==================== design 1
Fig. 1: design 1, zoomed window
Bar = 20 um. Window x 0 to 50, y 0 to 50 um. Cells in grey, sequential cells in the stronger grey; small squares are vias.
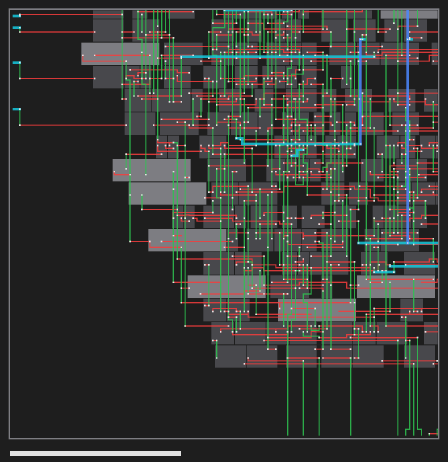
$ cat config.mk
export PLATFORM = sky130hd
export DESIGN_NAME = fixed_accum
export DESIGN_NICKNAME = d
export VERILOG_FILES = /design/src/rtl/svfloat_pkg.sv /design/src/rtl/fixed_accum_sat_narrow.sv /design/src/rtl/fixed_accum.sv
export SDC_FILE = /design/constraint.sdc
export NUM_CORES = 1
export LEC_CHECK = 0
export ABC_AREA = 0
export CORE_MARGIN = 8
export CORE_UTILIZATION = 54
export CTS_BUF_LIST = sky130_fd_sc_hd__clkbuf_4
export DETAILED_ROUTE_END_ITERATION = 12
export PLACE_DENSITY = 0.8
export SKIP_LAST_GASP = 1
export SYNTH_ARGS = -nofsm -noshare
export SYNTH_HDL_FRONTEND = slang
export SYNTH_SLANG_ARGS = --single-unit
$ cat constraint.sdc
create_clock -name clk -period 4.2 [get_ports clk]
set_clock_uncertainty 0.15 [all_clocks]
set_input_delay 0.84 -clock clk [delete_from_list [all_inputs] [get_ports clk]]
set_output_delay 0.84 -clock clk [all_outputs]
set_load 0.05 [all_outputs]
$ cat src/rtl/svfloat_pkg.sv
// Shared types and limits for the svfloat fixed/float conversion blocks.
//
// Contents:
//   fixed_accum_state_t         - block accumulator FSM states
//   FIXED_ACCUM_MAX_DEPTH_LOG2  - largest supported block length exponent
package svfloat;

  typedef enum logic [1:0] {
    IDLE,
    ACCUM,
    HOLD
  } fixed_accum_state_t;

  localparam int unsigned FIXED_ACCUM_MAX_DEPTH_LOG2 = 8;

  // Number of bits needed to hold a sample count of 0..2^depth_log2.
  function automatic int unsigned fixed_accum_cnt_width(input int unsigned depth_log2);
    return depth_log2 + 1;
  endfunction

endpackage

$ cat src/rtl/fixed_accum_sat_narrow.sv
// sat_narrow: combinational saturating narrowing of an in_width-bit value
// to out_width bits.
//
// Ports:
//   in        [in_width-1:0]   wide value (two's complement when issigned)
//   issigned                   interpret in/out as signed
//   out       [out_width-1:0]  clipped value
//   sat                        1 when clipping occurred
module sat_narrow #(
  parameter int unsigned in_width  = 34,
  parameter int unsigned out_width = 32
) (
  input  logic [in_width-1:0]  in,
  input  logic                 issigned,
  output logic [out_width-1:0] out,
  output logic                 sat
);

  localparam logic [out_width-1:0] UMax = '1;
  localparam logic [out_width-1:0] SMin = out_width'(1) << (out_width - 1);
  localparam logic [out_width-1:0] SMax = ~SMin;

  if (in_width > out_width) begin : g_narrow
    localparam int unsigned ExtW = in_width - out_width;

    logic [ExtW-1:0] upper;
    logic            fits_signed;
    logic            fits_unsigned;

    assign upper = in[in_width-1:out_width];
    // Signed value fits when every dropped bit equals the new sign bit.
    assign fits_signed   = (upper == {ExtW{in[out_width-1]}});
    assign fits_unsigned = (upper == '0);

    always_comb begin
      out = in[out_width-1:0];
      sat = 1'b0;
      if (issigned) begin
        if (!fits_signed) begin
          sat = 1'b1;
          out = in[in_width-1] ? SMin : SMax;
        end
      end else if (!fits_unsigned) begin
        sat = 1'b1;
        out = UMax;
      end
    end
  end else begin : g_pass
    // Equal widths: nothing can be clipped.
    assign out = in[out_width-1:0];
    assign sat = 1'b0;
  end

endmodule

$ cat src/rtl/fixed_accum.sv
// fixed_accum: sums blocks of 2^depth_log2 fixed-point samples from a
// valid/ready stream and presents one result word per block, ready to feed
// itof (out -> in, out_issigned -> issigned).
//
// Build option: FIXED_ACCUM_AVG_EN - when defined, out is the block mean
// (sum shifted right by depth_log2, floor) and out_sat is tied to 0; when
// undefined, out is the raw sum saturated to width bits.
//
// Ports:
//   clk, rst_n              clock, asynchronous active-low reset
//   clear                   synchronous flush of the current block
//   in_valid/in_ready/in    sample stream
//   issigned                sample signedness, latched on a block's first accept
//   out_valid/out_ready     result handshake
//   out, out_issigned       result word and its signedness
//   out_sat                 result was clipped
module fixed_accum
  import svfloat::*;
#(
  parameter int unsigned width      = 32,
  parameter int unsigned frac       = 0,
  parameter int unsigned depth_log2 = 2
) (
  input  logic             clk,
  input  logic             rst_n,
  input  logic             clear,
  input  logic             in_valid,
  output logic             in_ready,
  input  logic [width-1:0] in,
  input  logic             issigned,
  output logic             out_valid,
  input  logic             out_ready,
  output logic [width-1:0] out,
  output logic             out_issigned,
  output logic             out_sat
);

  localparam int unsigned AccW = width + depth_log2;
  localparam int unsigned CntW = fixed_accum_cnt_width(depth_log2);
  localparam logic [CntW-1:0] LastCnt = CntW'((1 << depth_log2) - 1);

  if (depth_log2 > FIXED_ACCUM_MAX_DEPTH_LOG2) begin : g_bad_depth
    $error("fixed_accum: depth_log2 exceeds FIXED_ACCUM_MAX_DEPTH_LOG2");
  end
  if (frac > width) begin : g_bad_frac
    $error("fixed_accum: frac exceeds width");
  end

  fixed_accum_state_t state_q, state_d;
  logic [AccW-1:0]    acc_q, acc_d;
  logic [CntW-1:0]    cnt_q, cnt_d;
  logic               sgn_q, sgn_d;

  logic               accept;
  logic               ext_sgn;
  logic [AccW-1:0]    in_ext;

  assign accept = in_valid & in_ready;

  // On a block's first accept the fresh issigned decides the extension,
  // since it is only being latched that cycle.
  assign ext_sgn = (state_q == IDLE) ? issigned : sgn_q;

  if (depth_log2 > 0) begin : g_ext
    assign in_ext = {{depth_log2{ext_sgn & in[width-1]}}, in};
  end else begin : g_noext
    assign in_ext = in;
  end

  always_ff @(posedge clk or negedge rst_n) begin
    if (!rst_n) begin
      state_q <= IDLE;
      acc_q   <= '0;
      cnt_q   <= '0;
      sgn_q   <= 1'b0;
    end else begin
      state_q <= state_d;
      acc_q   <= acc_d;
      cnt_q   <= cnt_d;
      sgn_q   <= sgn_d;
    end
  end

  always_comb begin
    state_d   = state_q;
    acc_d     = acc_q;
    cnt_d     = cnt_q;
    sgn_d     = sgn_q;
    in_ready  = (state_q != HOLD);
    out_valid = (state_q == HOLD);

    if (clear) begin
      state_d = IDLE;
      acc_d   = '0;
      cnt_d   = '0;
    end else begin
      unique case (state_q)
        IDLE: begin
          if (accept) begin
            acc_d   = in_ext;
            cnt_d   = CntW'(1);
            sgn_d   = issigned;
            state_d = (depth_log2 == 0) ? HOLD : ACCUM;
          end
        end
        ACCUM: begin
          if (accept) begin
            acc_d = acc_q + in_ext;
            cnt_d = cnt_q + CntW'(1);
            if (cnt_q == LastCnt) begin
              state_d = HOLD;
            end
          end
        end
        HOLD: begin
          if (out_ready) begin
            state_d = IDLE;
          end
        end
        default: state_d = IDLE;
      endcase
    end
  end

  assign out_issigned = sgn_q;

`ifdef FIXED_ACCUM_AVG_EN
  logic [AccW-1:0] mean;

  // Arithmetic shift floors signed sums; the mean always fits in width bits.
  always_comb begin
    if (sgn_q) begin
      mean = AccW'($signed(acc_q) >>> depth_log2);
    end else begin
      mean = acc_q >> depth_log2;
    end
  end

  assign out     = mean[width-1:0];
  assign out_sat = 1'b0;
`else
  sat_narrow #(
    .in_width (AccW),
    .out_width(width)
  ) u_sat_narrow (
    .in      (acc_q),
    .issigned(sgn_q),
    .out     (out),
    .sat     (out_sat)
  );
`endif

endmodule

==> flow_summary.toml <==
# implementation run metrics
[final_timing]
relSlewSlack_pct = 32.06

[worst_setup_path]
path_buffers = 1

[placed_design]
hpwl_um = 7689

[cells_and_area]
seq-cell-share_pct = 21.54
num-fill-cells = 575
final_area_sq_um = 4647
fin_util_pct = 69.16
largest_class = "combinational gates"
sh_comb_area_pct = 56.22
nets = 581
area_growth_pct = 25.18

[job]
drv_cap = 0

[status]
status = "complete, no violations"

[route]
via_per_inst = 6.145
met3_length_um = 401
wl_per_cell_um = 17.63
dr_wl_met2_um = 5001

[grt]
use_met1_pct = 27.96

[clock_tree]
htree_num_levels = 2
cts_resized = 0
numCtsBuffers = 5

[synth]
synth_top_cell_by_count = "nand2_1"
avgSynthCellArea_sq_um = 8.495

[die]
chipWidth_um = 98.92

[pwr]
p_clk_share_pct = 16.0
About Fig. 1:
[metal 2] green
[metal 1] red
[metal 3] cyan
[metal 4] blue
netlist names of flops here include: acc_q (7)
cells with their middle in the window: 128
most frequent: nand2_1 (17), a21o_1 (16), clkdlybuf4s50_1 (15)
sequential cells in the window: 7

==> state kept, by name, summed over array words and instances (netlist names) <==
signal and cells:
acc_q 34, state_q 2, out_issigned 1, cnt_q 3
==> power groups by stage <==
| stage | clock network [mW] | registers (mW) | logic, mW |
|---|---|---|---|
| 2_1_floorplan | 0 | 0.452 | 0.685 |
| 3_3_place_gp | 0 | 0.457 | 0.978 |
| 3_5_place_dp | 0 | 0.458 | 0.989 |
| 4_1_cts | 0.283 | 0.450 | 0.996 |
| 5_1_grt | 0.296 | 0.456 | 1.06 |
| 6_report | 0.276 | 0.451 | 0.995 |

==================== design 2
Fig. 2: design 2, wiring heat map
Bar = 20 um. The die is cut into 20 by 38 equal tiles; black is low, pale yellow is high, scaled to the fullest tile. Values are wire area over tile area, all layers added.
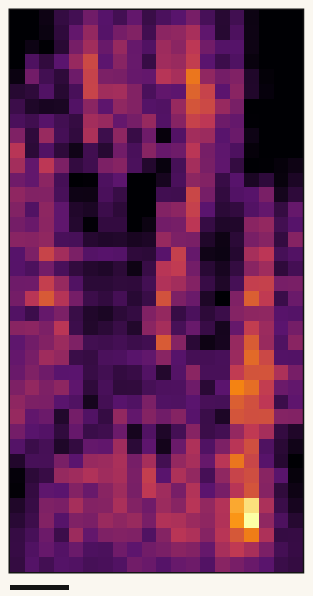
## src/rtl/cfg_bus_arbiter_pkg.sv

```systemverilog
// Shared constants and types for the configuration bus arbiter.
package cfg_bus_pkg;
  localparam int unsigned ADDR_W = 19;
  localparam int unsigned DATA_W = 32;
  localparam int unsigned TCNT_W = 16;

  typedef enum logic [1:0] {
    IDLE,
    ISSUE,
    WAIT_RSP,
    HOLD
  } state_t;

  localparam logic REQ_A = 1'b0;
  localparam logic REQ_B = 1'b1;
endpackage

```

## src/rtl/cfg_bus_arbiter_if.sv

```systemverilog
// Requester handshakes plus the shared config bus, as seen by the arbiter
// (master) and by the surrounding requesters and slaves (slave).
interface cfg_bus_arbiter_if;
  import cfg_bus_pkg::*;

  logic              i_a_req;
  logic [ADDR_W-1:0] iv_a_addr;
  logic              i_a_addr_fixed;
  logic [DATA_W-1:0] iv_a_wdata;
  logic              i_a_write;
  logic              o_a_ack;
  logic [DATA_W-1:0] ov_a_rdata;
  logic              o_a_err;

  logic              i_b_req;
  logic [ADDR_W-1:0] iv_b_addr;
  logic              i_b_addr_fixed;
  logic [DATA_W-1:0] iv_b_wdata;
  logic              i_b_write;
  logic              o_b_ack;
  logic [DATA_W-1:0] ov_b_rdata;
  logic              o_b_err;

  logic              o_wr;
  logic              o_rd;
  logic [ADDR_W-1:0] ov_addr;
  logic              o_addr_fixed;
  logic [DATA_W-1:0] ov_wdata;

  logic              i_rsp_wr;
  logic [ADDR_W-1:0] iv_rsp_addr;
  logic              i_rsp_addr_fixed;
  logic [DATA_W-1:0] iv_rsp_rdata;

  modport master (
    input  i_a_req, iv_a_addr, i_a_addr_fixed, iv_a_wdata, i_a_write,
    input  i_b_req, iv_b_addr, i_b_addr_fixed, iv_b_wdata, i_b_write,
    input  i_rsp_wr, iv_rsp_addr, i_rsp_addr_fixed, iv_rsp_rdata,
    output o_a_ack, ov_a_rdata, o_a_err,
    output o_b_ack, ov_b_rdata, o_b_err,
    output o_wr, o_rd, ov_addr, o_addr_fixed, ov_wdata
  );

  modport slave (
    output i_a_req, iv_a_addr, i_a_addr_fixed, iv_a_wdata, i_a_write,
    output i_b_req, iv_b_addr, i_b_addr_fixed, iv_b_wdata, i_b_write,
    output i_rsp_wr, iv_rsp_addr, i_rsp_addr_fixed, iv_rsp_rdata,
    input  o_a_ack, ov_a_rdata, o_a_err,
    input  o_b_ack, ov_b_rdata, o_b_err,
    input  o_wr, o_rd, ov_addr, o_addr_fixed, ov_wdata
  );
endinterface

```

## src/rtl/cfg_bus_arbiter_rr.sv

```systemverilog
// Two-way round-robin pick; the last-grant history lives in the parent.
module cfg_rr_arbiter2
  import cfg_bus_pkg::*;
(
  input  logic req_a,
  input  logic req_b,
  input  logic last_grant,
  output logic grant,
  output logic valid
);

  // On a tie the requester not served last wins; otherwise whoever asks.
  always_comb begin
    valid = req_a | req_b;
    grant = REQ_A;
    if (req_a && req_b) begin
      grant = (last_grant == REQ_A) ? REQ_B : REQ_A;
    end else if (req_b) begin
      grant = REQ_B;
    end
  end

endmodule

```

## src/rtl/cfg_bus_arbiter.sv

```systemverilog
// Shares the config bus between two masters: one transaction at a time,
// read responses routed back to the issuer, missing responses timed out.
module cfg_bus_arbiter
  import cfg_bus_pkg::*;
#(
  parameter int unsigned TIMEOUT_CYCLES = 16
) (
  input  logic              i_clk,
  input  logic              i_rst_n,
  cfg_bus_arbiter_if.master bus,
  output logic [TCNT_W-1:0] ov_timeout_cnt
);

  localparam int unsigned TMR_W = $clog2(TIMEOUT_CYCLES + 1);
  // Timer holds the number of completed WAIT_RSP cycles; the cycle where it
  // equals TIMEOUT_CYCLES-1 is the last one in which a response is accepted.
  localparam logic [TMR_W-1:0] TMR_LAST = TMR_W'(TIMEOUT_CYCLES - 1);

  state_t            state_q, state_d;
  logic              last_grant_q;
  logic              gnt_q;
  logic              write_q;
  logic              fixed_q;
  logic              err_q;
  logic [ADDR_W-1:0] addr_q;
  logic [DATA_W-1:0] wdata_q;
  logic [DATA_W-1:0] rdata_q;
  logic [TMR_W-1:0]  timer_q;
  logic              pick;
  logic              pick_valid;
  logic              rsp_match;
  logic              timed_out;

  cfg_rr_arbiter2 u_rr (
    .req_a      (bus.i_a_req),
    .req_b      (bus.i_b_req),
    .last_grant (last_grant_q),
    .grant      (pick),
    .valid      (pick_valid)
  );

  assign rsp_match = bus.i_rsp_wr && (bus.iv_rsp_addr == addr_q) &&
                     (bus.i_rsp_addr_fixed == fixed_q);
  assign timed_out = (timer_q == TMR_LAST);

  // State register.
  always_ff @(posedge i_clk or negedge i_rst_n) begin
    if (!i_rst_n) state_q <= IDLE;
    else          state_q <= state_d;
  end

  // Next-state and bus/ack outputs, all decoded from registered state.
  always_comb begin
    state_d          = state_q;
    bus.o_wr         = 1'b0;
    bus.o_rd         = 1'b0;
    bus.ov_addr      = '0;
    bus.o_addr_fixed = 1'b0;
    bus.ov_wdata     = '0;
    bus.o_a_ack      = 1'b0;
    bus.ov_a_rdata   = '0;
    bus.o_a_err      = 1'b0;
    bus.o_b_ack      = 1'b0;
    bus.ov_b_rdata   = '0;
    bus.o_b_err      = 1'b0;
    case (state_q)
      IDLE: begin
        if (pick_valid) state_d = ISSUE;
      end
      ISSUE: begin
        bus.o_wr         = write_q;
        bus.o_rd         = !write_q;
        bus.ov_addr      = addr_q;
        bus.o_addr_fixed = fixed_q;
        bus.ov_wdata     = wdata_q;
        state_d          = write_q ? HOLD : WAIT_RSP;
      end
      WAIT_RSP: begin
        if (rsp_match || timed_out) state_d = HOLD;
      end
      HOLD: begin
        if (gnt_q == REQ_A) begin
          bus.o_a_ack    = 1'b1;
          bus.ov_a_rdata = rdata_q;
          bus.o_a_err    = err_q;
        end else begin
          bus.o_b_ack    = 1'b1;
          bus.ov_b_rdata = rdata_q;
          bus.o_b_err    = err_q;
        end
        state_d = IDLE;
      end
      default: state_d = IDLE;
    endcase
  end

  // Transaction capture, response/timeout handling and timeout counter.
  always_ff @(posedge i_clk or negedge i_rst_n) begin
    if (!i_rst_n) begin
      last_grant_q   <= REQ_B;
      gnt_q          <= REQ_A;
      write_q        <= 1'b0;
      fixed_q        <= 1'b0;
      err_q          <= 1'b0;
      addr_q         <= '0;
      wdata_q        <= '0;
      rdata_q        <= '0;
      timer_q        <= '0;
      ov_timeout_cnt <= '0;
    end else begin
      case (state_q)
        IDLE: begin
          if (pick_valid) begin
            gnt_q        <= pick;
            last_grant_q <= pick;
            if (pick == REQ_A) begin
              addr_q  <= bus.iv_a_addr;
              fixed_q <= bus.i_a_addr_fixed;
              wdata_q <= bus.iv_a_wdata;
              write_q <= bus.i_a_write;
            end else begin
              addr_q  <= bus.iv_b_addr;
              fixed_q <= bus.i_b_addr_fixed;
              wdata_q <= bus.iv_b_wdata;
              write_q <= bus.i_b_write;
            end
          end
        end
        ISSUE: begin
          timer_q <= '0;
          rdata_q <= '0;
          err_q   <= 1'b0;
        end
        WAIT_RSP: begin
          if (rsp_match) begin
            rdata_q <= bus.iv_rsp_rdata;
          end else if (timed_out) begin
            err_q <= 1'b1;
            if (ov_timeout_cnt != '1) ov_timeout_cnt <= ov_timeout_cnt + 1'b1;
          end else begin
            timer_q <= timer_q + 1'b1;
          end
        end
        default: ;
      endcase
    end
  end

endmodule

```

## src/flat_wrapper.sv

```systemverilog
// flat-port wrapper written by rule: the top's interface ports become plain ports
module cfg_bus_arbiter_flat import cfg_bus_pkg::*;
#(
  parameter int unsigned TIMEOUT_CYCLES = 16
)
  (i_clk, i_rst_n, ov_timeout_cnt, bus_i_a_req, bus_iv_a_addr, bus_i_a_addr_fixed, bus_iv_a_wdata, bus_i_a_write, bus_i_b_req, bus_iv_b_addr, bus_i_b_addr_fixed, bus_iv_b_wdata, bus_i_b_write, bus_i_rsp_wr, bus_iv_rsp_addr, bus_i_rsp_addr_fixed, bus_iv_rsp_rdata, bus_o_a_ack, bus_ov_a_rdata, bus_o_a_err, bus_o_b_ack, bus_ov_b_rdata, bus_o_b_err, bus_o_wr, bus_o_rd, bus_ov_addr, bus_o_addr_fixed, bus_ov_wdata);
  cfg_bus_arbiter_if bus_i ();
  input  logic i_clk;
  input  logic i_rst_n;
  output logic [TCNT_W-1:0] ov_timeout_cnt;
  input wire logic [$bits(bus_i.i_a_req)-1:0] bus_i_a_req;
  input wire logic [$bits(bus_i.iv_a_addr)-1:0] bus_iv_a_addr;
  input wire logic [$bits(bus_i.i_a_addr_fixed)-1:0] bus_i_a_addr_fixed;
  input wire logic [$bits(bus_i.iv_a_wdata)-1:0] bus_iv_a_wdata;
  input wire logic [$bits(bus_i.i_a_write)-1:0] bus_i_a_write;
  input wire logic [$bits(bus_i.i_b_req)-1:0] bus_i_b_req;
  input wire logic [$bits(bus_i.iv_b_addr)-1:0] bus_iv_b_addr;
  input wire logic [$bits(bus_i.i_b_addr_fixed)-1:0] bus_i_b_addr_fixed;
  input wire logic [$bits(bus_i.iv_b_wdata)-1:0] bus_iv_b_wdata;
  input wire logic [$bits(bus_i.i_b_write)-1:0] bus_i_b_write;
  input wire logic [$bits(bus_i.i_rsp_wr)-1:0] bus_i_rsp_wr;
  input wire logic [$bits(bus_i.iv_rsp_addr)-1:0] bus_iv_rsp_addr;
  input wire logic [$bits(bus_i.i_rsp_addr_fixed)-1:0] bus_i_rsp_addr_fixed;
  input wire logic [$bits(bus_i.iv_rsp_rdata)-1:0] bus_iv_rsp_rdata;
  output wire logic [$bits(bus_i.o_a_ack)-1:0] bus_o_a_ack;
  output wire logic [$bits(bus_i.ov_a_rdata)-1:0] bus_ov_a_rdata;
  output wire logic [$bits(bus_i.o_a_err)-1:0] bus_o_a_err;
  output wire logic [$bits(bus_i.o_b_ack)-1:0] bus_o_b_ack;
  output wire logic [$bits(bus_i.ov_b_rdata)-1:0] bus_ov_b_rdata;
  output wire logic [$bits(bus_i.o_b_err)-1:0] bus_o_b_err;
  output wire logic [$bits(bus_i.o_wr)-1:0] bus_o_wr;
  output wire logic [$bits(bus_i.o_rd)-1:0] bus_o_rd;
  output wire logic [$bits(bus_i.ov_addr)-1:0] bus_ov_addr;
  output wire logic [$bits(bus_i.o_addr_fixed)-1:0] bus_o_addr_fixed;
  output wire logic [$bits(bus_i.ov_wdata)-1:0] bus_ov_wdata;
  assign bus_i.i_a_req = bus_i_a_req;
  assign bus_i.iv_a_addr = bus_iv_a_addr;
  assign bus_i.i_a_addr_fixed = bus_i_a_addr_fixed;
  assign bus_i.iv_a_wdata = bus_iv_a_wdata;
  assign bus_i.i_a_write = bus_i_a_write;
  assign bus_i.i_b_req = bus_i_b_req;
  assign bus_i.iv_b_addr = bus_iv_b_addr;
  assign bus_i.i_b_addr_fixed = bus_i_b_addr_fixed;
  assign bus_i.iv_b_wdata = bus_iv_b_wdata;
  assign bus_i.i_b_write = bus_i_b_write;
  assign bus_i.i_rsp_wr = bus_i_rsp_wr;
  assign bus_i.iv_rsp_addr = bus_iv_rsp_addr;
  assign bus_i.i_rsp_addr_fixed = bus_i_rsp_addr_fixed;
  assign bus_i.iv_rsp_rdata = bus_iv_rsp_rdata;
  assign bus_o_a_ack = bus_i.o_a_ack;
  assign bus_ov_a_rdata = bus_i.ov_a_rdata;
  assign bus_o_a_err = bus_i.o_a_err;
  assign bus_o_b_ack = bus_i.o_b_ack;
  assign bus_ov_b_rdata = bus_i.ov_b_rdata;
  assign bus_o_b_err = bus_i.o_b_err;
  assign bus_o_wr = bus_i.o_wr;
  assign bus_o_rd = bus_i.o_rd;
  assign bus_ov_addr = bus_i.ov_addr;
  assign bus_o_addr_fixed = bus_i.o_addr_fixed;
  assign bus_ov_wdata = bus_i.ov_wdata;
  cfg_bus_arbiter #(.TIMEOUT_CYCLES(TIMEOUT_CYCLES)) u_core (.i_clk(i_clk), .i_rst_n(i_rst_n), .bus(bus_i), .ov_timeout_cnt(ov_timeout_cnt));
endmodule
```

## config.mk

```make
export PLATFORM = sky130hd
export DESIGN_NAME = cfg_bus_arbiter_flat
export DESIGN_NICKNAME = d
export VERILOG_FILES = /design/src/rtl/cfg_bus_arbiter_pkg.sv /design/src/rtl/cfg_bus_arbiter_if.sv /design/src/rtl/cfg_bus_arbiter_rr.sv /design/src/rtl/cfg_bus_arbiter.sv /design/src/flat_wrapper.sv
export SDC_FILE = /design/constraint.sdc
export NUM_CORES = 1
export LEC_CHECK = 0
export CORE_ASPECT_RATIO = 2
export CORE_MARGIN = 4
export CORE_UTILIZATION = 37
export CTS_CLUSTER_DIAMETER = 30
export DETAILED_ROUTE_END_ITERATION = 10
export PLACE_DENSITY = 0.8
export SYNTH_ARGS = -nofsm -noshare
export SYNTH_HDL_FRONTEND = slang
export SYNTH_SLANG_ARGS = --single-unit
```

## constraint.sdc

```tcl
create_clock -name i_clk -period 1.9 [get_ports i_clk]
set_input_delay 0.38 -clock i_clk [delete_from_list [all_inputs] [get_ports i_clk]]
set_output_delay 0.38 -clock i_clk [all_outputs]
set_load 0.02 [all_outputs]
```

==> flow_summary.toml <==
# implementation run metrics
[final_timing]
finClkSkew_ns = 0.01003
whs_ns = 0.01672
rsz0062_at_grt = "yes"
period_needed_ns = 2.066
setup-violations-final = 159
worst_slack_ns = -0.1660

[synth]
yosysUniqueCellTypes = 42
netlist_area_sq_um = 6108
top_area_share_pct = 45.06
ys_warn_count = 0
top_cells_by_count = "dfrtp_1 (110), and2_1 (88), nand2_1 (65), o21ai_0 (58), mux2i_1 (54)"
ys_cells = 612
ys.flops = 111
synth_top_cell_by_count = "dfrtp_1"
synth-compound-area-share_pct = 11.53
yosys.area.top_type = "dfrtp_1"
top_cells_by_area = "dfrtp_1 (45%), and2_1 (9.0%), mux2i_1 (8.8%), o21ai_0 (4.8%), a22o_1 (4.6%)"
async_reset_ff_share_pct = 100.0

[route]
first_pass_iters = 5
drt_iter0_drc = 127
met3_length_um = 1058
via_per_inst = 5.072
drtAntennaViolNets = 0
dr_wl_met2_um = 12900

[grt]
grt.overflow.total = 0
global_route.usage.met3_pct = 4.110
antenna_found_initial = 0

[clock_tree]
hold_buffers = 0
htree_num_levels = 3
clkTransAtPathRegs_ns = 0.08
clk_latency_ns = 0.35
numCtsBuffers = 9
cts_resized = 669
cts_tree = "yes"

[pwr]
p_clk_share_pct = 16.0
ir_worst_vdd_uv = 882.9
maxPowerGroup = "combinational logic"
p_sw_share_pct = 39.38
p_sw_mw = 4.641
p_seq_share_pct = 29.5

[cells_and_area]
layout_top_cell = "clkdlybuf4s50_1"
drive_above_1_share_pct = 37.67
final_area_sq_um = 11010
antenna_cells = 0
lay_top_cells = "clkdlybuf4s50_1 (165), buf_6 (126), dfrtp_1 (109)"
num-fill-cells = 1244
nets = 1126
logic_area_sq_um = 3656

[placed_design]
hpwl_um = 15630
place_area_sq_um = 9659
io_buffers = 300
gp_congestion = 0.8562

[status]
violations = "negative setup slack"
status = "complete, but fails checks"

[die]
chipWidth_um = 98.86
die_h_um = 189.7
die-area_sq_um = 18750
rows = 66
core-area_sq_um = 16270

[worst_setup_path]
crit_path_end_kind = "output port"
cp-startpoint = "u_core.state_q[0]"
start_kind = "flip-flop"
worstPathCellList = "buf_6, ha_4, buf_12, buf_16, and2_4, buf_6"
cp_common_cell = "buf_6"
path_class = "flip-flop to output port"
cpLargestDelayFamily = "buffers and inverters"

[job]
warning_count = 33
## Picture notes: Fig. 2
densest ninth of the die: bottom right
tiles over half the peak: 7.1%
mean over tiles: 0.19
fullest tile: 0.74

## metrics by stage
step | cells | util [%] | power [mW]
final | 1165 | 67.71 | 11.78
after global routing | 1165 | 67.71 | 12.43
after CTS | 1158 | 64.54 | 11.25
after detailed placement | 1126 | 59.38 | 8.327
after global placement | 1126 | 59.38 | 8.195
after floorplan | 612 | - | 6.041
## area by class of cell
cell class | count | area share [%]
timing repair buffer | 375 | 36.41
multi-input combinational | 451 | 33.19
sequential | 111 | 25.24
tap | 204 | 2.317
clock buffer | 11 | 2.204
clock inverter | 5 | 0.3635
inverter | 8 | 0.2726

==================== design 3
Fig. 3: design 3, zoomed window
Bar = 20 um. Window x 0 to 50, y 0 to 50 um. Cells in grey, sequential cells in the stronger grey; small squares are vias.
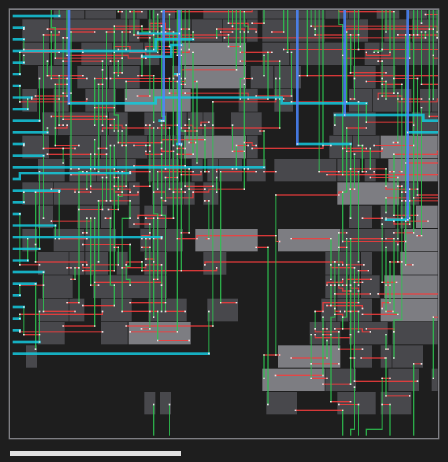
Fig. 4: design 3, where the registers sit
Other sequential cells in the stronger grey, the rest of the logic in the fainter grey.
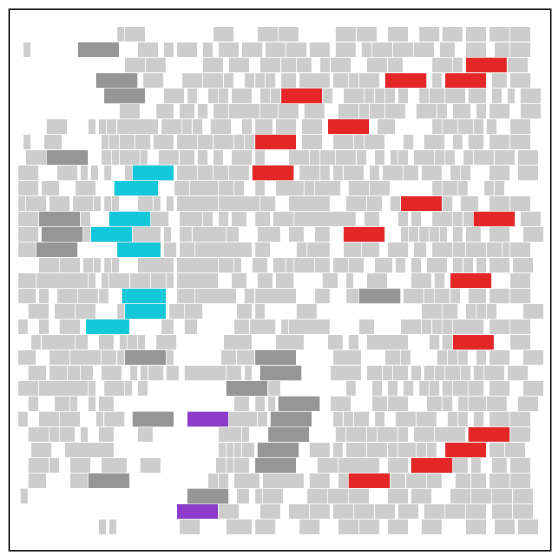
Fig. 5: design 3, wiring heat map
Bar = 20 um. The die is cut into 19 by 19 equal tiles; black is low, pale yellow is high, scaled to the fullest tile. Values are wire area over tile area, all layers added.
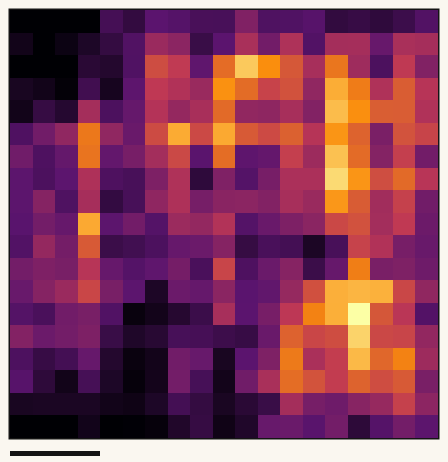
===== config.mk =====
export PLATFORM = sky130hd
export DESIGN_NAME = vtvic_prio
export DESIGN_NICKNAME = d
export VERILOG_FILES = /design/src/rtl/vtvic_prio.sv
export SDC_FILE = /design/constraint.sdc
export NUM_CORES = 1
export LEC_CHECK = 0
export CORE_UTILIZATION = 34
export CTS_BUF_LIST = sky130_fd_sc_hd__clkbuf_4 sky130_fd_sc_hd__clkbuf_8
export CTS_CLUSTER_SIZE = 8
export DETAILED_ROUTE_END_ITERATION = 16
export GPL_ROUTABILITY_DRIVEN = 0
export HOLD_SLACK_MARGIN = 0.15
export PLACE_DENSITY = 0.8
export SLEW_MARGIN = 20
export SYNTH_ARGS = -nofsm -noshare
export SYNTH_HDL_FRONTEND = slang
export SYNTH_SLANG_ARGS = --single-unit

===== constraint.sdc =====
create_clock -name wb_clk_i -period 1.6 [get_ports wb_clk_i]
set_input_delay 0.32 -clock wb_clk_i [delete_from_list [all_inputs] [get_ports wb_clk_i]]
set_output_delay 0.32 -clock wb_clk_i [all_outputs]
set_load 0.01 [all_outputs]

===== src/rtl/vtvic_prio.sv =====
// rtl/vtvic_prio.sv - vectored interrupt controller: MASK/PEND registers, priority select, vector handshake
// Optional VTVIC_RR_EN selects rotating priority; otherwise channel N-1 is always highest.
module vtvic_prio #(
  parameter int          N       = 8,
  parameter logic [15:0] CSR_ADR = 16'o171100
) (
  input  logic            wb_clk_i,
  input  logic            wb_rst_i,
  input  logic [15:0]     wb_adr_i,
  input  logic [15:0]     wb_dat_i,
  output logic [15:0]     wb_dat_o,
  input  logic            wb_cyc_i,
  input  logic            wb_we_i,
  input  logic            wb_stb_i,
  input  logic [1:0]      wb_sel_i,
  output logic            wb_ack_o,
  output logic            vic_irq_o,
  input  logic            vic_stb_i,
  input  logic            vic_una_i,
  output logic            vic_ack_o,
  output logic [15:0]     vic_dat_o,
  input  logic [15:0]     rsel,
  input  logic [16*N-1:0] ivec,
  input  logic [N-1:0]    ireq,
  output logic [N-1:0]    iack
);

  localparam logic [15:0] NMASK    = 16'((32'd1 << N) - 32'd1);
  localparam logic [15:0] PEND_ADR = CSR_ADR + 16'd2;

  typedef enum logic [1:0] {S_IDLE, S_SEL, S_ACK} state_t;

  state_t         state_q, state_d;
  logic [15:0]    mask_q, mask_d;
  logic           wb_ack_q, wb_ack_d;
  logic           wb_done_q, wb_done_d;
  logic [15:0]    wb_dat_q, wb_dat_d;
  logic           irq_q, irq_d;
  logic           vic_ack_q, vic_ack_d;
  logic [15:0]    vic_dat_q, vic_dat_d;
  logic [N-1:0]   iack_q, iack_d;

  logic [N-1:0]   req_m;
  logic           hit;
  logic [15:0]    win_vec;
  logic [N-1:0]   win_oh;
  logic           wb_hit;
  logic [15:0]    rdata;
  logic [15:0]    wr_val;

`ifdef VTVIC_RR_EN
  localparam int IW = (N > 1) ? $clog2(N) : 1;
  logic [IW-1:0]  ptr_q, ptr_d;
  logic [IW-1:0]  win_idx;
  int             j;
`endif

  assign req_m = ireq & mask_q[N-1:0];

  // Winner search over the masked requests sampled in the SEL cycle
  always_comb begin
    hit     = 1'b0;
    win_vec = 16'h0000;
    win_oh  = '0;
`ifdef VTVIC_RR_EN
    win_idx = '0;
    j       = 0;
    // Start just below the last granted channel so it ends up lowest
    for (int i = 0; i < N; i++) begin
      j = int'(ptr_q) - 1 - i;
      if (j < 0) j = j + N;
      if (!hit && req_m[j]) begin
        hit     = 1'b1;
        win_idx = IW'(j);
        win_vec = ivec[16*j +: 16];
        win_oh  = N'(1) << j;
      end
    end
`else
    for (int i = 0; i < N; i++) begin
      if (req_m[i]) begin
        hit     = 1'b1;
        win_vec = ivec[16*i +: 16];
        win_oh  = N'(1) << i;
      end
    end
`endif
  end

  always_comb begin
    wb_hit    = wb_stb_i & wb_cyc_i;
    wb_ack_d  = wb_hit & ~wb_done_q;
    wb_done_d = wb_stb_i & (wb_done_q | wb_hit);

    rdata = 16'h0000;
    if (wb_adr_i == CSR_ADR) begin
      rdata = mask_q;
    end else if (wb_adr_i == PEND_ADR) begin
      rdata[N-1:0] = req_m;
    end
    wb_dat_d = wb_ack_d ? rdata : 16'h0000;

    wr_val = mask_q;
    if (wb_sel_i[0]) wr_val[7:0]  = wb_dat_i[7:0];
    if (wb_sel_i[1]) wr_val[15:8] = wb_dat_i[15:8];
    mask_d = mask_q;
    if (wb_ack_d && wb_we_i && wb_adr_i == CSR_ADR) begin
      mask_d = wr_val & NMASK;
    end

    irq_d = |req_m;
  end

  always_comb begin
    state_d   = state_q;
    vic_ack_d = vic_ack_q;
    vic_dat_d = vic_dat_q;
    iack_d    = '0;
`ifdef VTVIC_RR_EN
    ptr_d     = ptr_q;
`endif
    case (state_q)
      S_IDLE: begin
        if (vic_stb_i) state_d = S_SEL;
      end
      S_SEL: begin
        state_d   = S_ACK;
        vic_ack_d = 1'b1;
        if (vic_una_i) begin
          vic_dat_d = rsel;
        end else if (hit) begin
          vic_dat_d = win_vec;
          iack_d    = win_oh;
`ifdef VTVIC_RR_EN
          ptr_d     = win_idx;
`endif
        end else begin
          vic_dat_d = 16'h0000;
        end
      end
      S_ACK: begin
        if (!vic_stb_i) begin
          state_d   = S_IDLE;
          vic_ack_d = 1'b0;
          vic_dat_d = 16'h0000;
        end
      end
      default: begin
        state_d   = S_IDLE;
        vic_ack_d = 1'b0;
        vic_dat_d = 16'h0000;
      end
    endcase
  end

  always_ff @(posedge wb_clk_i) begin
    if (!wb_rst_i) begin
      state_q   <= S_IDLE;
      mask_q    <= NMASK;
      wb_ack_q  <= 1'b0;
      wb_done_q <= 1'b0;
      wb_dat_q  <= 16'h0000;
      irq_q     <= 1'b0;
      vic_ack_q <= 1'b0;
      vic_dat_q <= 16'h0000;
      iack_q    <= '0;
`ifdef VTVIC_RR_EN
      ptr_q     <= '0;
`endif
    end else begin
      state_q   <= state_d;
      mask_q    <= mask_d;
      wb_ack_q  <= wb_ack_d;
      wb_done_q <= wb_done_d;
      wb_dat_q  <= wb_dat_d;
      irq_q     <= irq_d;
      vic_ack_q <= vic_ack_d;
      vic_dat_q <= vic_dat_d;
      iack_q    <= iack_d;
`ifdef VTVIC_RR_EN
      ptr_q     <= ptr_d;
`endif
    end
  end

  assign wb_ack_o  = wb_ack_q;
  assign wb_dat_o  = wb_dat_q;
  assign vic_irq_o = irq_q;
  assign vic_ack_o = vic_ack_q;
  assign vic_dat_o = vic_dat_q;
  assign iack      = iack_q;

endmodule


==> flow_summary.toml <==
# implementation run metrics
[synth]
edf_count = 0
ys_sh_xor_pct = 0
netlist_area_sq_um = 2967
yosys.area_share.simple_pct = 23.87
ys_warn_count = 0
async_reset_ff_share_pct = 0
avgSynthCellArea_sq_um = 7.646
fa_ha_area_share_pct = 0
ys.flops = 46
yosysUniqueCellTypes = 48
synth-compound-area-share_pct = 34.46

[pwr]
p_sw_share_pct = 27.46
cellLeakagePower_nw = 2.129
pwr.group.combinational_mw = 1.10
p_clk_mw = 0.912
p_per_area_nw_per_um2 = 550.8

[cells_and_area]
final_area_sq_um = 5824
logic_area_sq_um = 1954
antenna_cells = 0
largest_class = "non-clock buffers"
seq_cell_count = 46
fin_util_pct = 69.83
lay_top_cells = "clkdlybuf4s50_1 (196), o21ai_0 (51), dfxtp_1 (42)"
layout_top_cell = "clkdlybuf4s50_1"
sh_comb_area_pct = 33.56
largest_register_ffs = 16
nets = 825

[worst_setup_path]
rrSetupSlack_ns = 0.09
path_max_fanout = 2
reg2regPathDepth = 6
r2r_end = "vic_dat_o[0]"
cpMaxStageDelayCell = "clkdlybuf4s50_1"
worstPathCellList = "clkdlybuf4s50_1"

[route]
drc = 0
drt_iter0_drc = 277
top_layer_used = "met4"
dr_wl_met2_um = 7058
first_pass_iters = 5

[grt]
grt_pass1_wl_um = 21310
grt.overflow.total = 0
global_route.usage.met3_pct = 9.490
met2_usage_pct = 53.04

[die]
die_h_um = 95.41
core-area_sq_um = 8341
chipWidth_um = 95.41
die-area_sq_um = 9103

[clock_tree]
post_cts_buffers = 1
clock_path_buffers = 2
cts_resized = 43
clkTransAtPathRegs_ns = 0.09

[final_timing]
finClkSkew_ns = 0.004308
period_needed_ns = 1.551
worst_slack_ns = 0.04936
fin_tns_setup_ns = 0
max_clock_freq_mhz = 644.9
setup-violations-final = 0

[hold_path]
hold_class = "input pin to flip-flop"
min_from = "wb_rst_i"

[placed_design]
dp_cells = 729
place_area_sq_um = 5620
io_buffers = 218

[job]
warning_count = 35

[status]
status = "complete, no violations"
## Picture notes: Fig. 3
[metal 4] blue
[metal 2] green
[metal 3] cyan
[metal 1] red
cells with their middle in the window: 144
most frequent: buf_4 (16), clkdlybuf4s50_1 (15), dfxtp_1 (14)
sequential cells in the window: 16
netlist names of flops here include: iack (6), mask_q (3), state_q (2)

## Picture notes: Fig. 4
[mask_q] cyan | placed flops: 8 | where: left middle
[state_q] purple | placed flops: 2
[vic_dat_o] red | placed flops: 16
not coloured: 20

## Picture notes: Fig. 5
nearly empty tiles: 4.4%
mean over tiles: 0.28
tiles over half the peak: 23%
fullest tile: 0.81
emptiest ninth of the die: bottom left
GRT Total Usage: 31.14%
Detailed Route WL: 14,660 um
routed vias: 4,294
wire per inst: 19.87 um

worst max-delay path by stage:
| stage | end | slack, ns | from |
|---|---|---|---|
| finish | vic_dat_o[13] | 0.05 | vic_dat_o[13] |
| global route | vic_dat_o[3] | -0.03 | ireq[6] |
| CTS | mask_q[1] | 0.01 | wb_adr_i[0] |
| detailed placement | mask_q[1] | -0.60 | wb_adr_i[2] |
| global placement | mask_q[7] | -0.43 | wb_adr_i[2] |
| floorplan | mask_q[0] | 0.11 | wb_adr_i[2] |

==================== design 4
### src/rtl/uart_pkg.sv
// Purpose: shared types for the UART transmit arbiter.
// Latency: n/a (types and constants only).
// Backpressure: n/a.
package uart_pkg;

    localparam int DBIT_DEF = 8;

    typedef enum logic [2:0] {
        IDLE,
        LOAD,
        START,
        BUSY,
        HOLD
    } arb_state_t;

endpackage

### src/rtl/rr_pick.sv
// Purpose: combinational round-robin pick; first set bit at or after ptr, wrapping.
// Latency: 0 cycles (pure combinational).
// Backpressure: none; found=0 when no request bit is set.
//
// Ports:
//   req   : request vector
//   ptr   : search start index
//   idx   : chosen index (0 when found=0)
//   found : any request present
module rr_pick #(
    parameter int N  = 4,
    parameter int IW = $clog2(N)
) (
    input  logic [N-1:0]  req,
    input  logic [IW-1:0] ptr,
    output logic [IW-1:0] idx,
    output logic          found
);

    // Walk offsets from farthest to nearest so the nearest hit overwrites.
    always_comb begin
        idx   = '0;
        found = 1'b0;
        for (int k = N - 1; k >= 0; k--) begin
            if (req[(int'(ptr) + k) % N]) begin
                idx   = IW'((int'(ptr) + k) % N);
                found = 1'b1;
            end
        end
    end

endmodule

### src/rtl/uart_tx_arbiter.sv
// Purpose: shares one UART transmitter among N_REQ byte requesters, round-robin, optional packet lock.
// Latency: valid in IDLE -> req_ready next cycle -> tx_start the cycle after; tx_done -> next tx_start >= 3 cycles.
// Backpressure: requesters hold req_valid until a one-hot req_ready pulse; a silent transmitter is aborted by a watchdog.
//
// Ports:
//   clk, reset          : clock, synchronous active-high reset
//   req_valid/data/last : per-requester byte offer, data of requester i at [i*DBIT +: DBIT]
//   req_ready           : one-hot accept pulse (LOAD state only)
//   tx_start/din/done   : direct connection to the transmitter
//   busy                : any state other than IDLE
//   grant_id            : current or most recent granted requester
//   err_timeout         : one-cycle pulse when the watchdog aborts a transfer
module uart_tx_arbiter
    import uart_pkg::*;
#(
    parameter int N_REQ      = 4,
    parameter int DBIT       = DBIT_DEF,
    parameter int LOCK_PKT   = 1,
    parameter int TX_TIMEOUT = 200000
) (
    input  logic                     clk,
    input  logic                     reset,
    input  logic [N_REQ-1:0]         req_valid,
    input  logic [N_REQ*DBIT-1:0]    req_data,
    input  logic [N_REQ-1:0]         req_last,
    output logic [N_REQ-1:0]         req_ready,
    output logic                     tx_start,
    output logic [DBIT-1:0]          tx_din,
    input  logic                     tx_done,
    output logic                     busy,
    output logic [$clog2(N_REQ)-1:0] grant_id,
    output logic                     err_timeout
);

    localparam int GW = $clog2(N_REQ);
    localparam int TW = $clog2(TX_TIMEOUT);
    localparam logic [TW-1:0] T_LAST = TW'(TX_TIMEOUT - 1);

    arb_state_t      state, state_nx;
    logic [GW-1:0]   rr_ptr;
    logic [GW-1:0]   pick_idx;
    logic            pick_found;
    logic [TW-1:0]   timer;
    logic            last_q;
    logic            timeout_hit;
    logic            rel_grant;  // transfer ends, grant goes back to round-robin
    logic            wd_abort;   // the end was forced by the watchdog

    rr_pick #(.N(N_REQ), .IW(GW)) u_pick (
        .req   (req_valid),
        .ptr   (rr_ptr),
        .idx   (pick_idx),
        .found (pick_found)
    );

    assign timeout_hit = (timer == T_LAST);

    always_comb begin
        state_nx  = state;
        rel_grant = 1'b0;
        wd_abort  = 1'b0;
        req_ready = '0;
        tx_start  = 1'b0;
        busy      = (state != IDLE);
        case (state)
            IDLE: begin
                if (pick_found) state_nx = LOAD;
            end
            LOAD: begin
                req_ready[grant_id] = 1'b1;
                state_nx            = START;
            end
            START: begin
                tx_start = 1'b1;
                state_nx = BUSY;
            end
            BUSY: begin
                // done beats a coincident timeout
                if (tx_done) begin
                    if ((LOCK_PKT != 0) && !last_q) begin
                        state_nx = HOLD;
                    end else begin
                        state_nx  = IDLE;
                        rel_grant = 1'b1;
                    end
                end else if (timeout_hit) begin
                    state_nx  = IDLE;
                    rel_grant = 1'b1;
                    wd_abort  = 1'b1;
                end
            end
            HOLD: begin
                // only the lock owner may continue; everyone else waits
                if (req_valid[grant_id]) begin
                    state_nx = LOAD;
                end else if (timeout_hit) begin
                    state_nx  = IDLE;
                    rel_grant = 1'b1;
                    wd_abort  = 1'b1;
                end
            end
            default: state_nx = IDLE;
        endcase
    end

    always_ff @(posedge clk) begin
        if (reset) begin
            state       <= IDLE;
            rr_ptr      <= '0;
            grant_id    <= '0;
            tx_din      <= '0;
            last_q      <= 1'b0;
            timer       <= '0;
            err_timeout <= 1'b0;
        end else begin
            state       <= state_nx;
            err_timeout <= wd_abort;
            if (state == IDLE && pick_found) begin
                grant_id <= pick_idx;
            end
            if (state == LOAD) begin
                tx_din <= req_data[grant_id*DBIT +: DBIT];
                last_q <= req_last[grant_id];
            end
            // Restart on every state change; we leave BUSY/HOLD at T_LAST so it never wraps.
            if (state_nx != state) begin
                timer <= '0;
            end else if (state == BUSY || state == HOLD) begin
                timer <= timer + 1'b1;
            end
            if (rel_grant) begin
                rr_ptr <= (grant_id == GW'(N_REQ - 1)) ? '0 : grant_id + 1'b1;
            end
        end
    end

endmodule

### config.mk
export PLATFORM = sky130hd
export DESIGN_NAME = uart_tx_arbiter
export DESIGN_NICKNAME = d
export VERILOG_FILES = /design/src/rtl/uart_pkg.sv /design/src/rtl/rr_pick.sv /design/src/rtl/uart_tx_arbiter.sv
export SDC_FILE = /design/constraint.sdc
export NUM_CORES = 1
export LEC_CHECK = 0
export ABC_CLOCK_PERIOD_IN_PS = 2650
export CORE_ASPECT_RATIO = 0.8
export CORE_MARGIN = 1.5
export CORE_UTILIZATION = 47
export CTS_CLUSTER_DIAMETER = 50
export DETAILED_ROUTE_END_ITERATION = 16
export GPL_ROUTABILITY_DRIVEN = 0
export HOLD_SLACK_MARGIN = 0.1
export PLACE_DENSITY = 0.79
export SLEW_MARGIN = 20
export SYNTH_ARGS = -nofsm -noshare
export SYNTH_HDL_FRONTEND = slang
export SYNTH_HIERARCHICAL = 1
export SYNTH_SLANG_ARGS = --single-unit
### constraint.sdc
create_clock -name clk -period 2.65 [get_ports clk]
set_input_delay 0.53 -clock clk [delete_from_list [all_inputs] [get_ports clk]]
set_output_delay 0.53 -clock clk [all_outputs]
set_load 0.05 [all_outputs]
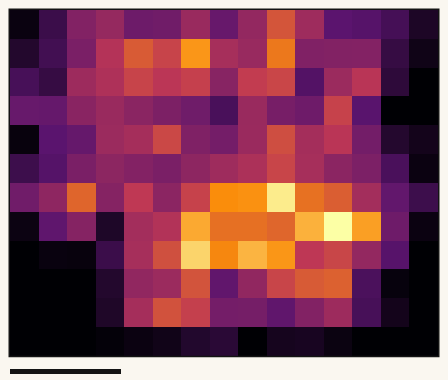
Fig. 6. Wiring heat map (design 4).
Bar = 20 um. The die is cut into 15 by 12 equal tiles; black is low, pale yellow is high, scaled to the fullest tile. Values are wire area over tile area, all layers added.
fullest tile: 0.49
nearly empty tiles: 12%
densest ninth of the die: middle
emptiest ninth of the die: bottom left
mean over tiles: 0.16
tiles over half the peak: 22%

==> flow_summary.toml <==
# implementation run metrics
[status]
status = "complete, no violations"

[pwr]
p_clk_mw = 0.389
p_seq_mw = 0.590
p_seq_share_pct = 40.7
maxPowerGroup = "sequential cells"
p_clk_share_pct = 26.9
finalPower_mw = 1.448
p_sw_share_pct = 32.82
p_per_area_nw_per_um2 = 512.5
cellLeakagePower_nw = 0.9841

[route]
drt_iter0_drc = 142
top_layer_used = "met4"
wl_met1_um = 2447
first_pass_iters = 4
wl_per_cell_um = 14.53

[clock_tree]
clkSinkCount = 35
post_cts_buffers = 0
cts_resized = 0
clk_latency_ns = 0.29
root_buffer = "clkbuf_8"

[die]
chipWidth_um = 77.17
boundaryPins = 60
fp-utilization_pct = 49.20
die_h_um = 62.34

[final_timing]
rsz0062_at_grt = "no"
worst_pin_slew_ns = 0.8201
finClkSkew_ns = 0.006334
whs_ns = 0.4544

[cells_and_area]
fin_util_pct = 67.20
area_growth_pct = 36.60
lay_top_cells = "clkdlybuf4s50_1 (55), dfxtp_1 (35), nand2_1 (34)"

[synth]
yosysUniqueCellTypes = 47
ys.flops = 35
ys_warn_count = 6
syn-instance-count = 228
synth-compound-area-share_pct = 10.04
ys_cells = 228
ff_type = "dfxtp_1"

[worst_setup_path]
critical_path_depth = 2
rr_startpoint = "grant_id[0]"
cp-startpoint = "state[1]"
r2r_end = "timer[1]"
reg2regPathDepth = 5
max_stage_delay_ns = 0.87

[job]
warning_count = 29
drv_cap = 0

[grt]
grt_max_degree = 19
antenna_found_initial = 0
global_route.usage.met3_pct = 5.000
grt.overflow.total = 0

[placed_design]
place_ws_ns = 0.06684

[hold_path]
hold_path_end = "tx_din[4]"
hold_depth = 2
## layout make-up
| type | count | area (sq um) |
|---|---|---|
| clock inverter | 1 | 5.005 |
| tap | 57 | 71.32 |
| sequential | 35 | 700.7 |
| clock buffer | 6 | 82.58 |
| timing repair buffer | 63 | 660.6 |
| inverter | 6 | 22.52 |
| fill | 346 | 1379 |
| multi-input combinational | 176 | 1282 |
## state kept, by name, summed over array words and instances (netlist names)
signal       cells
rr_ptr           2
grant_id         2
tx_din           8
err_timeout      1
timer           18
state            3
last_q           1

==================== design 5
Fig. 7: design 5, zoomed window
Bar = 20 um. Window x 25 to 75, y 25 to 75 um. Cells in grey, sequential cells in the stronger grey; small squares are vias.
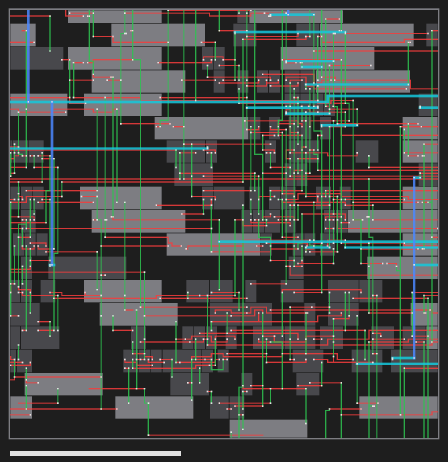
Fig. 8: design 5, placement view
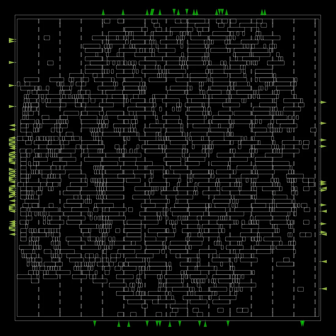
File: src/rtl/multi_vc_input_buffer_if.sv
// rtl/multi_vc_input_buffer_if.sv - flit/port types and the input buffer port bundle
//
// noc_params holds the flit format shared by router blocks: a 2-bit label,
// a vc_id wide enough for VC_NUM channels and a 16-bit payload.
//
// multi_vc_input_buffer_if groups every non-clock/reset signal of the buffer.
//   master : upstream link + allocators (drive data_i/valid_i/read_i/route/VA grant)
//   slave  : the input buffer (drives per-VC data, flags, requests, error)
package noc_params;
  localparam int VC_NUM  = 2;
  localparam int VC_SIZE = $clog2(VC_NUM);
  localparam int DATA_W  = 16;

  typedef enum logic [2:0] {LOCAL, NORTH, SOUTH, WEST, EAST} port_t;
  typedef enum logic [1:0] {HEAD, BODY, TAIL, HEADTAIL} flit_label_t;

  typedef struct packed {
    flit_label_t          flit_label;
    logic [VC_SIZE-1:0]   vc_id;
    logic [DATA_W-1:0]    data;
  } flit_t;
endpackage

interface multi_vc_input_buffer_if #(
  parameter int VC_NUM = noc_params::VC_NUM
);
  localparam int VC_SIZE = noc_params::VC_SIZE;

  noc_params::flit_t  data_i;
  logic               valid_i;
  logic [VC_NUM-1:0]  read_i;
  noc_params::port_t  out_port_i [VC_NUM];
  logic [VC_NUM-1:0]  vc_valid_i;
  logic [VC_SIZE-1:0] vc_new_i   [VC_NUM];

  noc_params::flit_t  data_o     [VC_NUM];
  logic [VC_NUM-1:0]  is_full_o;
  logic [VC_NUM-1:0]  is_empty_o;
  noc_params::port_t  out_port_o [VC_NUM];
  logic [VC_NUM-1:0]  va_request_o;
  logic [VC_NUM-1:0]  sa_request_o;
  logic [VC_NUM-1:0]  error_o;

  modport master (
    output data_i, valid_i, read_i, out_port_i, vc_valid_i, vc_new_i,
    input  data_o, is_full_o, is_empty_o, out_port_o, va_request_o, sa_request_o, error_o
  );

  modport slave (
    input  data_i, valid_i, read_i, out_port_i, vc_valid_i, vc_new_i,
    output data_o, is_full_o, is_empty_o, out_port_o, va_request_o, sa_request_o, error_o
  );
endinterface

File: src/rtl/multi_vc_input_buffer.sv
// rtl/multi_vc_input_buffer.sv - router input port buffer with one FIFO and VA/SA FSM per VC
//
// Ports:
//   clk  : single clock, rising edge
//   rst  : asynchronous active-low reset
//   bus  : multi_vc_input_buffer_if.slave
//          data_i/valid_i write a flit into VC data_i.vc_id; read_i is the one-hot
//          switch grant; out_port_i/vc_valid_i/vc_new_i are route and VA results.
//          data_o is the front flit per VC with vc_id rewritten to the granted
//          downstream VC; flags, requests and a sticky error flag per VC.
// VC_NUM must match noc_params::VC_NUM, which sizes the flit vc_id field.
module multi_vc_input_buffer #(
  parameter int BUFFER_SIZE = 8,
  parameter int VC_NUM      = noc_params::VC_NUM
) (
  input logic                     clk,
  input logic                     rst,
  multi_vc_input_buffer_if.slave  bus
);
  typedef noc_params::port_t       port_t;
  typedef noc_params::flit_label_t flit_label_t;

  localparam int VC_SIZE = noc_params::VC_SIZE;
  localparam int DATA_W  = noc_params::DATA_W;
  localparam int PTR_W   = $clog2(BUFFER_SIZE);
  localparam int CNT_W   = $clog2(BUFFER_SIZE + 1);

  typedef enum logic [1:0] {IDLE, VA, SA} state_t;

  flit_label_t        label_mem [VC_NUM][BUFFER_SIZE];
  logic [DATA_W-1:0]  data_mem  [VC_NUM][BUFFER_SIZE];

  logic [PTR_W-1:0]   wr_ptr        [VC_NUM];
  logic [PTR_W-1:0]   rd_ptr        [VC_NUM];
  logic [CNT_W-1:0]   count         [VC_NUM];
  state_t             state         [VC_NUM];
  logic [VC_SIZE-1:0] downstream_vc [VC_NUM];
  port_t              out_port_q    [VC_NUM];
  logic [VC_NUM-1:0]  error_q;

  logic [VC_NUM-1:0]  full, empty, is_head, wr_en, rd_ok, discard, pop, err_set;
  flit_label_t        front_label [VC_NUM];

  function automatic logic [PTR_W-1:0] ptr_inc(input logic [PTR_W-1:0] p);
    return (p == PTR_W'(BUFFER_SIZE - 1)) ? '0 : p + PTR_W'(1);
  endfunction

  always_comb begin
    for (int v = 0; v < VC_NUM; v++) begin
      full[v]        = (count[v] == CNT_W'(BUFFER_SIZE));
      empty[v]       = (count[v] == '0);
      front_label[v] = label_mem[v][rd_ptr[v]];
      is_head[v]     = (front_label[v] == noc_params::HEAD) ||
                       (front_label[v] == noc_params::HEADTAIL);
      wr_en[v]       = bus.valid_i && (bus.data_i.vc_id == VC_SIZE'(v)) && !full[v];
      rd_ok[v]       = bus.read_i[v] && (state[v] == SA) && !empty[v];
      // A non-head flit at the front of an idle VC can never be routed; drop it.
      discard[v]     = (state[v] == IDLE) && !empty[v] && !is_head[v];
      pop[v]         = rd_ok[v] || discard[v];
      // Full check uses the pre-edge count, so a same-cycle read does not make room.
      err_set[v]     = (bus.valid_i && (bus.data_i.vc_id == VC_SIZE'(v)) && full[v]) ||
                       (bus.read_i[v] && !rd_ok[v]) || discard[v];
    end
  end

  // Flit storage needs no reset: count gates every use of its contents.
  always_ff @(posedge clk) begin
    for (int v = 0; v < VC_NUM; v++) begin
      if (wr_en[v]) begin
        label_mem[v][wr_ptr[v]] <= bus.data_i.flit_label;
        data_mem[v][wr_ptr[v]]  <= bus.data_i.data;
      end
    end
  end

  always_ff @(posedge clk or negedge rst) begin
    if (!rst) begin
      for (int v = 0; v < VC_NUM; v++) begin
        wr_ptr[v]        <= '0;
        rd_ptr[v]        <= '0;
        count[v]         <= '0;
        state[v]         <= IDLE;
        downstream_vc[v] <= '0;
        out_port_q[v]    <= noc_params::LOCAL;
      end
      error_q <= '0;
    end else begin
      for (int v = 0; v < VC_NUM; v++) begin
        if (wr_en[v]) wr_ptr[v] <= ptr_inc(wr_ptr[v]);
        if (pop[v])   rd_ptr[v] <= ptr_inc(rd_ptr[v]);
        case ({wr_en[v], pop[v]})
          2'b10:   count[v] <= count[v] + CNT_W'(1);
          2'b01:   count[v] <= count[v] - CNT_W'(1);
          default: count[v] <= count[v];
        endcase
        if (err_set[v]) error_q[v] <= 1'b1;

        case (state[v])
          IDLE: if (!empty[v] && is_head[v]) begin
            state[v]      <= VA;
            out_port_q[v] <= bus.out_port_i[v];
          end
          VA: if (bus.vc_valid_i[v]) begin
            state[v]         <= SA;
            downstream_vc[v] <= bus.vc_new_i[v];
          end
          SA: if (rd_ok[v] && ((front_label[v] == noc_params::TAIL) ||
                               (front_label[v] == noc_params::HEADTAIL))) begin
            state[v] <= IDLE;
          end
          default: state[v] <= IDLE;
        endcase
      end
    end
  end

  for (genvar g = 0; g < VC_NUM; g++) begin : g_out
    assign bus.data_o[g]       = {label_mem[g][rd_ptr[g]], downstream_vc[g], data_mem[g][rd_ptr[g]]};
    assign bus.is_full_o[g]    = full[g];
    assign bus.is_empty_o[g]   = empty[g];
    assign bus.out_port_o[g]   = out_port_q[g];
    assign bus.va_request_o[g] = (state[g] == VA);
    assign bus.sa_request_o[g] = (state[g] == SA) && !empty[g];
    assign bus.error_o[g]      = error_q[g];
  end
endmodule

File: src/flat_wrapper.sv
// flat-port wrapper written by rule: the top's interface ports become plain ports
module multi_vc_input_buffer_flat 
#(
  parameter int BUFFER_SIZE = 8,
  parameter int VC_NUM      = noc_params::VC_NUM
)
  (clk, rst, bus_data_i, bus_valid_i, bus_read_i, bus_out_port_i, bus_vc_valid_i, bus_vc_new_i, bus_data_o, bus_is_full_o, bus_is_empty_o, bus_out_port_o, bus_va_request_o, bus_sa_request_o, bus_error_o);
  multi_vc_input_buffer_if #(.VC_NUM(VC_NUM)) bus_i ();
  input logic clk;
  input logic rst;
  input wire logic [$bits(bus_i.data_i)-1:0] bus_data_i;
  input wire logic [$bits(bus_i.valid_i)-1:0] bus_valid_i;
  input wire logic [$bits(bus_i.read_i)-1:0] bus_read_i;
  input wire logic [$bits(bus_i.out_port_i)-1:0] bus_out_port_i;
  input wire logic [$bits(bus_i.vc_valid_i)-1:0] bus_vc_valid_i;
  input wire logic [$bits(bus_i.vc_new_i)-1:0] bus_vc_new_i;
  output wire logic [$bits(bus_i.data_o)-1:0] bus_data_o;
  output wire logic [$bits(bus_i.is_full_o)-1:0] bus_is_full_o;
  output wire logic [$bits(bus_i.is_empty_o)-1:0] bus_is_empty_o;
  output wire logic [$bits(bus_i.out_port_o)-1:0] bus_out_port_o;
  output wire logic [$bits(bus_i.va_request_o)-1:0] bus_va_request_o;
  output wire logic [$bits(bus_i.sa_request_o)-1:0] bus_sa_request_o;
  output wire logic [$bits(bus_i.error_o)-1:0] bus_error_o;
  assign bus_i.data_i = bus_data_i;
  assign bus_i.valid_i = bus_valid_i;
  assign bus_i.read_i = bus_read_i;
  assign bus_i.out_port_i = {>>{bus_out_port_i}};
  assign bus_i.vc_valid_i = bus_vc_valid_i;
  assign bus_i.vc_new_i = {>>{bus_vc_new_i}};
  assign bus_data_o = {>>{bus_i.data_o}};
  assign bus_is_full_o = bus_i.is_full_o;
  assign bus_is_empty_o = bus_i.is_empty_o;
  assign bus_out_port_o = {>>{bus_i.out_port_o}};
  assign bus_va_request_o = bus_i.va_request_o;
  assign bus_sa_request_o = bus_i.sa_request_o;
  assign bus_error_o = bus_i.error_o;
  multi_vc_input_buffer #(.BUFFER_SIZE(BUFFER_SIZE), .VC_NUM(VC_NUM)) u_core (.clk(clk), .rst(rst), .bus(bus_i));
endmodule
File: config.mk
export PLATFORM = sky130hd
export DESIGN_NAME = multi_vc_input_buffer_flat
export DESIGN_NICKNAME = d
export VERILOG_FILES = /design/src/rtl/multi_vc_input_buffer_if.sv /design/src/rtl/multi_vc_input_buffer.sv /design/src/flat_wrapper.sv
export SDC_FILE = /design/constraint.sdc
export NUM_CORES = 1
export LEC_CHECK = 0
export ABC_AREA = 1
export CAP_MARGIN = 10
export CORE_UTILIZATION = 35
export DETAILED_ROUTE_END_ITERATION = 6
export HOLD_SLACK_MARGIN = 0.12
export PLACE_DENSITY = 0.49
export REMOVE_ABC_BUFFERS = 1
export SYNTH_ARGS = -nofsm -noshare
export SYNTH_HDL_FRONTEND = slang
export SYNTH_SLANG_ARGS = --single-unit
File: constraint.sdc
create_clock -name clk -period 4 [get_ports clk]
set_input_delay 0.6 -clock clk [delete_from_list [all_inputs] [get_ports clk]]
set_output_delay 0.6 -clock clk [all_outputs]
set_load 0.02 [all_outputs]
==> flow_summary.toml <==
# implementation run metrics
[clock_tree]
post_cts_buffers = 0
clkTransAtPathRegs_ns = 0.06
cts_resized = 0
numCtsBuffers = 37

[grt]
grt_pass1_vias = 8513
use_met1_pct = 23.88

[cells_and_area]
antenna_cells = 0
num-fill-cells = 3651
fin_util_pct = 42.67

[worst_setup_path]
crit_end = "bus_data_o[4]"
r2r_end = "u_core.count[7]"
rrSetupSlack_ns = 0.78
arrival_ns = 2.99
path_class = "flip-flop to output port"

[route]
top_layer_used = "met4"
drc = 0

[final_timing]
worst_slack_ns = 0.4146
relSlewSlack_pct = 46.45
setup-violations-final = 0

[placed_design]
dp_cells = 1801

[synth]
top_area_share_pct = 64.04
yosysUniqueCellTypes = 27
ys_cells = 1223
async_reset_ff_share_pct = 10.56
synth-compound-area-share_pct = 6.171

[status]
status = "complete, no violations"
## Picture notes: Fig. 7
[metal 4] blue
[metal 1] red
[metal 3] cyan
[metal 2] green
cells with their middle in the window: 123
sequential cells in the window: 22
netlist names of flops here include: u_core.label_mem (12), u_core.rd_ptr (3), u_core.wr_ptr (3)
most frequent: nand2_1 (23), nor2_1 (22), edfxtp_1 (14)

## Picture notes: Fig. 8
Core Area: 37,840 sq um
fin cells: 1,862
n_taps: 511

[cell type report]
cell class	instances	share of cell area, %
clock buffers	47	6.229
clock inverters	14	0.4959
inverters	44	1.023
multi-input cells	804	22.33
flip-flops and latches	322	58.84
well taps	511	3.959
repair buffers	120	7.128
[power by group]
part	switching (mW)	internal (mW)	leakage [nW]
clock network	1.29	1.77	0.525
registers	0.243	4.05	3.01
logic	3.17	1.83	2.57
[worst max-delay path: cells and delay by family, from the launching register on]
family,cells,cell delay [ns]
AOI/OAI and AO/OA,1,0.18
buffers and inverters,3,1.51
DFF,1,0.51
and+or+nand+nor,3,0.25

==================== design 6
Fig. 9: design 6, placement view
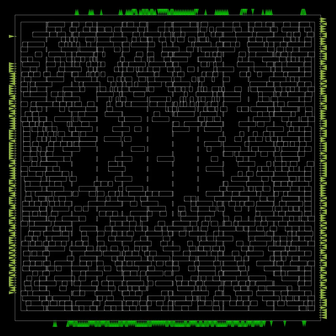
Fig. 10: design 6, cell classes on the final placement
Fill, decap, tap and diode cells in grey.
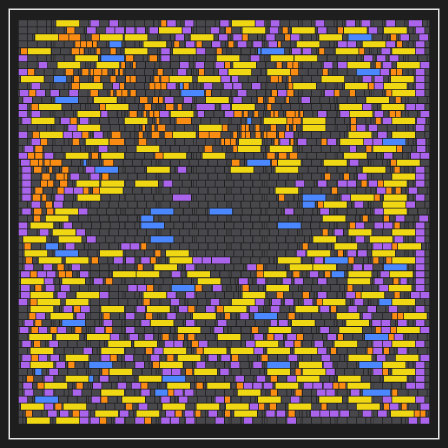
<file path="src/rtl/core_pkg.sv">
// rtl/core_pkg.sv - shared types and constants for the RV32I core pipeline
package core_pkg;

  localparam logic [1:0] RESULT_SRC_LOAD = 2'b01;

  typedef enum logic [3:0] {
    ALU_ADD  = 4'd0,
    ALU_SUB  = 4'd1,
    ALU_SLL  = 4'd2,
    ALU_SLT  = 4'd3,
    ALU_SLTU = 4'd4,
    ALU_XOR  = 4'd5,
    ALU_SRL  = 4'd6,
    ALU_SRA  = 4'd7,
    ALU_OR   = 4'd8,
    ALU_AND  = 4'd9
  } alu_ctrl_t;

  typedef struct packed {
    logic       reg_write;
    logic [1:0] result_src;
    logic       mem_write;
    logic       jump;
    logic       branch;
    alu_ctrl_t  alu_ctrl;
    logic       alu_src;
    logic       valid;
  } id_ex_ctrl_t;

  localparam id_ex_ctrl_t ID_EX_BUBBLE = '0;

endpackage

</file>
<file path="src/rtl/sat_counter.sv">
// rtl/sat_counter.sv - event counter that sticks at all-ones instead of wrapping
module sat_counter #(
  parameter int WIDTH = 16
) (
  input  logic             clk,
  input  logic             rst_n,
  input  logic             inc,
  output logic [WIDTH-1:0] count
);

  always_ff @(posedge clk or negedge rst_n) begin
    if (!rst_n) begin
      count <= '0;
    end else if (inc && (count != '1)) begin
      count <= count + WIDTH'(1);
    end
  end

endmodule

</file>
<file path="src/rtl/id_ex_pipe_reg.sv">
// rtl/id_ex_pipe_reg.sv - ID/EX pipeline register with load-use interlock and debug counters
module id_ex_pipe_reg
  import core_pkg::*;
#(
  parameter int DATA_WIDTH = 32,
  parameter int ADDR_WIDTH = 5,
  parameter int CNT_WIDTH  = 16
) (
  input  logic                  clk_i,
  input  logic                  rst_ni,
  input  logic                  flush_e_i,
  input  logic                  reg_write_d_i,
  input  logic [1:0]            result_src_d_i,
  input  logic                  mem_write_d_i,
  input  logic                  jump_d_i,
  input  logic                  branch_d_i,
  input  logic [3:0]            alu_ctrl_d_i,
  input  logic                  alu_src_d_i,
  input  logic [DATA_WIDTH-1:0] rd1_d_i,
  input  logic [DATA_WIDTH-1:0] rd2_d_i,
  input  logic [DATA_WIDTH-1:0] pc_d_i,
  input  logic [DATA_WIDTH-1:0] pc_plus4_d_i,
  input  logic [DATA_WIDTH-1:0] imm_ext_d_i,
  input  logic [ADDR_WIDTH-1:0] rs1_d_i,
  input  logic [ADDR_WIDTH-1:0] rs2_d_i,
  input  logic [ADDR_WIDTH-1:0] rd_d_i,
  input  logic                  valid_d_i,
  output logic                  reg_write_e_o,
  output logic [1:0]            result_src_e_o,
  output logic                  mem_write_e_o,
  output logic                  jump_e_o,
  output logic                  branch_e_o,
  output logic [3:0]            alu_ctrl_e_o,
  output logic                  alu_src_e_o,
  output logic [DATA_WIDTH-1:0] rd1_e_o,
  output logic [DATA_WIDTH-1:0] rd2_e_o,
  output logic [DATA_WIDTH-1:0] pc_e_o,
  output logic [DATA_WIDTH-1:0] pc_plus4_e_o,
  output logic [DATA_WIDTH-1:0] imm_ext_e_o,
  output logic [ADDR_WIDTH-1:0] rs1_e_o,
  output logic [ADDR_WIDTH-1:0] rs2_e_o,
  output logic [ADDR_WIDTH-1:0] rd_e_o,
  output logic                  valid_e_o,
  output logic                  stall_d_o,
  output logic [CNT_WIDTH-1:0]  stall_cnt_o,
  output logic [CNT_WIDTH-1:0]  flush_cnt_o
);

  id_ex_ctrl_t           ctrl_q;
  id_ex_ctrl_t           ctrl_d;
  logic [DATA_WIDTH-1:0] rd1_q, rd2_q, pc_q, pc_plus4_q, imm_ext_q;
  logic [ADDR_WIDTH-1:0] rs1_q, rs2_q, rd_q;
  logic                  load_in_e;
  logic                  take_bubble;

  // An empty decode slot must never write state, even if its enables are stale.
  always_comb begin
    ctrl_d            = ID_EX_BUBBLE;
    ctrl_d.reg_write  = reg_write_d_i & valid_d_i;
    ctrl_d.result_src = result_src_d_i;
    ctrl_d.mem_write  = mem_write_d_i & valid_d_i;
    ctrl_d.jump       = jump_d_i & valid_d_i;
    ctrl_d.branch     = branch_d_i & valid_d_i;
    ctrl_d.alu_ctrl   = alu_ctrl_t'(alu_ctrl_d_i);
    ctrl_d.alu_src    = alu_src_d_i;
    ctrl_d.valid      = valid_d_i;
  end

  assign load_in_e = ctrl_q.valid & ctrl_q.reg_write &
                     (ctrl_q.result_src == RESULT_SRC_LOAD) & (rd_q != '0);
  assign stall_d_o = load_in_e & ((rd_q == rs1_d_i) | (rd_q == rs2_d_i));

  assign take_bubble = flush_e_i | stall_d_o;

  always_ff @(posedge clk_i or negedge rst_ni) begin
    if (!rst_ni) begin
      ctrl_q     <= ID_EX_BUBBLE;
      rd1_q      <= '0;
      rd2_q      <= '0;
      pc_q       <= '0;
      pc_plus4_q <= '0;
      imm_ext_q  <= '0;
      rs1_q      <= '0;
      rs2_q      <= '0;
      rd_q       <= '0;
    end else if (take_bubble) begin
      ctrl_q     <= ID_EX_BUBBLE;
      rd1_q      <= '0;
      rd2_q      <= '0;
      pc_q       <= '0;
      pc_plus4_q <= '0;
      imm_ext_q  <= '0;
      rs1_q      <= '0;
      rs2_q      <= '0;
      rd_q       <= '0;
    end else begin
      ctrl_q     <= ctrl_d;
      rd1_q      <= rd1_d_i;
      rd2_q      <= rd2_d_i;
      pc_q       <= pc_d_i;
      pc_plus4_q <= pc_plus4_d_i;
      imm_ext_q  <= imm_ext_d_i;
      rs1_q      <= rs1_d_i;
      rs2_q      <= rs2_d_i;
      rd_q       <= rd_d_i;
    end
  end

  assign reg_write_e_o  = ctrl_q.reg_write;
  assign result_src_e_o = ctrl_q.result_src;
  assign mem_write_e_o  = ctrl_q.mem_write;
  assign jump_e_o       = ctrl_q.jump;
  assign branch_e_o     = ctrl_q.branch;
  assign alu_ctrl_e_o   = ctrl_q.alu_ctrl;
  assign alu_src_e_o    = ctrl_q.alu_src;
  assign valid_e_o      = ctrl_q.valid;
  assign rd1_e_o        = rd1_q;
  assign rd2_e_o        = rd2_q;
  assign pc_e_o         = pc_q;
  assign pc_plus4_e_o   = pc_plus4_q;
  assign imm_ext_e_o    = imm_ext_q;
  assign rs1_e_o        = rs1_q;
  assign rs2_e_o        = rs2_q;
  assign rd_e_o         = rd_q;

  // A flush outranks the interlock, so a coincident stall is not counted.
  sat_counter #(.WIDTH(CNT_WIDTH)) u_stall_cnt (
    .clk   (clk_i),
    .rst_n (rst_ni),
    .inc   (stall_d_o & ~flush_e_i),
    .count (stall_cnt_o)
  );

  sat_counter #(.WIDTH(CNT_WIDTH)) u_flush_cnt (
    .clk   (clk_i),
    .rst_n (rst_ni),
    .inc   (flush_e_i),
    .count (flush_cnt_o)
  );

endmodule
</file>
<file path="config.mk">
export PLATFORM = sky130hd
export DESIGN_NAME = id_ex_pipe_reg
export DESIGN_NICKNAME = d
export VERILOG_FILES = /design/src/rtl/core_pkg.sv /design/src/rtl/sat_counter.sv /design/src/rtl/id_ex_pipe_reg.sv
export SDC_FILE = /design/constraint.sdc
export NUM_CORES = 1
export LEC_CHECK = 0
export CORE_MARGIN = 3
export CORE_UTILIZATION = 30
export DETAILED_ROUTE_END_ITERATION = 10
export GPL_ROUTABILITY_DRIVEN = 0
export PLACE_DENSITY_LB_ADDON = 0.08
export SLEW_MARGIN = 20
export SYNTH_ARGS = -nofsm -noshare
export SYNTH_HDL_FRONTEND = slang
export SYNTH_SLANG_ARGS = --single-unit
</file>
<file path="constraint.sdc">
create_clock -name clk_i -period 3.4 [get_ports clk_i]
set_input_delay 0.68 -clock clk_i [delete_from_list [all_inputs] [get_ports clk_i]]
set_output_delay 0.68 -clock clk_i [all_outputs]
set_load 0.01 [all_outputs]
</file>
==> flow_summary.toml <==
# implementation run metrics
[grt]
global_route.usage.met3_pct = 7.382
grt_pass1_vias = 5856
grt_usage_pct = 17.30
met2_usage_pct = 29.46
grt_pass1_wl_um = 37380
grt_busiest_layer = "met2"
antenna_found_initial = 4

[die]
die_h_um = 167.1
chipWidth_um = 167.1

[cells_and_area]
logic_gates = 315
final-clk-cell-share_pct = 6.429
signal_buffers = 419
layout_top_cell = "clkdlybuf4s50_1"
antenna_cells = 2
lay_top_cells = "clkdlybuf4s50_1 (408), dfrtp_1 (219), and2_1 (98)"
fin_cells = 1331
buf_share_pct = 32.06
seqCellArea_sq_um = 5480

[worst_setup_path]
required_ns = 2.72
path_class = "flip-flop to output port"
start_kind = "flip-flop"
path_max_fanout = 5
path_buffers = 2

[final_timing]
hold_viol_final = 0
rsz0062_at_grt = "no"
worst_pin_slew_ns = 0.7109
finalClockPeriodUsage_pct = 94.07
finClkSkew_ns = 0.01410
period_needed_ns = 3.198
worst_slack_ns = 0.2018
setup-violations-final = 0

[synth]
yosys.area.top_type = "dfrtp_1"
yosysUniqueCellTypes = 35
ff_type = "dfrtp_1"
avgSynthCellArea_sq_um = 13.90
yosysChipArea_sq_um = 7782
syn-instance-count = 560
synth-compound-area-share_pct = 1.624
ys_sh_mux_pct = 0.2894
syn_nets = 752
top_cells_by_count = "dfrtp_1 (219), and2_1 (98), and2_2 (91), xnor2_1 (29), clkbuf_2 (17)"
async_reset_ff_share_pct = 100.0

[clock_tree]
htree_num_levels = 1

[pwr]
p_per_area_nw_per_um2 = 492.3
cellLeakagePower_nw = 5.734
p_seq_mw = 2.85

[placed_design]
place_area_sq_um = 12290

[hold_path]
hold_class = "input pin to async pin"

[status]
status = "complete, no violations"

[route]
top_layer_used = "met5"
drtAntennaViolNets = 0
drc = 0
wl_met1_um = 9075

[job]
warning_count = 28
## Picture notes: Fig. 9
Seq area share: 41.72%
flop count: 219
Core Area: 25,330 sq um
# fillers: 2,276

## Picture notes: Fig. 10
[remaining buffers and delay cells] purple | cells: 419 | share of their area: 33%
[sequential cells] yellow | cells: 219 | share of their area: 43%
[clock drivers and dummy loads] blue | cells: 42 | share of their area: 6.6%
[combinational and other logic] orange | cells: 319 | share of their area: 17%
std cell rows: 58
Finished Cell Area: 13,140 sq um

==> final timing paths <==
path,from,to,slack (ns),cells after the start
worst min-delay path,rst_ni,rd2_e_o[11],0.18,1
worst max register to register,rd_e_o[1],rd2_e_o[8],1.15,6
worst max-delay path,rd_e_o[1],stall_d_o,0.20,5
max in group asynchronous,rst_ni,rd2_e_o[21],2.49,2
min in group clk_i,u_flush_cnt.count[5],u_flush_cnt.count[5],0.50,1
worst min register to register,u_flush_cnt.count[5],u_flush_cnt.count[5],0.50,1

==================== design 7
Fig. 11: design 7, wiring heat map
Bar = 10 um. The die is cut into 10 by 10 equal tiles; black is low, pale yellow is high, scaled to the fullest tile. Values are wire area over tile area, all layers added.
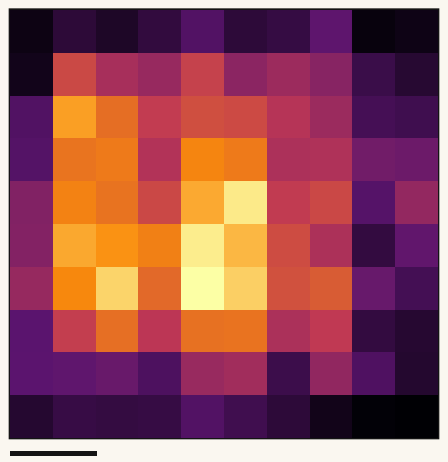
Fig. 12: design 7, where the registers sit
Other sequential cells in the stronger grey, the rest of the logic in the fainter grey.
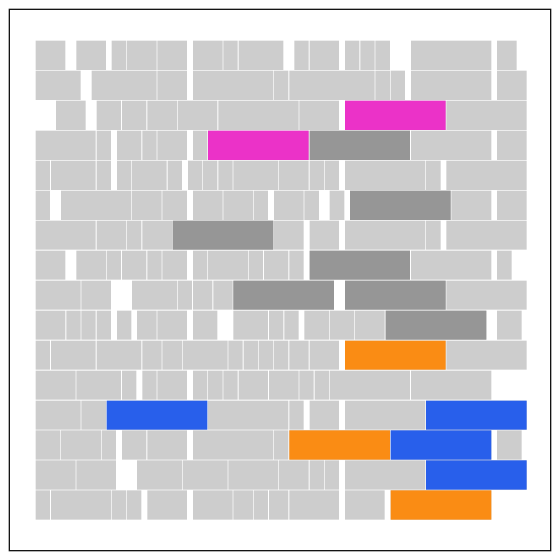
Fig. 13: design 7, placement view
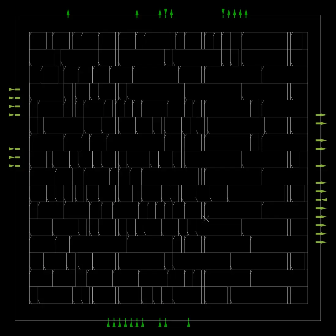
### src/rtl/riscv_pipe_controller.sv
// Purpose : D-stage decode of op/func3/func7 into the ID/EX (E-stage) control register,
//           with flush bubbles, illegal-opcode flagging and an M-extension latency sequencer.
// Latency : immSrcD is combinational; all *E outputs are registered (1 cycle after D).
//           M ops occupy E for MUL_LAT / DIV_LAT cycles.
// Backpressure: mdStall (combinational) is high while the sequencer holds E.
//           The hazard unit must stall F/D while it is high. flushE overrides the hold.
//
// Optional feature macro: MULDIV_EN
//   defined   -> M-extension decode and latency sequencer present
//   undefined -> op=0110011/func7=0000001 is illegal, mdStall tied 0,
//                ALU codes 1010/1011 never produced
//
// Ports:
//   clk, rst            core clock (rising edge); asynchronous active-low reset
//   op, func3, func7    instruction fields [6:0], [14:12], [31:25] in D
//   flushE              load a bubble into the E register (aborts in-flight M op)
//   immSrcD             immediate select: 000 I, 001 S, 010 B, 011 J, 100 U
//   regWriteE .. illegalE  registered E-stage control
//   mdStall             1 while the M-op sequencer holds E

module riscv_pipe_controller #(
    parameter int ALUC_W  = 4,
    parameter int MUL_LAT = 3,
    parameter int DIV_LAT = 8
) (
    input  logic              clk,
    input  logic              rst,
    input  logic [6:0]        op,
    input  logic [2:0]        func3,
    input  logic [6:0]        func7,
    input  logic              flushE,
    output logic [2:0]        immSrcD,
    output logic              regWriteE,
    output logic              memWriteE,
    output logic              ALUSrcE,
    output logic [1:0]        resultSrcE,
    output logic [1:0]        jumpE,
    output logic [2:0]        branchE,
    output logic              branchValidE,
    output logic [ALUC_W-1:0] ALUControlE,
    output logic              illegalE,
    output logic              mdStall
);

    // ------------------------------------------------------------------
    // Elaboration-time parameter sanity checks
    // ------------------------------------------------------------------
    if (ALUC_W < 4) begin : g_chk_aluc_w
        $error("riscv_pipe_controller: ALUC_W must be >= 4");
    end
    if (MUL_LAT < 1) begin : g_chk_mul_lat
        $error("riscv_pipe_controller: MUL_LAT must be >= 1");
    end
    if (DIV_LAT < 1) begin : g_chk_div_lat
        $error("riscv_pipe_controller: DIV_LAT must be >= 1");
    end

    // ------------------------------------------------------------------
    // Encodings
    // ------------------------------------------------------------------
    localparam logic [6:0] OP_R      = 7'b0110011;
    localparam logic [6:0] OP_I_ALU  = 7'b0010011;
    localparam logic [6:0] OP_LOAD   = 7'b0000011;
    localparam logic [6:0] OP_STORE  = 7'b0100011;
    localparam logic [6:0] OP_BRANCH = 7'b1100011;
    localparam logic [6:0] OP_JAL    = 7'b1101111;
    localparam logic [6:0] OP_JALR   = 7'b1100111;
    localparam logic [6:0] OP_LUI    = 7'b0110111;

    localparam logic [6:0] F7_BASE   = 7'b0000000;
    localparam logic [6:0] F7_ALT    = 7'b0100000;
`ifdef MULDIV_EN
    localparam logic [6:0] F7_MULDIV = 7'b0000001;
`endif

    localparam logic [2:0] IMM_I = 3'b000;
    localparam logic [2:0] IMM_S = 3'b001;
    localparam logic [2:0] IMM_B = 3'b010;
    localparam logic [2:0] IMM_J = 3'b011;
    localparam logic [2:0] IMM_U = 3'b100;

    localparam logic [3:0] ALU_ADD  = 4'b0000;
    localparam logic [3:0] ALU_SUB  = 4'b0001;
    localparam logic [3:0] ALU_AND  = 4'b0010;
    localparam logic [3:0] ALU_OR   = 4'b0011;
    localparam logic [3:0] ALU_XOR  = 4'b0100;
    localparam logic [3:0] ALU_SLT  = 4'b0101;
    localparam logic [3:0] ALU_SLTU = 4'b0110;
    localparam logic [3:0] ALU_SLL  = 4'b0111;
    localparam logic [3:0] ALU_SRL  = 4'b1000;
    localparam logic [3:0] ALU_SRA  = 4'b1001;
`ifdef MULDIV_EN
    localparam logic [3:0] ALU_MUL  = 4'b1010;
    localparam logic [3:0] ALU_DIV  = 4'b1011;
`endif

    localparam logic [1:0] RES_ALU = 2'b00;
    localparam logic [1:0] RES_MEM = 2'b01;
    localparam logic [1:0] RES_PC4 = 2'b10;
    localparam logic [1:0] RES_IMM = 2'b11;

    localparam logic [1:0] JMP_JAL  = 2'b01;
    localparam logic [1:0] JMP_JALR = 2'b10;

    // Everything that travels through the E register. An all-zero value is a bubble.
    typedef struct packed {
        logic       reg_write;
        logic       mem_write;
        logic       alu_src;
        logic [1:0] result_src;
        logic [1:0] jump;
        logic [2:0] branch;
        logic       branch_valid;
        logic [3:0] alu;
        logic       illegal;
    } ctrl_t;

    // func3 -> ALU code; alt selects sub/sra (func7[5]) on the two codes that have one.
    function automatic logic [3:0] alu_from_f3(input logic [2:0] f3, input logic alt);
        logic [3:0] code;
        code = ALU_ADD;
        case (f3)
            3'b000:  code = alt ? ALU_SUB : ALU_ADD;
            3'b001:  code = ALU_SLL;
            3'b010:  code = ALU_SLT;
            3'b011:  code = ALU_SLTU;
            3'b100:  code = ALU_XOR;
            3'b101:  code = alt ? ALU_SRA : ALU_SRL;
            3'b110:  code = ALU_OR;
            default: code = ALU_AND;
        endcase
        return code;
    endfunction

    // ------------------------------------------------------------------
    // D-stage decode
    // ------------------------------------------------------------------
    ctrl_t dec;
    logic  md_busy;
`ifdef MULDIV_EN
    logic  dec_md;
`endif

    always_comb begin
        dec     = '0;
        immSrcD = IMM_I;
`ifdef MULDIV_EN
        dec_md  = 1'b0;
`endif
        case (op)
            OP_R: begin
                dec.reg_write = 1'b1;
                case (func7)
                    F7_BASE: dec.alu = alu_from_f3(func3, 1'b0);
                    F7_ALT: begin
                        if (func3 == 3'b000 || func3 == 3'b101) begin
                            dec.alu = alu_from_f3(func3, 1'b1);
                        end else begin
                            dec         = '0;
                            dec.illegal = 1'b1;
                        end
                    end
`ifdef MULDIV_EN
                    F7_MULDIV: begin
                        dec.alu    = func3[2] ? ALU_DIV : ALU_MUL;
                        // The M-unit needs the exact variant; it rides in the branch field.
                        dec.branch = func3;
                        dec_md     = 1'b1;
                    end
`endif
                    default: begin
                        dec         = '0;
                        dec.illegal = 1'b1;
                    end
                endcase
            end
            OP_I_ALU: begin
                // func7[5] is part of the immediate except for srli/srai.
                dec.reg_write = 1'b1;
                dec.alu_src   = 1'b1;
                dec.alu       = alu_from_f3(func3, (func3 == 3'b101) && func7[5]);
            end
            OP_LOAD: begin
                dec.reg_write  = 1'b1;
                dec.alu_src    = 1'b1;
                dec.result_src = RES_MEM;
                dec.alu        = ALU_ADD;
            end
            OP_STORE: begin
                dec.mem_write = 1'b1;
                dec.alu_src   = 1'b1;
                dec.alu       = ALU_ADD;
                immSrcD       = IMM_S;
            end
            OP_BRANCH: begin
                dec.branch_valid = 1'b1;
                dec.branch       = func3;
                dec.alu          = ALU_SUB;
                immSrcD          = IMM_B;
            end
            OP_JAL: begin
                dec.reg_write  = 1'b1;
                dec.jump       = JMP_JAL;
                dec.result_src = RES_PC4;
                immSrcD        = IMM_J;
            end
            OP_JALR: begin
                dec.reg_write  = 1'b1;
                dec.jump       = JMP_JALR;
                dec.result_src = RES_PC4;
                dec.alu_src    = 1'b1;
                dec.alu        = ALU_ADD;
            end
            OP_LUI: begin
                dec.reg_write  = 1'b1;
                dec.result_src = RES_IMM;
                immSrcD        = IMM_U;
            end
            default: begin
                dec.illegal = 1'b1;
            end
        endcase
    end

    // ------------------------------------------------------------------
    // E-stage control register: flush > sequencer hold > load
    // ------------------------------------------------------------------
    ctrl_t e_q;

    always_ff @(posedge clk or negedge rst) begin
        if (!rst) begin
            e_q <= '0;
        end else if (flushE) begin
            e_q <= '0;
        end else if (!md_busy) begin
            e_q <= dec;
        end
    end

    assign regWriteE    = e_q.reg_write;
    assign memWriteE    = e_q.mem_write;
    assign ALUSrcE      = e_q.alu_src;
    assign resultSrcE   = e_q.result_src;
    assign jumpE        = e_q.jump;
    assign branchE      = e_q.branch;
    assign branchValidE = e_q.branch_valid;
    assign ALUControlE  = ALUC_W'(e_q.alu);
    assign illegalE     = e_q.illegal;

    // ------------------------------------------------------------------
    // M-op latency sequencer
    // ------------------------------------------------------------------
`ifdef MULDIV_EN
    localparam int LAT_MAX = (MUL_LAT > DIV_LAT) ? MUL_LAT : DIV_LAT;
    localparam int CNT_W   = (LAT_MAX > 1) ? $clog2(LAT_MAX) : 1;
    localparam logic [CNT_W-1:0] MUL_CNT = CNT_W'(MUL_LAT - 1);
    localparam logic [CNT_W-1:0] DIV_CNT = CNT_W'(DIV_LAT - 1);

    typedef enum logic {
        S_IDLE = 1'b0,
        S_BUSY = 1'b1
    } seq_state_t;

    seq_state_t       state, state_nxt;
    logic [CNT_W-1:0] cnt, cnt_nxt;
    logic             md_multi;

    // Single-cycle variants never need to hold E.
    assign md_multi = dec_md && (func3[2] ? (DIV_LAT > 1) : (MUL_LAT > 1));

    always_ff @(posedge clk or negedge rst) begin
        if (!rst) begin
            state <= S_IDLE;
            cnt   <= '0;
        end else begin
            state <= state_nxt;
            cnt   <= cnt_nxt;
        end
    end

    // Count holds the remaining hold cycles; E is occupied for the loading
    // cycle's successor plus LAT-1 BUSY cycles... i.e. LAT cycles in total,
    // the last of them with the sequencer already back in IDLE.
    always_comb begin
        state_nxt = state;
        cnt_nxt   = cnt;
        if (flushE) begin
            state_nxt = S_IDLE;
            cnt_nxt   = '0;
        end else if (state == S_BUSY) begin
            cnt_nxt = cnt - 1'b1;
            if (cnt_nxt == '0) begin
                state_nxt = S_IDLE;
            end
        end else if (md_multi) begin
            state_nxt = S_BUSY;
            cnt_nxt   = func3[2] ? DIV_CNT : MUL_CNT;
        end
    end

    assign md_busy = (state == S_BUSY);
    assign mdStall = md_busy;
`else
    assign md_busy = 1'b0;
    assign mdStall = 1'b0;
`endif

endmodule

### config.mk
export PLATFORM = sky130hd
export DESIGN_NAME = riscv_pipe_controller
export DESIGN_NICKNAME = d
export VERILOG_FILES = /design/src/rtl/riscv_pipe_controller.sv
export SDC_FILE = /design/constraint.sdc
export NUM_CORES = 1
export LEC_CHECK = 0
export ABC_AREA = 1
export CAP_MARGIN = 25
export CORE_MARGIN = 2
export CORE_UTILIZATION = 44
export DETAILED_ROUTE_END_ITERATION = 8
export GPL_ROUTABILITY_DRIVEN = 1
export PLACE_DENSITY = 0.81
export SLEW_MARGIN = 20
export SYNTH_ARGS = -nofsm -noshare
export SYNTH_HDL_FRONTEND = slang
export SYNTH_SLANG_ARGS = --single-unit
### constraint.sdc
create_clock -name clk -period 1.7 [get_ports clk]
set_input_delay 0.51 -clock clk [delete_from_list [all_inputs] [get_ports clk]]
set_output_delay 0.51 -clock clk [all_outputs]
set_load 0.05 [all_outputs]
==> flow_summary.toml <==
# implementation run metrics
[final_timing]
period_needed_ns = 1.808
setup-violations-final = 6
maxSlewViolCount = 0
fin_tns_setup_ns = -0.3824
worst_slack_ns = -0.1082

[synth]
yosysUniqueCellTypes = 21
ff_type = "dfrtp_1"

[status]
status = "complete, but fails checks"
violations = "design-rule violations, negative setup slack"

[pwr]
pwr-share-comb_pct = 28.5
finalPower_mw = 0.8391
cellLeakagePower_nw = 0.9635
p_seq_mw = 0.386

[clock_tree]
numCtsBuffers = 3

[worst_setup_path]
cpMaxStageDelayCell = "nor3_4"
cp-startpoint = "op[3]"
path_class = "input pin to output port"

[route]
met3_length_um = 760
drc = 2
top_layer_used = "met4"
wl_per_cell_um = 25.02

[grt]
grt_max_degree = 17

[die]
die_h_um = 49.00
die-area_sq_um = 2401

[hold_path]
hold_class = "input pin to async pin"
## Picture notes: Fig. 11
nearly empty tiles: 2.0%
densest ninth of the die: middle
fullest tile: 1.1
tiles over half the peak: 36%

## Picture notes: Fig. 12
[ALUControlE] blue | placed flops: 4 | where: bottom right
[branchE] orange | placed flops: 3
[resultSrcE] magenta | placed flops: 2
not coloured: 7

## Picture notes: Fig. 13
# fillers: 43
flop count: 16
std cell rows: 16
Core Area: 1942 sq um
Seq area share: 21.64%

## path summary, 6_finish.rpt
path	cells past startpoint	to	slack [ns]
hold / removal	2	regWriteE	0.51
setup / recovery	6	immSrcD[2]	-0.11
min in group clk	3	branchE[1]	0.66
max in group asynchronous	2	ALUControlE[3]	1.00
## area by class of cell
cell class,instances,area [sq um],share of cell area (%)
multi-input cells,85,488.0,26.37
well taps,27,33.78,1.826
flip-flops and latches,16,400.4,21.64
clock buffers,3,22.52,1.217
repair buffers,68,820.8,44.35
inverters,18,85.08,4.598

==================== design 8
Fig. 14: design 8, cell classes on the final placement
Fill, decap, tap and diode cells in grey.
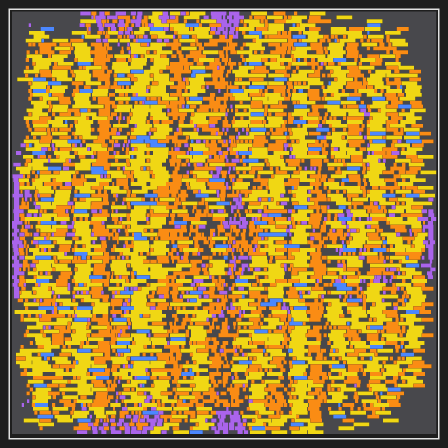
Fig. 15: design 8, placement view
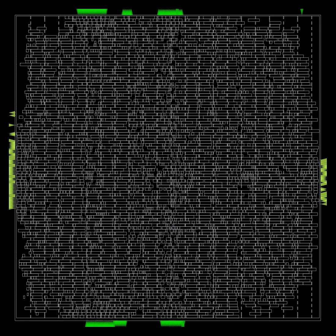
Fig. 16: design 8, wiring heat map
Bar = 100 um. The die is cut into 30 by 30 equal tiles; black is low, pale yellow is high, scaled to the fullest tile. Values are wire area over tile area, all layers added.
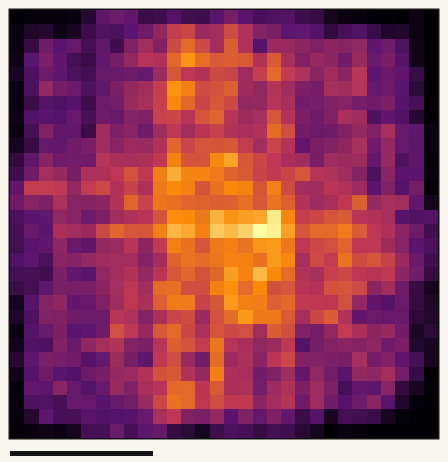
[src/rtl/rfw_writeback_stage.sv]
// RF-write stage of the pipelined Beta: MEM/WB register, write-data select and
// a 2**ADDR_WIDTH-entry register file with write-through bypass on both read ports.
module rfw_writeback_stage #(
    parameter int unsigned DATA_WIDTH = 32,
    parameter int unsigned ADDR_WIDTH = 5
) (
    input  logic                  clk,
    input  logic                  reset,
    input  logic                  mem_valid,
    input  logic [DATA_WIDTH-1:0] mem_pc_plus4,
    input  logic [DATA_WIDTH-1:0] mem_alu,
    input  logic [DATA_WIDTH-1:0] mem_rdata,
    input  logic [ADDR_WIDTH-1:0] mem_rc,
    input  logic [1:0]            mem_wdsel,
    input  logic                  mem_werf,
    input  logic [ADDR_WIDTH-1:0] ra1,
    input  logic [ADDR_WIDTH-1:0] ra2,
    output logic [DATA_WIDTH-1:0] rd1,
    output logic [DATA_WIDTH-1:0] rd2,
    output logic                  wb_valid,
    output logic                  wb_we,
    output logic [ADDR_WIDTH-1:0] wb_rc,
    output logic [DATA_WIDTH-1:0] wb_data
);

    localparam int unsigned NumRegs = 2 ** ADDR_WIDTH;
    localparam logic [ADDR_WIDTH-1:0] R31 = '1;

    logic                  wb_valid_q;
    logic                  wb_we_q;
    logic [ADDR_WIDTH-1:0] wb_rc_q;
    logic [DATA_WIDTH-1:0] wb_data_q;
    logic [DATA_WIDTH-1:0] wb_data_d;
    logic                  wb_we_d;
    logic [DATA_WIDTH-1:0] regfile_q [NumRegs];

    always_comb begin
        wb_data_d = mem_rdata;
        case (mem_wdsel)
            2'b00:   wb_data_d = mem_pc_plus4;
            2'b01:   wb_data_d = mem_alu;
            default: wb_data_d = mem_rdata;
        endcase
    end

    // R31 is hard-wired zero, so a write to it is squashed before it reaches WB.
    assign wb_we_d = mem_valid & mem_werf & (mem_rc != R31);

    always_ff @(posedge clk) begin
        if (reset) begin
            wb_valid_q <= 1'b0;
            wb_we_q    <= 1'b0;
            wb_rc_q    <= R31;
            wb_data_q  <= '0;
            for (int i = 0; i < int'(NumRegs); i++) begin
                regfile_q[i] <= '0;
            end
        end else begin
            wb_valid_q <= mem_valid;
            wb_we_q    <= wb_we_d;
            wb_rc_q    <= mem_rc;
            wb_data_q  <= wb_data_d;
            if (wb_we_q) begin
                regfile_q[wb_rc_q] <= wb_data_q;
            end
        end
    end

    function automatic logic [DATA_WIDTH-1:0] rf_read(input logic [ADDR_WIDTH-1:0] addr);
        logic [DATA_WIDTH-1:0] val;
        if (addr == R31) begin
            val = '0;
        end else if (wb_we_q && (addr == wb_rc_q)) begin
            val = wb_data_q;
        end else begin
            val = regfile_q[addr];
        end
        return val;
    endfunction

    always_comb begin
        rd1 = rf_read(ra1);
        rd2 = rf_read(ra2);
    end

    assign wb_valid = wb_valid_q;
    assign wb_we    = wb_we_q;
    assign wb_rc    = wb_rc_q;
    assign wb_data  = wb_data_q;

endmodule

[config.mk]
export PLATFORM = sky130hd
export DESIGN_NAME = rfw_writeback_stage
export DESIGN_NICKNAME = d
export VERILOG_FILES = /design/src/rtl/rfw_writeback_stage.sv
export SDC_FILE = /design/constraint.sdc
export NUM_CORES = 2
export LEC_CHECK = 0
export CORE_UTILIZATION = 65
export CTS_CLUSTER_SIZE = 16
export DETAILED_ROUTE_END_ITERATION = 8
export GPL_TIMING_DRIVEN = 0
export PLACE_DENSITY_LB_ADDON = 0.25
export SLEW_MARGIN = 20
export SYNTH_ARGS = -nofsm -noshare
export SYNTH_HDL_FRONTEND = slang
export SYNTH_SLANG_ARGS = --single-unit
[constraint.sdc]
create_clock -name clk -period 6.6 [get_ports clk]
set_input_delay 0.66 -clock clk [delete_from_list [all_inputs] [get_ports clk]]
set_output_delay 0.66 -clock clk [all_outputs]
set_load 0.05 [all_outputs]
==> flow_summary.toml <==
# implementation run metrics
[die]
chipWidth_um = 300.3
die-area_sq_um = 90160

[cells_and_area]
sh_comb_area_pct = 37.16
nets = 4341
inv_count = 2
antenna_cells = 2
seqCellArea_sq_um = 31530
lay_top_cells = "and2_1 (1,025), edfxtp_1 (1,024), mux4_2 (481)"
final-clk-cell-share_pct = 5.758

[synth]
ff_type = "edfxtp_1"
yosysUniqueCellTypes = 50
synth-seq-area-share_pct = 54.53
avgSynthCellArea_sq_um = 14.79
ys_warn_count = 0

[grt]
grt.overflow.total = 0
use_met1_pct = 51.74
global_route.usage.met3_pct = 14.76
grt_pass1_wl_um = 255300
met2_usage_pct = 61.71

[pwr]
internal_power_mw = 12.26
p_per_area_nw_per_um2 = 251.6
p_sw_share_pct = 25.17
pwr.group.combinational_mw = 2.09
ir_worst_vdd_uv = 206.5

[final_timing]
max_clock_freq_mhz = 182.6
maxSlewViolCount = 0
rsz0062_at_grt = "no"
relSlewSlack_pct = 23.62
setup-violations-final = 0

[route]
wl_met1_um = 60990
drtAntennaViolNets = 0
met3_length_um = 28100

[status]
status = "complete, no violations"

[worst_setup_path]
path_max_fanout = 10
rr_startpoint = "wb_rc[1]"

[placed_design]
gp_congestion = 0.9724

[clock_tree]
post_cts_buffers = 0
clkTransAtPathRegs_ns = 0.06
root_buffer = "clkbuf_16"
Notes on Fig. 14 above:
[combinational and other logic] orange | cells: 2,427 | share of their area: 38%
[remaining buffers and delay cells] purple | cells: 627 | share of their area: 6.6%
[clock drivers and dummy loads] blue | cells: 195 | share of their area: 5.9%
[sequential cells] yellow | cells: 1,063 | share of their area: 50%
fin util: 73.81%
Core Area: 88,240 sq um
Seq area share: 48.41%
std cell rows: 109
Finished Cell Area: 65,130 sq um

Notes on Fig. 15 above:
fin cells: 5,479
# fillers: 5,403

Notes on Fig. 16 above:
mean over tiles: 0.36
tiles over half the peak: 27%
nearly empty tiles: 4.0%
GRT Total Usage: 40.14%
Detailed Route WL: 180,500 um
routed vias: 38,293
wire per inst: 32.94 um

[through the flow]
step	worst slack, ns	area, sq um	total power [mW]
2_1_floorplan	2.699	57830	9.063
3_3_place_gp	1.187	61370	9.811
3_5_place_dp	1.168	61370	9.856
4_1_cts	1.133	65120	16.25
5_1_grt	1.209	65120	16.62
6_report	1.124	65130	16.39
[cells by family after synthesis]
kind of cell | count (synthesis) | synth area share [%]
mux | 799 | 24.38
simple gates | 1389 | 14.33
compound gates | 227 | 2.979
flops | 1063 | 54.53
xor+xnor | 10 | 0.1515
buf+inv | 421 | 3.631

==================== design 9
Fig. 17: design 9, signal wires by layer
Bar = 20 um. Only two layers are drawn.
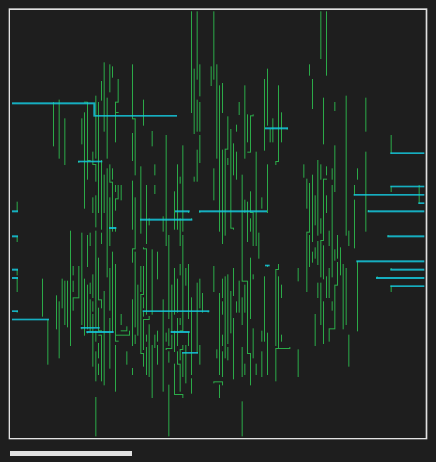
Fig. 18: design 9, wiring heat map
Bar = 20 um. The die is cut into 14 by 14 equal tiles; black is low, pale yellow is high, scaled to the fullest tile. Values are wire area over tile area, all layers added.
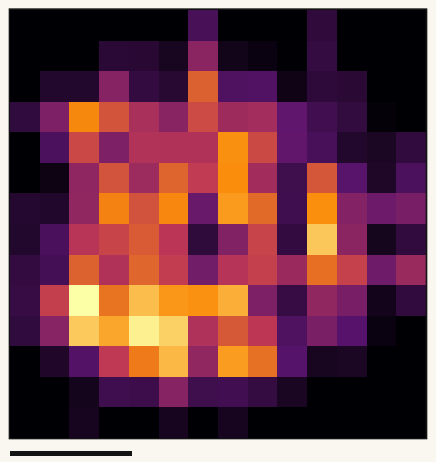
Fig. 19: design 9, cell classes on the final placement
Fill, decap, tap and diode cells in grey.
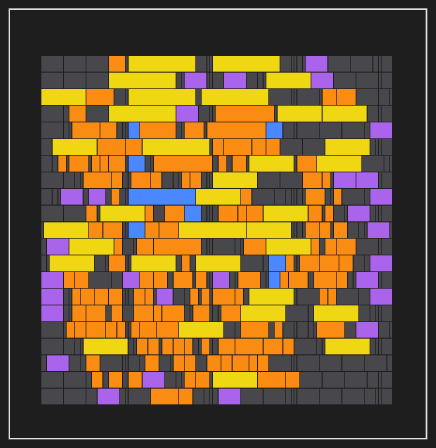
===== config.mk =====
export PLATFORM = sky130hd
export DESIGN_NAME = vend_sequencer
export DESIGN_NICKNAME = d
export VERILOG_FILES = /design/src/rtl/vend_pkg.sv /design/src/rtl/coin_fifo.sv /design/src/rtl/vend_sequencer.sv
export SDC_FILE = /design/constraint.sdc
export NUM_CORES = 1
export LEC_CHECK = 0
export CAP_MARGIN = 20
export CORE_AREA = 5 5 63 65
export CTS_CLUSTER_DIAMETER = 100
export DETAILED_ROUTE_END_ITERATION = 10
export DIE_AREA = 0 0 68 70
export MAX_ROUTING_LAYER = met4
export PLACE_DENSITY = 0.81
export SYNTH_ARGS = -nofsm -noshare
export SYNTH_HDL_FRONTEND = slang
export SYNTH_SLANG_ARGS = --single-unit

===== constraint.sdc =====
create_clock -name clk -period 3.2 [get_ports clk]
set_clock_uncertainty 0.1 [all_clocks]
set_input_delay 0.48 -clock clk [delete_from_list [all_inputs] [get_ports clk]]
set_output_delay 0.48 -clock clk [all_outputs]
set_load 0.02 [all_outputs]

===== src/rtl/vend_pkg.sv =====
// Shared coin/change codes, FSM state encodings and small helpers for the vend sequencer.
package vend_pkg;

    typedef logic [1:0] coin_t;
    typedef logic [2:0] state_t;

    localparam coin_t COIN_NONE = 2'b00;
    localparam coin_t COIN_5    = 2'b01;
    localparam coin_t COIN_10   = 2'b10;
    localparam coin_t COIN_BAD  = 2'b11;

    localparam state_t IDLE     = 3'd0;
    localparam state_t ISSUE    = 3'd1;
    localparam state_t SETTLE   = 3'd2;
    localparam state_t DISPENSE = 3'd3;
    localparam state_t EJECT    = 3'd4;

    function automatic logic coin_is_valid(input coin_t c);
        return (c == COIN_5) || (c == COIN_10);
    endfunction

    function automatic int unsigned max3(input int unsigned a, input int unsigned b,
                                         input int unsigned c);
        int unsigned m;
        m = (a > b) ? a : b;
        return (m > c) ? m : c;
    endfunction

endpackage


===== src/rtl/coin_fifo.sv =====
// Small synchronous FIFO for 2-bit coin codes; extra pointer MSB separates full from empty.
module coin_fifo
    import vend_pkg::*;
#(
    parameter int unsigned DEPTH = 4
) (
    input  logic  clk,
    input  logic  rst,
    input  logic  push,
    input  logic  pop,
    input  coin_t wdata,
    output coin_t rdata,
    output logic  full,
    output logic  empty
);

    localparam int unsigned AW = $clog2(DEPTH);
    localparam int unsigned PW = AW + 1;

    logic [PW-1:0] wptr_q, wptr_d;
    logic [PW-1:0] rptr_q, rptr_d;
    coin_t         mem_q [DEPTH];
    logic          do_push;
    logic          do_pop;

    assign full  = (wptr_q[PW-1] != rptr_q[PW-1]) && (wptr_q[AW-1:0] == rptr_q[AW-1:0]);
    assign empty = (wptr_q == rptr_q);
    assign rdata = mem_q[rptr_q[AW-1:0]];

    assign do_push = push & ~full;
    assign do_pop  = pop & ~empty;

    always_comb begin
        wptr_d = wptr_q;
        rptr_d = rptr_q;
        if (do_push) begin
            wptr_d = wptr_q + PW'(1);
        end
        if (do_pop) begin
            rptr_d = rptr_q + PW'(1);
        end
    end

    always_ff @(posedge clk) begin
        if (!rst) begin
            wptr_q <= '0;
            rptr_q <= '0;
        end else begin
            wptr_q <= wptr_d;
            rptr_q <= rptr_d;
        end
    end

    // Storage needs no reset: only entries between the pointers are ever read.
    always_ff @(posedge clk) begin
        if (do_push) begin
            mem_q[wptr_q[AW-1:0]] <= wdata;
        end
    end

endmodule


===== src/rtl/vend_sequencer.sv =====
// Front-end for the vending_machine core: queues acceptor coins, issues them as single-cycle
// pulses, watches the core result and runs timed dispense-motor and change-ejector pulses.
module vend_sequencer
    import vend_pkg::*;
#(
    parameter int unsigned FIFO_DEPTH      = 4,
    parameter int unsigned SETTLE_CYCLES   = 2,
    parameter int unsigned DISPENSE_CYCLES = 8,
    parameter int unsigned EJECT_CYCLES    = 4
) (
    input  logic       clk,
    input  logic       rst,
    input  logic       coin_valid,
    input  logic [1:0] coin_val,
    output logic       coin_ready,
    output logic       bad_coin,
    output logic [1:0] vm_in,
    input  logic       vm_out,
    input  logic [1:0] vm_change,
    output logic       motor_en,
    output logic       eject_en,
    output logic [1:0] eject_coin,
    output logic       busy,
    output logic [7:0] vend_count
);

    localparam int unsigned CNT_MAX = max3(SETTLE_CYCLES, DISPENSE_CYCLES, EJECT_CYCLES);
    localparam int unsigned CNT_W   = $clog2(CNT_MAX) + 1;

    state_t           state_q, state_d;
    logic [CNT_W-1:0] cnt_q, cnt_d;
    coin_t            chg_q, chg_d;
    coin_t            vm_in_q, vm_in_d;
    logic             bad_q, bad_d;
    logic [7:0]       vend_cnt_q, vend_cnt_d;

    logic  fifo_full;
    logic  fifo_empty;
    coin_t fifo_head;
    logic  push;
    logic  pop;

    assign push = coin_valid & ~fifo_full & coin_is_valid(coin_val);
    assign pop  = (state_q == IDLE) & ~fifo_empty;

    coin_fifo #(
        .DEPTH(FIFO_DEPTH)
    ) u_coin_fifo (
        .clk  (clk),
        .rst  (rst),
        .push (push),
        .pop  (pop),
        .wdata(coin_val),
        .rdata(fifo_head),
        .full (fifo_full),
        .empty(fifo_empty)
    );

    always_comb begin
        state_d    = state_q;
        cnt_d      = cnt_q;
        chg_d      = chg_q;
        vend_cnt_d = vend_cnt_q;
        case (state_q)
            IDLE: begin
                if (pop) begin
                    state_d = ISSUE;
                end
            end
            ISSUE: begin
                state_d = SETTLE;
                cnt_d   = CNT_W'(SETTLE_CYCLES - 1);
            end
            SETTLE: begin
                // Change is only meaningful alongside a vend; otherwise the core is still crediting.
                if (vm_out) begin
                    chg_d      = vm_change;
                    vend_cnt_d = vend_cnt_q + 8'd1;
                    state_d    = DISPENSE;
                    cnt_d      = CNT_W'(DISPENSE_CYCLES - 1);
                end else if (cnt_q == '0) begin
                    state_d = IDLE;
                end else begin
                    cnt_d = cnt_q - CNT_W'(1);
                end
            end
            DISPENSE: begin
                if (cnt_q == '0) begin
                    if (chg_q != COIN_NONE) begin
                        state_d = EJECT;
                        cnt_d   = CNT_W'(EJECT_CYCLES - 1);
                    end else begin
                        state_d = IDLE;
                    end
                end else begin
                    cnt_d = cnt_q - CNT_W'(1);
                end
            end
            EJECT: begin
                if (cnt_q == '0) begin
                    state_d = IDLE;
                    chg_d   = COIN_NONE;
                end else begin
                    cnt_d = cnt_q - CNT_W'(1);
                end
            end
            default: begin
                state_d = IDLE;
                chg_d   = COIN_NONE;
            end
        endcase
    end

    assign vm_in_d = pop ? fifo_head : COIN_NONE;
    assign bad_d   = coin_valid & ~coin_is_valid(coin_val);

    always_ff @(posedge clk) begin
        if (!rst) begin
            state_q    <= IDLE;
            cnt_q      <= '0;
            chg_q      <= COIN_NONE;
            vm_in_q    <= COIN_NONE;
            bad_q      <= 1'b0;
            vend_cnt_q <= 8'd0;
        end else begin
            state_q    <= state_d;
            cnt_q      <= cnt_d;
            chg_q      <= chg_d;
            vm_in_q    <= vm_in_d;
            bad_q      <= bad_d;
            vend_cnt_q <= vend_cnt_d;
        end
    end

    // Actuators are gated by rst so an abort drops them in the reset cycle itself.
    assign motor_en   = rst & (state_q == DISPENSE);
    assign eject_en   = rst & (state_q == EJECT);
    assign eject_coin = eject_en ? chg_q : COIN_NONE;

    assign coin_ready = ~fifo_full;
    assign bad_coin   = bad_q;
    assign vm_in      = vm_in_q;
    assign busy       = (state_q != IDLE) | ~fifo_empty;
    assign vend_count = vend_cnt_q;

endmodule

==> flow_summary.toml <==
# implementation run metrics
[status]
status = "complete, no violations"

[pwr]
p_seq_mw = 0.555
finalPower_mw = 1.327
pwr.group.combinational_mw = 0.464
p_sw_share_pct = 34.97
p_seq_share_pct = 41.8
internal_power_mw = 0.8630
ir_worst_vdd_uv = 450.6

[synth]
top_cells_by_area = "dfxtp_1 (29%), edfxtp_1 (14%), ha_1 (6.3%), xnor2_1 (3.5%), nor2_1 (3.2%)"
fa_ha_area_share_pct = 6.347
yosysChipArea_sq_um = 1774
ff_type = "dfxtp_1"
yosysUniqueCellTypes = 46
synth.logic.top_family = "simple AND/OR/NAND/NOR gates"
ys_warn_count = 0
synth-compound-area-share_pct = 14.46
async_reset_ff_share_pct = 0
netlist_area_sq_um = 1774
ys_cells = 176
ys.flops = 34

[final_timing]
rsz0062_at_grt = "no"
maxSlewViolCount = 0
max_clock_freq_mhz = 354.9

[worst_setup_path]
crit_end = "busy"
rrSetupSlack_ns = 1.08
path_max_fanout = 5
cpLargestDelayFamily = "buffers and inverters"
reg2regPathDepth = 8

[cells_and_area]
lay_top_cells = "dfxtp_1 (26), clkdlybuf4s50_1 (24), nor2_1 (15)"
antenna_cells = 0
nets = 222
drive_above_1_share_pct = 10.19

[clock_tree]
root_buffer = "clkbuf_4"
clkTransAtPathRegs_ns = 0.11

[hold_path]
min_from = "u_coin_fifo.wptr_q[2]"

[grt]
grt_usage_pct = 16.55
grt_busiest_layer = "met2"
global_route.usage.met3_pct = 3.846

[placed_design]
hpwl_um = 2657
dp_cells = 244
io_buffers = 24
gp_congestion = 0.7511

[die]
die-area_sq_um = 4760
boundaryPins = 25
chipWidth_um = 68

[job]
drv_cap = 0

[route]
via_per_inst = 5.504
## Picture notes: Fig. 17
[metal 3] cyan | wire length: 156 um
[metal 2] green | wire length: 1,740 um
routed vias: 1,387
wire per inst: 14.11 um
Detailed Route WL: 3555 um

## Picture notes: Fig. 18
nearly empty tiles: 24%
tiles over half the peak: 23%
emptiest ninth of the die: top right
densest ninth of the die: middle
mean over tiles: 0.12
fullest tile: 0.42

## Picture notes: Fig. 19
[remaining buffers and delay cells] purple | cells: 28 | share of their area: 13%
[sequential cells] yellow | cells: 34 | share of their area: 36%
[combinational and other logic] orange | cells: 136 | share of their area: 47%
[clock drivers and dummy loads] blue | cells: 8 | share of their area: 3.7%

[area by class of cell]
cell class	instances	area (sq um)	area share, %
Inverter	11	41.29	1.925
Clock inverter	3	40.04	1.867
Sequential cell	34	760.7	35.47
Multi-Input combinational cell	125	937.1	43.70
Tap cell	46	57.56	2.684
Clock buffer	5	37.54	1.750
Timing Repair Buffer	28	270.3	12.60
[sequential cells by signal (all words and copies together) (netlist names), 2 cells and up]
name                count
chg_q                   2
cnt_q                   4
state_q                 3
u_coin_fifo.mem_q       8
u_coin_fifo.rptr_q      3
u_coin_fifo.wptr_q      3
vend_count              8
vm_in                   2

==================== design 10
Fig. 20: design 10, cell classes on the final placement
Fill, decap, tap and diode cells in grey.
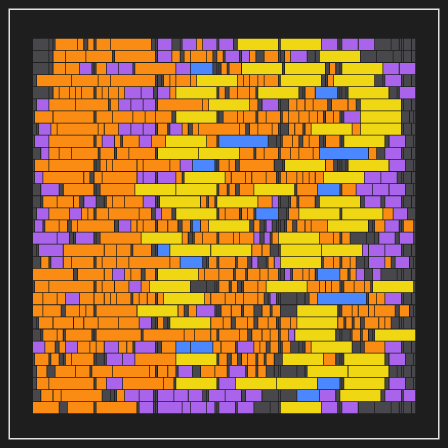
==> config.mk <==
export PLATFORM = sky130hd
export DESIGN_NAME = region_redraw_engine
export DESIGN_NICKNAME = d
export VERILOG_FILES = /design/src/rtl/region_redraw_engine.sv
export SDC_FILE = /design/constraint.sdc
export NUM_CORES = 1
export LEC_CHECK = 0
export CAP_MARGIN = 10
export CORE_MARGIN = 5
export CORE_UTILIZATION = 58
export CTS_BUF_LIST = sky130_fd_sc_hd__clkbuf_8
export DETAILED_ROUTE_END_ITERATION = 10
export GPL_TIMING_DRIVEN = 0
export PLACE_DENSITY = 0.85
export SYNTH_ARGS = -nofsm -noshare
export SYNTH_HDL_FRONTEND = slang
export SYNTH_SLANG_ARGS = --single-unit
==> constraint.sdc <==
create_clock -name clock -period 2.8 [get_ports clock]
set_input_delay 0.56 -clock clock [delete_from_list [all_inputs] [get_ports clock]]
set_output_delay 0.56 -clock clock [all_outputs]
set_load 0.1 [all_outputs]
==> src/rtl/region_redraw_engine.sv <==
// Redraws a screen-clipped dirty rectangle from the background ROM at one pixel per clock, then triggers the sprite overlay.
// Each plot trails its address by ROM_LAT cycles; abort cancels from any busy state and flushes pixels in flight.
module region_redraw_engine #(
    parameter int X_W      = 9,
    parameter int Y_W      = 8,
    parameter int COLOR_W  = 3,
    parameter int SCREEN_W = 320,
    parameter int SCREEN_H = 240,
    parameter int ROM_LAT  = 1
) (
    input  logic               clock,
    input  logic               resetn,
    input  logic               start,
    input  logic [X_W-1:0]     rect_x,
    input  logic [Y_W-1:0]     rect_y,
    input  logic [X_W-1:0]     rect_w,
    input  logic [Y_W-1:0]     rect_h,
    input  logic               abort,
    output logic [X_W-1:0]     bg_x,
    output logic [Y_W-1:0]     bg_y,
    input  logic [COLOR_W-1:0] bg_color,
    output logic               plot,
    output logic [X_W-1:0]     plot_x,
    output logic [Y_W-1:0]     plot_y,
    output logic [COLOR_W-1:0] plot_color,
    output logic               char_start,
    input  logic               char_done,
    output logic               busy,
    output logic               done
);
    typedef enum logic [2:0] {IDLE, SCAN, DRAIN, CHAR, CHAR_WAIT, DONE} state_t;

    localparam logic [X_W:0]   SCR_W      = (X_W+1)'(SCREEN_W);
    localparam logic [Y_W:0]   SCR_H      = (Y_W+1)'(SCREEN_H);
    localparam logic [X_W:0]   X_ONE_W    = (X_W+1)'(1);
    localparam logic [Y_W:0]   Y_ONE_W    = (Y_W+1)'(1);
    localparam logic [X_W-1:0] X_ONE      = X_W'(1);
    localparam logic [Y_W-1:0] Y_ONE      = Y_W'(1);
    localparam logic [2:0]     DRAIN_LAST = 3'(ROM_LAT - 1);

    state_t         state_q, state_d;
    logic [X_W-1:0] x_q, x_d, x_first_q, x_first_d, x_last_q, x_last_d;
    logic [Y_W-1:0] y_q, y_d, y_last_q, y_last_d;
    logic [2:0]     cnt_q, cnt_d;

    logic           pipe_vld_q [ROM_LAT];
    logic [X_W-1:0] pipe_x_q   [ROM_LAT];
    logic [Y_W-1:0] pipe_y_q   [ROM_LAT];

    logic [X_W:0]   x_sum, x_end, x_end_m1;
    logic [Y_W:0]   y_sum, y_end, y_end_m1;
    logic           empty;
    logic           flush;

    // Sums carry one extra bit so a wide rect near the right/bottom edge cannot wrap before clipping.
    always_comb begin
        x_sum    = {1'b0, rect_x} + {1'b0, rect_w};
        y_sum    = {1'b0, rect_y} + {1'b0, rect_h};
        x_end    = (x_sum > SCR_W) ? SCR_W : x_sum;
        y_end    = (y_sum > SCR_H) ? SCR_H : y_sum;
        x_end_m1 = x_end - X_ONE_W;
        y_end_m1 = y_end - Y_ONE_W;
        empty    = (rect_w == '0) || (rect_h == '0) ||
                   ({1'b0, rect_x} >= SCR_W) || ({1'b0, rect_y} >= SCR_H);
        flush    = abort && (state_q != IDLE);
    end

    always_comb begin
        state_d   = state_q;
        x_d       = x_q;
        y_d       = y_q;
        x_first_d = x_first_q;
        x_last_d  = x_last_q;
        y_last_d  = y_last_q;
        cnt_d     = cnt_q;
        case (state_q)
            IDLE: begin
                if (start) begin
                    x_d       = rect_x;
                    y_d       = rect_y;
                    x_first_d = rect_x;
                    x_last_d  = x_end_m1[X_W-1:0];
                    y_last_d  = y_end_m1[Y_W-1:0];
                    state_d   = empty ? CHAR : SCAN;
                end
            end
            SCAN: begin
                if (x_q == x_last_q) begin
                    x_d = x_first_q;
                    if (y_q == y_last_q) begin
                        state_d = DRAIN;
                        cnt_d   = '0;
                    end else begin
                        y_d = y_q + Y_ONE;
                    end
                end else begin
                    x_d = x_q + X_ONE;
                end
            end
            DRAIN: begin
                if (cnt_q == DRAIN_LAST) state_d = CHAR;
                else                     cnt_d   = cnt_q + 3'd1;
            end
            CHAR:      state_d = CHAR_WAIT;
            CHAR_WAIT: if (char_done) state_d = DONE;
            DONE:      state_d = IDLE;
            default:   state_d = IDLE;
        endcase
        if (flush) state_d = IDLE;
    end

    always_ff @(posedge clock or negedge resetn) begin
        if (!resetn) begin
            state_q   <= IDLE;
            x_q       <= '0;
            y_q       <= '0;
            x_first_q <= '0;
            x_last_q  <= '0;
            y_last_q  <= '0;
            cnt_q     <= '0;
            for (int i = 0; i < ROM_LAT; i++) begin
                pipe_vld_q[i] <= 1'b0;
                pipe_x_q[i]   <= '0;
                pipe_y_q[i]   <= '0;
            end
        end else begin
            state_q       <= state_d;
            x_q           <= x_d;
            y_q           <= y_d;
            x_first_q     <= x_first_d;
            x_last_q      <= x_last_d;
            y_last_q      <= y_last_d;
            cnt_q         <= cnt_d;
            pipe_vld_q[0] <= (state_q == SCAN) && !flush;
            pipe_x_q[0]   <= x_q;
            pipe_y_q[0]   <= y_q;
            for (int i = 1; i < ROM_LAT; i++) begin
                pipe_vld_q[i] <= pipe_vld_q[i-1] && !flush;
                pipe_x_q[i]   <= pipe_x_q[i-1];
                pipe_y_q[i]   <= pipe_y_q[i-1];
            end
        end
    end

    assign bg_x       = x_q;
    assign bg_y       = y_q;
    assign plot       = pipe_vld_q[ROM_LAT-1];
    assign plot_x     = pipe_x_q[ROM_LAT-1];
    assign plot_y     = pipe_y_q[ROM_LAT-1];
    // ROM data arrives in the same cycle as the delayed strobe, so colour is steered rather than re-registered.
    assign plot_color = plot ? bg_color : '0;
    assign char_start = (state_q == CHAR);
    assign busy       = (state_q != IDLE);
    assign done       = (state_q == DONE);
endmodule

==> flow_summary.toml <==
# implementation run metrics
[status]
status = "complete, but fails checks"
violations = "negative setup slack"

[die]
boundaryPins = 83

[cells_and_area]
seqCellArea_sq_um = 1677
nets = 671
largest_class = "combinational gates"

[final_timing]
worst_slack_ns = -0.3101
setup-violations-final = 5

[synth]
async_reset_ff_share_pct = 100.0
yosys.area.top_type = "dfrtp_1"
edf_count = 0
fa_ha_area_share_pct = 7.623
syn-instance-count = 482
yosysUniqueCellTypes = 68
ys_sh_xor_pct = 7.507
netlist_area_sq_um = 4300
top_cells_by_count = "dfrtp_1 (67), nand2_1 (57), nor2_1 (56), a21oi_1 (33)"

[worst_setup_path]
rrSetupSlack_ns = 0.18
r2r_end = "y_last_q[4]"
path_class = "input pin to flip-flop"
required_ns = 3.00

[clock_tree]
htree_num_levels = 3

[pwr]
internal_power_mw = 3.421

[grt]
grt_pass1_wl_um = 21490
grt_busiest_layer = "met2"

[route]
via_count = 4528
wl_um = 14420
About Fig. 20:
[sequential cells] yellow | cells: 67 | share of their area: 27%
[remaining buffers and delay cells] purple | cells: 125 | share of their area: 17%
[clock drivers and dummy loads] blue | cells: 16 | share of their area: 4.1%
[combinational and other logic] orange | cells: 401 | share of their area: 51%

==> cell usage in the layout (no fill, tap or decap), types with 7 or more instances in the layout <==
cell and n:
a21oi_1 28, a31oi_1 11, clkbuf_8 10, dlygate4sd2_1 21
ha_4 17, o21ai_0 20, nand3_1 14, clkdlybuf4s50_1 45
nand2_1 55, and3_1 10, dfrtp_1 67, buf_4 31
clkbuf_1 10, mux2i_1 7, inv_1 15, nor2_1 52
and2_1 8, xor2_1 9, o21a_1 7, xnor2_1 21

==================== design 11
Fig. 21: design 11, placement view
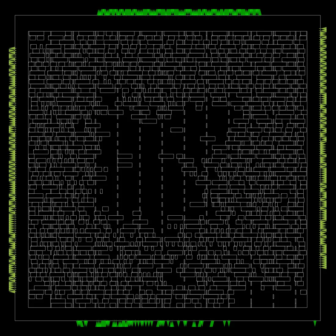
Fig. 22: design 11, zoomed window
Bar = 20 um. Window x 22 to 72, y 22 to 72 um. Cells in grey, sequential cells in the stronger grey; small squares are vias.
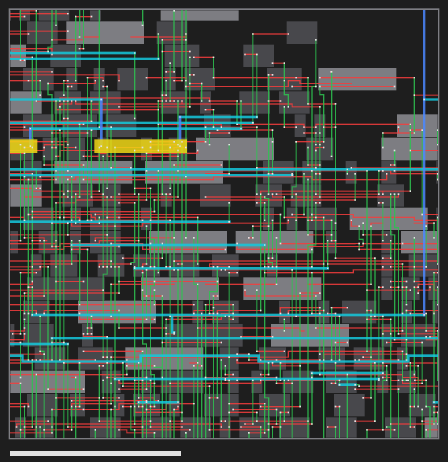
Fig. 23: design 11, cell classes on the final placement
Fill, decap, tap and diode cells in grey.
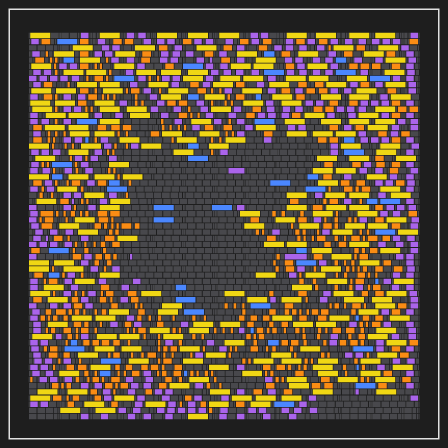
File: config.mk
export PLATFORM = sky130hd
export DESIGN_NAME = mem_stage_lsu
export DESIGN_NICKNAME = d
export VERILOG_FILES = /design/src/rtl/mem_stage_lsu.sv
export SDC_FILE = /design/constraint.sdc
export NUM_CORES = 1
export LEC_CHECK = 0
export CAP_MARGIN = 20
export CELL_PAD_IN_SITES_DETAIL_PLACEMENT = 1
export CELL_PAD_IN_SITES_GLOBAL_PLACEMENT = 1
export CORE_MARGIN = 8
export CORE_UTILIZATION = 34
export DETAILED_ROUTE_END_ITERATION = 10
export PLACE_DENSITY = 0.81
export RECOVER_POWER = 100
export SYNTH_ARGS = -nofsm -noshare
export SYNTH_HDL_FRONTEND = slang
export SYNTH_SLANG_ARGS = --single-unit
File: constraint.sdc
create_clock -name clk -period 9.75 [get_ports clk]
set_input_delay 1.95 -clock clk [delete_from_list [all_inputs] [get_ports clk]]
set_output_delay 1.95 -clock clk [all_outputs]
set_load 0.005 [all_outputs]
File: src/rtl/mem_stage_lsu.sv
// mem_stage_lsu: MEM-stage load/store unit plus the MEM/WB pipeline register.
// An access runs IDLE -> REQ -> (WAIT) -> DONE; stallMem holds the pipe while the access is in flight.
// Optional build macro MISALIGN_TRAP_EN: flag misaligned accesses instead of aligning their offset down.
module mem_stage_lsu #(
   parameter int N  = 32,   // data width, 32 or 64
   parameter int AW = 32    // memory address width, not wider than N
) (
   input  logic            clk,
   input  logic            rst,
   input  logic            pipe_en,
   input  logic            mem_ready,
   input  logic            valid,
   input  logic [N-1:0]    rdata,
   input  logic [6:0]      cwMEM,
   input  logic [2:0]      funct3,
   input  logic [N-1:0]    wrData_in,
   input  logic [N-1:0]    ALUres,
   input  logic [N-1:0]    NPCin,
   input  logic [N-1:0]    IMMin,
   input  logic [4:0]      Rdest_in,
   output logic            proc_req,
   output logic            we_out,
   output logic [AW-1:0]   addr,
   output logic [N/8-1:0]  be,
   output logic [N-1:0]    wdata,
   output logic [N-1:0]    loadData,
   output logic [N-1:0]    ALUout,
   output logic [N-1:0]    NPCout,
   output logic [N-1:0]    IMMout,
   output logic [4:0]      Rdest_out,
   output logic [2:0]      cwWB,
   output logic            stallMem,
   output logic            misalign
);

   localparam int NB = N / 8;
   localparam int OB = $clog2(NB);

   typedef enum logic [1:0] {IDLE, REQ, WAIT, DONE} state_t;

   state_t          state_q, state_d;
   logic [AW-1:0]   addr_q, addr_d;
   logic [NB-1:0]   be_q, be_d;
   logic [N-1:0]    wdata_q, wdata_d;
   logic            we_q, we_d;
   logic            proc_req_q, proc_req_d;
   logic [OB-1:0]   ld_off_q, ld_off_d;
   logic [1:0]      ld_size_q, ld_size_d;
   logic            ld_uns_q, ld_uns_d;
   logic [N-1:0]    ld_buf_q, ld_buf_d;
   logic [2:0]      cwwb_q, cwwb_d;
   logic [N-1:0]    aluout_q, aluout_d;
   logic [N-1:0]    npc_q, npc_d;
   logic [N-1:0]    imm_q, imm_d;
   logic [4:0]      rdest_q, rdest_d;
   logic [N-1:0]    loaddata_q, loaddata_d;

   logic            pending;
   logic            trap;
   logic [1:0]      size_eff;
   logic [OB-1:0]   offset;
   logic [OB-1:0]   low_mask;
   logic [OB-1:0]   eoff;
   logic [NB-1:0]   size_be;
   logic [NB-1:0]   be_calc;
   logic [N-1:0]    wdata_calc;
   logic [N-1:0]    ld_shifted;
   logic [N-1:0]    ld_fmt;
   logic            ld_sign;
   logic [6:0]      wb_bits;
`ifdef MISALIGN_TRAP_EN
   logic            mis;
`endif

   // Decode the incoming access: size, byte offset, lane-aligned byte enables and store data
   always_comb begin
      pending  = cwMEM[4] | cwMEM[3];
      size_eff = funct3[1:0];
      // A dword request on a 32-bit datapath degrades to a word access
      if (N == 32 && funct3[1:0] == 2'b11) size_eff = 2'b10;
      offset = ALUres[OB-1:0];
      // Offset bits that must be zero for the access to be naturally aligned
      for (int i = 0; i < OB; i++) low_mask[i] = (i < int'(size_eff));
      for (int i = 0; i < NB; i++) size_be[i] = (i < (1 << size_eff));
`ifdef MISALIGN_TRAP_EN
      mis  = |(offset & low_mask);
      eoff = offset;
      trap = (state_q == IDLE) & pending & mis;
`else
      eoff = offset & ~low_mask;
      trap = 1'b0;
`endif
      be_calc    = size_be << eoff;
      wdata_calc = wrData_in << {eoff, 3'b000};
   end

   // Format returned read data using the size/offset captured when the request was issued
   always_comb begin
      ld_shifted = rdata >> {ld_off_q, 3'b000};
      case (ld_size_q)
         2'b00:   begin ld_sign = ld_shifted[7];   wb_bits = 7'd8;  end
         2'b01:   begin ld_sign = ld_shifted[15];  wb_bits = 7'd16; end
         2'b10:   begin ld_sign = ld_shifted[31];  wb_bits = 7'd32; end
         default: begin ld_sign = ld_shifted[N-1]; wb_bits = 7'd64; end
      endcase
      for (int i = 0; i < N; i++)
         ld_fmt[i] = (i < int'(wb_bits)) ? ld_shifted[i] : (ld_sign & ~ld_uns_q);
   end

   // Next-state logic for the access FSM, request latches and the MEM/WB register
   always_comb begin
      state_d    = state_q;
      addr_d     = addr_q;
      be_d       = be_q;
      wdata_d    = wdata_q;
      we_d       = we_q;
      proc_req_d = proc_req_q;
      ld_off_d   = ld_off_q;
      ld_size_d  = ld_size_q;
      ld_uns_d   = ld_uns_q;
      ld_buf_d   = ld_buf_q;
      cwwb_d     = cwwb_q;
      aluout_d   = aluout_q;
      npc_d      = npc_q;
      imm_d      = imm_q;
      rdest_d    = rdest_q;
      loaddata_d = loaddata_q;

      case (state_q)
         IDLE: begin
            if (pending && !trap) begin
               addr_d     = {ALUres[AW-1:OB], {OB{1'b0}}};
               be_d       = be_calc;
               wdata_d    = wdata_calc;
               we_d       = cwMEM[6] | ~cwMEM[5];
               ld_off_d   = eoff;
               ld_size_d  = size_eff;
               ld_uns_d   = funct3[2];
               proc_req_d = 1'b1;
               state_d    = REQ;
            end
         end
         REQ: begin
            if (mem_ready) begin
               proc_req_d = 1'b0;
               if (we_q) begin
                  state_d = DONE;
               end else if (valid) begin
                  ld_buf_d = ld_fmt;
                  state_d  = DONE;
               end else begin
                  state_d = WAIT;
               end
            end
         end
         WAIT: begin
            if (valid) begin
               ld_buf_d = ld_fmt;
               state_d  = DONE;
            end
         end
         DONE: begin
            // Wait for the pipe to advance so the same access is never reissued
            if (pipe_en) state_d = IDLE;
         end
         default: state_d = IDLE;
      endcase

      if (pipe_en) begin
         cwwb_d     = trap ? 3'b000 : cwMEM[2:0];
         aluout_d   = ALUres;
         npc_d      = NPCin;
         imm_d      = IMMin;
         rdest_d    = Rdest_in;
         loaddata_d = ld_buf_q;
      end
   end

   // State and output registers; reset abandons any in-flight response
   always_ff @(posedge clk or posedge rst) begin
      if (rst) begin
         state_q    <= IDLE;
         addr_q     <= '0;
         be_q       <= '0;
         wdata_q    <= '0;
         we_q       <= 1'b0;
         proc_req_q <= 1'b0;
         ld_off_q   <= '0;
         ld_size_q  <= '0;
         ld_uns_q   <= 1'b0;
         ld_buf_q   <= '0;
         cwwb_q     <= '0;
         aluout_q   <= '0;
         npc_q      <= '0;
         imm_q      <= '0;
         rdest_q    <= '0;
         loaddata_q <= '0;
      end else begin
         state_q    <= state_d;
         addr_q     <= addr_d;
         be_q       <= be_d;
         wdata_q    <= wdata_d;
         we_q       <= we_d;
         proc_req_q <= proc_req_d;
         ld_off_q   <= ld_off_d;
         ld_size_q  <= ld_size_d;
         ld_uns_q   <= ld_uns_d;
         ld_buf_q   <= ld_buf_d;
         cwwb_q     <= cwwb_d;
         aluout_q   <= aluout_d;
         npc_q      <= npc_d;
         imm_q      <= imm_d;
         rdest_q    <= rdest_d;
         loaddata_q <= loaddata_d;
      end
   end

   assign proc_req  = proc_req_q;
   assign we_out    = we_q;
   assign addr      = addr_q;
   assign be        = be_q;
   assign wdata     = wdata_q;
   assign loadData  = loaddata_q;
   assign ALUout    = aluout_q;
   assign NPCout    = npc_q;
   assign IMMout    = imm_q;
   assign Rdest_out = rdest_q;
   assign cwWB      = cwwb_q;
   // Stall starts combinationally on the cycle an access is first seen, then follows REQ/WAIT
   assign stallMem  = ~rst & ((state_q == REQ) | (state_q == WAIT) |
                              ((state_q == IDLE) & pending & ~trap));
`ifdef MISALIGN_TRAP_EN
   assign misalign  = ~rst & trap;
`else
   assign misalign  = 1'b0;
`endif

endmodule

==> flow_summary.toml <==
# implementation run metrics
[status]
status = "complete, but fails checks"
violations = "max-capacitance violations, max-slew violations"

[final_timing]
worst_pin_slew_ns = 5.073
fin_tns_setup_ns = 0
maxSlewViolCount = 418
setup-violations-final = 0
finClkSkew_ns = 0.005781

[pwr]
pwr.group.combinational_mw = 1.36
internal_power_mw = 2.690
p_clk_mw = 1.08
p_sw_mw = 1.268
p_seq_mw = 1.51
pwr-share-comb_pct = 34.5
p_seq_share_pct = 38.1

[worst_setup_path]
crit_path_end_kind = "flip-flop"
rrSetupSlack_ns = 4.65
reg2regPathDepth = 6
r2r_end = "wdata[7]"
path_buffers = 2
start_kind = "input pin"
cpLargestDelayFamily = "buffers and inverters"
max_stage_delay_ns = 2.99
required_ns = 10.15
crit_end = "NPCout[7]"

[synth]
async_reset_ff_share_pct = 100.0
synth-seq-area-share_pct = 59.44
ff_type = "dfrtp_1"
ys_sh_mux_pct = 19.88
synth-compound-area-share_pct = 7.926
top_area_share_pct = 59.44
edf_count = 0
top_cells_by_count = "dfrtp_1 (243), nand2_1 (158), mux2_2 (153), nor2_1 (50), o21ai_0 (38)"
synth.logic.top_family = "multiplexers"
top_cells_by_area = "dfrtp_1 (59%), mux2_2 (17%), nand2_1 (5.8%), mux2i_1 (3.0%), o21ai_0 (1.9%)"
fa_ha_area_share_pct = 0.6115
yosys.area.top_type = "dfrtp_1"

[placed_design]
place_ws_ns = 4.384
place_area_sq_um = 14440

[cells_and_area]
lay_top_cells = "dfrtp_1 (243), dlygate4sd3_1 (209), clkdlybuf4s50_1 (174)"
largest_class = "flip-flops and latches"
drive_above_1_share_pct = 17.20
seq-cell-share_pct = 39.52
antenna_cells = 2
final_area_sq_um = 15380
signal_buffers = 393
layout_top_cell = "dfrtp_1"
logic_area_sq_um = 3886
buf_share_pct = 25.50

[die]
die-area_sq_um = 35900
core-area_sq_um = 29640
boundaryPins = 388

[hold_path]
hold_depth = 2
hold_path_end = "addr[29]"

[clock_tree]
clk_latency_ns = 0.53
cts_tree = "yes"
post_cts_buffers = 0
clock_path_buffers = 3
hold_buffers = 0
clkTransAtPathRegs_ns = 0.06
root_buffer = "clkbuf_16"
cts_resized = 0

[grt]
grt_usage_pct = 20.21
grt_max_degree = 135
antenna_found_initial = 2
grt_pass1_vias = 9165
grt_pass1_wl_um = 57300

[job]
drv_cap = 6
warning_count = 36

[route]
drt_iter0_drc = 331
first_pass_iters = 4
About Fig. 21:
fin cells: 1,636
# fillers: 3,136
fin util: 51.91%

About Fig. 22:
[metal 5] yellow
[metal 3] cyan
[metal 4] blue
[metal 1] red
[metal 2] green
netlist names of flops here include: wdata (14)
most frequent: nand2_1 (23), dfrtp_1 (16), clkdlybuf4s50_1 (14)
sequential cells in the window: 16
cells with their middle in the window: 132

About Fig. 23:
[combinational and other logic] orange | cells: 556 | share of their area: 26%
[sequential cells] yellow | cells: 243 | share of their area: 41%
[clock drivers and dummy loads] blue | cells: 52 | share of their area: 6.6%
[remaining buffers and delay cells] purple | cells: 393 | share of their area: 26%

==> per-layer routing <==
layer / part of all wire (%) / vias to the layer above / global-route usage, %
li1: - / 3697 / -
met1: 39 / 4127 / 24.16
met2: 50 / 314 / 34.64
met3: 9.9 / 50 / 7.064
met4: 2.0 / 4 / 4.209
met5: 0.054 / - / 0
==> worst min-delay path, cell delays in order (launching register included) <==
cell,delay (ns)
dfrtp_1,0.34
nand2_1,0.05
nand2_1,0.05

==================== design 12
Fig. 24: design 12, wiring heat map
Bar = 20 um. The die is cut into 21 by 28 equal tiles; black is low, pale yellow is high, scaled to the fullest tile. Values are wire area over tile area, all layers added.
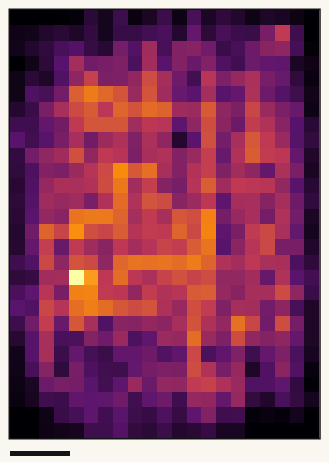
Fig. 25: design 12, placement view
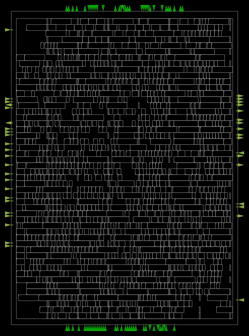
`config.mk`:
```
export PLATFORM = sky130hd
export DESIGN_NAME = hex_display_pager
export DESIGN_NICKNAME = d
export VERILOG_FILES = /design/src/rtl/hex_display_pager.sv
export SDC_FILE = /design/constraint.sdc
export NUM_CORES = 1
export LEC_CHECK = 0
export ABC_AREA = 1
export ABC_CLOCK_PERIOD_IN_PS = 3400
export CORE_ASPECT_RATIO = 1.4
export CORE_MARGIN = 2
export CORE_UTILIZATION = 56
export DETAILED_ROUTE_END_ITERATION = 10
export PLACE_DENSITY = 0.92
export SLEW_MARGIN = 20
export SYNTH_ARGS = -nofsm -noshare
export SYNTH_HDL_FRONTEND = slang
export SYNTH_SLANG_ARGS = --single-unit
```
`constraint.sdc`:
```
create_clock -name clk -period 3.4 [get_ports clk]
set_clock_uncertainty 0.05 [all_clocks]
set_input_delay 0.85 -clock clk [delete_from_list [all_inputs] [get_ports clk]]
set_output_delay 0.85 -clock clk [all_outputs]
set_load 0.02 [all_outputs]
```
`src/rtl/hex_display_pager.sv`:
```
// Pages a DIGITS-nibble window across a captured DATA_W-bit value for the 7-segment decoders.
// state  | meaning
// EMPTY  | nothing held, every digit blanked
// HOLD   | value shown, window moves only on step
// SCROLL | value shown, window also moves every TICK_DIV cycles
module hex_display_pager #(
   parameter int DATA_W   = 64,
   parameter int DIGITS   = 6,
   parameter int TICK_DIV = 50000000,
   localparam int N       = DATA_W / 4,
   localparam int PW      = (N > 1) ? $clog2(N) : 1
) (
   input  logic                  clk,
   input  logic                  rst_n,
   input  logic                  load,
   input  logic [DATA_W-1:0]     data_in,
   input  logic                  clear,
   input  logic                  step,
   input  logic                  auto_scroll,
   output logic [4*DIGITS-1:0]   hex_digits,
   output logic [DIGITS-1:0]     digit_valid,
   output logic [PW-1:0]         window_pos,
   output logic                  loaded
);

   localparam int TOP = (N > DIGITS) ? (N - DIGITS) : 0;
   localparam int CW  = $clog2(TICK_DIV);

   typedef enum logic [1:0] {EMPTY, HOLD, SCROLL} state_t;

   state_t                state_q, state_d;
   logic [DATA_W-1:0]     data_q, data_d;
   logic [PW-1:0]         pos_q, pos_d;
   logic [CW-1:0]         cnt_q, cnt_d;
   logic [4*DIGITS-1:0]   hex_q, hex_d;
   logic [DIGITS-1:0]     valid_q, valid_d;
   logic                  loaded_q, loaded_d;
   logic                  adv;

   always_comb begin
      state_d = state_q;
      data_d  = data_q;
      pos_d   = pos_q;
      cnt_d   = cnt_q;
      adv     = 1'b0;
      if (clear) begin
         state_d = EMPTY;
         data_d  = '0;
         pos_d   = '0;
         cnt_d   = '0;
      end else if (load) begin
         data_d  = data_in;
         pos_d   = PW'(TOP);
         cnt_d   = auto_scroll ? CW'(TICK_DIV - 1) : '0;
         state_d = auto_scroll ? SCROLL : HOLD;
      end else begin
         case (state_q)
            HOLD: begin
               adv = step;
               if (auto_scroll) begin
                  state_d = SCROLL;
                  cnt_d   = CW'(TICK_DIV - 1);
               end
            end
            SCROLL: begin
               // Down-counter: terminal count 0 is the tick; a step reloads it so step+tick advances once.
               if (!auto_scroll) begin
                  state_d = HOLD;
                  cnt_d   = '0;
                  adv     = step;
               end else if (step || cnt_q == '0) begin
                  adv   = 1'b1;
                  cnt_d = CW'(TICK_DIV - 1);
               end else begin
                  cnt_d = cnt_q - 1'b1;
               end
            end
            default: ;
         endcase
      end

      if (adv)
         pos_d = (pos_q == '0) ? PW'(TOP) : pos_q - 1'b1;

      hex_d    = '0;
      valid_d  = '0;
      loaded_d = (state_d != EMPTY);
      for (int d = 0; d < DIGITS; d++) begin
         if (state_d != EMPTY && (int'(pos_d) + d) < N) begin
            hex_d[4*d +: 4] = data_d[4*(int'(pos_d) + d) +: 4];
            valid_d[d]      = 1'b1;
         end
      end
   end

   always_ff @(posedge clk or negedge rst_n) begin
      if (!rst_n) begin
         state_q  <= EMPTY;
         data_q   <= '0;
         pos_q    <= '0;
         cnt_q    <= '0;
         hex_q    <= '0;
         valid_q  <= '0;
         loaded_q <= 1'b0;
      end else begin
         state_q  <= state_d;
         data_q   <= data_d;
         pos_q    <= pos_d;
         cnt_q    <= cnt_d;
         hex_q    <= hex_d;
         valid_q  <= valid_d;
         loaded_q <= loaded_d;
      end
   end

   assign hex_digits  = hex_q;
   assign digit_valid = valid_q;
   assign window_pos  = pos_q;
   assign loaded      = loaded_q;

endmodule

```
==> flow_summary.toml <==
# implementation run metrics
[synth]
yosysUniqueCellTypes = 32
syn-instance-count = 1108
ys_cells = 1108
edf_count = 0
yosys.area.top_type = "dfrtp_1"
netlist_area_sq_um = 7619
async_reset_ff_share_pct = 100.0
top_cells_by_area = "dfrtp_1 (41%), nand3_1 (13%), nand2_1 (11%), nor2_1 (8.9%), inv_1 (5.1%)"

[worst_setup_path]
cp_common_cell = "o21ai_0"
path_class = "input pin to flip-flop"
path_max_fanout = 13
start_kind = "input pin"
crit_end = "hex_digits[8]"
cp-startpoint = "auto_scroll"
max_stage_delay_ns = 0.43
rrSetupSlack_ns = 0.38
crit_path_end_kind = "flip-flop"
r2r_end = "hex_digits[8]"

[route]
via_per_inst = 5.729
drt_iter0_drc = 630
first_pass_iters = 7
top_layer_used = "met4"
drtAntennaViolNets = 0
drc = 0
wl_met1_um = 8849

[final_timing]
worst_slack_ns = 0.2862
fin_tns_setup_ns = 0
rsz0062_at_grt = "no"
hold_viol_final = 0
setup-violations-final = 0

[cells_and_area]
layout_top_cell = "nand2_1"
nets = 1324
largest_register_ffs = 64
fin_util_pct = 74.40
drive_above_1_share_pct = 10.69
lay_top_cells = "nand2_1 (222), nand3_1 (197), nor2_1 (179)"
area_growth_pct = 30.14
largest-register = "data_q"

[hold_path]
hold_class = "input pin to async pin"

[clock_tree]
clkSinkCount = 126
cts_resized = 0
clock_path_buffers = 2
root_buffer = "clkbuf_16"

[grt]
grt_pass1_vias = 8306
grt_pass1_wl_um = 41410

[pwr]
p_seq_mw = 1.68
ir_worst_vdd_uv = 409.9
pwr-share-comb_pct = 21.9
p_clk_share_pct = 41.8
p_seq_share_pct = 36.3
pwr.group.combinational_mw = 1.01

[placed_design]
gp_congestion = 1.039
io_buffers = 104
place_ws_ns = -0.07267

[die]
chipWidth_um = 102.6

[job]
warning_count = 29

[status]
status = "complete, no violations"
Notes on Fig. 24 above:
nearly empty tiles: 3.7%
densest ninth of the die: middle
fullest tile: 0.92
mean over tiles: 0.30
tiles over half the peak: 20%

Notes on Fig. 25 above:
std cell rows: 50
fin cells: 1,445

[kinds of logic after synthesis]
kind of cell / share of synthesized area [%]
flops: 41.39
simple gates: 37.28
compound gates: 10.07
xor+xnor: 1.265
buf+inv: 9.345
fa+ha+maj: 0.6569
[final cells by class]
cell class / instances / area (sq um) / share of cell area, %
tap: 182 / 227.7 / 2.297
timing repair buffer: 182 / 1732 / 17.47
sequential: 126 / 3153 / 31.80
inverter: 111 / 419.2 / 4.228
clock inverter: 15 / 193.9 / 1.956
clock buffer: 17 / 425.4 / 4.291
multi-input combinational: 812 / 3764 / 37.96

==================== design 13
Fig. 26: design 13, placement view
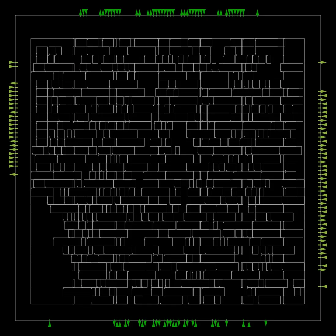
Fig. 27: design 13, zoomed window
Bar = 20 um. Window x 0 to 50, y 0 to 50 um. Cells in grey, sequential cells in the stronger grey; small squares are vias.
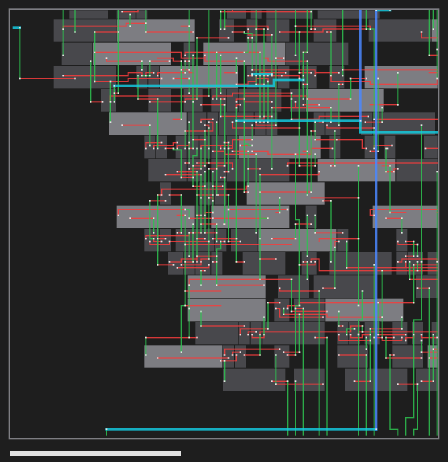
[src/rtl/lc3_pkg.sv]
// ---------------------------------------------------------------------------
// lc3_pkg -- definitions shared by the LC-3 memory arbiter files.
//   * lc3_state_e        : arbiter FSM states (IDLE, ACCESS, DONE)
//   * LC3_* localparams  : default parameter values for the arbiter
//   * lc3_onehot_to_idx  : converts a one-hot vector (up to 8 bits) to an index
// ---------------------------------------------------------------------------
package lc3_pkg;

    localparam int LC3_NUM_REQ = 2;
    localparam int LC3_ADDR_W  = 16;
    localparam int LC3_DATA_W  = 16;
    localparam int LC3_MEM_LAT = 2;
    // Wait counter width; enough for the largest supported latency of 15.
    localparam int LC3_CNT_W   = 4;

    typedef enum logic [1:0] {
        ST_IDLE   = 2'd0,
        ST_ACCESS = 2'd1,
        ST_DONE   = 2'd2
    } lc3_state_e;

    // Index of the set bit of a one-hot vector; returns 0 for an all-zero input.
    function automatic logic [2:0] lc3_onehot_to_idx(input logic [7:0] oh);
        logic [2:0] idx;
        idx = 3'd0;
        for (int i = 0; i < 8; i++) begin
            if (oh[i]) begin
                idx = 3'(i);
            end
        end
        return idx;
    endfunction

endpackage

[src/rtl/lc3_rr_select.sv]
// ---------------------------------------------------------------------------
// lc3_rr_select -- combinational round-robin selector.
// Scans upward from (last_winner + 1) mod NUM_REQ and returns the first
// requesting channel as a one-hot vector (all zero when nothing requests).
//   req         in  NUM_REQ  per-channel request
//   last_winner in  IDX_W    index of the channel served last
//   winner      out NUM_REQ  one-hot winning channel
// ---------------------------------------------------------------------------
module lc3_rr_select
    import lc3_pkg::*;
#(
    parameter int NUM_REQ = LC3_NUM_REQ,
    parameter int IDX_W   = $clog2(NUM_REQ)
) (
    input  logic [NUM_REQ-1:0] req,
    input  logic [IDX_W-1:0]   last_winner,
    output logic [NUM_REQ-1:0] winner
);

    int   idx_s;
    logic found_s;

    // Rotating priority scan; the wrap is a subtract since idx_s < 2*NUM_REQ.
    always_comb begin
        winner  = '0;
        found_s = 1'b0;
        idx_s   = 0;
        for (int k = 1; k <= NUM_REQ; k++) begin
            idx_s = int'(last_winner) + k;
            if (idx_s >= NUM_REQ) begin
                idx_s = idx_s - NUM_REQ;
            end else begin
                idx_s = idx_s;
            end
            if (!found_s && req[idx_s]) begin
                winner[idx_s] = 1'b1;
                found_s       = 1'b1;
            end else begin
                found_s = found_s;
            end
        end
    end

endmodule

[src/rtl/lc3_mem_arbiter.sv]
// ---------------------------------------------------------------------------
// lc3_mem_arbiter -- round-robin arbiter giving NUM_REQ channels access to a
// single fixed-latency memory (channel 0 = instruction fetch, 1 = data).
// Each access: IDLE (arbitrate) -> MEM_LAT x ACCESS -> DONE (complete pulse).
//   clk, reset          clock, asynchronous active-low reset
//   req/rd              per-channel request and direction (1 = read)
//   addr/wdata          packed per-channel address / write data
//   grant               one-hot owner of the memory (registered)
//   complete            one-cycle per-channel completion pulse
//   rdata               last read data, valid with its complete pulse
//   mem_en/mem_rd       memory enable and direction
//   mem_addr/mem_din    memory address and write data
//   mem_dout            memory read data
// ---------------------------------------------------------------------------
module lc3_mem_arbiter
    import lc3_pkg::*;
#(
    parameter int NUM_REQ = LC3_NUM_REQ,
    parameter int ADDR_W  = LC3_ADDR_W,
    parameter int DATA_W  = LC3_DATA_W,
    parameter int MEM_LAT = LC3_MEM_LAT
) (
    input  logic                      clk,
    input  logic                      reset,
    input  logic [NUM_REQ-1:0]        req,
    input  logic [NUM_REQ-1:0]        rd,
    input  logic [NUM_REQ*ADDR_W-1:0] addr,
    input  logic [NUM_REQ*DATA_W-1:0] wdata,
    output logic [NUM_REQ-1:0]        grant,
    output logic [NUM_REQ-1:0]        complete,
    output logic [DATA_W-1:0]         rdata,
    output logic                      mem_en,
    output logic                      mem_rd,
    output logic [ADDR_W-1:0]         mem_addr,
    output logic [DATA_W-1:0]         mem_din,
    input  logic [DATA_W-1:0]         mem_dout
);

    localparam int                   IDX_W    = $clog2(NUM_REQ);
    localparam logic [IDX_W-1:0]     LAST_RST = IDX_W'(NUM_REQ - 1);
    localparam logic [LC3_CNT_W-1:0] CNT_LOAD = LC3_CNT_W'(MEM_LAT - 1);
    localparam logic [LC3_CNT_W-1:0] CNT_ONE  = LC3_CNT_W'(1);

    lc3_state_e           state_q, state_d;
    logic [NUM_REQ-1:0]   grant_q, grant_d;
    logic [NUM_REQ-1:0]   complete_q, complete_d;
    logic [DATA_W-1:0]    rdata_q, rdata_d;
    logic                 mem_en_q, mem_en_d;
    logic                 mem_rd_q, mem_rd_d;
    logic [ADDR_W-1:0]    mem_addr_q, mem_addr_d;
    logic [DATA_W-1:0]    mem_din_q, mem_din_d;
    logic [LC3_CNT_W-1:0] cnt_q, cnt_d;
    logic [IDX_W-1:0]     last_winner_q, last_winner_d;

    logic [NUM_REQ-1:0]   winner_s;
    logic                 win_rd_s;
    logic [ADDR_W-1:0]    win_addr_s;
    logic [DATA_W-1:0]    win_wdata_s;
    logic [2:0]           grant_idx_s;

    lc3_rr_select #(
        .NUM_REQ (NUM_REQ),
        .IDX_W   (IDX_W)
    ) u_rr_select (
        .req         (req),
        .last_winner (last_winner_q),
        .winner      (winner_s)
    );

    // Index of the channel currently holding the grant, used to update last_winner.
    always_comb begin
        grant_idx_s = lc3_onehot_to_idx(8'(grant_q));
    end

    // AND-OR mux of the winning channel's fields; winner_s is one-hot or zero.
    always_comb begin
        win_rd_s    = 1'b0;
        win_addr_s  = '0;
        win_wdata_s = '0;
        for (int i = 0; i < NUM_REQ; i++) begin
            win_rd_s    = win_rd_s    | (rd[i] & winner_s[i]);
            win_addr_s  = win_addr_s  | (addr[i*ADDR_W +: ADDR_W]  & {ADDR_W{winner_s[i]}});
            win_wdata_s = win_wdata_s | (wdata[i*DATA_W +: DATA_W] & {DATA_W{winner_s[i]}});
        end
    end

    // FSM next-state and next-output logic; every output is registered below.
    always_comb begin
        state_d       = state_q;
        grant_d       = grant_q;
        complete_d    = '0;
        rdata_d       = rdata_q;
        mem_en_d      = mem_en_q;
        mem_rd_d      = mem_rd_q;
        mem_addr_d    = mem_addr_q;
        mem_din_d     = mem_din_q;
        cnt_d         = cnt_q;
        last_winner_d = last_winner_q;
        case (state_q)
            ST_IDLE: begin
                if (|req) begin
                    state_d    = ST_ACCESS;
                    grant_d    = winner_s;
                    mem_en_d   = 1'b1;
                    mem_rd_d   = win_rd_s;
                    mem_addr_d = win_addr_s;
                    mem_din_d  = win_wdata_s;
                    cnt_d      = CNT_LOAD;
                end else begin
                    grant_d  = '0;
                    mem_en_d = 1'b0;
                end
            end
            ST_ACCESS: begin
                if (cnt_q == '0) begin
                    // Last wait cycle: memory data is valid now, so capture it.
                    state_d    = ST_DONE;
                    mem_en_d   = 1'b0;
                    complete_d = grant_q;
                    if (mem_rd_q) begin
                        rdata_d = mem_dout;
                    end else begin
                        rdata_d = rdata_q;
                    end
                end else begin
                    cnt_d = cnt_q - CNT_ONE;
                end
            end
            ST_DONE: begin
                state_d       = ST_IDLE;
                grant_d       = '0;
                last_winner_d = grant_idx_s[IDX_W-1:0];
            end
            default: begin
                state_d  = ST_IDLE;
                grant_d  = '0;
                mem_en_d = 1'b0;
            end
        endcase
    end

    // State and output registers; reset clears everything asynchronously.
    always_ff @(posedge clk or negedge reset) begin
        if (!reset) begin
            state_q       <= ST_IDLE;
            grant_q       <= '0;
            complete_q    <= '0;
            rdata_q       <= '0;
            mem_en_q      <= 1'b0;
            mem_rd_q      <= 1'b0;
            mem_addr_q    <= '0;
            mem_din_q     <= '0;
            cnt_q         <= '0;
            last_winner_q <= LAST_RST;
        end else begin
            state_q       <= state_d;
            grant_q       <= grant_d;
            complete_q    <= complete_d;
            rdata_q       <= rdata_d;
            mem_en_q      <= mem_en_d;
            mem_rd_q      <= mem_rd_d;
            mem_addr_q    <= mem_addr_d;
            mem_din_q     <= mem_din_d;
            cnt_q         <= cnt_d;
            last_winner_q <= last_winner_d;
        end
    end

    assign grant    = grant_q;
    assign complete = complete_q;
    assign rdata    = rdata_q;
    assign mem_en   = mem_en_q;
    assign mem_rd   = mem_rd_q;
    assign mem_addr = mem_addr_q;
    assign mem_din  = mem_din_q;

endmodule
[config.mk]
export PLATFORM = sky130hd
export DESIGN_NAME = lc3_mem_arbiter
export DESIGN_NICKNAME = d
export VERILOG_FILES = /design/src/rtl/lc3_pkg.sv /design/src/rtl/lc3_rr_select.sv /design/src/rtl/lc3_mem_arbiter.sv
export SDC_FILE = /design/constraint.sdc
export NUM_CORES = 1
export LEC_CHECK = 0
export ABC_AREA = 1
export CORE_MARGIN = 5
export CORE_UTILIZATION = 35
export DETAILED_ROUTE_END_ITERATION = 8
export GPL_ROUTABILITY_DRIVEN = 0
export PLACE_DENSITY_LB_ADDON = 0.12
export SLEW_MARGIN = 10
export SYNTH_ARGS = -nofsm -noshare
export SYNTH_HDL_FRONTEND = slang
export SYNTH_SLANG_ARGS = --single-unit
[constraint.sdc]
create_clock -name clk -period 1.55 [get_ports clk]
set_clock_uncertainty 0.1 [all_clocks]
set_input_delay 0.3875 -clock clk [delete_from_list [all_inputs] [get_ports clk]]
set_output_delay 0.3875 -clock clk [all_outputs]
set_load 0.05 [all_outputs]
==> flow_summary.toml <==
# implementation run metrics
[cells_and_area]
signal_buffers = 159
sh_comb_area_pct = 21.15
layout_top_cell = "nand3_1"
nClkBuffers = 12

[pwr]
p_per_area_nw_per_um2 = 2512
p_seq_share_pct = 24.4
pwr.group.combinational_mw = 8.39

[synth]
ys_sh_mux_pct = 0
ys_sh_xor_pct = 0.3084
fa_ha_area_share_pct = 0.8811
netlist_area_sq_um = 2840
synth-compound-area-share_pct = 8.678
ys_warn_count = 0
ff_type = "dfrtp_1"
yosys.area_share.simple_pct = 29.21
synth.logic.top_family = "simple AND/OR/NAND/NOR gates"
top_cells_by_count = "nand3_1 (86), dfrtp_1 (60), nand2_1 (45), nor2_1 (42), a31oi_1 (33)"
async_reset_ff_share_pct = 100.0
syn-instance-count = 320
syn_nets = 408

[final_timing]
worst_slack_ns = 0.06678
maxSlewViolCount = 0
finalClockPeriodUsage_pct = 95.69
max_clock_freq_mhz = 674.2

[worst_setup_path]
crit_path_end_kind = "output port"
r2r_end = "mem_addr[0]"
max_stage_delay_ns = 0.48
reg2regPathDepth = 7
cp-startpoint = "mem_rd"
start_kind = "flip-flop"

[grt]
grt_busiest_layer = "met2"
grt_max_degree = 62
grt_usage_pct = 19.02
grt_pass1_vias = 2947
grt.overflow.total = 0
grt_pass1_wl_um = 14860

[job]
drv_cap = 0

[hold_path]
min_from = "last_winner_q"

[clock_tree]
cts_tree = "yes"
clock_path_buffers = 2
htree_num_levels = 3
clk_latency_ns = 0.33

[die]
chipWidth_um = 100.1
num_tap_cells = 102
core-area_sq_um = 7807

[route]
drtAntennaViolNets = 0
drt_iter0_drc = 99
top_layer_used = "met4"

[status]
status = "complete, no violations"
About Fig. 26:
std cell rows: 32
fin cells: 572

About Fig. 27:
[metal 4] blue
[metal 2] green
[metal 3] cyan
[metal 1] red
sequential cells in the window: 18
most frequent: nand2_1 (21), dfrtp_1 (16)
cells with their middle in the window: 110
netlist names of flops here include: rdata (5), cnt_q (4), complete (2)

## how the worst min path moves through the flow
stage / to / slack (ns) / cells past startpoint
2_1_floorplan: cnt_q[0] / -0.008 / 0
3_3_place_gp: rdata[10] / 0.33 / 2
3_5_place_dp: rdata[10] / 0.33 / 2
4_1_cts: last_winner_q / 0.42 / 2
5_1_grt: last_winner_q / 0.43 / 2
6_report: last_winner_q / 0.42 / 2
## timing repair
item,CTS,global route
gates resized,0,10
buffers inserted,0,1
endpoints found under the hold margin,60,0
hold buffers,1,0
setup endpoints to repair,0,24

==================== design 14
--- config.mk ---
export PLATFORM = sky130hd
export DESIGN_NAME = countdown_timer_32bit
export DESIGN_NICKNAME = d
export VERILOG_FILES = /design/src/rtl/countdown_timer_32bit.sv
export SDC_FILE = /design/constraint.sdc
export NUM_CORES = 1
export LEC_CHECK = 0
export ABC_AREA = 1
export CAP_MARGIN = 20
export CORE_ASPECT_RATIO = 0.6
export CORE_UTILIZATION = 44
export DETAILED_ROUTE_END_ITERATION = 10
export GPL_TIMING_DRIVEN = 0
export PLACE_DENSITY = 0.77
export SLEW_MARGIN = 20
export SYNTH_ARGS = -nofsm -noshare
export SYNTH_HDL_FRONTEND = slang
export SYNTH_SLANG_ARGS = --single-unit
--- constraint.sdc ---
create_clock -name clk -period 1.6 [get_ports clk]
set_input_delay 0.32 -clock clk [delete_from_list [all_inputs] [get_ports clk]]
set_output_delay 0.32 -clock clk [all_outputs]
set_load 0.1 [all_outputs]
--- src/rtl/countdown_timer_32bit.sv ---
// Countdown timer with load/start strobes, pause via enable and a one-cycle underflow pulse.
// Define COUNTDOWN_TIMER_AUTORELOAD_EN for periodic mode; the default build is one-shot.
module countdown_timer_32bit #(
  parameter int WIDTH = 32
) (
  input  logic             clk,
  input  logic             reset,
  input  logic             enable,
  input  logic             load,
  input  logic [WIDTH-1:0] load_value,
  input  logic             start,
  output logic [WIDTH-1:0] count,
  output logic             underflow,
  output logic             busy,
  output logic             done
);

  typedef enum logic [1:0] {
    IDLE = 2'd0,
    RUN  = 2'd1,
    DONE = 2'd2
  } state_t;

  localparam logic [WIDTH-1:0] ONE = {{(WIDTH-1){1'b0}}, 1'b1};

  state_t state;

`ifdef COUNTDOWN_TIMER_AUTORELOAD_EN
  logic [WIDTH-1:0] reload;

  always_ff @(posedge clk) begin
    if (reset) begin
      reload <= '0;
    end else if (load) begin
      reload <= load_value;
    end
  end
`endif

  // busy/done are updated together with state so they stay pure registered decodes.
  always_ff @(posedge clk) begin
    if (reset) begin
      state     <= IDLE;
      count     <= '0;
      underflow <= 1'b0;
      busy      <= 1'b0;
      done      <= 1'b0;
    end else begin
      underflow <= 1'b0;
      if (load) begin
        count <= load_value;
        state <= IDLE;
        busy  <= 1'b0;
        done  <= 1'b0;
      end else begin
        case (state)
          IDLE, DONE: begin
            if (start) begin
              state <= RUN;
              busy  <= 1'b1;
              done  <= 1'b0;
            end
          end
          RUN: begin
            if (enable) begin
              if (count != '0) begin
                count <= count - ONE;
              end else begin
                underflow <= 1'b1;
`ifdef COUNTDOWN_TIMER_AUTORELOAD_EN
                count <= reload;
`else
                state <= DONE;
                busy  <= 1'b0;
                done  <= 1'b1;
`endif
              end
            end
          end
          default: begin
            state <= IDLE;
            busy  <= 1'b0;
            done  <= 1'b0;
          end
        endcase
      end
    end
  end

endmodule

==> flow_summary.toml <==
# implementation run metrics
[status]
status = "complete, but fails checks"
violations = "negative setup slack"

[pwr]
internal_power_mw = 2.042
p_sw_share_pct = 45.29
finalPower_mw = 3.732

[synth]
syn_nets = 470
fa_ha_area_share_pct = 0.4782
yosys.area_share.simple_pct = 45.82
yosysChipArea_sq_um = 2616

[cells_and_area]
largest_class = "combinational gates"
inv_count = 33
logic_gates = 350
signal_buffers = 112
area_growth_pct = 66.38

[route]
met3_length_um = 901
drc = 0

[final_timing]
worst_pin_slew_ns = 0.6242
setup-violations-final = 20
worst_slack_ns = -0.04723

[placed_design]
dp_cells = 583
hpwl_um = 6361

[clock_tree]
clkSinkCount = 36

[job]
warning_count = 29

[hold_path]
min_from = "busy"

[worst_setup_path]
cp-startpoint = "count[25]"
synthesized netlist by cell type, drive strengths merged, types with 2 or more instances:
cell | instances | area, sq um
a21oi | 28 | 177.7
clkinv | 2 | 12.51
nand3 | 23 | 115.1
nor2 | 91 | 382.9
dfxtp | 36 | 720.7
inv | 31 | 116.4
buf | 5 | 45.04
nand3b | 2 | 15.01
o21bai | 2 | 15.01
clkbuf | 8 | 30.03
xor2 | 8 | 70.07
nand2 | 151 | 616.8
o21ai | 23 | 115.1
nand4 | 6 | 52.55
nor3 | 2 | 10.01
xnor2 | 10 | 87.58
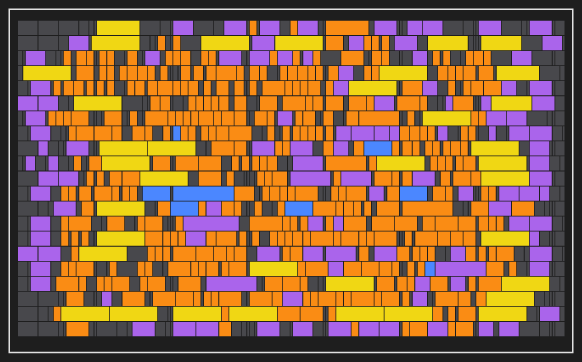
Fig. 28. Cell classes on the final placement (design 14).
Fill, decap, tap and diode cells in grey.
[remaining buffers and delay cells] purple | cells: 112 | share of their area: 26%
[clock drivers and dummy loads] blue | cells: 8 | share of their area: 2.5%
[combinational and other logic] orange | cells: 383 | share of their area: 52%
[sequential cells] yellow | cells: 36 | share of their area: 20%
Core Area: 5649 sq um
Finished Cell Area: 4353 sq um
Seq area share: 19.29%
std cell rows: 21

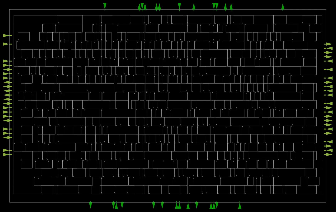
Fig. 29. Placement view (design 14).
n_taps: 80
fin cells: 619
# fillers: 402
flop count: 36
fin util: 77.05%

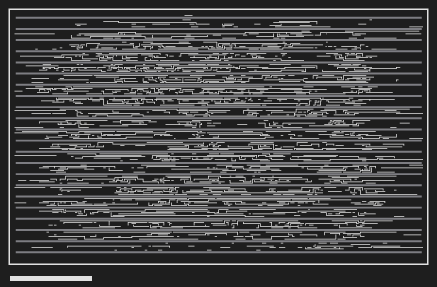
Fig. 30. Met1 routing (design 14).
Bar = 20 um. Supply wires on this layer in grey.
main direction: horizontal
longest straight run: 46.5 um
share of all routed wire: 46%
nets with wire on the layer: 530
wire length on this layer: 4,570 um
routed vias: 3,323
met1 usage: 41.26%
Detailed Route WL: 9841 um


==================== design 15
Fig. 31: design 15, zoomed window
Bar = 20 um. Window x 0 to 50, y 2 to 52 um. Cells in grey, sequential cells in the stronger grey; small squares are vias.
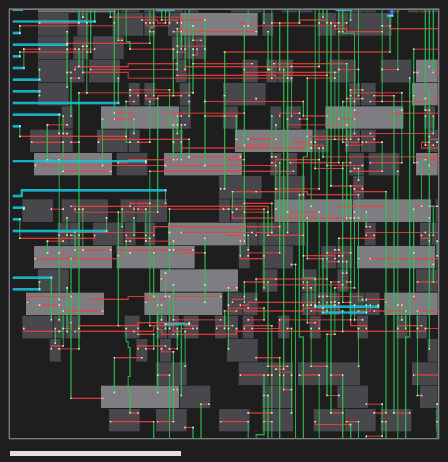
Fig. 32: design 15, wiring heat map
Bar = 20 um. The die is cut into 18 by 21 equal tiles; black is low, pale yellow is high, scaled to the fullest tile. Values are wire area over tile area, all layers added.
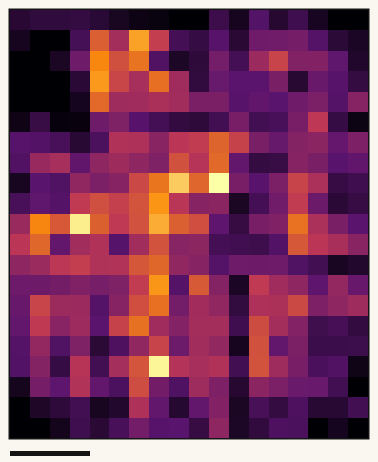
### config.mk
export PLATFORM = sky130hd
export DESIGN_NAME = xadc_drp_master
export DESIGN_NICKNAME = d
export VERILOG_FILES = /design/src/rtl/xadc_pkg.sv /design/src/rtl/drp_timeout_counter.sv /design/src/rtl/xadc_drp_master.sv
export SDC_FILE = /design/constraint.sdc
export NUM_CORES = 1
export LEC_CHECK = 0
export ABC_AREA = 1
export CAP_MARGIN = 0
export CORE_ASPECT_RATIO = 1.2
export CORE_UTILIZATION = 35
export CTS_BUF_LIST = sky130_fd_sc_hd__clkbuf_8
export CTS_CLUSTER_DIAMETER = 50
export DETAILED_ROUTE_END_ITERATION = 6
export GPL_TIMING_DRIVEN = 0
export PLACE_DENSITY_LB_ADDON = 0.05
export SYNTH_ARGS = -nofsm -noshare
export SYNTH_HDL_FRONTEND = slang
export SYNTH_HIERARCHICAL = 1
export SYNTH_SLANG_ARGS = --single-unit
### constraint.sdc
create_clock -name clk -period 2.02 [get_ports clk]
set_input_delay 0.404 -clock clk [delete_from_list [all_inputs] [get_ports clk]]
set_output_delay 0.404 -clock clk [all_outputs]
set_load 0.005 [all_outputs]
### src/rtl/xadc_pkg.sv
// Shared types and constants for the XADC DRP master: FSM states, DRP addresses,
// and the configuration table written after reset.
package xadc_pkg;

  localparam int unsigned ADDR_W   = 7;
  localparam int unsigned DATA_W   = 16;
  localparam int unsigned SAMPLE_W = 12;
  localparam int unsigned INIT_LEN = 3;
  localparam int unsigned IDX_W    = (INIT_LEN > 1) ? $clog2(INIT_LEN) : 1;

  localparam logic [ADDR_W-1:0] CFG0  = 7'h40;
  localparam logic [ADDR_W-1:0] CFG1  = 7'h41;
  localparam logic [ADDR_W-1:0] CFG2  = 7'h42;
  localparam logic [ADDR_W-1:0] VAUX6 = 7'h16;

  localparam logic [DATA_W-1:0] DEAD_WORD = 16'hDEAD;

  typedef enum logic [2:0] {
    INIT_ISSUE,
    INIT_WAIT,
    IDLE,
    SMP_WAIT,
    HOST_WAIT
  } state_t;

  typedef struct packed {
    logic [ADDR_W-1:0] addr;
    logic [DATA_W-1:0] data;
  } drp_entry_t;

  // VAUX6 without averaging, single-channel mode with alarms off, DCLK divide 4
  localparam drp_entry_t INIT_TABLE [INIT_LEN] = '{
    '{addr: CFG0, data: 16'h0016},
    '{addr: CFG1, data: 16'h3F0F},
    '{addr: CFG2, data: 16'h0400}
  };

endpackage

### src/rtl/drp_timeout_counter.sv
// Counts DCLK cycles of an outstanding DRP transaction; expired_c flags the last
// allowed cycle before the transaction is abandoned.
module drp_timeout_counter #(
  parameter int unsigned TIMEOUT = 64
) (
  input  logic clk,
  input  logic rst_n,
  input  logic clear,
  input  logic enable,
  output logic expired_c
);

  localparam int unsigned CNT_W = (TIMEOUT > 1) ? $clog2(TIMEOUT) : 1;

  logic [CNT_W-1:0] cnt_q;

  assign expired_c = (cnt_q == CNT_W'(TIMEOUT - 1));

  // Saturates at the expiry value so a stuck enable never wraps around
  always_ff @(posedge clk or negedge rst_n) begin
    if (!rst_n) begin
      cnt_q <= '0;
    end else if (clear) begin
      cnt_q <= '0;
    end else if (enable && !expired_c) begin
      cnt_q <= cnt_q + CNT_W'(1);
    end
  end

endmodule

### src/rtl/xadc_drp_master.sv
// DRP initiator for the XADC: writes the init table, reads the channel status on
// every eoc, and arbitrates a host register port onto the same DRP.
module xadc_drp_master
  import xadc_pkg::*;
#(
  parameter logic [6:0]  CHANNEL_ADDR = VAUX6,
  parameter int unsigned TIMEOUT      = 64
) (
  input  logic        clk,
  input  logic        rst_n,
  input  logic        eoc,
  output logic        den,
  output logic        dwe,
  output logic [6:0]  daddr,
  output logic [15:0] di,
  input  logic [15:0] do_in,
  input  logic        drdy,
  input  logic        host_req,
  input  logic        host_we,
  input  logic [6:0]  host_addr,
  input  logic [15:0] host_wdata,
  output logic        host_ack,
  output logic [15:0] host_rdata,
  output logic [11:0] sample,
  output logic        sample_valid,
  output logic        init_done,
  output logic        timeout_err,
  output logic        overrun
);

  state_t                state_q, state_d;
  logic [IDX_W-1:0]      idx_q, idx_d;
  logic                  pending_q, pending_d;

  logic                  den_d, dwe_d;
  logic [ADDR_W-1:0]     daddr_d;
  logic [DATA_W-1:0]     di_d;
  logic                  host_ack_d;
  logic [DATA_W-1:0]     host_rdata_d;
  logic [SAMPLE_W-1:0]   sample_d;
  logic                  sample_valid_d;
  logic                  init_done_d, timeout_err_d, overrun_d;

  logic                  serve_c;
  logic                  tmo_clear_c;
  logic                  tmo_enable_c;
  logic                  tmo_expired_c;

  assign tmo_enable_c = (state_q == INIT_WAIT) || (state_q == SMP_WAIT) ||
                        (state_q == HOST_WAIT);

  drp_timeout_counter #(
    .TIMEOUT (TIMEOUT)
  ) u_timeout (
    .clk       (clk),
    .rst_n     (rst_n),
    .clear     (tmo_clear_c),
    .enable    (tmo_enable_c),
    .expired_c (tmo_expired_c)
  );

  always_ff @(posedge clk or negedge rst_n) begin
    if (!rst_n) begin
      state_q      <= INIT_ISSUE;
      idx_q        <= '0;
      pending_q    <= 1'b0;
      den          <= 1'b0;
      dwe          <= 1'b0;
      daddr        <= '0;
      di           <= '0;
      host_ack     <= 1'b0;
      host_rdata   <= '0;
      sample       <= '0;
      sample_valid <= 1'b0;
      init_done    <= 1'b0;
      timeout_err  <= 1'b0;
      overrun      <= 1'b0;
    end else begin
      state_q      <= state_d;
      idx_q        <= idx_d;
      pending_q    <= pending_d;
      den          <= den_d;
      dwe          <= dwe_d;
      daddr        <= daddr_d;
      di           <= di_d;
      host_ack     <= host_ack_d;
      host_rdata   <= host_rdata_d;
      sample       <= sample_d;
      sample_valid <= sample_valid_d;
      init_done    <= init_done_d;
      timeout_err  <= timeout_err_d;
      overrun      <= overrun_d;
    end
  end

  always_comb begin
    state_d        = state_q;
    idx_d          = idx_q;
    pending_d      = pending_q;
    den_d          = 1'b0;
    dwe_d          = dwe;
    daddr_d        = daddr;
    di_d           = di;
    host_ack_d     = 1'b0;
    host_rdata_d   = host_rdata;
    sample_d       = sample;
    sample_valid_d = 1'b0;
    init_done_d    = init_done;
    timeout_err_d  = timeout_err;
    overrun_d      = overrun;
    tmo_clear_c    = 1'b0;

    // A fresh eoc in IDLE is served directly; one arriving as a held one is
    // consumed becomes the new pending entry rather than an overrun.
    serve_c = (state_q == IDLE) && (pending_q || eoc);
    if (serve_c) begin
      pending_d = pending_q && eoc;
    end else if (eoc) begin
      pending_d = 1'b1;
      if (pending_q) begin
        overrun_d = 1'b1;
      end
    end

    case (state_q)
      INIT_ISSUE: begin
        den_d       = 1'b1;
        dwe_d       = 1'b1;
        daddr_d     = INIT_TABLE[idx_q].addr;
        di_d        = INIT_TABLE[idx_q].data;
        tmo_clear_c = 1'b1;
        state_d     = INIT_WAIT;
      end

      INIT_WAIT: begin
        if (drdy || tmo_expired_c) begin
          dwe_d = 1'b0;
          if (!drdy) begin
            timeout_err_d = 1'b1;
          end
          if (idx_q == IDX_W'(INIT_LEN - 1)) begin
            idx_d       = '0;
            init_done_d = 1'b1;
            state_d     = IDLE;
          end else begin
            idx_d   = idx_q + IDX_W'(1);
            state_d = INIT_ISSUE;
          end
        end
      end

      IDLE: begin
        if (serve_c) begin
          den_d       = 1'b1;
          dwe_d       = 1'b0;
          daddr_d     = CHANNEL_ADDR;
          di_d        = '0;
          tmo_clear_c = 1'b1;
          state_d     = SMP_WAIT;
        end else if (host_req && !host_ack) begin
          // host_ack still high means the host has not yet seen its completion
          den_d       = 1'b1;
          dwe_d       = host_we;
          daddr_d     = host_addr;
          di_d        = host_we ? host_wdata : '0;
          tmo_clear_c = 1'b1;
          state_d     = HOST_WAIT;
        end
      end

      SMP_WAIT: begin
        if (drdy) begin
          sample_d       = do_in[15:4];
          sample_valid_d = 1'b1;
          dwe_d          = 1'b0;
          state_d        = IDLE;
        end else if (tmo_expired_c) begin
          timeout_err_d = 1'b1;
          dwe_d         = 1'b0;
          state_d       = IDLE;
        end
      end

      HOST_WAIT: begin
        if (drdy) begin
          host_rdata_d = dwe ? '0 : do_in;
          host_ack_d   = 1'b1;
          dwe_d        = 1'b0;
          state_d      = IDLE;
        end else if (tmo_expired_c) begin
          host_rdata_d  = DEAD_WORD;
          host_ack_d    = 1'b1;
          timeout_err_d = 1'b1;
          dwe_d         = 1'b0;
          state_d       = IDLE;
        end
      end

      default: begin
        state_d = INIT_ISSUE;
      end
    endcase
  end

endmodule

==> flow_summary.toml <==
# implementation run metrics
[clock_tree]
root_buffer = "clkbuf_8"
clk_latency_ns = 0.35
post_cts_buffers = 0

[pwr]
p_sw_mw = 1.978
cellLeakagePower_nw = 2.294
p_seq_share_pct = 38.9
finalPower_mw = 5.497

[die]
die-area_sq_um = 9595
boundaryPins = 103
num_tap_cells = 120

[placed_design]
hpwl_um = 6262
dp_cells = 607
place_ws_ns = -0.4695
gp_congestion = 0.7681

[final_timing]
worst_slack_ns = 0.1655
fin_tns_setup_ns = 0
rsz0062_at_grt = "no"
period_needed_ns = 1.855

[worst_setup_path]
cp-startpoint = "eoc"
path_buffers = 5
path_class = "input pin to flip-flop"
arrival_ns = 2.14
cpMaxStageDelayCell = "clkdlybuf4s50_1"

[synth]
top_cells_by_count = "nand2_1 (155), dfrtp_1 (70), nand3_1 (29), inv_1 (28), nor2_1 (20)"
syn-instance-count = 384
syn_nets = 434
edf_count = 0
ys_warn_count = 6
ys.flops = 70

[cells_and_area]
signal_buffers = 115
fin_cells = 624
antenna_cells = 0
sh_comb_area_pct = 28.30
lay_top_cells = "nand2_1 (155), clkdlybuf4s50_1 (101), dfrtp_1 (70)"
inv_count = 31

[grt]
global_route.usage.met3_pct = 3.618
met2_usage_pct = 31.49

[status]
status = "complete, no violations"

[hold_path]
hold_class = "flip-flop to flip-flop"
min_from = "sample[10]"
hold_path_end = "sample[10]"

[route]
drc = 0
## Picture notes: Fig. 31
[metal 4] blue
[metal 1] red
[metal 3] cyan
[metal 2] green
netlist names of flops here include: di (14), daddr (3)
cells with their middle in the window: 140
sequential cells in the window: 17
most frequent: nand2_1 (48), clkdlybuf4s50_1 (38), dfrtp_1 (17)

## Picture notes: Fig. 32
densest ninth of the die: middle
fullest tile: 0.44
mean over tiles: 0.14
nearly empty tiles: 5.6%
tiles over half the peak: 16%

## power by group through the flow
stage	sequential, mW	clock (mW)	combinational [mW]
6_report	2.14	0.983	2.37
3_5_place_dp	2.16	0	2.37
3_3_place_gp	2.15	0	2.34
4_1_cts	2.14	1.03	2.38
5_1_grt	2.20	1.08	2.70
2_1_floorplan	2.16	0	1.13
## timing repair
action / 4_1_cts / 5_1_grt
hold endpoints to repair: 20 / 0
endpoints found under the setup margin: 6 / 6
hold buffers: 1 / 0
gates resized: 1 / 6

==================== design 16
Fig. 33: design 16, where the registers sit
Other sequential cells in the stronger grey, the rest of the logic in the fainter grey.
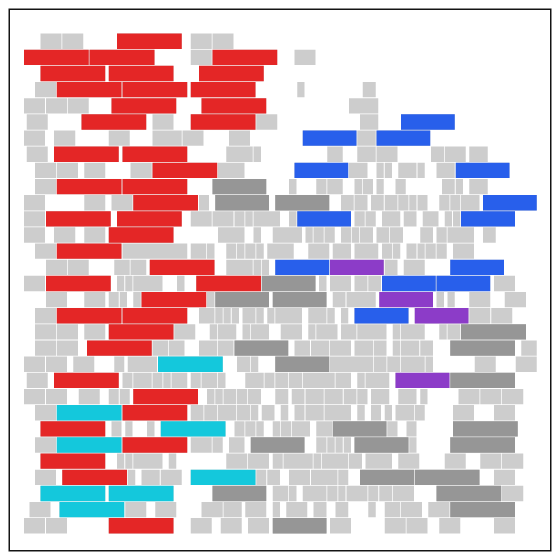
### config.mk
export PLATFORM = sky130hd
export DESIGN_NAME = nand_seq
export DESIGN_NICKNAME = d
export VERILOG_FILES = /design/src/rtl/nand_seq.sv
export SDC_FILE = /design/constraint.sdc
export NUM_CORES = 1
export LEC_CHECK = 0
export ABC_AREA = 0
export ABC_CLOCK_PERIOD_IN_PS = 6700
export CAP_MARGIN = 20
export CORE_MARGIN = 2
export CORE_UTILIZATION = 54
export DETAILED_ROUTE_END_ITERATION = 10
export PLACE_DENSITY = 0.95
export SETUP_SLACK_MARGIN = 0.5
export SKIP_LAST_GASP = 1
export SLEW_MARGIN = 30
export SYNTH_ARGS = -nofsm -noshare
export SYNTH_HDL_FRONTEND = slang
export SYNTH_SLANG_ARGS = --single-unit
### constraint.sdc
create_clock -name clk -period 6.7 [get_ports clk]
set_input_delay 2.01 -clock clk [delete_from_list [all_inputs] [get_ports clk]]
set_output_delay 2.01 -clock clk [all_outputs]
set_load 0.02 [all_outputs]
### src/rtl/nand_seq.sv
// nand_seq: single-plane NAND page program / page read sequencer.
//
// Drives one NAND device through a full page operation:
//   program: 80h, 5 address cycles, PAGE_BYTES data, 10h, tWB, R/B wait, 70h, status read
//   read   : 00h, 5 address cycles, 30h, tWB, R/B wait, PAGE_BYTES data into the sink FIFO
//
// Ports
//   clk, rst_n                 system clock, asynchronous active-low reset
//   op_start/op_prog/op_addr   request pulse, 1=program 0=read, {row[39:16], column[15:0]}
//   op_busy/op_done/op_err     operation active, completion pulse, status-fail/timeout flag
//   fifo_rd_en/dout/empty      program-data source (data valid the cycle after rd_en)
//   fifo_wr_en/din/full        read-data sink
//   io_io_in/steed_io_out/oe   NAND IO bus
//   io_rxb                     NAND ready(1)/busy(0)
//   io_ale/cle/xce/xre/xwe     NAND control strobes
//
// Optional feature: define NAND_RB_TIMEOUT_EN to add a 20-bit ready/busy timeout
// that ends the operation with op_err=1; without it the R/B wait is unbounded.
module nand_seq #(
  parameter int PAGE_BYTES = 2048,
  parameter int T_LO       = 2,
  parameter int T_HI       = 2,
  parameter int T_WB       = 4
) (
  input  logic        clk,
  input  logic        rst_n,
  input  logic        op_start,
  input  logic        op_prog,
  input  logic [39:0] op_addr,
  output logic        op_busy,
  output logic        op_done,
  output logic        op_err,
  output logic        fifo_rd_en,
  input  logic [7:0]  fifo_dout,
  input  logic        fifo_empty,
  output logic        fifo_wr_en,
  output logic [7:0]  fifo_din,
  input  logic        fifo_full,
  input  logic [7:0]  io_io_in,
  output logic [7:0]  steed_io_out,
  output logic        steed_io_oe,
  input  logic        io_rxb,
  output logic        io_ale,
  output logic        io_cle,
  output logic        io_xce,
  output logic        io_xre,
  output logic        io_xwe
);

  localparam int TCYC = T_LO + T_HI;
  localparam int TW   = $clog2(TCYC + 1);
  localparam int WBW  = $clog2(T_WB + 1);
  localparam logic [TW-1:0]  T_LAST  = TW'(TCYC - 1);
  localparam logic [TW-1:0]  T_SMP   = TW'(T_LO - 1);
  localparam logic [TW-1:0]  T_LOW   = TW'(T_LO);
  localparam logic [WBW-1:0] WB_LAST = WBW'(T_WB - 1);
  localparam logic [12:0]    B_LAST  = 13'(PAGE_BYTES - 1);

  typedef enum logic [3:0] {
    IDLE, CMD1, ADDR, WDATA, CMD2, WAIT_WB, WAIT_RB, RDATA, STAT_CMD, STAT_RD, DONE
  } state_t;

  state_t state, state_n;

  logic           prog_q;
  logic [39:0]    addr_q;
  logic [TW-1:0]  tcnt;
  logic [2:0]     idx;
  logic [12:0]    bcnt;
  logic [WBW-1:0] wbcnt;
  logic [7:0]     data_q;
  logic           have_byte;
  logic           rd_pend;
  logic [7:0]     rdata_q;
  logic           wr_pend;
  logic           err_q;
  logic [7:0]     addr_byte;

  logic strobe_on, re_strobe, cyc_end, cyc_done, start_acc, smp, to_hit;

`ifdef NAND_RB_TIMEOUT_EN
  localparam logic [19:0] TO_LAST = 20'hFFFFE;
  logic [19:0] to_cnt;
`endif

  assign cyc_end  = (tcnt == T_LAST);
  assign smp      = strobe_on && re_strobe && (tcnt == T_SMP);
  assign io_xwe   = !(strobe_on && !re_strobe && (tcnt < T_LOW));
  assign io_xre   = !(strobe_on && re_strobe && (tcnt < T_LOW));
  assign op_err   = err_q;
  assign fifo_din = rdata_q;

  always_comb begin
    case (idx)
      3'd0:    addr_byte = addr_q[7:0];
      3'd1:    addr_byte = addr_q[15:8];
      3'd2:    addr_byte = addr_q[23:16];
      3'd3:    addr_byte = addr_q[31:24];
      default: addr_byte = addr_q[39:32];
    endcase
  end

  always_ff @(posedge clk or negedge rst_n) begin
    if (!rst_n) state <= IDLE;
    else        state <= state_n;
  end

  always_comb begin
    state_n      = state;
    steed_io_out = 8'h00;
    steed_io_oe  = 1'b0;
    io_cle       = 1'b0;
    io_ale       = 1'b0;
    io_xce       = 1'b0;
    op_busy      = 1'b1;
    op_done      = 1'b0;
    fifo_rd_en   = 1'b0;
    fifo_wr_en   = 1'b0;
    strobe_on    = 1'b0;
    re_strobe    = 1'b0;
    cyc_done     = 1'b0;
    start_acc    = 1'b0;
    to_hit       = 1'b0;
    case (state)
      IDLE: begin
        io_xce  = 1'b1;
        op_busy = 1'b0;
        if (op_start) begin
          start_acc = 1'b1;
          state_n   = CMD1;
        end
      end
      CMD1: begin
        io_cle       = 1'b1;
        steed_io_oe  = 1'b1;
        steed_io_out = prog_q ? 8'h80 : 8'h00;
        strobe_on    = 1'b1;
        if (cyc_end) begin
          cyc_done = 1'b1;
          state_n  = ADDR;
        end
      end
      ADDR: begin
        io_ale       = 1'b1;
        steed_io_oe  = 1'b1;
        steed_io_out = addr_byte;
        strobe_on    = 1'b1;
        if (cyc_end) begin
          cyc_done = 1'b1;
          if (idx == 3'd4) state_n = prog_q ? WDATA : CMD2;
        end
      end
      WDATA: begin
        // Bus stays driven for the whole page; xWE only pulses once a byte is held.
        steed_io_oe  = 1'b1;
        steed_io_out = data_q;
        if (have_byte) begin
          strobe_on = 1'b1;
          if (cyc_end) begin
            cyc_done = 1'b1;
            if (bcnt == B_LAST) state_n = CMD2;
          end
        end else if (!rd_pend && !fifo_empty) begin
          fifo_rd_en = 1'b1;
        end
      end
      CMD2: begin
        io_cle       = 1'b1;
        steed_io_oe  = 1'b1;
        steed_io_out = prog_q ? 8'h10 : 8'h30;
        strobe_on    = 1'b1;
        if (cyc_end) begin
          cyc_done = 1'b1;
          state_n  = WAIT_WB;
        end
      end
      WAIT_WB: begin
        if (wbcnt == WB_LAST) state_n = WAIT_RB;
      end
      WAIT_RB: begin
        if (io_rxb) state_n = prog_q ? STAT_CMD : RDATA;
`ifdef NAND_RB_TIMEOUT_EN
        else if (to_cnt == TO_LAST) begin
          to_hit  = 1'b1;
          state_n = DONE;
        end
`endif
      end
      RDATA: begin
        // A captured byte must reach the sink before the next xRE pulse;
        // while the sink is full the timer parks on its last (high) count.
        strobe_on  = 1'b1;
        re_strobe  = 1'b1;
        fifo_wr_en = wr_pend && !fifo_full;
        if (cyc_end && (!wr_pend || !fifo_full)) begin
          cyc_done = 1'b1;
          if (bcnt == B_LAST) state_n = DONE;
        end
      end
      STAT_CMD: begin
        io_cle       = 1'b1;
        steed_io_oe  = 1'b1;
        steed_io_out = 8'h70;
        strobe_on    = 1'b1;
        if (cyc_end) begin
          cyc_done = 1'b1;
          state_n  = STAT_RD;
        end
      end
      STAT_RD: begin
        strobe_on = 1'b1;
        re_strobe = 1'b1;
        if (cyc_end) begin
          cyc_done = 1'b1;
          state_n  = DONE;
        end
      end
      DONE: begin
        op_done = 1'b1;
        state_n = IDLE;
      end
      default: state_n = IDLE;
    endcase
  end

  always_ff @(posedge clk or negedge rst_n) begin
    if (!rst_n) begin
      prog_q    <= 1'b0;
      tcnt      <= '0;
      idx       <= '0;
      bcnt      <= '0;
      wbcnt     <= '0;
      have_byte <= 1'b0;
      rd_pend   <= 1'b0;
      wr_pend   <= 1'b0;
      err_q     <= 1'b0;
    end else begin
      if (start_acc) prog_q <= op_prog;

      if (cyc_done)                  tcnt <= '0;
      else if (strobe_on && !cyc_end) tcnt <= tcnt + 1'b1;

      if (start_acc)                       idx <= '0;
      else if (state == ADDR && cyc_done)  idx <= idx + 1'b1;

      if (start_acc) bcnt <= '0;
      else if ((state == WDATA || state == RDATA) && cyc_done)
        bcnt <= (bcnt == B_LAST) ? 13'd0 : bcnt + 1'b1;

      if (state == WAIT_WB) wbcnt <= wbcnt + 1'b1;
      else                  wbcnt <= '0;

      // Source FIFO data lands one cycle after the read enable.
      rd_pend <= fifo_rd_en;
      if (rd_pend)       have_byte <= 1'b1;
      else if (cyc_done) have_byte <= 1'b0;

      if (state == RDATA && smp) wr_pend <= 1'b1;
      else if (fifo_wr_en)       wr_pend <= 1'b0;

      if (start_acc)                   err_q <= 1'b0;
      else if (state == STAT_RD && smp) err_q <= io_io_in[0];
      else if (to_hit)                  err_q <= 1'b1;
    end
  end

  always_ff @(posedge clk) begin
    if (start_acc)              addr_q  <= op_addr;
    if (rd_pend)                data_q  <= fifo_dout;
    if (state == RDATA && smp)  rdata_q <= io_io_in;
  end

`ifdef NAND_RB_TIMEOUT_EN
  always_ff @(posedge clk or negedge rst_n) begin
    if (!rst_n)                         to_cnt <= '0;
    else if (state == WAIT_RB && !io_rxb) to_cnt <= to_cnt + 1'b1;
    else                                to_cnt <= '0;
  end
`endif

endmodule

==> flow_summary.toml <==
# implementation run metrics
[worst_setup_path]
reg2regPathDepth = 5
path_class = "input pin to output port"
r2r_end = "bcnt[4]"
cp_common_cell = "clkdlybuf4s50_1"
arrival_ns = 3.39
start_kind = "input pin"
critical_path_depth = 3

[grt]
met2_usage_pct = 40.68
global_route.usage.met3_pct = 7.054
antenna_found_initial = 0
grt_max_degree = 47

[pwr]
p_sw_share_pct = 29.58
pwr.group.combinational_mw = 0.273
p_sw_mw = 0.3763

[final_timing]
rsz0062_at_grt = "no"
hold_viol_final = 0
maxSlewViolCount = 0
worst_pin_slew_ns = 0.8023
fin_tns_setup_ns = 0
finalClockPeriodUsage_pct = 80.56

[route]
wl_um = 9533
first_pass_iters = 5
top_layer_used = "met4"
drt_iter0_drc = 291

[cells_and_area]
nets = 505
layout_top_cell = "clkdlybuf4s50_1"
largest_register_ffs = 40
fin_util_pct = 71.83
fin_cells = 535

[hold_path]
hold_class = "flip-flop to flip-flop"

[synth]
ff_type = "edfxtp_1"
netlist_area_sq_um = 4081
top_cells_by_count = "edfxtp_1 (56), nand2_1 (37), dfrtp_1 (31), nor2_1 (24), o21ai_0 (20)"
avgSynthCellArea_sq_um = 11.80
synth-seq-area-share_pct = 60.21
async_reset_ff_share_pct = 35.63

[clock_tree]
clk_latency_ns = 0.36
htree_num_levels = 3
clkSinkCount = 87

[die]
boundaryPins = 90
die_h_um = 90.94
chipWidth_um = 90.94

[status]
status = "complete, no violations"
Notes on Fig. 33 above:
[addr_q] red | placed flops: 40
[state] purple | placed flops: 4 | where: right middle
[bcnt] blue | placed flops: 13
[data_q] cyan | placed flops: 8 | where: bottom left

cell type report:
| class | count | area [sq um] |
|---|---|---|
| repair buffers | 91 | 905.9 |
| clock buffers | 9 | 123.9 |
| flip-flops and latches | 87 | 2457 |
| inverters | 13 | 48.80 |
| multi-input cells | 229 | 1498 |
| well taps | 99 | 123.9 |
| fillers | 504 | 2054 |
| clock inverters | 7 | 80.08 |
cells by family after synthesis:
group / after synthesis / synth area share, %
compound gates: 82 / 14.90
xor+xnor: 3 / 0.6439
simple gates: 123 / 15.08
flops: 87 / 60.21
mux: 10 / 2.575
fa+ha+maj: 11 / 3.372
buf+inv: 30 / 3.218

==================== design 17
File: config.mk
export PLATFORM = sky130hd
export DESIGN_NAME = upsample2x
export DESIGN_NICKNAME = d
export VERILOG_FILES = /design/src/rtl/cnn_pkg.sv /design/src/rtl/upsample2x_row_buffer.sv /design/src/rtl/upsample2x.sv
export SDC_FILE = /design/constraint.sdc
export NUM_CORES = 2
export LEC_CHECK = 0
export CORE_MARGIN = 2
export CORE_UTILIZATION = 40
export DETAILED_ROUTE_END_ITERATION = 8
export HOLD_SLACK_MARGIN = 0.1
export MAX_ROUTING_LAYER = met4
export SYNTH_ARGS = -nofsm -noshare
export SYNTH_HDL_FRONTEND = slang
export SYNTH_HIERARCHICAL = 1
export SYNTH_SLANG_ARGS = --single-unit
File: constraint.sdc
create_clock -name clk -period 32.2 [get_ports clk]
set_input_delay 9.66 -clock clk [delete_from_list [all_inputs] [get_ports clk]]
set_output_delay 9.66 -clock clk [all_outputs]
set_load 0.1 [all_outputs]
File: src/rtl/cnn_pkg.sv
`default_nettype none
// ============================================================================
//  Module      : cnn_pkg
//  Description : Shared types and defaults for the CNN pixel-stream blocks.
//  Revision    : 1.0 - initial release
// ============================================================================
package cnn_pkg;

    localparam int c_default_data_w = 8;
    localparam int c_default_ch     = 16;

    // One channel-vector pixel at the default geometry.
    typedef logic signed [c_default_data_w-1:0] pix_vec_t [c_default_ch];

    typedef enum logic [0:0] {
        FILL = 1'b0,
        EMIT = 1'b1
    } upsample_state_t;

    // Counter width that stays at least one bit when the range is 1.
    function automatic int cnt_w(input int n);
        return (n > 1) ? $clog2(n) : 1;
    endfunction

endpackage
`default_nettype wire

File: src/rtl/upsample2x_row_buffer.sv
`default_nettype none
// ============================================================================
//  Module      : row_buffer
//  Description : Single-row pixel store: one synchronous write port and one
//                combinational read port. Contents are not reset.
//  Revision    : 1.0 - initial release
// ============================================================================
module row_buffer
    import cnn_pkg::*;
#(
    parameter int DEPTH  = 14,
    parameter int WIDTH  = 128,
    parameter int ADDR_W = cnt_w(DEPTH)
) (
    input  logic              clk,
    input  logic              wr_en,
    input  logic [ADDR_W-1:0] wr_addr,
    input  logic [WIDTH-1:0]  wr_data,
    input  logic [ADDR_W-1:0] rd_addr,
    output logic [WIDTH-1:0]  rd_data
);

    logic [WIDTH-1:0] r_mem [DEPTH];

    // Write the accepted pixel into its column slot.
    always_ff @(posedge clk) begin
        if (wr_en) begin
            r_mem[wr_addr] <= wr_data;
        end
    end

    assign rd_data = r_mem[rd_addr];

endmodule
`default_nettype wire

File: src/rtl/upsample2x.sv
`default_nettype none
// ============================================================================
//  Module      : upsample2x
//  Description : 2x nearest-neighbour upsampler on a raster channel-vector
//                stream. Buffers one input row, then replays each pixel twice
//                horizontally and the whole doubled row twice vertically.
//  Revision    : 1.0 - initial release
// ============================================================================
module upsample2x
    import cnn_pkg::*;
#(
    parameter int CH     = c_default_ch,
    parameter int DATA_W = c_default_data_w,
    parameter int IN_W   = 14,
    parameter int IN_H   = 14
) (
    input  logic                   clk,
    input  logic                   rst_n,
    input  logic [CH*DATA_W-1:0]   in_data,
    input  logic                   in_valid,
    output logic                   in_ready,
    output logic [CH*DATA_W-1:0]   out_data,
    output logic                   out_valid,
    input  logic                   out_ready,
    output logic                   out_last
);

    localparam int c_vec_w  = CH * DATA_W;
    localparam int c_icol_w = cnt_w(IN_W);
    localparam int c_irow_w = cnt_w(IN_H);
    // $clog2(2*IN_W) is exactly one bit wider than $clog2(IN_W) for IN_W>=2,
    // so dropping the LSB of an output column yields an input column.
    localparam int c_ocol_w = cnt_w(2 * IN_W);

    localparam logic [c_icol_w-1:0] c_icol_last = c_icol_w'(IN_W - 1);
    localparam logic [c_irow_w-1:0] c_irow_last = c_irow_w'(IN_H - 1);
    localparam logic [c_ocol_w-1:0] c_ocol_last = c_ocol_w'(2 * IN_W - 1);

    upsample_state_t       r_state;
    upsample_state_t       w_state_nxt;
    logic [c_icol_w-1:0]   r_in_col;
    logic [c_irow_w-1:0]   r_in_row;
    logic [c_ocol_w-1:0]   r_out_col;
    logic                  r_rep;

    logic                  w_in_xfer;
    logic                  w_out_xfer;
    logic                  w_in_row_done;
    logic                  w_col_end;
    logic                  w_row_end;
    logic [c_ocol_w-1:0]   w_ocol_nxt;
    logic                  w_rep_nxt;
    logic                  w_last_nxt;
    logic [c_icol_w-1:0]   w_rd_addr;
    logic [c_vec_w-1:0]    w_rd_data;

    assign w_in_xfer     = in_valid && in_ready;
    assign w_out_xfer    = out_valid && out_ready;
    assign w_in_row_done = w_in_xfer && (r_in_col == c_icol_last);
    assign w_col_end     = (r_out_col == c_ocol_last);
    assign w_row_end     = w_col_end && r_rep;

    // Position of the element that follows the one currently presented.
    assign w_ocol_nxt = w_col_end ? '0 : r_out_col + c_ocol_w'(1);
    assign w_rep_nxt  = w_col_end ? 1'b1 : r_rep;
    assign w_last_nxt = (r_in_row == c_irow_last) && w_rep_nxt
                        && (w_ocol_nxt == c_ocol_last);

    // FILL loads column 0 for the first output; EMIT prefetches the next one.
    assign w_rd_addr = (r_state == EMIT) ? w_ocol_nxt[c_ocol_w-1:1] : '0;

    row_buffer #(
        .DEPTH (IN_W),
        .WIDTH (c_vec_w)
    ) u_row_buffer (
        .clk     (clk),
        .wr_en   (w_in_xfer),
        .wr_addr (r_in_col),
        .wr_data (in_data),
        .rd_addr (w_rd_addr),
        .rd_data (w_rd_data)
    );

    // State register.
    always_ff @(posedge clk or negedge rst_n) begin
        if (!rst_n) begin
            r_state <= FILL;
        end else begin
            r_state <= w_state_nxt;
        end
    end

    // Next-state decode and input-side ready.
    always_comb begin
        w_state_nxt = r_state;
        in_ready    = 1'b0;
        case (r_state)
            FILL: begin
                in_ready = 1'b1;
                if (w_in_row_done) begin
                    w_state_nxt = EMIT;
                end
            end
            EMIT: begin
                if (w_out_xfer && w_row_end) begin
                    w_state_nxt = FILL;
                end
            end
            default: w_state_nxt = FILL;
        endcase
    end

    // Counters and registered output vector, valid and last flag.
    always_ff @(posedge clk or negedge rst_n) begin
        if (!rst_n) begin
            r_in_col  <= '0;
            r_in_row  <= '0;
            r_out_col <= '0;
            r_rep     <= 1'b0;
            out_data  <= '0;
            out_valid <= 1'b0;
            out_last  <= 1'b0;
        end else begin
            if (w_in_xfer) begin
                if (w_in_row_done) begin
                    r_in_col  <= '0;
                    r_out_col <= '0;
                    r_rep     <= 1'b0;
                    out_data  <= w_rd_data;
                    out_valid <= 1'b1;
                    out_last  <= 1'b0;
                end else begin
                    r_in_col <= r_in_col + c_icol_w'(1);
                end
            end
            if ((r_state == EMIT) && w_out_xfer) begin
                if (w_row_end) begin
                    out_valid <= 1'b0;
                    out_last  <= 1'b0;
                    r_in_row  <= (r_in_row == c_irow_last) ? '0
                                 : r_in_row + c_irow_w'(1);
                end else begin
                    r_out_col <= w_ocol_nxt;
                    r_rep     <= w_rep_nxt;
                    out_data  <= w_rd_data;
                    out_last  <= w_last_nxt;
                end
            end
        end
    end

endmodule
`default_nettype wire

==> flow_summary.toml <==
# implementation run metrics
[status]
status = "complete, no violations"

[final_timing]
whs_ns = 0.5047
finalClockPeriodUsage_pct = 38.33
setup-violations-final = 0
fin_tns_setup_ns = 0
maxSlewViolCount = 0

[cells_and_area]
seq_cell_count = 1937
final_area_sq_um = 84880
final-clk-cell-share_pct = 6.642
logic_gates = 1178
sh_comb_area_pct = 18.21
drive_above_1_share_pct = 26.01
largest_class = "flip-flops and latches"

[placed_design]
gp_congestion = 0.7273
place_area_sq_um = 79210
dp_cells = 5914

[route]
first_pass_iters = 5
via_per_inst = 5.423
drc = 0

[job]
warning_count = 39
drv_cap = 0

[synth]
yosysUniqueCellTypes = 51
synth_top_cell_by_count = "edfxtp_1"

[grt]
global_route.usage.met3_pct = 3.276
met2_usage_pct = 29.23
grt_pass1_wl_um = 245000
grt_pass1_vias = 35056

[hold_path]
hold_class = "flip-flop to flip-flop"

[worst_setup_path]
cpMaxStageDelayCell = "buf_4"
path_buffers = 4
path_max_fanout = 45

[die]
num_tap_cells = 2464

[pwr]
p_seq_mw = 2.75
how the worst max path moves through the flow:
stage,startpoint,to,depth (start not counted),slack (ns)
floorplan,in_valid,u_row_buffer/r_mem[0][0],4,12.32
finish,in_valid,out_data[6],8,19.86
global route,in_valid,out_data[127],8,19.68
global placement,in_valid,out_data[6],8,18.97
detailed placement,in_valid,out_data[6],8,18.98
CTS,r_state,in_ready,2,19.80
sequential cells by signal, indices dropped and copies added (netlist names):
register and flops:
out_valid 1, out_last 1, r_rep 1, r_in_col 4, out_data 128, r_in_row 4
r_state 1, r_out_col 5, u_row_buffer/r_mem 1792
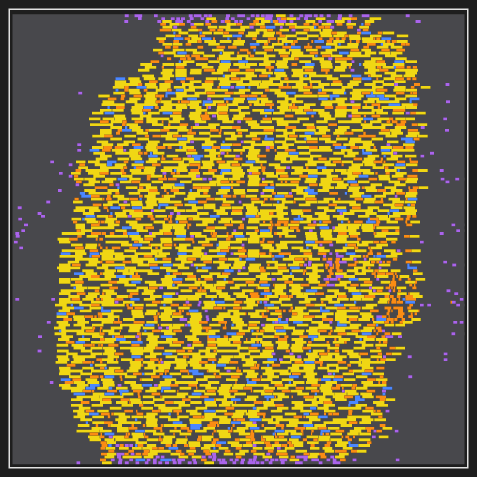
Fig. 34. Cell classes on the final placement (design 17).
Fill, decap, tap and diode cells in grey.
[clock drivers and dummy loads] blue | cells: 333 | share of their area: 6.9%
[remaining buffers and delay cells] purple | cells: 328 | share of their area: 3.9%
[sequential cells] yellow | cells: 1,937 | share of their area: 70%
[combinational and other logic] orange | cells: 1,185 | share of their area: 19%

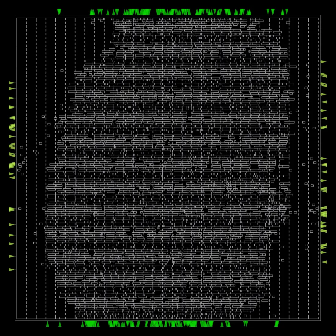
Fig. 35. Placement view (design 17).
fin util: 46.31%
Core Area: 183,300 sq um
fin cells: 6,260
# fillers: 15,117

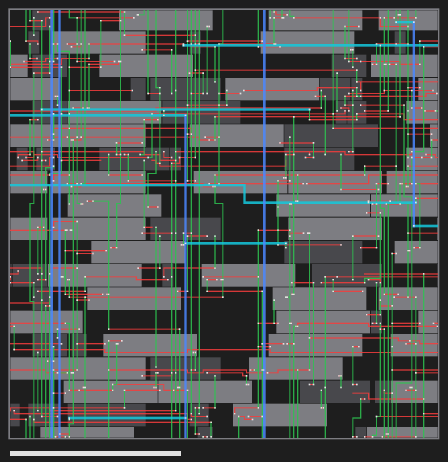
Fig. 36. Zoomed window (design 17).
Bar = 20 um. Window x 83 to 133, y 83 to 133 um. Cells in grey, sequential cells in the stronger grey; small squares are vias.
[metal 3] cyan
[metal 4] blue
[metal 2] green
[metal 1] red
sequential cells in the window: 38
netlist names of flops here include: u_row_buffer/r_mem (38)
cells with their middle in the window: 73
most frequent: edfxtp_1 (38), nand2_1 (8), mux4_2 (7)


==================== design 18
Fig. 37: design 18, placement view
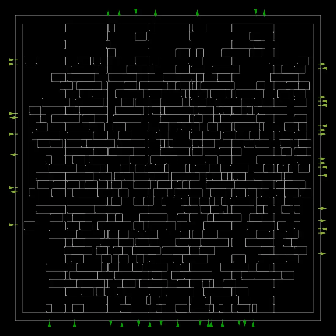
Fig. 38: design 18, wiring heat map
Bar = 20 um. The die is cut into 20 by 20 equal tiles; black is low, pale yellow is high, scaled to the fullest tile. Values are wire area over tile area, all layers added.
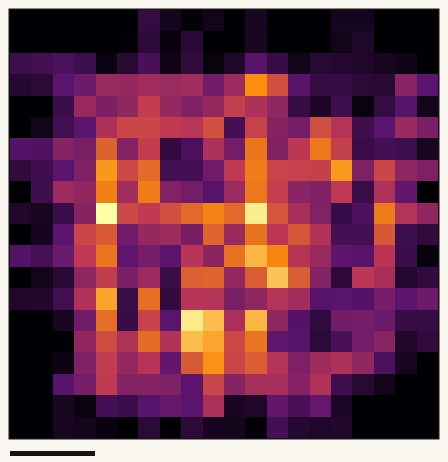
Fig. 39: design 18, where the registers sit
Other sequential cells in the stronger grey, the rest of the logic in the fainter grey.
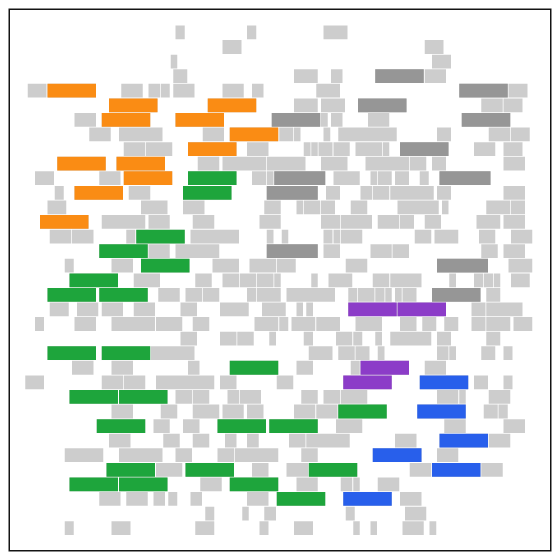
[src/rtl/icache_plru_arbiter_if.sv]
// Bundle between the icache pipe, the PLRU port arbiter and the icache_plru state array.
interface icache_plru_arbiter_if #(
    parameter int unsigned INDEX_W = 6,
    parameter int unsigned WAY_W   = 3
);
    // hit-way update request from hit_read
    logic               hit_valid;
    logic [INDEX_W-1:0] hit_index;
    logic [WAY_W-1:0]   hit_way;
    logic               hit_ready;

    // victim lookup request / response with replace
    logic               rep_req_valid;
    logic [INDEX_W-1:0] rep_req_index;
    logic               rep_req_ready;
    logic               rep_rsp_valid;
    logic [WAY_W-1:0]   rep_rsp_way;
    logic               rep_rsp_ready;

    // single port of the PLRU state array
    logic               plru_hit_valid;
    logic [INDEX_W-1:0] plru_hit_index;
    logic [WAY_W-1:0]   plru_hit_way;
    logic               plru_rep_valid;
    logic [INDEX_W-1:0] plru_rep_index;
    logic               plru_rep_ready;
    logic [WAY_W-1:0]   plru_way;

    // surroundings: icache pipe plus the PLRU array
    modport master (
        output hit_valid, hit_index, hit_way,
        input  hit_ready,
        output rep_req_valid, rep_req_index,
        input  rep_req_ready,
        input  rep_rsp_valid, rep_rsp_way,
        output rep_rsp_ready,
        input  plru_hit_valid, plru_hit_index, plru_hit_way,
        input  plru_rep_valid, plru_rep_index, plru_rep_ready,
        output plru_way
    );

    // the arbiter itself
    modport slave (
        input  hit_valid, hit_index, hit_way,
        output hit_ready,
        input  rep_req_valid, rep_req_index,
        output rep_req_ready,
        output rep_rsp_valid, rep_rsp_way,
        input  rep_rsp_ready,
        output plru_hit_valid, plru_hit_index, plru_hit_way,
        output plru_rep_valid, plru_rep_index, plru_rep_ready,
        input  plru_way
    );
endinterface

[src/rtl/icache_plru_arbiter.sv]
// Shares the single icache PLRU port between queued hit updates (writes) and
// victim lookups (reads). A lookup waits until every update to its set that
// was queued when it was accepted has been written.
module icache_plru_arbiter #(
    parameter int unsigned FIFO_DEPTH = 4,
    parameter int unsigned INDEX_W    = 6,
    parameter int unsigned WAY_W      = 3
) (
    input  logic                 clk_i,
    input  logic                 rst_ni,
    input  logic                 flush_i,
    icache_plru_arbiter_if.slave bus
);

    localparam int unsigned PTR_W = (FIFO_DEPTH > 1) ? $clog2(FIFO_DEPTH) : 1;
    localparam int unsigned CNT_W = PTR_W + 1;

    typedef enum logic [1:0] {
        S_IDLE   = 2'd0,
        S_LOOKUP = 2'd1,
        S_RESP   = 2'd2
    } state_e;

    state_e             state_q, state_d;

    logic [INDEX_W-1:0] idx_q [FIFO_DEPTH];
    logic [WAY_W-1:0]   way_q [FIFO_DEPTH];
    logic [PTR_W-1:0]   rd_ptr_q, rd_ptr_d;
    logic [PTR_W-1:0]   wr_ptr_q, wr_ptr_d;
    logic [CNT_W-1:0]   count_q, count_d;
    logic [FIFO_DEPTH-1:0] haz_q, haz_d;
    logic [INDEX_W-1:0] req_index_q, req_index_d;
    logic [WAY_W-1:0]   rsp_way_q, rsp_way_d;

    logic                  fifo_empty_c;
    logic                  fifo_full_c;
    logic                  hazard_c;
    logic                  grant_c;
    logic                  pop_c;
    logic                  push_c;
    logic                  accept_c;
    logic                  hit_ready_c;
    logic                  rep_req_ready_c;
    logic                  rep_rsp_valid_c;
    logic [PTR_W-1:0]      slot_off_c [FIFO_DEPTH];
    logic [FIFO_DEPTH-1:0] slot_vld_c;

    // FIFO status and port arbitration
    always_comb begin
        fifo_empty_c = (count_q == '0);
        fifo_full_c  = (count_q == CNT_W'(FIFO_DEPTH));
        hazard_c     = |haz_q;
        hit_ready_c  = !fifo_full_c && !flush_i;
        push_c       = bus.hit_valid && hit_ready_c;
        accept_c     = bus.rep_req_valid && rep_req_ready_c;
        pop_c        = !fifo_empty_c && !grant_c && !flush_i;
    end

    // occupied-slot map, used to snapshot the hazard set at lookup accept
    always_comb begin
        slot_vld_c = '0;
        for (int unsigned i = 0; i < FIFO_DEPTH; i++) begin
            slot_off_c[i] = PTR_W'(i) - rd_ptr_q;
            slot_vld_c[i] = ({1'b0, slot_off_c[i]} < count_q);
        end
    end

    // FIFO pointer / occupancy next state; flush empties the queue
    always_comb begin
        rd_ptr_d = rd_ptr_q;
        wr_ptr_d = wr_ptr_q;
        count_d  = count_q;
        if (flush_i) begin
            rd_ptr_d = '0;
            wr_ptr_d = '0;
            count_d  = '0;
        end else begin
            if (push_c) begin
                wr_ptr_d = wr_ptr_q + PTR_W'(1);
            end
            if (pop_c) begin
                rd_ptr_d = rd_ptr_q + PTR_W'(1);
            end
            case ({push_c, pop_c})
                2'b10:   count_d = count_q + CNT_W'(1);
                2'b01:   count_d = count_q - CNT_W'(1);
                default: count_d = count_q;
            endcase
        end
    end

    // hazard mask: older same-set entries captured at accept, cleared as they pop
    always_comb begin
        haz_d = haz_q;
        if (flush_i) begin
            haz_d = '0;
        end else if (accept_c) begin
            for (int unsigned i = 0; i < FIFO_DEPTH; i++) begin
                haz_d[i] = slot_vld_c[i] && (idx_q[i] == bus.rep_req_index)
                           && !(pop_c && (rd_ptr_q == PTR_W'(i)));
            end
        end else if (pop_c) begin
            haz_d[rd_ptr_q] = 1'b0;
        end
    end

    // lookup index latch and victim capture
    always_comb begin
        req_index_d = req_index_q;
        rsp_way_d   = rsp_way_q;
        if (accept_c) begin
            req_index_d = bus.rep_req_index;
        end
        if (grant_c) begin
            rsp_way_d = bus.plru_way;
        end
    end

    // queue storage
    always_ff @(posedge clk_i or negedge rst_ni) begin
        if (!rst_ni) begin
            for (int unsigned i = 0; i < FIFO_DEPTH; i++) begin
                idx_q[i] <= '0;
                way_q[i] <= '0;
            end
        end else if (push_c) begin
            idx_q[wr_ptr_q] <= bus.hit_index;
            way_q[wr_ptr_q] <= bus.hit_way;
        end
    end

    // datapath registers
    always_ff @(posedge clk_i or negedge rst_ni) begin
        if (!rst_ni) begin
            rd_ptr_q    <= '0;
            wr_ptr_q    <= '0;
            count_q     <= '0;
            haz_q       <= '0;
            req_index_q <= '0;
            rsp_way_q   <= '0;
        end else begin
            rd_ptr_q    <= rd_ptr_d;
            wr_ptr_q    <= wr_ptr_d;
            count_q     <= count_d;
            haz_q       <= haz_d;
            req_index_q <= req_index_d;
            rsp_way_q   <= rsp_way_d;
        end
    end

    // FSM state register
    always_ff @(posedge clk_i or negedge rst_ni) begin
        if (!rst_ni) begin
            state_q <= S_IDLE;
        end else begin
            state_q <= state_d;
        end
    end

    // FSM next state; flush always returns to IDLE
    always_comb begin
        state_d = state_q;
        case (state_q)
            S_IDLE:   if (accept_c)          state_d = S_LOOKUP;
            S_LOOKUP: if (grant_c)           state_d = S_RESP;
            S_RESP:   if (bus.rep_rsp_ready) state_d = S_IDLE;
            default:                         state_d = S_IDLE;
        endcase
        if (flush_i) begin
            state_d = S_IDLE;
        end
    end

    // FSM outputs; the read is granted only once the hazard set has drained
    always_comb begin
        rep_req_ready_c = 1'b0;
        rep_rsp_valid_c = 1'b0;
        grant_c         = 1'b0;
        case (state_q)
            S_IDLE:   rep_req_ready_c = !flush_i;
            S_LOOKUP: grant_c         = !hazard_c && !flush_i;
            S_RESP:   rep_rsp_valid_c = 1'b1;
            default:  ;
        endcase
    end

    // bus drive; RAM address/data held at zero when the port is unused
    assign bus.hit_ready      = hit_ready_c;
    assign bus.rep_req_ready  = rep_req_ready_c;
    assign bus.rep_rsp_valid  = rep_rsp_valid_c;
    assign bus.rep_rsp_way    = rsp_way_q;
    assign bus.plru_hit_valid = pop_c;
    assign bus.plru_hit_index = pop_c ? idx_q[rd_ptr_q] : '0;
    assign bus.plru_hit_way   = pop_c ? way_q[rd_ptr_q] : '0;
    assign bus.plru_rep_valid = grant_c;
    assign bus.plru_rep_ready = grant_c;
    assign bus.plru_rep_index = grant_c ? req_index_q : '0;

endmodule

[src/flat_wrapper.sv]
// flat-port wrapper written by rule: the top's interface ports become plain ports
module icache_plru_arbiter_flat 
#(
    parameter int unsigned FIFO_DEPTH = 4,
    parameter int unsigned INDEX_W    = 6,
    parameter int unsigned WAY_W      = 3
)
  (clk_i, rst_ni, flush_i, bus_hit_valid, bus_hit_index, bus_hit_way, bus_hit_ready, bus_rep_req_valid, bus_rep_req_index, bus_rep_req_ready, bus_rep_rsp_valid, bus_rep_rsp_way, bus_rep_rsp_ready, bus_plru_hit_valid, bus_plru_hit_index, bus_plru_hit_way, bus_plru_rep_valid, bus_plru_rep_index, bus_plru_rep_ready, bus_plru_way);
  icache_plru_arbiter_if #(.INDEX_W(INDEX_W), .WAY_W(WAY_W)) bus_i ();
  input  logic clk_i;
  input  logic rst_ni;
  input  logic flush_i;
  input wire logic [$bits(bus_i.hit_valid)-1:0] bus_hit_valid;
  input wire logic [$bits(bus_i.hit_index)-1:0] bus_hit_index;
  input wire logic [$bits(bus_i.hit_way)-1:0] bus_hit_way;
  output wire logic [$bits(bus_i.hit_ready)-1:0] bus_hit_ready;
  input wire logic [$bits(bus_i.rep_req_valid)-1:0] bus_rep_req_valid;
  input wire logic [$bits(bus_i.rep_req_index)-1:0] bus_rep_req_index;
  output wire logic [$bits(bus_i.rep_req_ready)-1:0] bus_rep_req_ready;
  output wire logic [$bits(bus_i.rep_rsp_valid)-1:0] bus_rep_rsp_valid;
  output wire logic [$bits(bus_i.rep_rsp_way)-1:0] bus_rep_rsp_way;
  input wire logic [$bits(bus_i.rep_rsp_ready)-1:0] bus_rep_rsp_ready;
  output wire logic [$bits(bus_i.plru_hit_valid)-1:0] bus_plru_hit_valid;
  output wire logic [$bits(bus_i.plru_hit_index)-1:0] bus_plru_hit_index;
  output wire logic [$bits(bus_i.plru_hit_way)-1:0] bus_plru_hit_way;
  output wire logic [$bits(bus_i.plru_rep_valid)-1:0] bus_plru_rep_valid;
  output wire logic [$bits(bus_i.plru_rep_index)-1:0] bus_plru_rep_index;
  output wire logic [$bits(bus_i.plru_rep_ready)-1:0] bus_plru_rep_ready;
  input wire logic [$bits(bus_i.plru_way)-1:0] bus_plru_way;
  assign bus_i.hit_valid = bus_hit_valid;
  assign bus_i.hit_index = bus_hit_index;
  assign bus_i.hit_way = bus_hit_way;
  assign bus_hit_ready = bus_i.hit_ready;
  assign bus_i.rep_req_valid = bus_rep_req_valid;
  assign bus_i.rep_req_index = bus_rep_req_index;
  assign bus_rep_req_ready = bus_i.rep_req_ready;
  assign bus_rep_rsp_valid = bus_i.rep_rsp_valid;
  assign bus_rep_rsp_way = bus_i.rep_rsp_way;
  assign bus_i.rep_rsp_ready = bus_rep_rsp_ready;
  assign bus_plru_hit_valid = bus_i.plru_hit_valid;
  assign bus_plru_hit_index = bus_i.plru_hit_index;
  assign bus_plru_hit_way = bus_i.plru_hit_way;
  assign bus_plru_rep_valid = bus_i.plru_rep_valid;
  assign bus_plru_rep_index = bus_i.plru_rep_index;
  assign bus_plru_rep_ready = bus_i.plru_rep_ready;
  assign bus_i.plru_way = bus_plru_way;
  icache_plru_arbiter #(.FIFO_DEPTH(FIFO_DEPTH), .INDEX_W(INDEX_W), .WAY_W(WAY_W)) u_core (.clk_i(clk_i), .rst_ni(rst_ni), .flush_i(flush_i), .bus(bus_i));
endmodule
[config.mk]
export PLATFORM = sky130hd
export DESIGN_NAME = icache_plru_arbiter_flat
export DESIGN_NICKNAME = d
export VERILOG_FILES = /design/src/rtl/icache_plru_arbiter_if.sv /design/src/rtl/icache_plru_arbiter.sv /design/src/flat_wrapper.sv
export SDC_FILE = /design/constraint.sdc
export NUM_CORES = 1
export LEC_CHECK = 0
export CAP_MARGIN = 10
export CORE_MARGIN = 2
export CORE_UTILIZATION = 35
export DETAILED_ROUTE_END_ITERATION = 8
export GPL_TIMING_DRIVEN = 0
export PLACE_DENSITY = 0.54
export SYNTH_ARGS = -nofsm -noshare
export SYNTH_HDL_FRONTEND = slang
export SYNTH_SLANG_ARGS = --single-unit
[constraint.sdc]
create_clock -name clk_i -period 2 [get_ports clk_i]
set_input_delay 0.4 -clock clk_i [delete_from_list [all_inputs] [get_ports clk_i]]
set_output_delay 0.4 -clock clk_i [all_outputs]
set_load 0.005 [all_outputs]
==> flow_summary.toml <==
# implementation run metrics
[worst_setup_path]
start_kind = "flip-flop"
cpLargestDelayFamily = "simple AND/OR/NAND/NOR gates"
worstPathCellList = "nor3b_4, and2_4, or3_4, buf_6, nor2b_4, buf_2"

[placed_design]
place_ws_ns = -0.6622

[final_timing]
setup-violations-final = 19
hold_viol_final = 0
rsz0062_at_grt = "yes"
worst_slack_ns = -0.2489

[synth]
netlist_area_sq_um = 3276
synth.logic.top_family = "multiplexers"
fa_ha_area_share_pct = 5.195

[status]
status = "complete, but fails checks"
violations = "negative setup slack"

[cells_and_area]
buf_share_pct = 16.43
top_regs = "u_core.idx_q x24, u_core.way_q x12, u_core.req_index_q x6"
logic_area_sq_um = 1813

[clock_tree]
clock_path_buffers = 2

[pwr]
pwr-share-comb_pct = 45.8
About Fig. 37:
fin cells: 453
std cell rows: 35
# fillers: 863

About Fig. 38:
emptiest ninth of the die: top right
fullest tile: 0.42
tiles over half the peak: 19%
mean over tiles: 0.12
nearly empty tiles: 16%
wire per inst: 17.19 um
GRT Total Usage: 16.22%

About Fig. 39:
[u_core.haz_q] purple | placed flops: 4
[u_core.req_index_q] blue | placed flops: 6 | where: bottom right
[u_core.way_q] orange | placed flops: 12 | where: top left
[u_core.idx_q] green | placed flops: 24

-- routing by layer --
layer	track usage, %	up-vias
met5	0	-
met4	6.322	0
met3	3.953	13
met2	24.92	48
met1	22.08	1125
li1	-	1077
-- through the flow --
| step | power (mW) | utilization [%] | setup TNS, ns |
|---|---|---|---|
| after global placement | 4.393 | 41.85 | -106.36 |
| after floorplan | 3.687 | - | -0.1143 |
| after detailed placement | 4.460 | 42.01 | -22.54 |
| after global routing | 6.591 | 48.00 | -5.423 |
| after CTS | 6.100 | 47.14 | -5.051 |
| final | 6.150 | 48.00 | -3.152 |

==================== design 19
Fig. 40: design 19, placement view
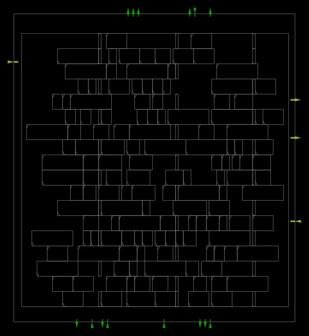
Fig. 41: design 19, where the registers sit
Other sequential cells in the stronger grey, the rest of the logic in the fainter grey.
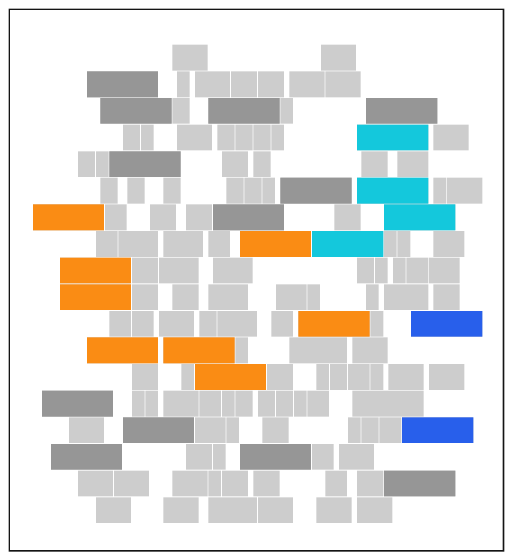
`src/rtl/shift_deser8_if.sv`:
```
// Bus interface for the shift_deser8 serial-to-parallel deserializer.
// The parity_err signal exists only when SHIFT_DESER8_PARITY_EN is defined.
interface shift_deser8_if #(
    parameter int WIDTH = 8
);
    logic             enable;
    logic             frame_start;
    logic             serial_in;
    logic             msb_first;
    logic             data_ready;
    logic [WIDTH-1:0] data_out;
    logic             data_valid;
    logic             busy;
    logic             overrun;
`ifdef SHIFT_DESER8_PARITY_EN
    logic             parity_err;
`endif

    // Deserializer side
    modport slave (
        input  enable, frame_start, serial_in, msb_first, data_ready,
`ifdef SHIFT_DESER8_PARITY_EN
        output parity_err,
`endif
        output data_out, data_valid, busy, overrun
    );

    // Producer/consumer side
    modport master (
        output enable, frame_start, serial_in, msb_first, data_ready,
`ifdef SHIFT_DESER8_PARITY_EN
        input  parity_err,
`endif
        input  data_out, data_valid, busy, overrun
    );
endinterface

```
`src/rtl/shift_deser8.sv`:
```
// shift_deser8: serial-to-parallel deserializer with frame start, bit-order
// select, ready/valid output handshake and a sticky overrun flag.
// Optional feature macro: SHIFT_DESER8_PARITY_EN adds an even-parity bit
// after the data bits and the parity_err output.
module shift_deser8 #(
    parameter int WIDTH = 8
) (
    input  logic           clk,
    input  logic           reset,
    shift_deser8_if.slave  bus
);
    localparam int CW = $clog2(WIDTH + 1);

    localparam logic [1:0] S_IDLE   = 2'd0;
    localparam logic [1:0] S_SHIFT  = 2'd1;
`ifdef SHIFT_DESER8_PARITY_EN
    localparam logic [1:0] S_PARITY = 2'd2;
`endif
    localparam logic [1:0] S_HOLD   = 2'd3;

    localparam logic [CW-1:0] LAST_CNT = CW'(WIDTH - 1);

`ifdef SHIFT_DESER8_PARITY_EN
    // Even parity: error when data bits plus parity bit have odd weight.
    function automatic logic even_parity_err(input logic [WIDTH-1:0] d, input logic p);
        return ^{d, p};
    endfunction
`endif

    logic [1:0]       r_state,  w_state_n;
    logic [WIDTH-1:0] r_shreg,  w_shreg_n;
    logic [CW-1:0]    r_count,  w_count_n;
    logic             r_msb,    w_msb_n;
    logic [WIDTH-1:0] r_dout,   w_dout_n;
    logic             r_valid,  w_valid_n;
    logic             r_busy,   w_busy_n;
    logic             r_ovr,    w_ovr_n;
`ifdef SHIFT_DESER8_PARITY_EN
    logic             r_perr,   w_perr_n;
`endif

    logic             w_start;
    logic [WIDTH-1:0] w_shift;
    logic [WIDTH-1:0] w_first;

    assign w_start = bus.enable & bus.frame_start;
    // Shift uses the order latched at frame start; the first bit uses the live input.
    assign w_shift = r_msb ? {r_shreg[WIDTH-2:0], bus.serial_in}
                           : {bus.serial_in, r_shreg[WIDTH-1:1]};
    assign w_first = bus.msb_first ? {{(WIDTH-1){1'b0}}, bus.serial_in}
                                   : {bus.serial_in, {(WIDTH-1){1'b0}}};

    // Next-state and next-output computation for the framing FSM.
    always_comb begin
        w_state_n = r_state;
        w_shreg_n = r_shreg;
        w_count_n = r_count;
        w_msb_n   = r_msb;
        w_dout_n  = r_dout;
        w_valid_n = r_valid;
        w_ovr_n   = r_ovr;
`ifdef SHIFT_DESER8_PARITY_EN
        w_perr_n  = r_perr;
`endif
        // Consumer accepts a pending word in any state.
        if (r_valid && bus.data_ready) begin
            w_valid_n = 1'b0;
        end else begin
            w_valid_n = r_valid;
        end
        // A new frame while a word is still unaccepted is an overrun.
        if (w_start && r_valid && !bus.data_ready) begin
            w_ovr_n = 1'b1;
        end else begin
            w_ovr_n = r_ovr;
        end

        // A qualified frame_start always (re)starts a frame, in any state.
        if (w_start) begin
            w_state_n = S_SHIFT;
            w_shreg_n = w_first;
            w_count_n = CW'(1);
            w_msb_n   = bus.msb_first;
        end else begin
            case (r_state)
                S_IDLE: begin
                    w_state_n = S_IDLE;
                end
                S_SHIFT: begin
                    if (bus.enable) begin
                        w_shreg_n = w_shift;
                        w_count_n = r_count + CW'(1);
                        if (r_count == LAST_CNT) begin
                            w_dout_n  = w_shift;
`ifdef SHIFT_DESER8_PARITY_EN
                            w_state_n = S_PARITY;
`else
                            w_state_n = S_HOLD;
                            w_valid_n = 1'b1;
`endif
                        end else begin
                            w_state_n = S_SHIFT;
                        end
                    end else begin
                        w_state_n = S_SHIFT;
                    end
                end
`ifdef SHIFT_DESER8_PARITY_EN
                S_PARITY: begin
                    if (bus.enable) begin
                        w_state_n = S_HOLD;
                        w_valid_n = 1'b1;
                        w_perr_n  = even_parity_err(r_dout, bus.serial_in);
                    end else begin
                        w_state_n = S_PARITY;
                    end
                end
`endif
                S_HOLD: begin
                    if (bus.data_ready) begin
                        w_state_n = S_IDLE;
                    end else begin
                        w_state_n = S_HOLD;
                    end
                end
                default: begin
                    w_state_n = S_IDLE;
                end
            endcase
        end

`ifdef SHIFT_DESER8_PARITY_EN
        w_busy_n = (w_state_n == S_SHIFT) || (w_state_n == S_PARITY);
`else
        w_busy_n = (w_state_n == S_SHIFT);
`endif
    end

    // State and output registers with synchronous active-low reset.
    always_ff @(posedge clk) begin
        if (!reset) begin
            r_state <= S_IDLE;
            r_shreg <= {WIDTH{1'b0}};
            r_count <= {CW{1'b0}};
            r_msb   <= 1'b0;
            r_dout  <= {WIDTH{1'b0}};
            r_valid <= 1'b0;
            r_busy  <= 1'b0;
            r_ovr   <= 1'b0;
`ifdef SHIFT_DESER8_PARITY_EN
            r_perr  <= 1'b0;
`endif
        end else begin
            r_state <= w_state_n;
            r_shreg <= w_shreg_n;
            r_count <= w_count_n;
            r_msb   <= w_msb_n;
            r_dout  <= w_dout_n;
            r_valid <= w_valid_n;
            r_busy  <= w_busy_n;
            r_ovr   <= w_ovr_n;
`ifdef SHIFT_DESER8_PARITY_EN
            r_perr  <= w_perr_n;
`endif
        end
    end

    assign bus.data_out   = r_dout;
    assign bus.data_valid = r_valid;
    assign bus.busy       = r_busy;
    assign bus.overrun    = r_ovr;
`ifdef SHIFT_DESER8_PARITY_EN
    assign bus.parity_err = r_perr;
`endif

endmodule

```
`src/flat_wrapper.sv`:
```
// flat-port wrapper written by rule: the top's interface ports become plain ports
module shift_deser8_flat 
#(
    parameter int WIDTH = 8
)
  (clk, reset, bus_enable, bus_frame_start, bus_serial_in, bus_msb_first, bus_data_ready, bus_data_out, bus_data_valid, bus_busy, bus_overrun);
  shift_deser8_if #(.WIDTH(WIDTH)) bus_i ();
  input  logic clk;
  input  logic reset;
  input wire logic [$bits(bus_i.enable)-1:0] bus_enable;
  input wire logic [$bits(bus_i.frame_start)-1:0] bus_frame_start;
  input wire logic [$bits(bus_i.serial_in)-1:0] bus_serial_in;
  input wire logic [$bits(bus_i.msb_first)-1:0] bus_msb_first;
  input wire logic [$bits(bus_i.data_ready)-1:0] bus_data_ready;
  output wire logic [$bits(bus_i.data_out)-1:0] bus_data_out;
  output wire logic [$bits(bus_i.data_valid)-1:0] bus_data_valid;
  output wire logic [$bits(bus_i.busy)-1:0] bus_busy;
  output wire logic [$bits(bus_i.overrun)-1:0] bus_overrun;
  assign bus_i.enable = bus_enable;
  assign bus_i.frame_start = bus_frame_start;
  assign bus_i.serial_in = bus_serial_in;
  assign bus_i.msb_first = bus_msb_first;
  assign bus_i.data_ready = bus_data_ready;
  assign bus_data_out = bus_i.data_out;
  assign bus_data_valid = bus_i.data_valid;
  assign bus_busy = bus_i.busy;
  assign bus_overrun = bus_i.overrun;
  shift_deser8 #(.WIDTH(WIDTH)) u_core (.clk(clk), .reset(reset), .bus(bus_i));
endmodule
```
`config.mk`:
```
export PLATFORM = sky130hd
export DESIGN_NAME = shift_deser8_flat
export DESIGN_NICKNAME = d
export VERILOG_FILES = /design/src/rtl/shift_deser8_if.sv /design/src/rtl/shift_deser8.sv /design/src/flat_wrapper.sv
export SDC_FILE = /design/constraint.sdc
export NUM_CORES = 1
export LEC_CHECK = 0
export ABC_CLOCK_PERIOD_IN_PS = 2300
export CAP_MARGIN = 25
export CORE_ASPECT_RATIO = 1.1
export CORE_UTILIZATION = 45
export DETAILED_ROUTE_END_ITERATION = 16
export PLACE_DENSITY = 0.69
export SLEW_MARGIN = 15
export SYNTH_ARGS = -nofsm -noshare
export SYNTH_HDL_FRONTEND = slang
export SYNTH_SLANG_ARGS = --single-unit
```
`constraint.sdc`:
```
create_clock -name clk -period 2.3 [get_ports clk]
set_input_delay 0.46 -clock clk [delete_from_list [all_inputs] [get_ports clk]]
set_output_delay 0.46 -clock clk [all_outputs]
set_load 0.02 [all_outputs]
```
==> flow_summary.toml <==
# implementation run metrics
[worst_setup_path]
cp-startpoint = "u_core.bus.data_out[6]"
rrSetupSlack_ns = 0.88
start_kind = "flip-flop"
path_class = "flip-flop to output port"
cpMaxStageDelayCell = "clkdlybuf4s50_1"
rr_startpoint = "u_core.r_count[0]"
crit_path_end_kind = "output port"
critical_path_depth = 1
worstPathCellList = "clkdlybuf4s50_1"
arrival_ns = 1.29

[hold_path]
hold_depth = 2
hold_class = "flip-flop to flip-flop"

[die]
chipWidth_um = 50.36
die_h_um = 55.19
boundaryPins = 18
rows = 18
fp-utilization_pct = 49.41

[pwr]
p_sw_share_pct = 22.99
cellLeakagePower_nw = 0.5204
ir_worst_vdd_uv = 323.4
p_clk_mw = 0.230
internal_power_mw = 0.5857
p_sw_mw = 0.1749
pwr.group.combinational_mw = 0.0640
p_seq_mw = 0.466

[cells_and_area]
area_growth_pct = 18.49
layout_top_cell = "dfxtp_1"
nets = 149

[synth]
netlist_area_sq_um = 1157
synth-compound-area-share_pct = 16.97
top_cells_by_area = "dfxtp_1 (45%), mux2_2 (5.8%), nand2_1 (5.5%), nor2b_1 (4.9%), o21ai_0 (3.9%)"
synth.logic.top_family = "simple AND/OR/NAND/NOR gates"
ff_type = "dfxtp_1"
synth_top_cell_by_count = "dfxtp_1"
fa_ha_area_share_pct = 1.081
ys_sh_mux_pct = 7.568
top_cells_by_count = "dfxtp_1 (26), nand2_1 (17), nor2b_1 (9), o21ai_0 (9), nor2_1 (8)"
avgSynthCellArea_sq_um = 9.487
syn_nets = 130
ys_sh_xor_pct = 2.270

[grt]
grt_pass1_wl_um = 3470
global_route.usage.met3_pct = 2.459
antenna_found_initial = 0
grt_usage_pct = 16.88
use_met1_pct = 20.93
met2_usage_pct = 29.11
grt.overflow.total = 0

[route]
wl_met1_um = 1009
top_layer_used = "met4"
via_per_inst = 5.165
met3_length_um = 50
wl_um = 2089
drt_iter0_drc = 15
drc = 0

[clock_tree]
htree_num_levels = 1
cts_resized = 0

[placed_design]
place_ws_ns = 0.3473
io_buffers = 17
hpwl_um = 1581

[final_timing]
finClkSkew_ns = 0.006833
worst_pin_slew_ns = 0.4931
period_needed_ns = 1.750
max_clock_freq_mhz = 571.4
relSlewSlack_pct = 66.91
whs_ns = 0.4693
maxSlewViolCount = 0

[status]
status = "complete, no violations"
About Fig. 40:
flop count: 26
fin cells: 170
Core Area: 2342 sq um
fin util: 58.55%
n_taps: 30

About Fig. 41:
[u_core.r_state] blue | placed flops: 2
[u_core.r_shreg] orange | placed flops: 8
[u_core.r_count] cyan | placed flops: 4
Seq area share: 37.96%
Reg area: 520.5 sq um

[stage by stage]
stage	power (mW)	instances	cell area (sq um)
2_1_floorplan	0.5178	122	1157
3_3_place_gp	0.5395	166	1335
3_5_place_dp	0.5400	166	1335
4_1_cts	0.7743	170	1371
5_1_grt	0.7922	170	1371
6_report	0.7605	170	1371
[final cells by class]
cell class	count	area (sq um)
repair buffers	20	192.7
well taps	30	37.54
inverters	1	3.754
clock buffers	4	36.28
fillers	203	970.9
multi-input cells	89	580.6
flip-flops and latches	26	520.5

==================== design 20
--- src/rtl/relu_maxpool_2x2_if.sv ---
// Stream bundle for relu_maxpool_2x2: frame control, raw conv-sum input, pooled pixel output.
// RELU_POOL_SAT_CNT_EN adds the sat_cnt observation bus.
interface relu_maxpool_2x2_if;
    logic               frame_start;
    logic signed [15:0] bias_in;
    logic               in_valid;
    logic signed [35:0] in_data;
    logic               out_valid;
    logic        [7:0]  out_data;
    logic        [7:0]  out_row;
    logic        [7:0]  out_col;
    logic               frame_done;
    logic               busy;
`ifdef RELU_POOL_SAT_CNT_EN
    logic        [17:0] sat_cnt;
`endif

    modport master (
        output frame_start, bias_in, in_valid, in_data,
        input  out_valid, out_data, out_row, out_col, frame_done, busy
`ifdef RELU_POOL_SAT_CNT_EN
        , input sat_cnt
`endif
    );

    modport slave (
        input  frame_start, bias_in, in_valid, in_data,
        output out_valid, out_data, out_row, out_col, frame_done, busy
`ifdef RELU_POOL_SAT_CNT_EN
        , output sat_cnt
`endif
    );
endinterface

--- src/rtl/relu_maxpool_2x2.sv ---
// Bias + ReLU + shift/saturate to 8 bits, then 2x2 stride-2 max pooling of a raster conv-sum stream.
// Optional saturated-pixel counter enabled by macro RELU_POOL_SAT_CNT_EN.
module relu_maxpool_2x2 #(
    parameter int unsigned IMG_W = 224,
    parameter int unsigned IMG_H = 224,
    parameter int unsigned SHIFT = 4
) (
    input  logic               clk,
    input  logic               rst,
    relu_maxpool_2x2_if.slave  bus
);
    localparam int unsigned CW  = (IMG_W > 2) ? $clog2(IMG_W) : 1;
    localparam int unsigned RW  = (IMG_H > 2) ? $clog2(IMG_H) : 1;
    localparam int unsigned HCW = (IMG_W > 4) ? $clog2(IMG_W / 2) : 1;
    localparam int unsigned HRW = (IMG_H > 4) ? $clog2(IMG_H / 2) : 1;
    localparam int unsigned SW  = 37;
    localparam int unsigned PW  = 8;

    typedef enum logic [1:0] {IDLE, RUN, DONE} state_t;

    state_t              state, state_nxt;
    logic [CW-1:0]       col, col_cur_c;
    logic [RW-1:0]       row, row_cur_c;
    logic signed [15:0]  bias, bias_cur_c;
    logic                accept_c, col_end_c, last_beat_c;

    logic signed [SW-1:0] sum_c;
    logic [SW-1:0]        relu_c, shift_c;
    logic                 sat_c;
    logic [PW-1:0]        q_c;

    logic                s1_valid, s1_col_odd, s1_row_odd, s1_last;
    logic [PW-1:0]       s1_q;
    logic [HCW-1:0]      s1_hcol;
    logic [HRW-1:0]      s1_hrow;

    logic [PW-1:0]       h_reg, hmax_c, rd_c, pool_c;
    logic                s2_en_c, fire_c;
    logic [PW-1:0]       row_buf [IMG_W/2];

    logic                out_valid, frame_done, busy;
    logic [PW-1:0]       out_data, out_row, out_col;

    // FSM state register
    always_ff @(posedge clk or negedge rst) begin
        if (!rst) state <= IDLE;
        else      state <= state_nxt;
    end

    // FSM next state: frame_start wins from any state
    always_comb begin
        state_nxt = state;
        if (bus.frame_start)
            state_nxt = RUN;
        else if (state == RUN && accept_c && last_beat_c)
            state_nxt = DONE;
    end

    // FSM outputs: a frame_start beat is pixel (0,0) using this cycle's bias
    always_comb begin
        accept_c   = 1'b0;
        col_cur_c  = col;
        row_cur_c  = row;
        bias_cur_c = bias;
        if (bus.frame_start) begin
            col_cur_c  = '0;
            row_cur_c  = '0;
            bias_cur_c = bus.bias_in;
        end
        if (bus.in_valid && (bus.frame_start || state == RUN))
            accept_c = 1'b1;
    end

    assign col_end_c   = (col_cur_c == CW'(IMG_W - 1));
    assign last_beat_c = col_end_c && (row_cur_c == RW'(IMG_H - 1));

    // Raster position counters and latched bias
    always_ff @(posedge clk or negedge rst) begin
        if (!rst) begin
            col  <= '0;
            row  <= '0;
            bias <= '0;
        end else begin
            if (bus.frame_start)
                bias <= bus.bias_in;
            if (accept_c) begin
                if (col_end_c) begin
                    col <= '0;
                    row <= last_beat_c ? '0 : row_cur_c + RW'(1);
                end else begin
                    col <= col_cur_c + CW'(1);
                    row <= row_cur_c;
                end
            end else if (bus.frame_start) begin
                col <= '0;
                row <= '0;
            end
        end
    end

    // Bias, ReLU, rescale and clamp to 8 bits
    always_comb begin
        sum_c   = SW'(bus.in_data) + SW'(bias_cur_c);
        relu_c  = sum_c[SW-1] ? '0 : sum_c;
        shift_c = relu_c >> SHIFT;
        sat_c   = |shift_c[SW-1:PW];
        q_c     = sat_c ? '1 : shift_c[PW-1:0];
    end

    always_ff @(posedge clk or negedge rst) begin
        if (!rst) begin
            s1_valid   <= 1'b0;
            s1_q       <= '0;
            s1_col_odd <= 1'b0;
            s1_row_odd <= 1'b0;
            s1_hcol    <= '0;
            s1_hrow    <= '0;
            s1_last    <= 1'b0;
        end else begin
            s1_valid <= accept_c;
            if (accept_c) begin
                s1_q       <= q_c;
                s1_col_odd <= col_cur_c[0];
                s1_row_odd <= row_cur_c[0];
                s1_hcol    <= HCW'(col_cur_c >> 1);
                s1_hrow    <= HRW'(row_cur_c >> 1);
                s1_last    <= last_beat_c;
            end
        end
    end

    // Stage 2: a frame_start discards whatever stage 1 holds from the old frame
    assign s2_en_c = s1_valid && !bus.frame_start;
    assign fire_c  = s2_en_c && s1_col_odd && s1_row_odd;
    assign hmax_c  = (s1_q > h_reg) ? s1_q : h_reg;
    assign rd_c    = row_buf[s1_hcol];
    assign pool_c  = (rd_c > hmax_c) ? rd_c : hmax_c;

    always_ff @(posedge clk) begin
        if (s2_en_c && s1_col_odd && !s1_row_odd)
            row_buf[s1_hcol] <= hmax_c;
    end

    always_ff @(posedge clk or negedge rst) begin
        if (!rst) begin
            h_reg      <= '0;
            out_valid  <= 1'b0;
            frame_done <= 1'b0;
            busy       <= 1'b0;
            out_data   <= '0;
            out_row    <= '0;
            out_col    <= '0;
        end else begin
            out_valid  <= fire_c;
            frame_done <= fire_c && s1_last;
            busy       <= (state_nxt == RUN);
            if (s2_en_c && !s1_col_odd)
                h_reg <= s1_q;
            if (fire_c) begin
                out_data <= pool_c;
                out_row  <= 8'(s1_hrow);
                out_col  <= 8'(s1_hcol);
            end
        end
    end

    assign bus.out_valid  = out_valid;
    assign bus.out_data   = out_data;
    assign bus.out_row    = out_row;
    assign bus.out_col    = out_col;
    assign bus.frame_done = frame_done;
    assign bus.busy       = busy;

`ifdef RELU_POOL_SAT_CNT_EN
    logic [17:0] sat_cnt;

    // Per-frame count of clamped pixels, sticky at full scale
    always_ff @(posedge clk or negedge rst) begin
        if (!rst)
            sat_cnt <= '0;
        else if (bus.frame_start)
            sat_cnt <= 18'(accept_c && sat_c);
        else if (accept_c && sat_c && sat_cnt != '1)
            sat_cnt <= sat_cnt + 18'd1;
    end

    assign bus.sat_cnt = sat_cnt;
`endif
endmodule

--- src/flat_wrapper.sv ---
// flat-port wrapper written by rule: the top's interface ports become plain ports
module relu_maxpool_2x2_flat 
#(
    parameter int unsigned IMG_W = 224,
    parameter int unsigned IMG_H = 224,
    parameter int unsigned SHIFT = 4
)
  (clk, rst, bus_frame_start, bus_bias_in, bus_in_valid, bus_in_data, bus_out_valid, bus_out_data, bus_out_row, bus_out_col, bus_frame_done, bus_busy);
  relu_maxpool_2x2_if bus_i ();
  input  logic clk;
  input  logic rst;
  input wire logic [$bits(bus_i.frame_start)-1:0] bus_frame_start;
  input wire logic [$bits(bus_i.bias_in)-1:0] bus_bias_in;
  input wire logic [$bits(bus_i.in_valid)-1:0] bus_in_valid;
  input wire logic [$bits(bus_i.in_data)-1:0] bus_in_data;
  output wire logic [$bits(bus_i.out_valid)-1:0] bus_out_valid;
  output wire logic [$bits(bus_i.out_data)-1:0] bus_out_data;
  output wire logic [$bits(bus_i.out_row)-1:0] bus_out_row;
  output wire logic [$bits(bus_i.out_col)-1:0] bus_out_col;
  output wire logic [$bits(bus_i.frame_done)-1:0] bus_frame_done;
  output wire logic [$bits(bus_i.busy)-1:0] bus_busy;
  assign bus_i.frame_start = bus_frame_start;
  assign bus_i.bias_in = bus_bias_in;
  assign bus_i.in_valid = bus_in_valid;
  assign bus_i.in_data = bus_in_data;
  assign bus_out_valid = bus_i.out_valid;
  assign bus_out_data = bus_i.out_data;
  assign bus_out_row = bus_i.out_row;
  assign bus_out_col = bus_i.out_col;
  assign bus_frame_done = bus_i.frame_done;
  assign bus_busy = bus_i.busy;
  relu_maxpool_2x2 #(.IMG_W(IMG_W), .IMG_H(IMG_H), .SHIFT(SHIFT)) u_core (.clk(clk), .rst(rst), .bus(bus_i));
endmodule
--- config.mk ---
export PLATFORM = sky130hd
export DESIGN_NAME = relu_maxpool_2x2_flat
export DESIGN_NICKNAME = d
export VERILOG_FILES = /design/src/rtl/relu_maxpool_2x2_if.sv /design/src/rtl/relu_maxpool_2x2.sv /design/src/flat_wrapper.sv
export SDC_FILE = /design/constraint.sdc
export NUM_CORES = 1
export LEC_CHECK = 0
export CELL_PAD_IN_SITES_DETAIL_PLACEMENT = 0
export CELL_PAD_IN_SITES_GLOBAL_PLACEMENT = 1
export CORE_MARGIN = 1
export CORE_UTILIZATION = 45
export DETAILED_ROUTE_END_ITERATION = 7
export GPL_ROUTABILITY_DRIVEN = 0
export GPL_TIMING_DRIVEN = 1
export PLACE_DENSITY_LB_ADDON = 0.08
export SLEW_MARGIN = 40
export SYNTH_ARGS = -nofsm -noshare
export SYNTH_HDL_FRONTEND = slang
export SYNTH_SLANG_ARGS = --single-unit
--- constraint.sdc ---
create_clock -name clk -period 4.6 [get_ports clk]
set_input_delay 0.92 -clock clk [delete_from_list [all_inputs] [get_ports clk]]
set_output_delay 0.92 -clock clk [all_outputs]
set_load 0.03 [all_outputs]
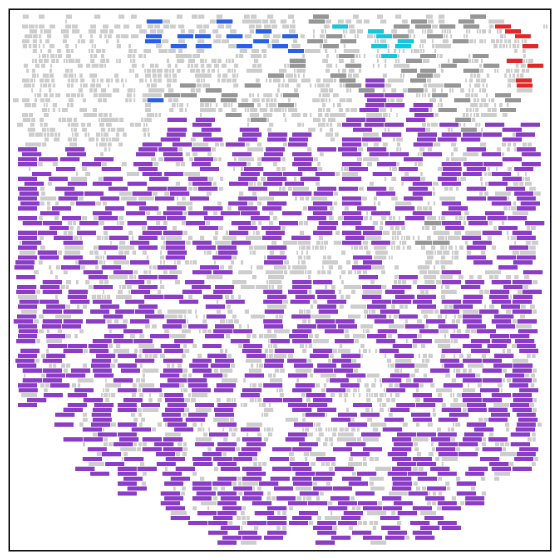
Fig. 42. Where the registers sit (design 20).
Other sequential cells in the stronger grey, the rest of the logic in the fainter grey.
[u_core.row_buf] purple | placed flops: 896 | where: widely spread
[u_core.bus.out_col] cyan | placed flops: 7
[u_core.row] red | placed flops: 8 | where: top right
[u_core.bias] blue | placed flops: 16
not coloured: 62

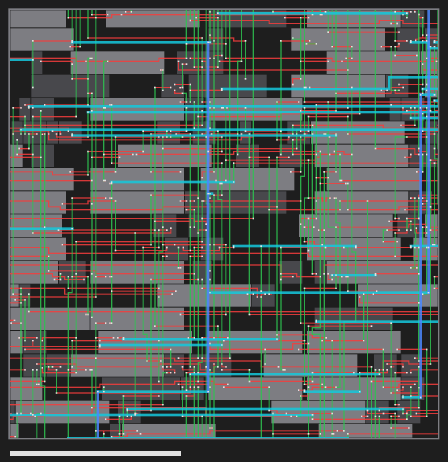
Fig. 43. Zoomed window (design 20).
Bar = 20 um. Window x 50 to 100, y 50 to 100 um. Cells in grey, sequential cells in the stronger grey; small squares are vias.
[metal 3] cyan
[metal 1] red
[metal 4] blue
[metal 2] green
sequential cells in the window: 42
netlist names of flops here include: u_core.row_buf (42)
cells with their middle in the window: 102
most frequent: edfxtp_1 (42), a22oi_1 (26), buf_4 (8)

==> flow_summary.toml <==
# implementation run metrics
[route]
drtAntennaViolNets = 0
wl_met1_um = 49960
drt_iter0_drc = 2175
wl_per_cell_um = 26.63
drc = 0
via_per_inst = 5.962
top_layer_used = "met4"
via_count = 25257

[grt]
grt.overflow.total = 0
use_met1_pct = 36.23
grt_busiest_layer = "met2"

[cells_and_area]
fin_util_pct = 55.17
largest_class = "flip-flops and latches"
sh_comb_area_pct = 20.28
buf_share_pct = 8.642
antenna_cells = 1
seqCellArea_sq_um = 29240
nets = 3106
area_growth_pct = 21.12
signal_buffers = 457
drive_above_1_share_pct = 20.13

[pwr]
pwr.group.combinational_mw = 3.08
pwr-share-comb_pct = 13.7
p_seq_share_pct = 49.7
p_clk_share_pct = 36.6

[die]
boundaryPins = 83
core-area_sq_um = 87020
fp-utilization_pct = 45.55
die_h_um = 298.8
num_tap_cells = 1155

[synth]
yosys.area.top_type = "edfxtp_1"
synth-seq-area-share_pct = 73.75
top_cells_by_area = "edfxtp_1 (68%), dfrtp_1 (5.9%), a22oi_1 (5.7%), ha_1 (1.7%), nand2_1 (1.7%)"
ys_warn_count = 0
ys_sh_mux_pct = 2.254
ys.flops = 989

[final_timing]
max_clock_freq_mhz = 223.0
finClkSkew_ns = 0.02777
finalClockPeriodUsage_pct = 97.47

[worst_setup_path]
r2r_end = "u_core.bus.out_data[0]"
reg2regPathDepth = 20
path_buffers = 3
arrival_ns = 5.05

[clock_tree]
clk_latency_ns = 0.69

[job]
drv_cap = 0

[placed_design]
place_area_sq_um = 44340

[status]
status = "complete, no violations"
==> cell usage in the layout (no fill, tap or decap), types with 17 or more instances in the layout <==
cell             instances
a21oi_1                 58
a22o_1                  67
clkinv_1                23
a221oi_1                63
clkdlybuf4s50_1         78
mux2i_1                 18
nand4_1                100
edfxtp_1               896
clkinv_2                24
o21ai_0                 84
nor2b_1                 27
inv_1                   30
nor2_1                 162
a22oi_1                301
buf_12                  31
clkbuf_16              108
buf_4                  331
dfrtp_1                 88
ha_1                    53
mux2_2                  31
nand2_1                175
nand3_1                 39
clkbuf_1                17

==================== design 21
`src/rtl/fir_ntap_mac_pipe.sv`:
```
// N-tap signed FIR with programmable coefficients: delay line, product register,
// then adder tree into the output register, with valid/ready handshaking and full stall.
module fir_ntap_mac_pipe #(
   parameter  int W   = 16,
   parameter  int N   = 4,
   parameter  int CW  = 8,
   localparam int LGN = $clog2(N),
   localparam int OW  = W + CW + LGN
) (
   input  logic                 clk,
   input  logic                 reset,
   input  logic                 in_valid,
   output logic                 in_ready,
   input  logic signed [W-1:0]  in_data,
   output logic                 out_valid,
   input  logic                 out_ready,
   output logic signed [OW-1:0] out_data,
   output logic                 out_warm,
   input  logic                 coef_we,
   input  logic [LGN-1:0]       coef_addr,
   input  logic signed [CW-1:0] coef_data,
   input  logic                 avg_en,
   input  logic                 flush
);
   localparam int PW   = W + CW;
   localparam int CNTW = LGN + 1;

   logic signed [W-1:0]  tap_q  [N];
   logic signed [W-1:0]  tap_d  [N];
   logic signed [CW-1:0] coef_q [N];
   logic signed [CW-1:0] coef_d [N];
   logic signed [PW-1:0] p_q    [N];
   logic signed [PW-1:0] p_d    [N];
   logic signed [PW-1:0] prod   [N];

   logic                 v0_q, v0_d;
   logic                 w0_q, w0_d;
   logic                 v1_q, v1_d;
   logic                 w1_q, w1_d;
   logic                 out_valid_q, out_valid_d;
   logic                 out_warm_q, out_warm_d;
   logic signed [OW-1:0] out_data_q, out_data_d;
   logic [CNTW-1:0]      cnt_q, cnt_d;

   logic                 stall;
   logic                 accept;
   logic signed [OW-1:0] sum;
   logic signed [OW-1:0] sum_rnd;
   logic signed [OW-1:0] avg;

   assign stall    = out_valid_q & ~out_ready;
   assign in_ready = reset | (~flush & ~stall);
   assign accept   = in_valid & in_ready;

   for (genvar gi = 0; gi < N; gi++) begin : g_mul
      assign prod[gi] = PW'(coef_q[gi]) * PW'(tap_q[gi]);
   end

   // Delay line shifts per accepted sample; product stage advances per non-stalled edge.
   always_comb begin
      for (int k = 0; k < N; k++) begin
         tap_d[k]  = tap_q[k];
         p_d[k]    = p_q[k];
         coef_d[k] = coef_q[k];
         if (flush) begin
            tap_d[k] = '0;
            p_d[k]   = '0;
         end else if (!stall) begin
            p_d[k] = prod[k];
         end
         if (coef_we && (coef_addr == LGN'(k))) begin
            coef_d[k] = coef_data;
         end
      end
      if (!flush && accept) begin
         tap_d[0] = in_data;
         for (int k = 1; k < N; k++) begin
            tap_d[k] = tap_q[k-1];
         end
      end
   end

   // Sign-extended sum cannot overflow OW; the rounding offset leaves one bit of headroom.
   always_comb begin
      sum = '0;
      for (int k = 0; k < N; k++) begin
         sum = sum + OW'(p_q[k]);
      end
      sum_rnd = sum + OW'(N / 2);
      avg     = sum_rnd >>> LGN;
   end

   always_comb begin
      cnt_d       = cnt_q;
      v0_d        = v0_q;
      w0_d        = w0_q;
      v1_d        = v1_q;
      w1_d        = w1_q;
      out_valid_d = out_valid_q;
      out_warm_d  = out_warm_q;
      out_data_d  = out_data_q;
      if (flush) begin
         cnt_d       = '0;
         v0_d        = 1'b0;
         w0_d        = 1'b0;
         v1_d        = 1'b0;
         w1_d        = 1'b0;
         out_valid_d = 1'b0;
         out_warm_d  = 1'b0;
      end else if (!stall) begin
         if (accept && (cnt_q != CNTW'(N))) begin
            cnt_d = cnt_q + CNTW'(1);
         end
         v0_d        = accept;
         w0_d        = accept && (cnt_q >= CNTW'(N - 1));
         v1_d        = v0_q;
         w1_d        = w0_q;
         out_valid_d = v1_q;
         out_warm_d  = w1_q;
         out_data_d  = avg_en ? avg : sum;
      end
   end

   always_ff @(posedge clk) begin
      if (reset) begin
         for (int k = 0; k < N; k++) begin
            tap_q[k]  <= '0;
            p_q[k]    <= '0;
            coef_q[k] <= CW'(1);
         end
         cnt_q       <= '0;
         v0_q        <= 1'b0;
         w0_q        <= 1'b0;
         v1_q        <= 1'b0;
         w1_q        <= 1'b0;
         out_valid_q <= 1'b0;
         out_warm_q  <= 1'b0;
         out_data_q  <= '0;
      end else begin
         for (int k = 0; k < N; k++) begin
            tap_q[k]  <= tap_d[k];
            p_q[k]    <= p_d[k];
            coef_q[k] <= coef_d[k];
         end
         cnt_q       <= cnt_d;
         v0_q        <= v0_d;
         w0_q        <= w0_d;
         v1_q        <= v1_d;
         w1_q        <= w1_d;
         out_valid_q <= out_valid_d;
         out_warm_q  <= out_warm_d;
         out_data_q  <= out_data_d;
      end
   end

   assign out_valid = out_valid_q;
   assign out_warm  = out_warm_q;
   assign out_data  = out_data_q;

endmodule

```
`config.mk`:
```
export PLATFORM = sky130hd
export DESIGN_NAME = fir_ntap_mac_pipe
export DESIGN_NICKNAME = d
export VERILOG_FILES = /design/src/rtl/fir_ntap_mac_pipe.sv
export SDC_FILE = /design/constraint.sdc
export NUM_CORES = 2
export LEC_CHECK = 0
export ABC_CLOCK_PERIOD_IN_PS = 14110
export CAP_MARGIN = 5
export CORE_MARGIN = 2
export CORE_UTILIZATION = 45
export DETAILED_ROUTE_END_ITERATION = 6
export GPL_TIMING_DRIVEN = 0
export PLACE_DENSITY = 0.73
export RECOVER_POWER = 100
export SYNTH_ARGS = -nofsm -noshare
export SYNTH_HDL_FRONTEND = slang
export SYNTH_SLANG_ARGS = --single-unit
```
`constraint.sdc`:
```
create_clock -name clk -period 14.11 [get_ports clk]
set_input_delay 2.822 -clock clk [delete_from_list [all_inputs] [get_ports clk]]
set_output_delay 2.822 -clock clk [all_outputs]
set_load 0.005 [all_outputs]
```
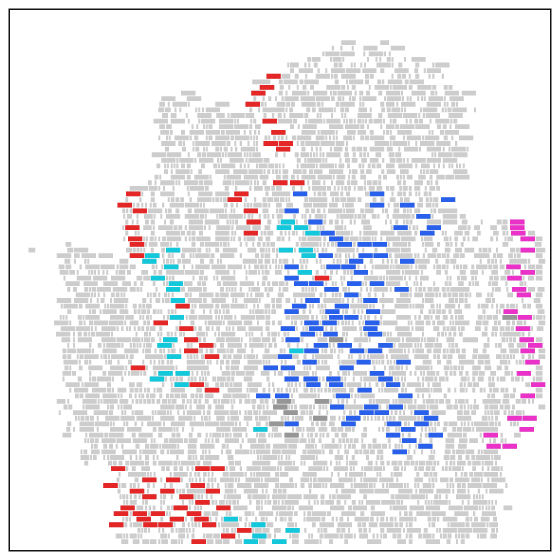
Fig. 44. Where the registers sit (design 21).
Other sequential cells in the stronger grey, the rest of the logic in the fainter grey.
[p_q] blue | placed flops: 96
[tap_q] red | placed flops: 64
[out_data] magenta | placed flops: 26
[coef_q] cyan | placed flops: 32
not coloured: 9

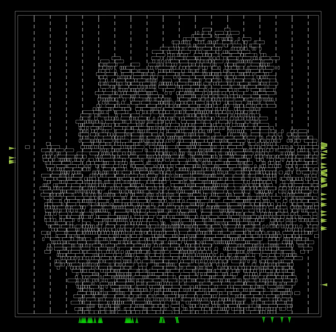
Fig. 45. Placement view (design 21).
Core Area: 65,860 sq um
Seq area share: 13.98%

[area by class of cell]
| class | count | area [sq um] |
|---|---|---|
| diodes | 4 | 10.01 |
| plain buffers | 164 | 676.9 |
| clock buffers | 35 | 745.7 |
| clock inverters | 12 | 216.5 |
| fillers | 6246 | 33350 |
| inverters | 709 | 2661 |
| multi-input cells | 2479 | 21980 |
| flip-flops and latches | 227 | 4544 |
| well taps | 864 | 1081 |
| repair buffers | 59 | 590.6 |
==> flow_summary.toml <==
# implementation run metrics
[synth]
ff_type = "dfxtp_1"
synth.logic.top_family = "adder cells"
fa_ha_area_share_pct = 39.55
ys_warn_count = 0
yosys.area_share.simple_pct = 19.84
netlist_area_sq_um = 29950
top_area_share_pct = 30.82
ys_sh_xor_pct = 3.217

[placed_design]
io_buffers = 59

[die]
boundaryPins = 62

[final_timing]
max_clock_freq_mhz = 114.2
worst_pin_slew_ns = 1.082

[grt]
grt_max_degree = 15

[pwr]
p_seq_share_pct = 40.1
cellLeakagePower_nw = 15.03
internal_power_mw = 1.198

[route]
met3_length_um = 5779
first_pass_iters = 5
via_per_inst = 5.293

[clock_tree]
root_buffer = "clkbuf_16"

[status]
status = "complete, no violations"

[cells_and_area]
top_regs = "p_q x96, tap_q x64, coef_q x32"

==================== design 22
$ cat src/rtl/writeback_stage.sv
// Final pipeline stage: register-file commit, branch resolution with fetch redirect,
// post-redirect squash window, commit trace and cycle/instret counters.
//
// state | meaning
// RUN   | instructions from the memory stage are accepted and committed
// FLUSH | younger instructions are discarded until the flush counter expires
module writeback_stage #(
  parameter int unsigned FLUSH_DEPTH = 3,
  parameter logic [31:0] RESET_PC    = 32'h0000_0000
) (
  input  logic        clk,
  input  logic        rst,
  input  logic        in_valid,
  input  logic [31:0] in_pc,
  input  logic        in_wback,
  input  logic [4:0]  in_wreg,
  input  logic [31:0] in_wdata,
  input  logic        in_branch,
  input  logic [3:0]  in_flags,
  input  logic [2:0]  in_cond,
  input  logic [4:0]  rs1_addr,
  input  logic [4:0]  rs2_addr,
  output logic [31:0] rs1_data,
  output logic [31:0] rs2_data,
  output logic        redirect_valid,
  output logic [31:0] redirect_pc,
  output logic        squashing,
  output logic        commit_valid,
  output logic [31:0] commit_pc,
  output logic [4:0]  commit_reg,
  output logic [31:0] commit_data,
  output logic [63:0] cycle_count,
  output logic [63:0] instret
);

  localparam logic [3:0] FLUSH_LOAD = 4'(FLUSH_DEPTH);

  typedef enum logic {
    RUN   = 1'b0,
    FLUSH = 1'b1
  } state_t;

  state_t      state, state_nxt;
  logic [3:0]  flush_cnt, flush_cnt_nxt;
  logic [31:0] regs [32];

  logic flag_n, flag_z, flag_c, flag_v;
  logic cond_true;
  logic accept;
  logic taken;
  logic do_write;

  assign {flag_n, flag_z, flag_c, flag_v} = in_flags;

  always_comb begin
    cond_true = 1'b0;
    case (in_cond)
      3'd0:    cond_true = flag_z;
      3'd1:    cond_true = ~flag_z;
      3'd2:    cond_true = flag_n ^ flag_v;
      3'd3:    cond_true = ~(flag_n ^ flag_v);
      3'd4:    cond_true = ~flag_c;
      3'd5:    cond_true = flag_c;
      3'd6:    cond_true = 1'b1;
      default: cond_true = 1'b0;
    endcase
  end

  assign accept   = in_valid & (state == RUN);
  assign taken    = accept & in_branch & cond_true;
  assign do_write = accept & in_wback & (in_wreg != 5'd0);

  // Write-first bypass so decode sees a result in the cycle it commits.
  always_comb begin
    rs1_data = 32'd0;
    if (rs1_addr != 5'd0) begin
      if (do_write && (in_wreg == rs1_addr)) rs1_data = in_wdata;
      else                                   rs1_data = regs[rs1_addr];
    end
  end

  always_comb begin
    rs2_data = 32'd0;
    if (rs2_addr != 5'd0) begin
      if (do_write && (in_wreg == rs2_addr)) rs2_data = in_wdata;
      else                                   rs2_data = regs[rs2_addr];
    end
  end

  always_ff @(posedge clk) begin
    if (rst) begin
      state     <= RUN;
      flush_cnt <= 4'd0;
    end else begin
      state     <= state_nxt;
      flush_cnt <= flush_cnt_nxt;
    end
  end

  // The flush counter runs unconditionally; branches seen in FLUSH never reload it.
  always_comb begin
    state_nxt     = state;
    flush_cnt_nxt = flush_cnt;
    case (state)
      RUN: begin
        if (taken) begin
          state_nxt     = FLUSH;
          flush_cnt_nxt = FLUSH_LOAD;
        end
      end
      FLUSH: begin
        flush_cnt_nxt = flush_cnt - 4'd1;
        if (flush_cnt == 4'd1) state_nxt = RUN;
      end
      default: begin
        state_nxt     = RUN;
        flush_cnt_nxt = 4'd0;
      end
    endcase
  end

  assign squashing = (state == FLUSH);

  always_ff @(posedge clk) begin
    if (rst) begin
      for (int i = 0; i < 32; i++) regs[i] <= 32'd0;
    end else if (do_write) begin
      regs[in_wreg] <= in_wdata;
    end
  end

  always_ff @(posedge clk) begin
    if (rst) begin
      redirect_valid <= 1'b0;
      redirect_pc    <= RESET_PC;
    end else begin
      redirect_valid <= taken;
      if (taken) redirect_pc <= in_wdata;
    end
  end

  always_ff @(posedge clk) begin
    if (rst) begin
      commit_valid <= 1'b0;
      commit_pc    <= 32'd0;
      commit_reg   <= 5'd0;
      commit_data  <= 32'd0;
    end else begin
      commit_valid <= accept;
      commit_pc    <= accept   ? in_pc    : 32'd0;
      commit_reg   <= do_write ? in_wreg  : 5'd0;
      commit_data  <= do_write ? in_wdata : 32'd0;
    end
  end

  always_ff @(posedge clk) begin
    if (rst) begin
      cycle_count <= 64'd0;
      instret     <= 64'd0;
    end else begin
      cycle_count <= cycle_count + 64'd1;
      if (accept) instret <= instret + 64'd1;
    end
  end

endmodule

$ cat config.mk
export PLATFORM = sky130hd
export DESIGN_NAME = writeback_stage
export DESIGN_NICKNAME = d
export VERILOG_FILES = /design/src/rtl/writeback_stage.sv
export SDC_FILE = /design/constraint.sdc
export NUM_CORES = 2
export LEC_CHECK = 0
export CAP_MARGIN = 25
export CORE_MARGIN = 4
export CORE_UTILIZATION = 52
export CTS_BUF_LIST = sky130_fd_sc_hd__clkbuf_4 sky130_fd_sc_hd__clkbuf_8
export DETAILED_ROUTE_END_ITERATION = 10
export PLACE_DENSITY_LB_ADDON = 0.3
export SYNTH_ARGS = -nofsm -noshare
export SYNTH_HDL_FRONTEND = slang
export SYNTH_SLANG_ARGS = --single-unit
export TNS_END_PERCENT = 50
$ cat constraint.sdc
create_clock -name clk -period 2.4 [get_ports clk]
set_input_delay 0.24 -clock clk [delete_from_list [all_inputs] [get_ports clk]]
set_output_delay 0.24 -clock clk [all_outputs]
set_load 0.02 [all_outputs]
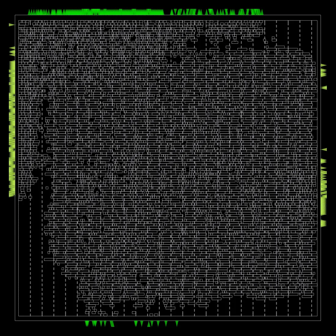
Fig. 46. Placement view (design 22).
std cell rows: 128
Core Area: 122,500 sq um
fin util: 68.26%
Seq area share: 42.42%
flop count: 1,260

==> flow_summary.toml <==
# implementation run metrics
[status]
status = "complete, but fails checks"
violations = "negative setup slack"

[cells_and_area]
signal_buffers = 1203
final-clk-cell-share_pct = 4.865
antenna_cells = 7
nClkBuffers = 298
logic_gates = 3019
top_regs = "regs x1024, cycle_count x64, instret x64"
area_growth_pct = 29.75

[clock_tree]
root_buffer = "clkbuf_8"
clock_path_buffers = 3
hold_buffers = 38

[pwr]
p_clk_share_pct = 37.0
cellLeakagePower_nw = 31.07
p_sw_mw = 13.63

[synth]
avgSynthCellArea_sq_um = 13.65
ys_sh_mux_pct = 19.60
synth-seq-area-share_pct = 55.04
yosysUniqueCellTypes = 65

[worst_setup_path]
r2r_end = "regs[7][16]"
reg2regPathDepth = 11
max_stage_delay_ns = 0.56
arrival_ns = 2.86
critical_path_depth = 5

[final_timing]
worst_pin_slew_ns = 0.7663
max_clock_freq_mhz = 322.7
setup-violations-final = 64
worst_slack_ns = -0.6985

[hold_path]
hold_depth = 3

[route]
wl_um = 236600
drt_iter0_drc = 7665
drtAntennaViolNets = 0
first_pass_iters = 6

[grt]
antenna_found_initial = 10
grt_max_degree = 136

[placed_design]
io_buffers = 386
gp_congestion = 0.9998
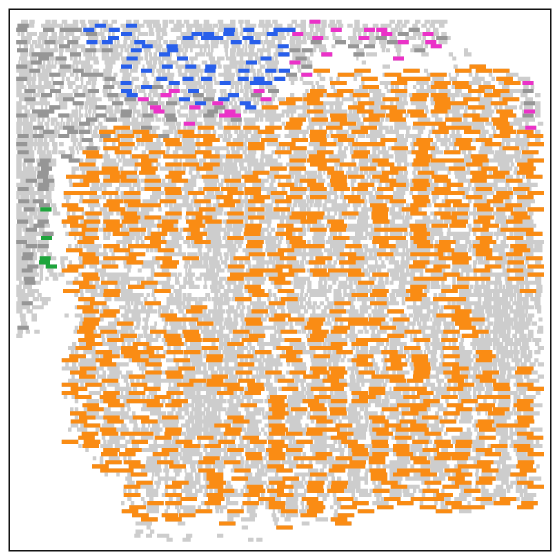
Fig. 47. Where the registers sit (design 22).
Other sequential cells in the stronger grey, the rest of the logic in the fainter grey.
[cycle_count] blue | placed flops: 64
[commit_data] magenta | placed flops: 32
[regs] orange | placed flops: 1,024 | where: widely spread
[commit_reg] green | placed flops: 5 | where: left middle
P_seq: 24.7 mW
Reg area: 35,480 sq um

routing by layer:
layer  up-vias  wire length, um  global-route usage, %
met5         -                0                      0
met4         0            17890                  22.75
met3       843            32280                  9.873
met2      3934           106700                  53.42
met1     24297            79670                  44.25
li1      19866                -                      -
through the flow:
stage	utilization, %	power, mW	worst slack [ns]	area, sq um
2_1_floorplan	-	28.29	-0.1410	64580
3_3_place_gp	62.26	31.87	-1.195	76280
3_5_place_dp	62.26	31.99	-1.190	76280
4_1_cts	66.95	50.98	-0.8241	82020
5_1_grt	68.25	52.84	-0.7341	83620
6_report	68.26	51.49	-0.6985	83630


==> gallery <==
Where the registers sit.
Other sequential cells in the stronger grey, the rest of the logic in the fainter grey.
image #1
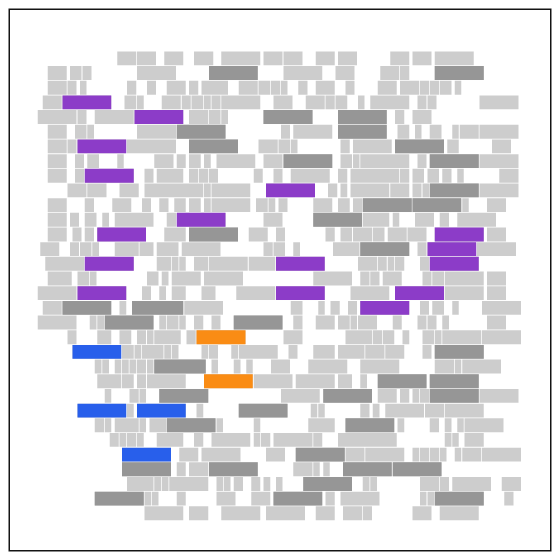
image #2
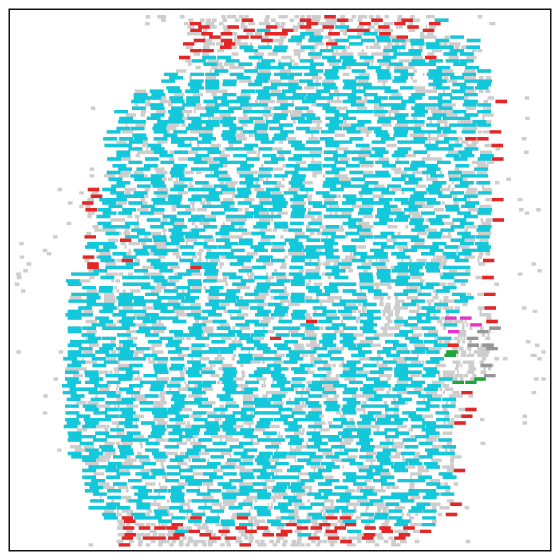
image #3
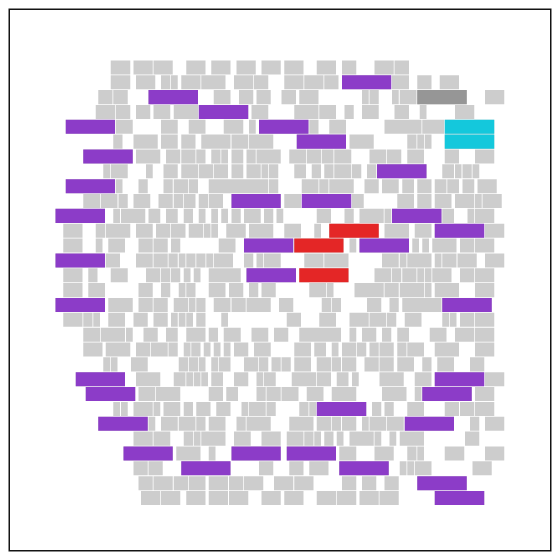
image #4
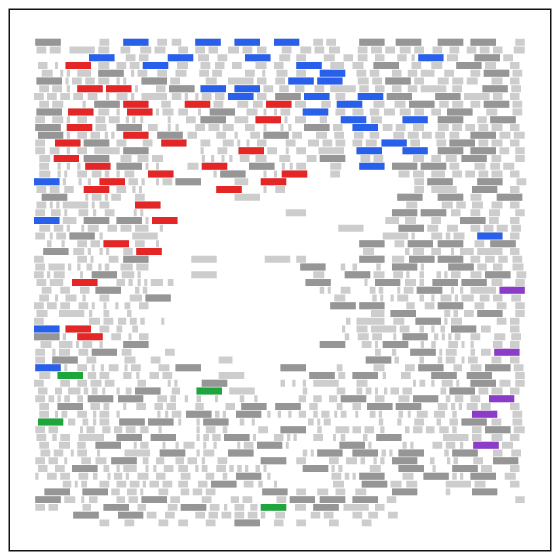
image #5
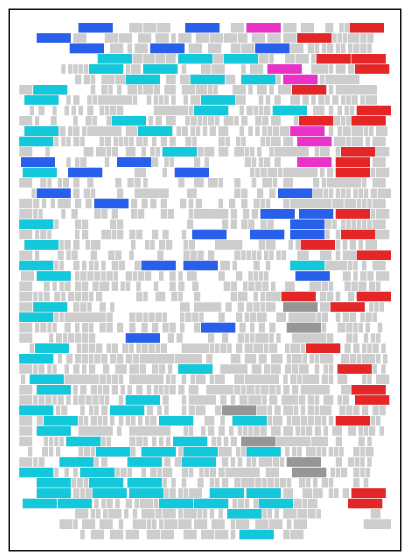
image #6
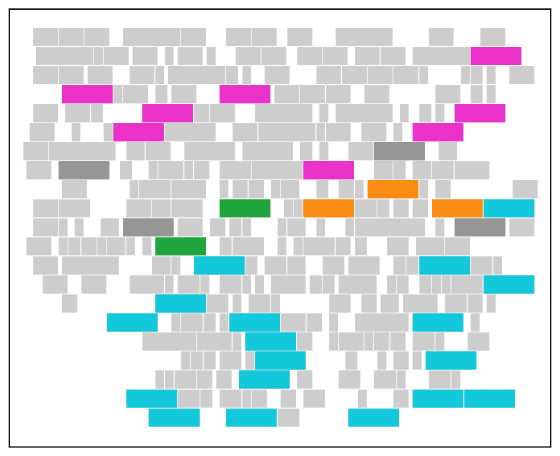
image #5 -> design 12
image #1 -> design 13
image #6 -> design 4
image #4 -> design 11
image #2 -> design 17
image #3 -> design 1


==> screenshots <==
Wiring heat map.
panel A
Bar = 100 um. The die is cut into 22 by 22 equal tiles; black is low, pale yellow is high, scaled to the fullest tile. Values are wire area over tile area, all layers added.
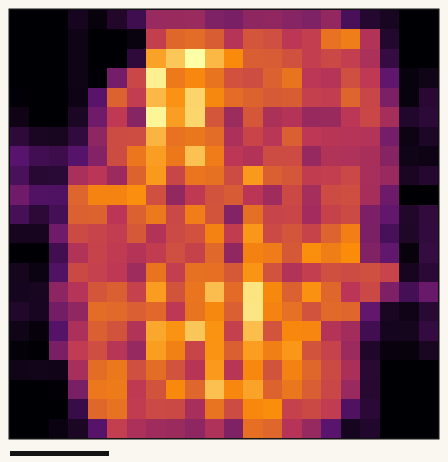
panel B
Bar = 20 um. The die is cut into 19 by 19 equal tiles; black is low, pale yellow is high, scaled to the fullest tile. Values are wire area over tile area, all layers added.
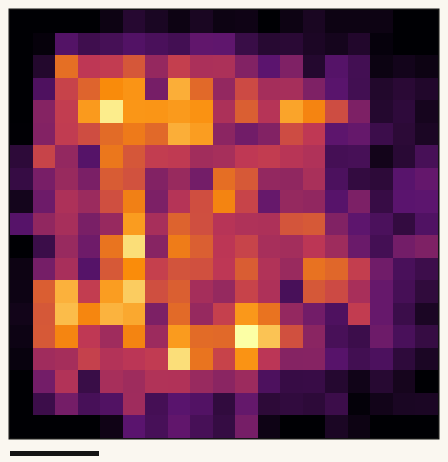
panel C
Bar = 20 um. The die is cut into 20 by 20 equal tiles; black is low, pale yellow is high, scaled to the fullest tile. Values are wire area over tile area, all layers added.
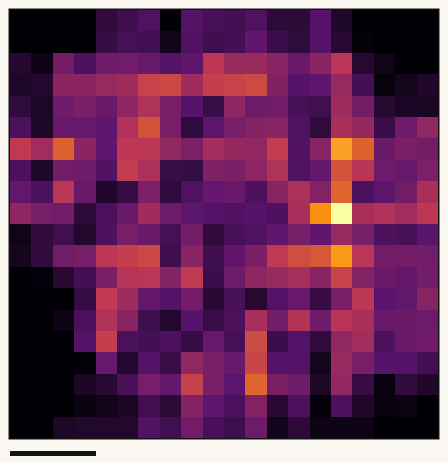
panel D
Bar = 20 um. The die is cut into 20 by 12 equal tiles; black is low, pale yellow is high, scaled to the fullest tile. Values are wire area over tile area, all layers added.
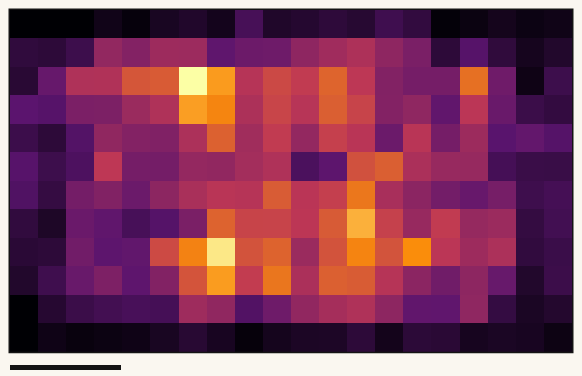
panel E
Bar = 50 um. The die is cut into 40 by 40 equal tiles; black is low, pale yellow is high, scaled to the fullest tile. Values are wire area over tile area, all layers added.
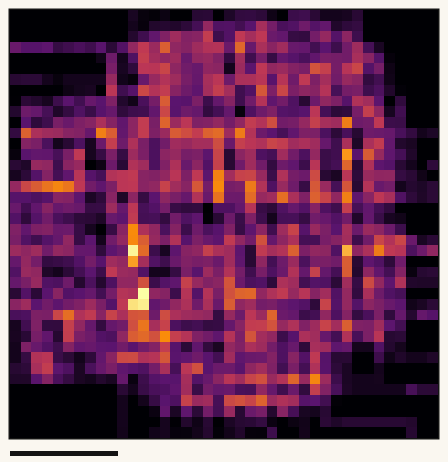
panel F
Bar = 20 um. The die is cut into 20 by 20 equal tiles; black is low, pale yellow is high, scaled to the fullest tile. Values are wire area over tile area, all layers added.
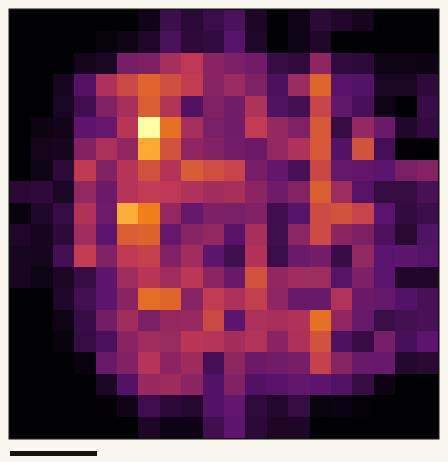
For design 1, see panel F.
For design 10, see panel B.
For design 13, see panel C.
For design 17, see panel A.
For design 14, see panel D.
For design 5, see panel E.
Of these, largest die: panel A

Key to panel A:
mean over tiles: 0.14
nearly empty tiles: 12%
tiles over half the peak: 49%

Power and IR drop assume default switching activity.
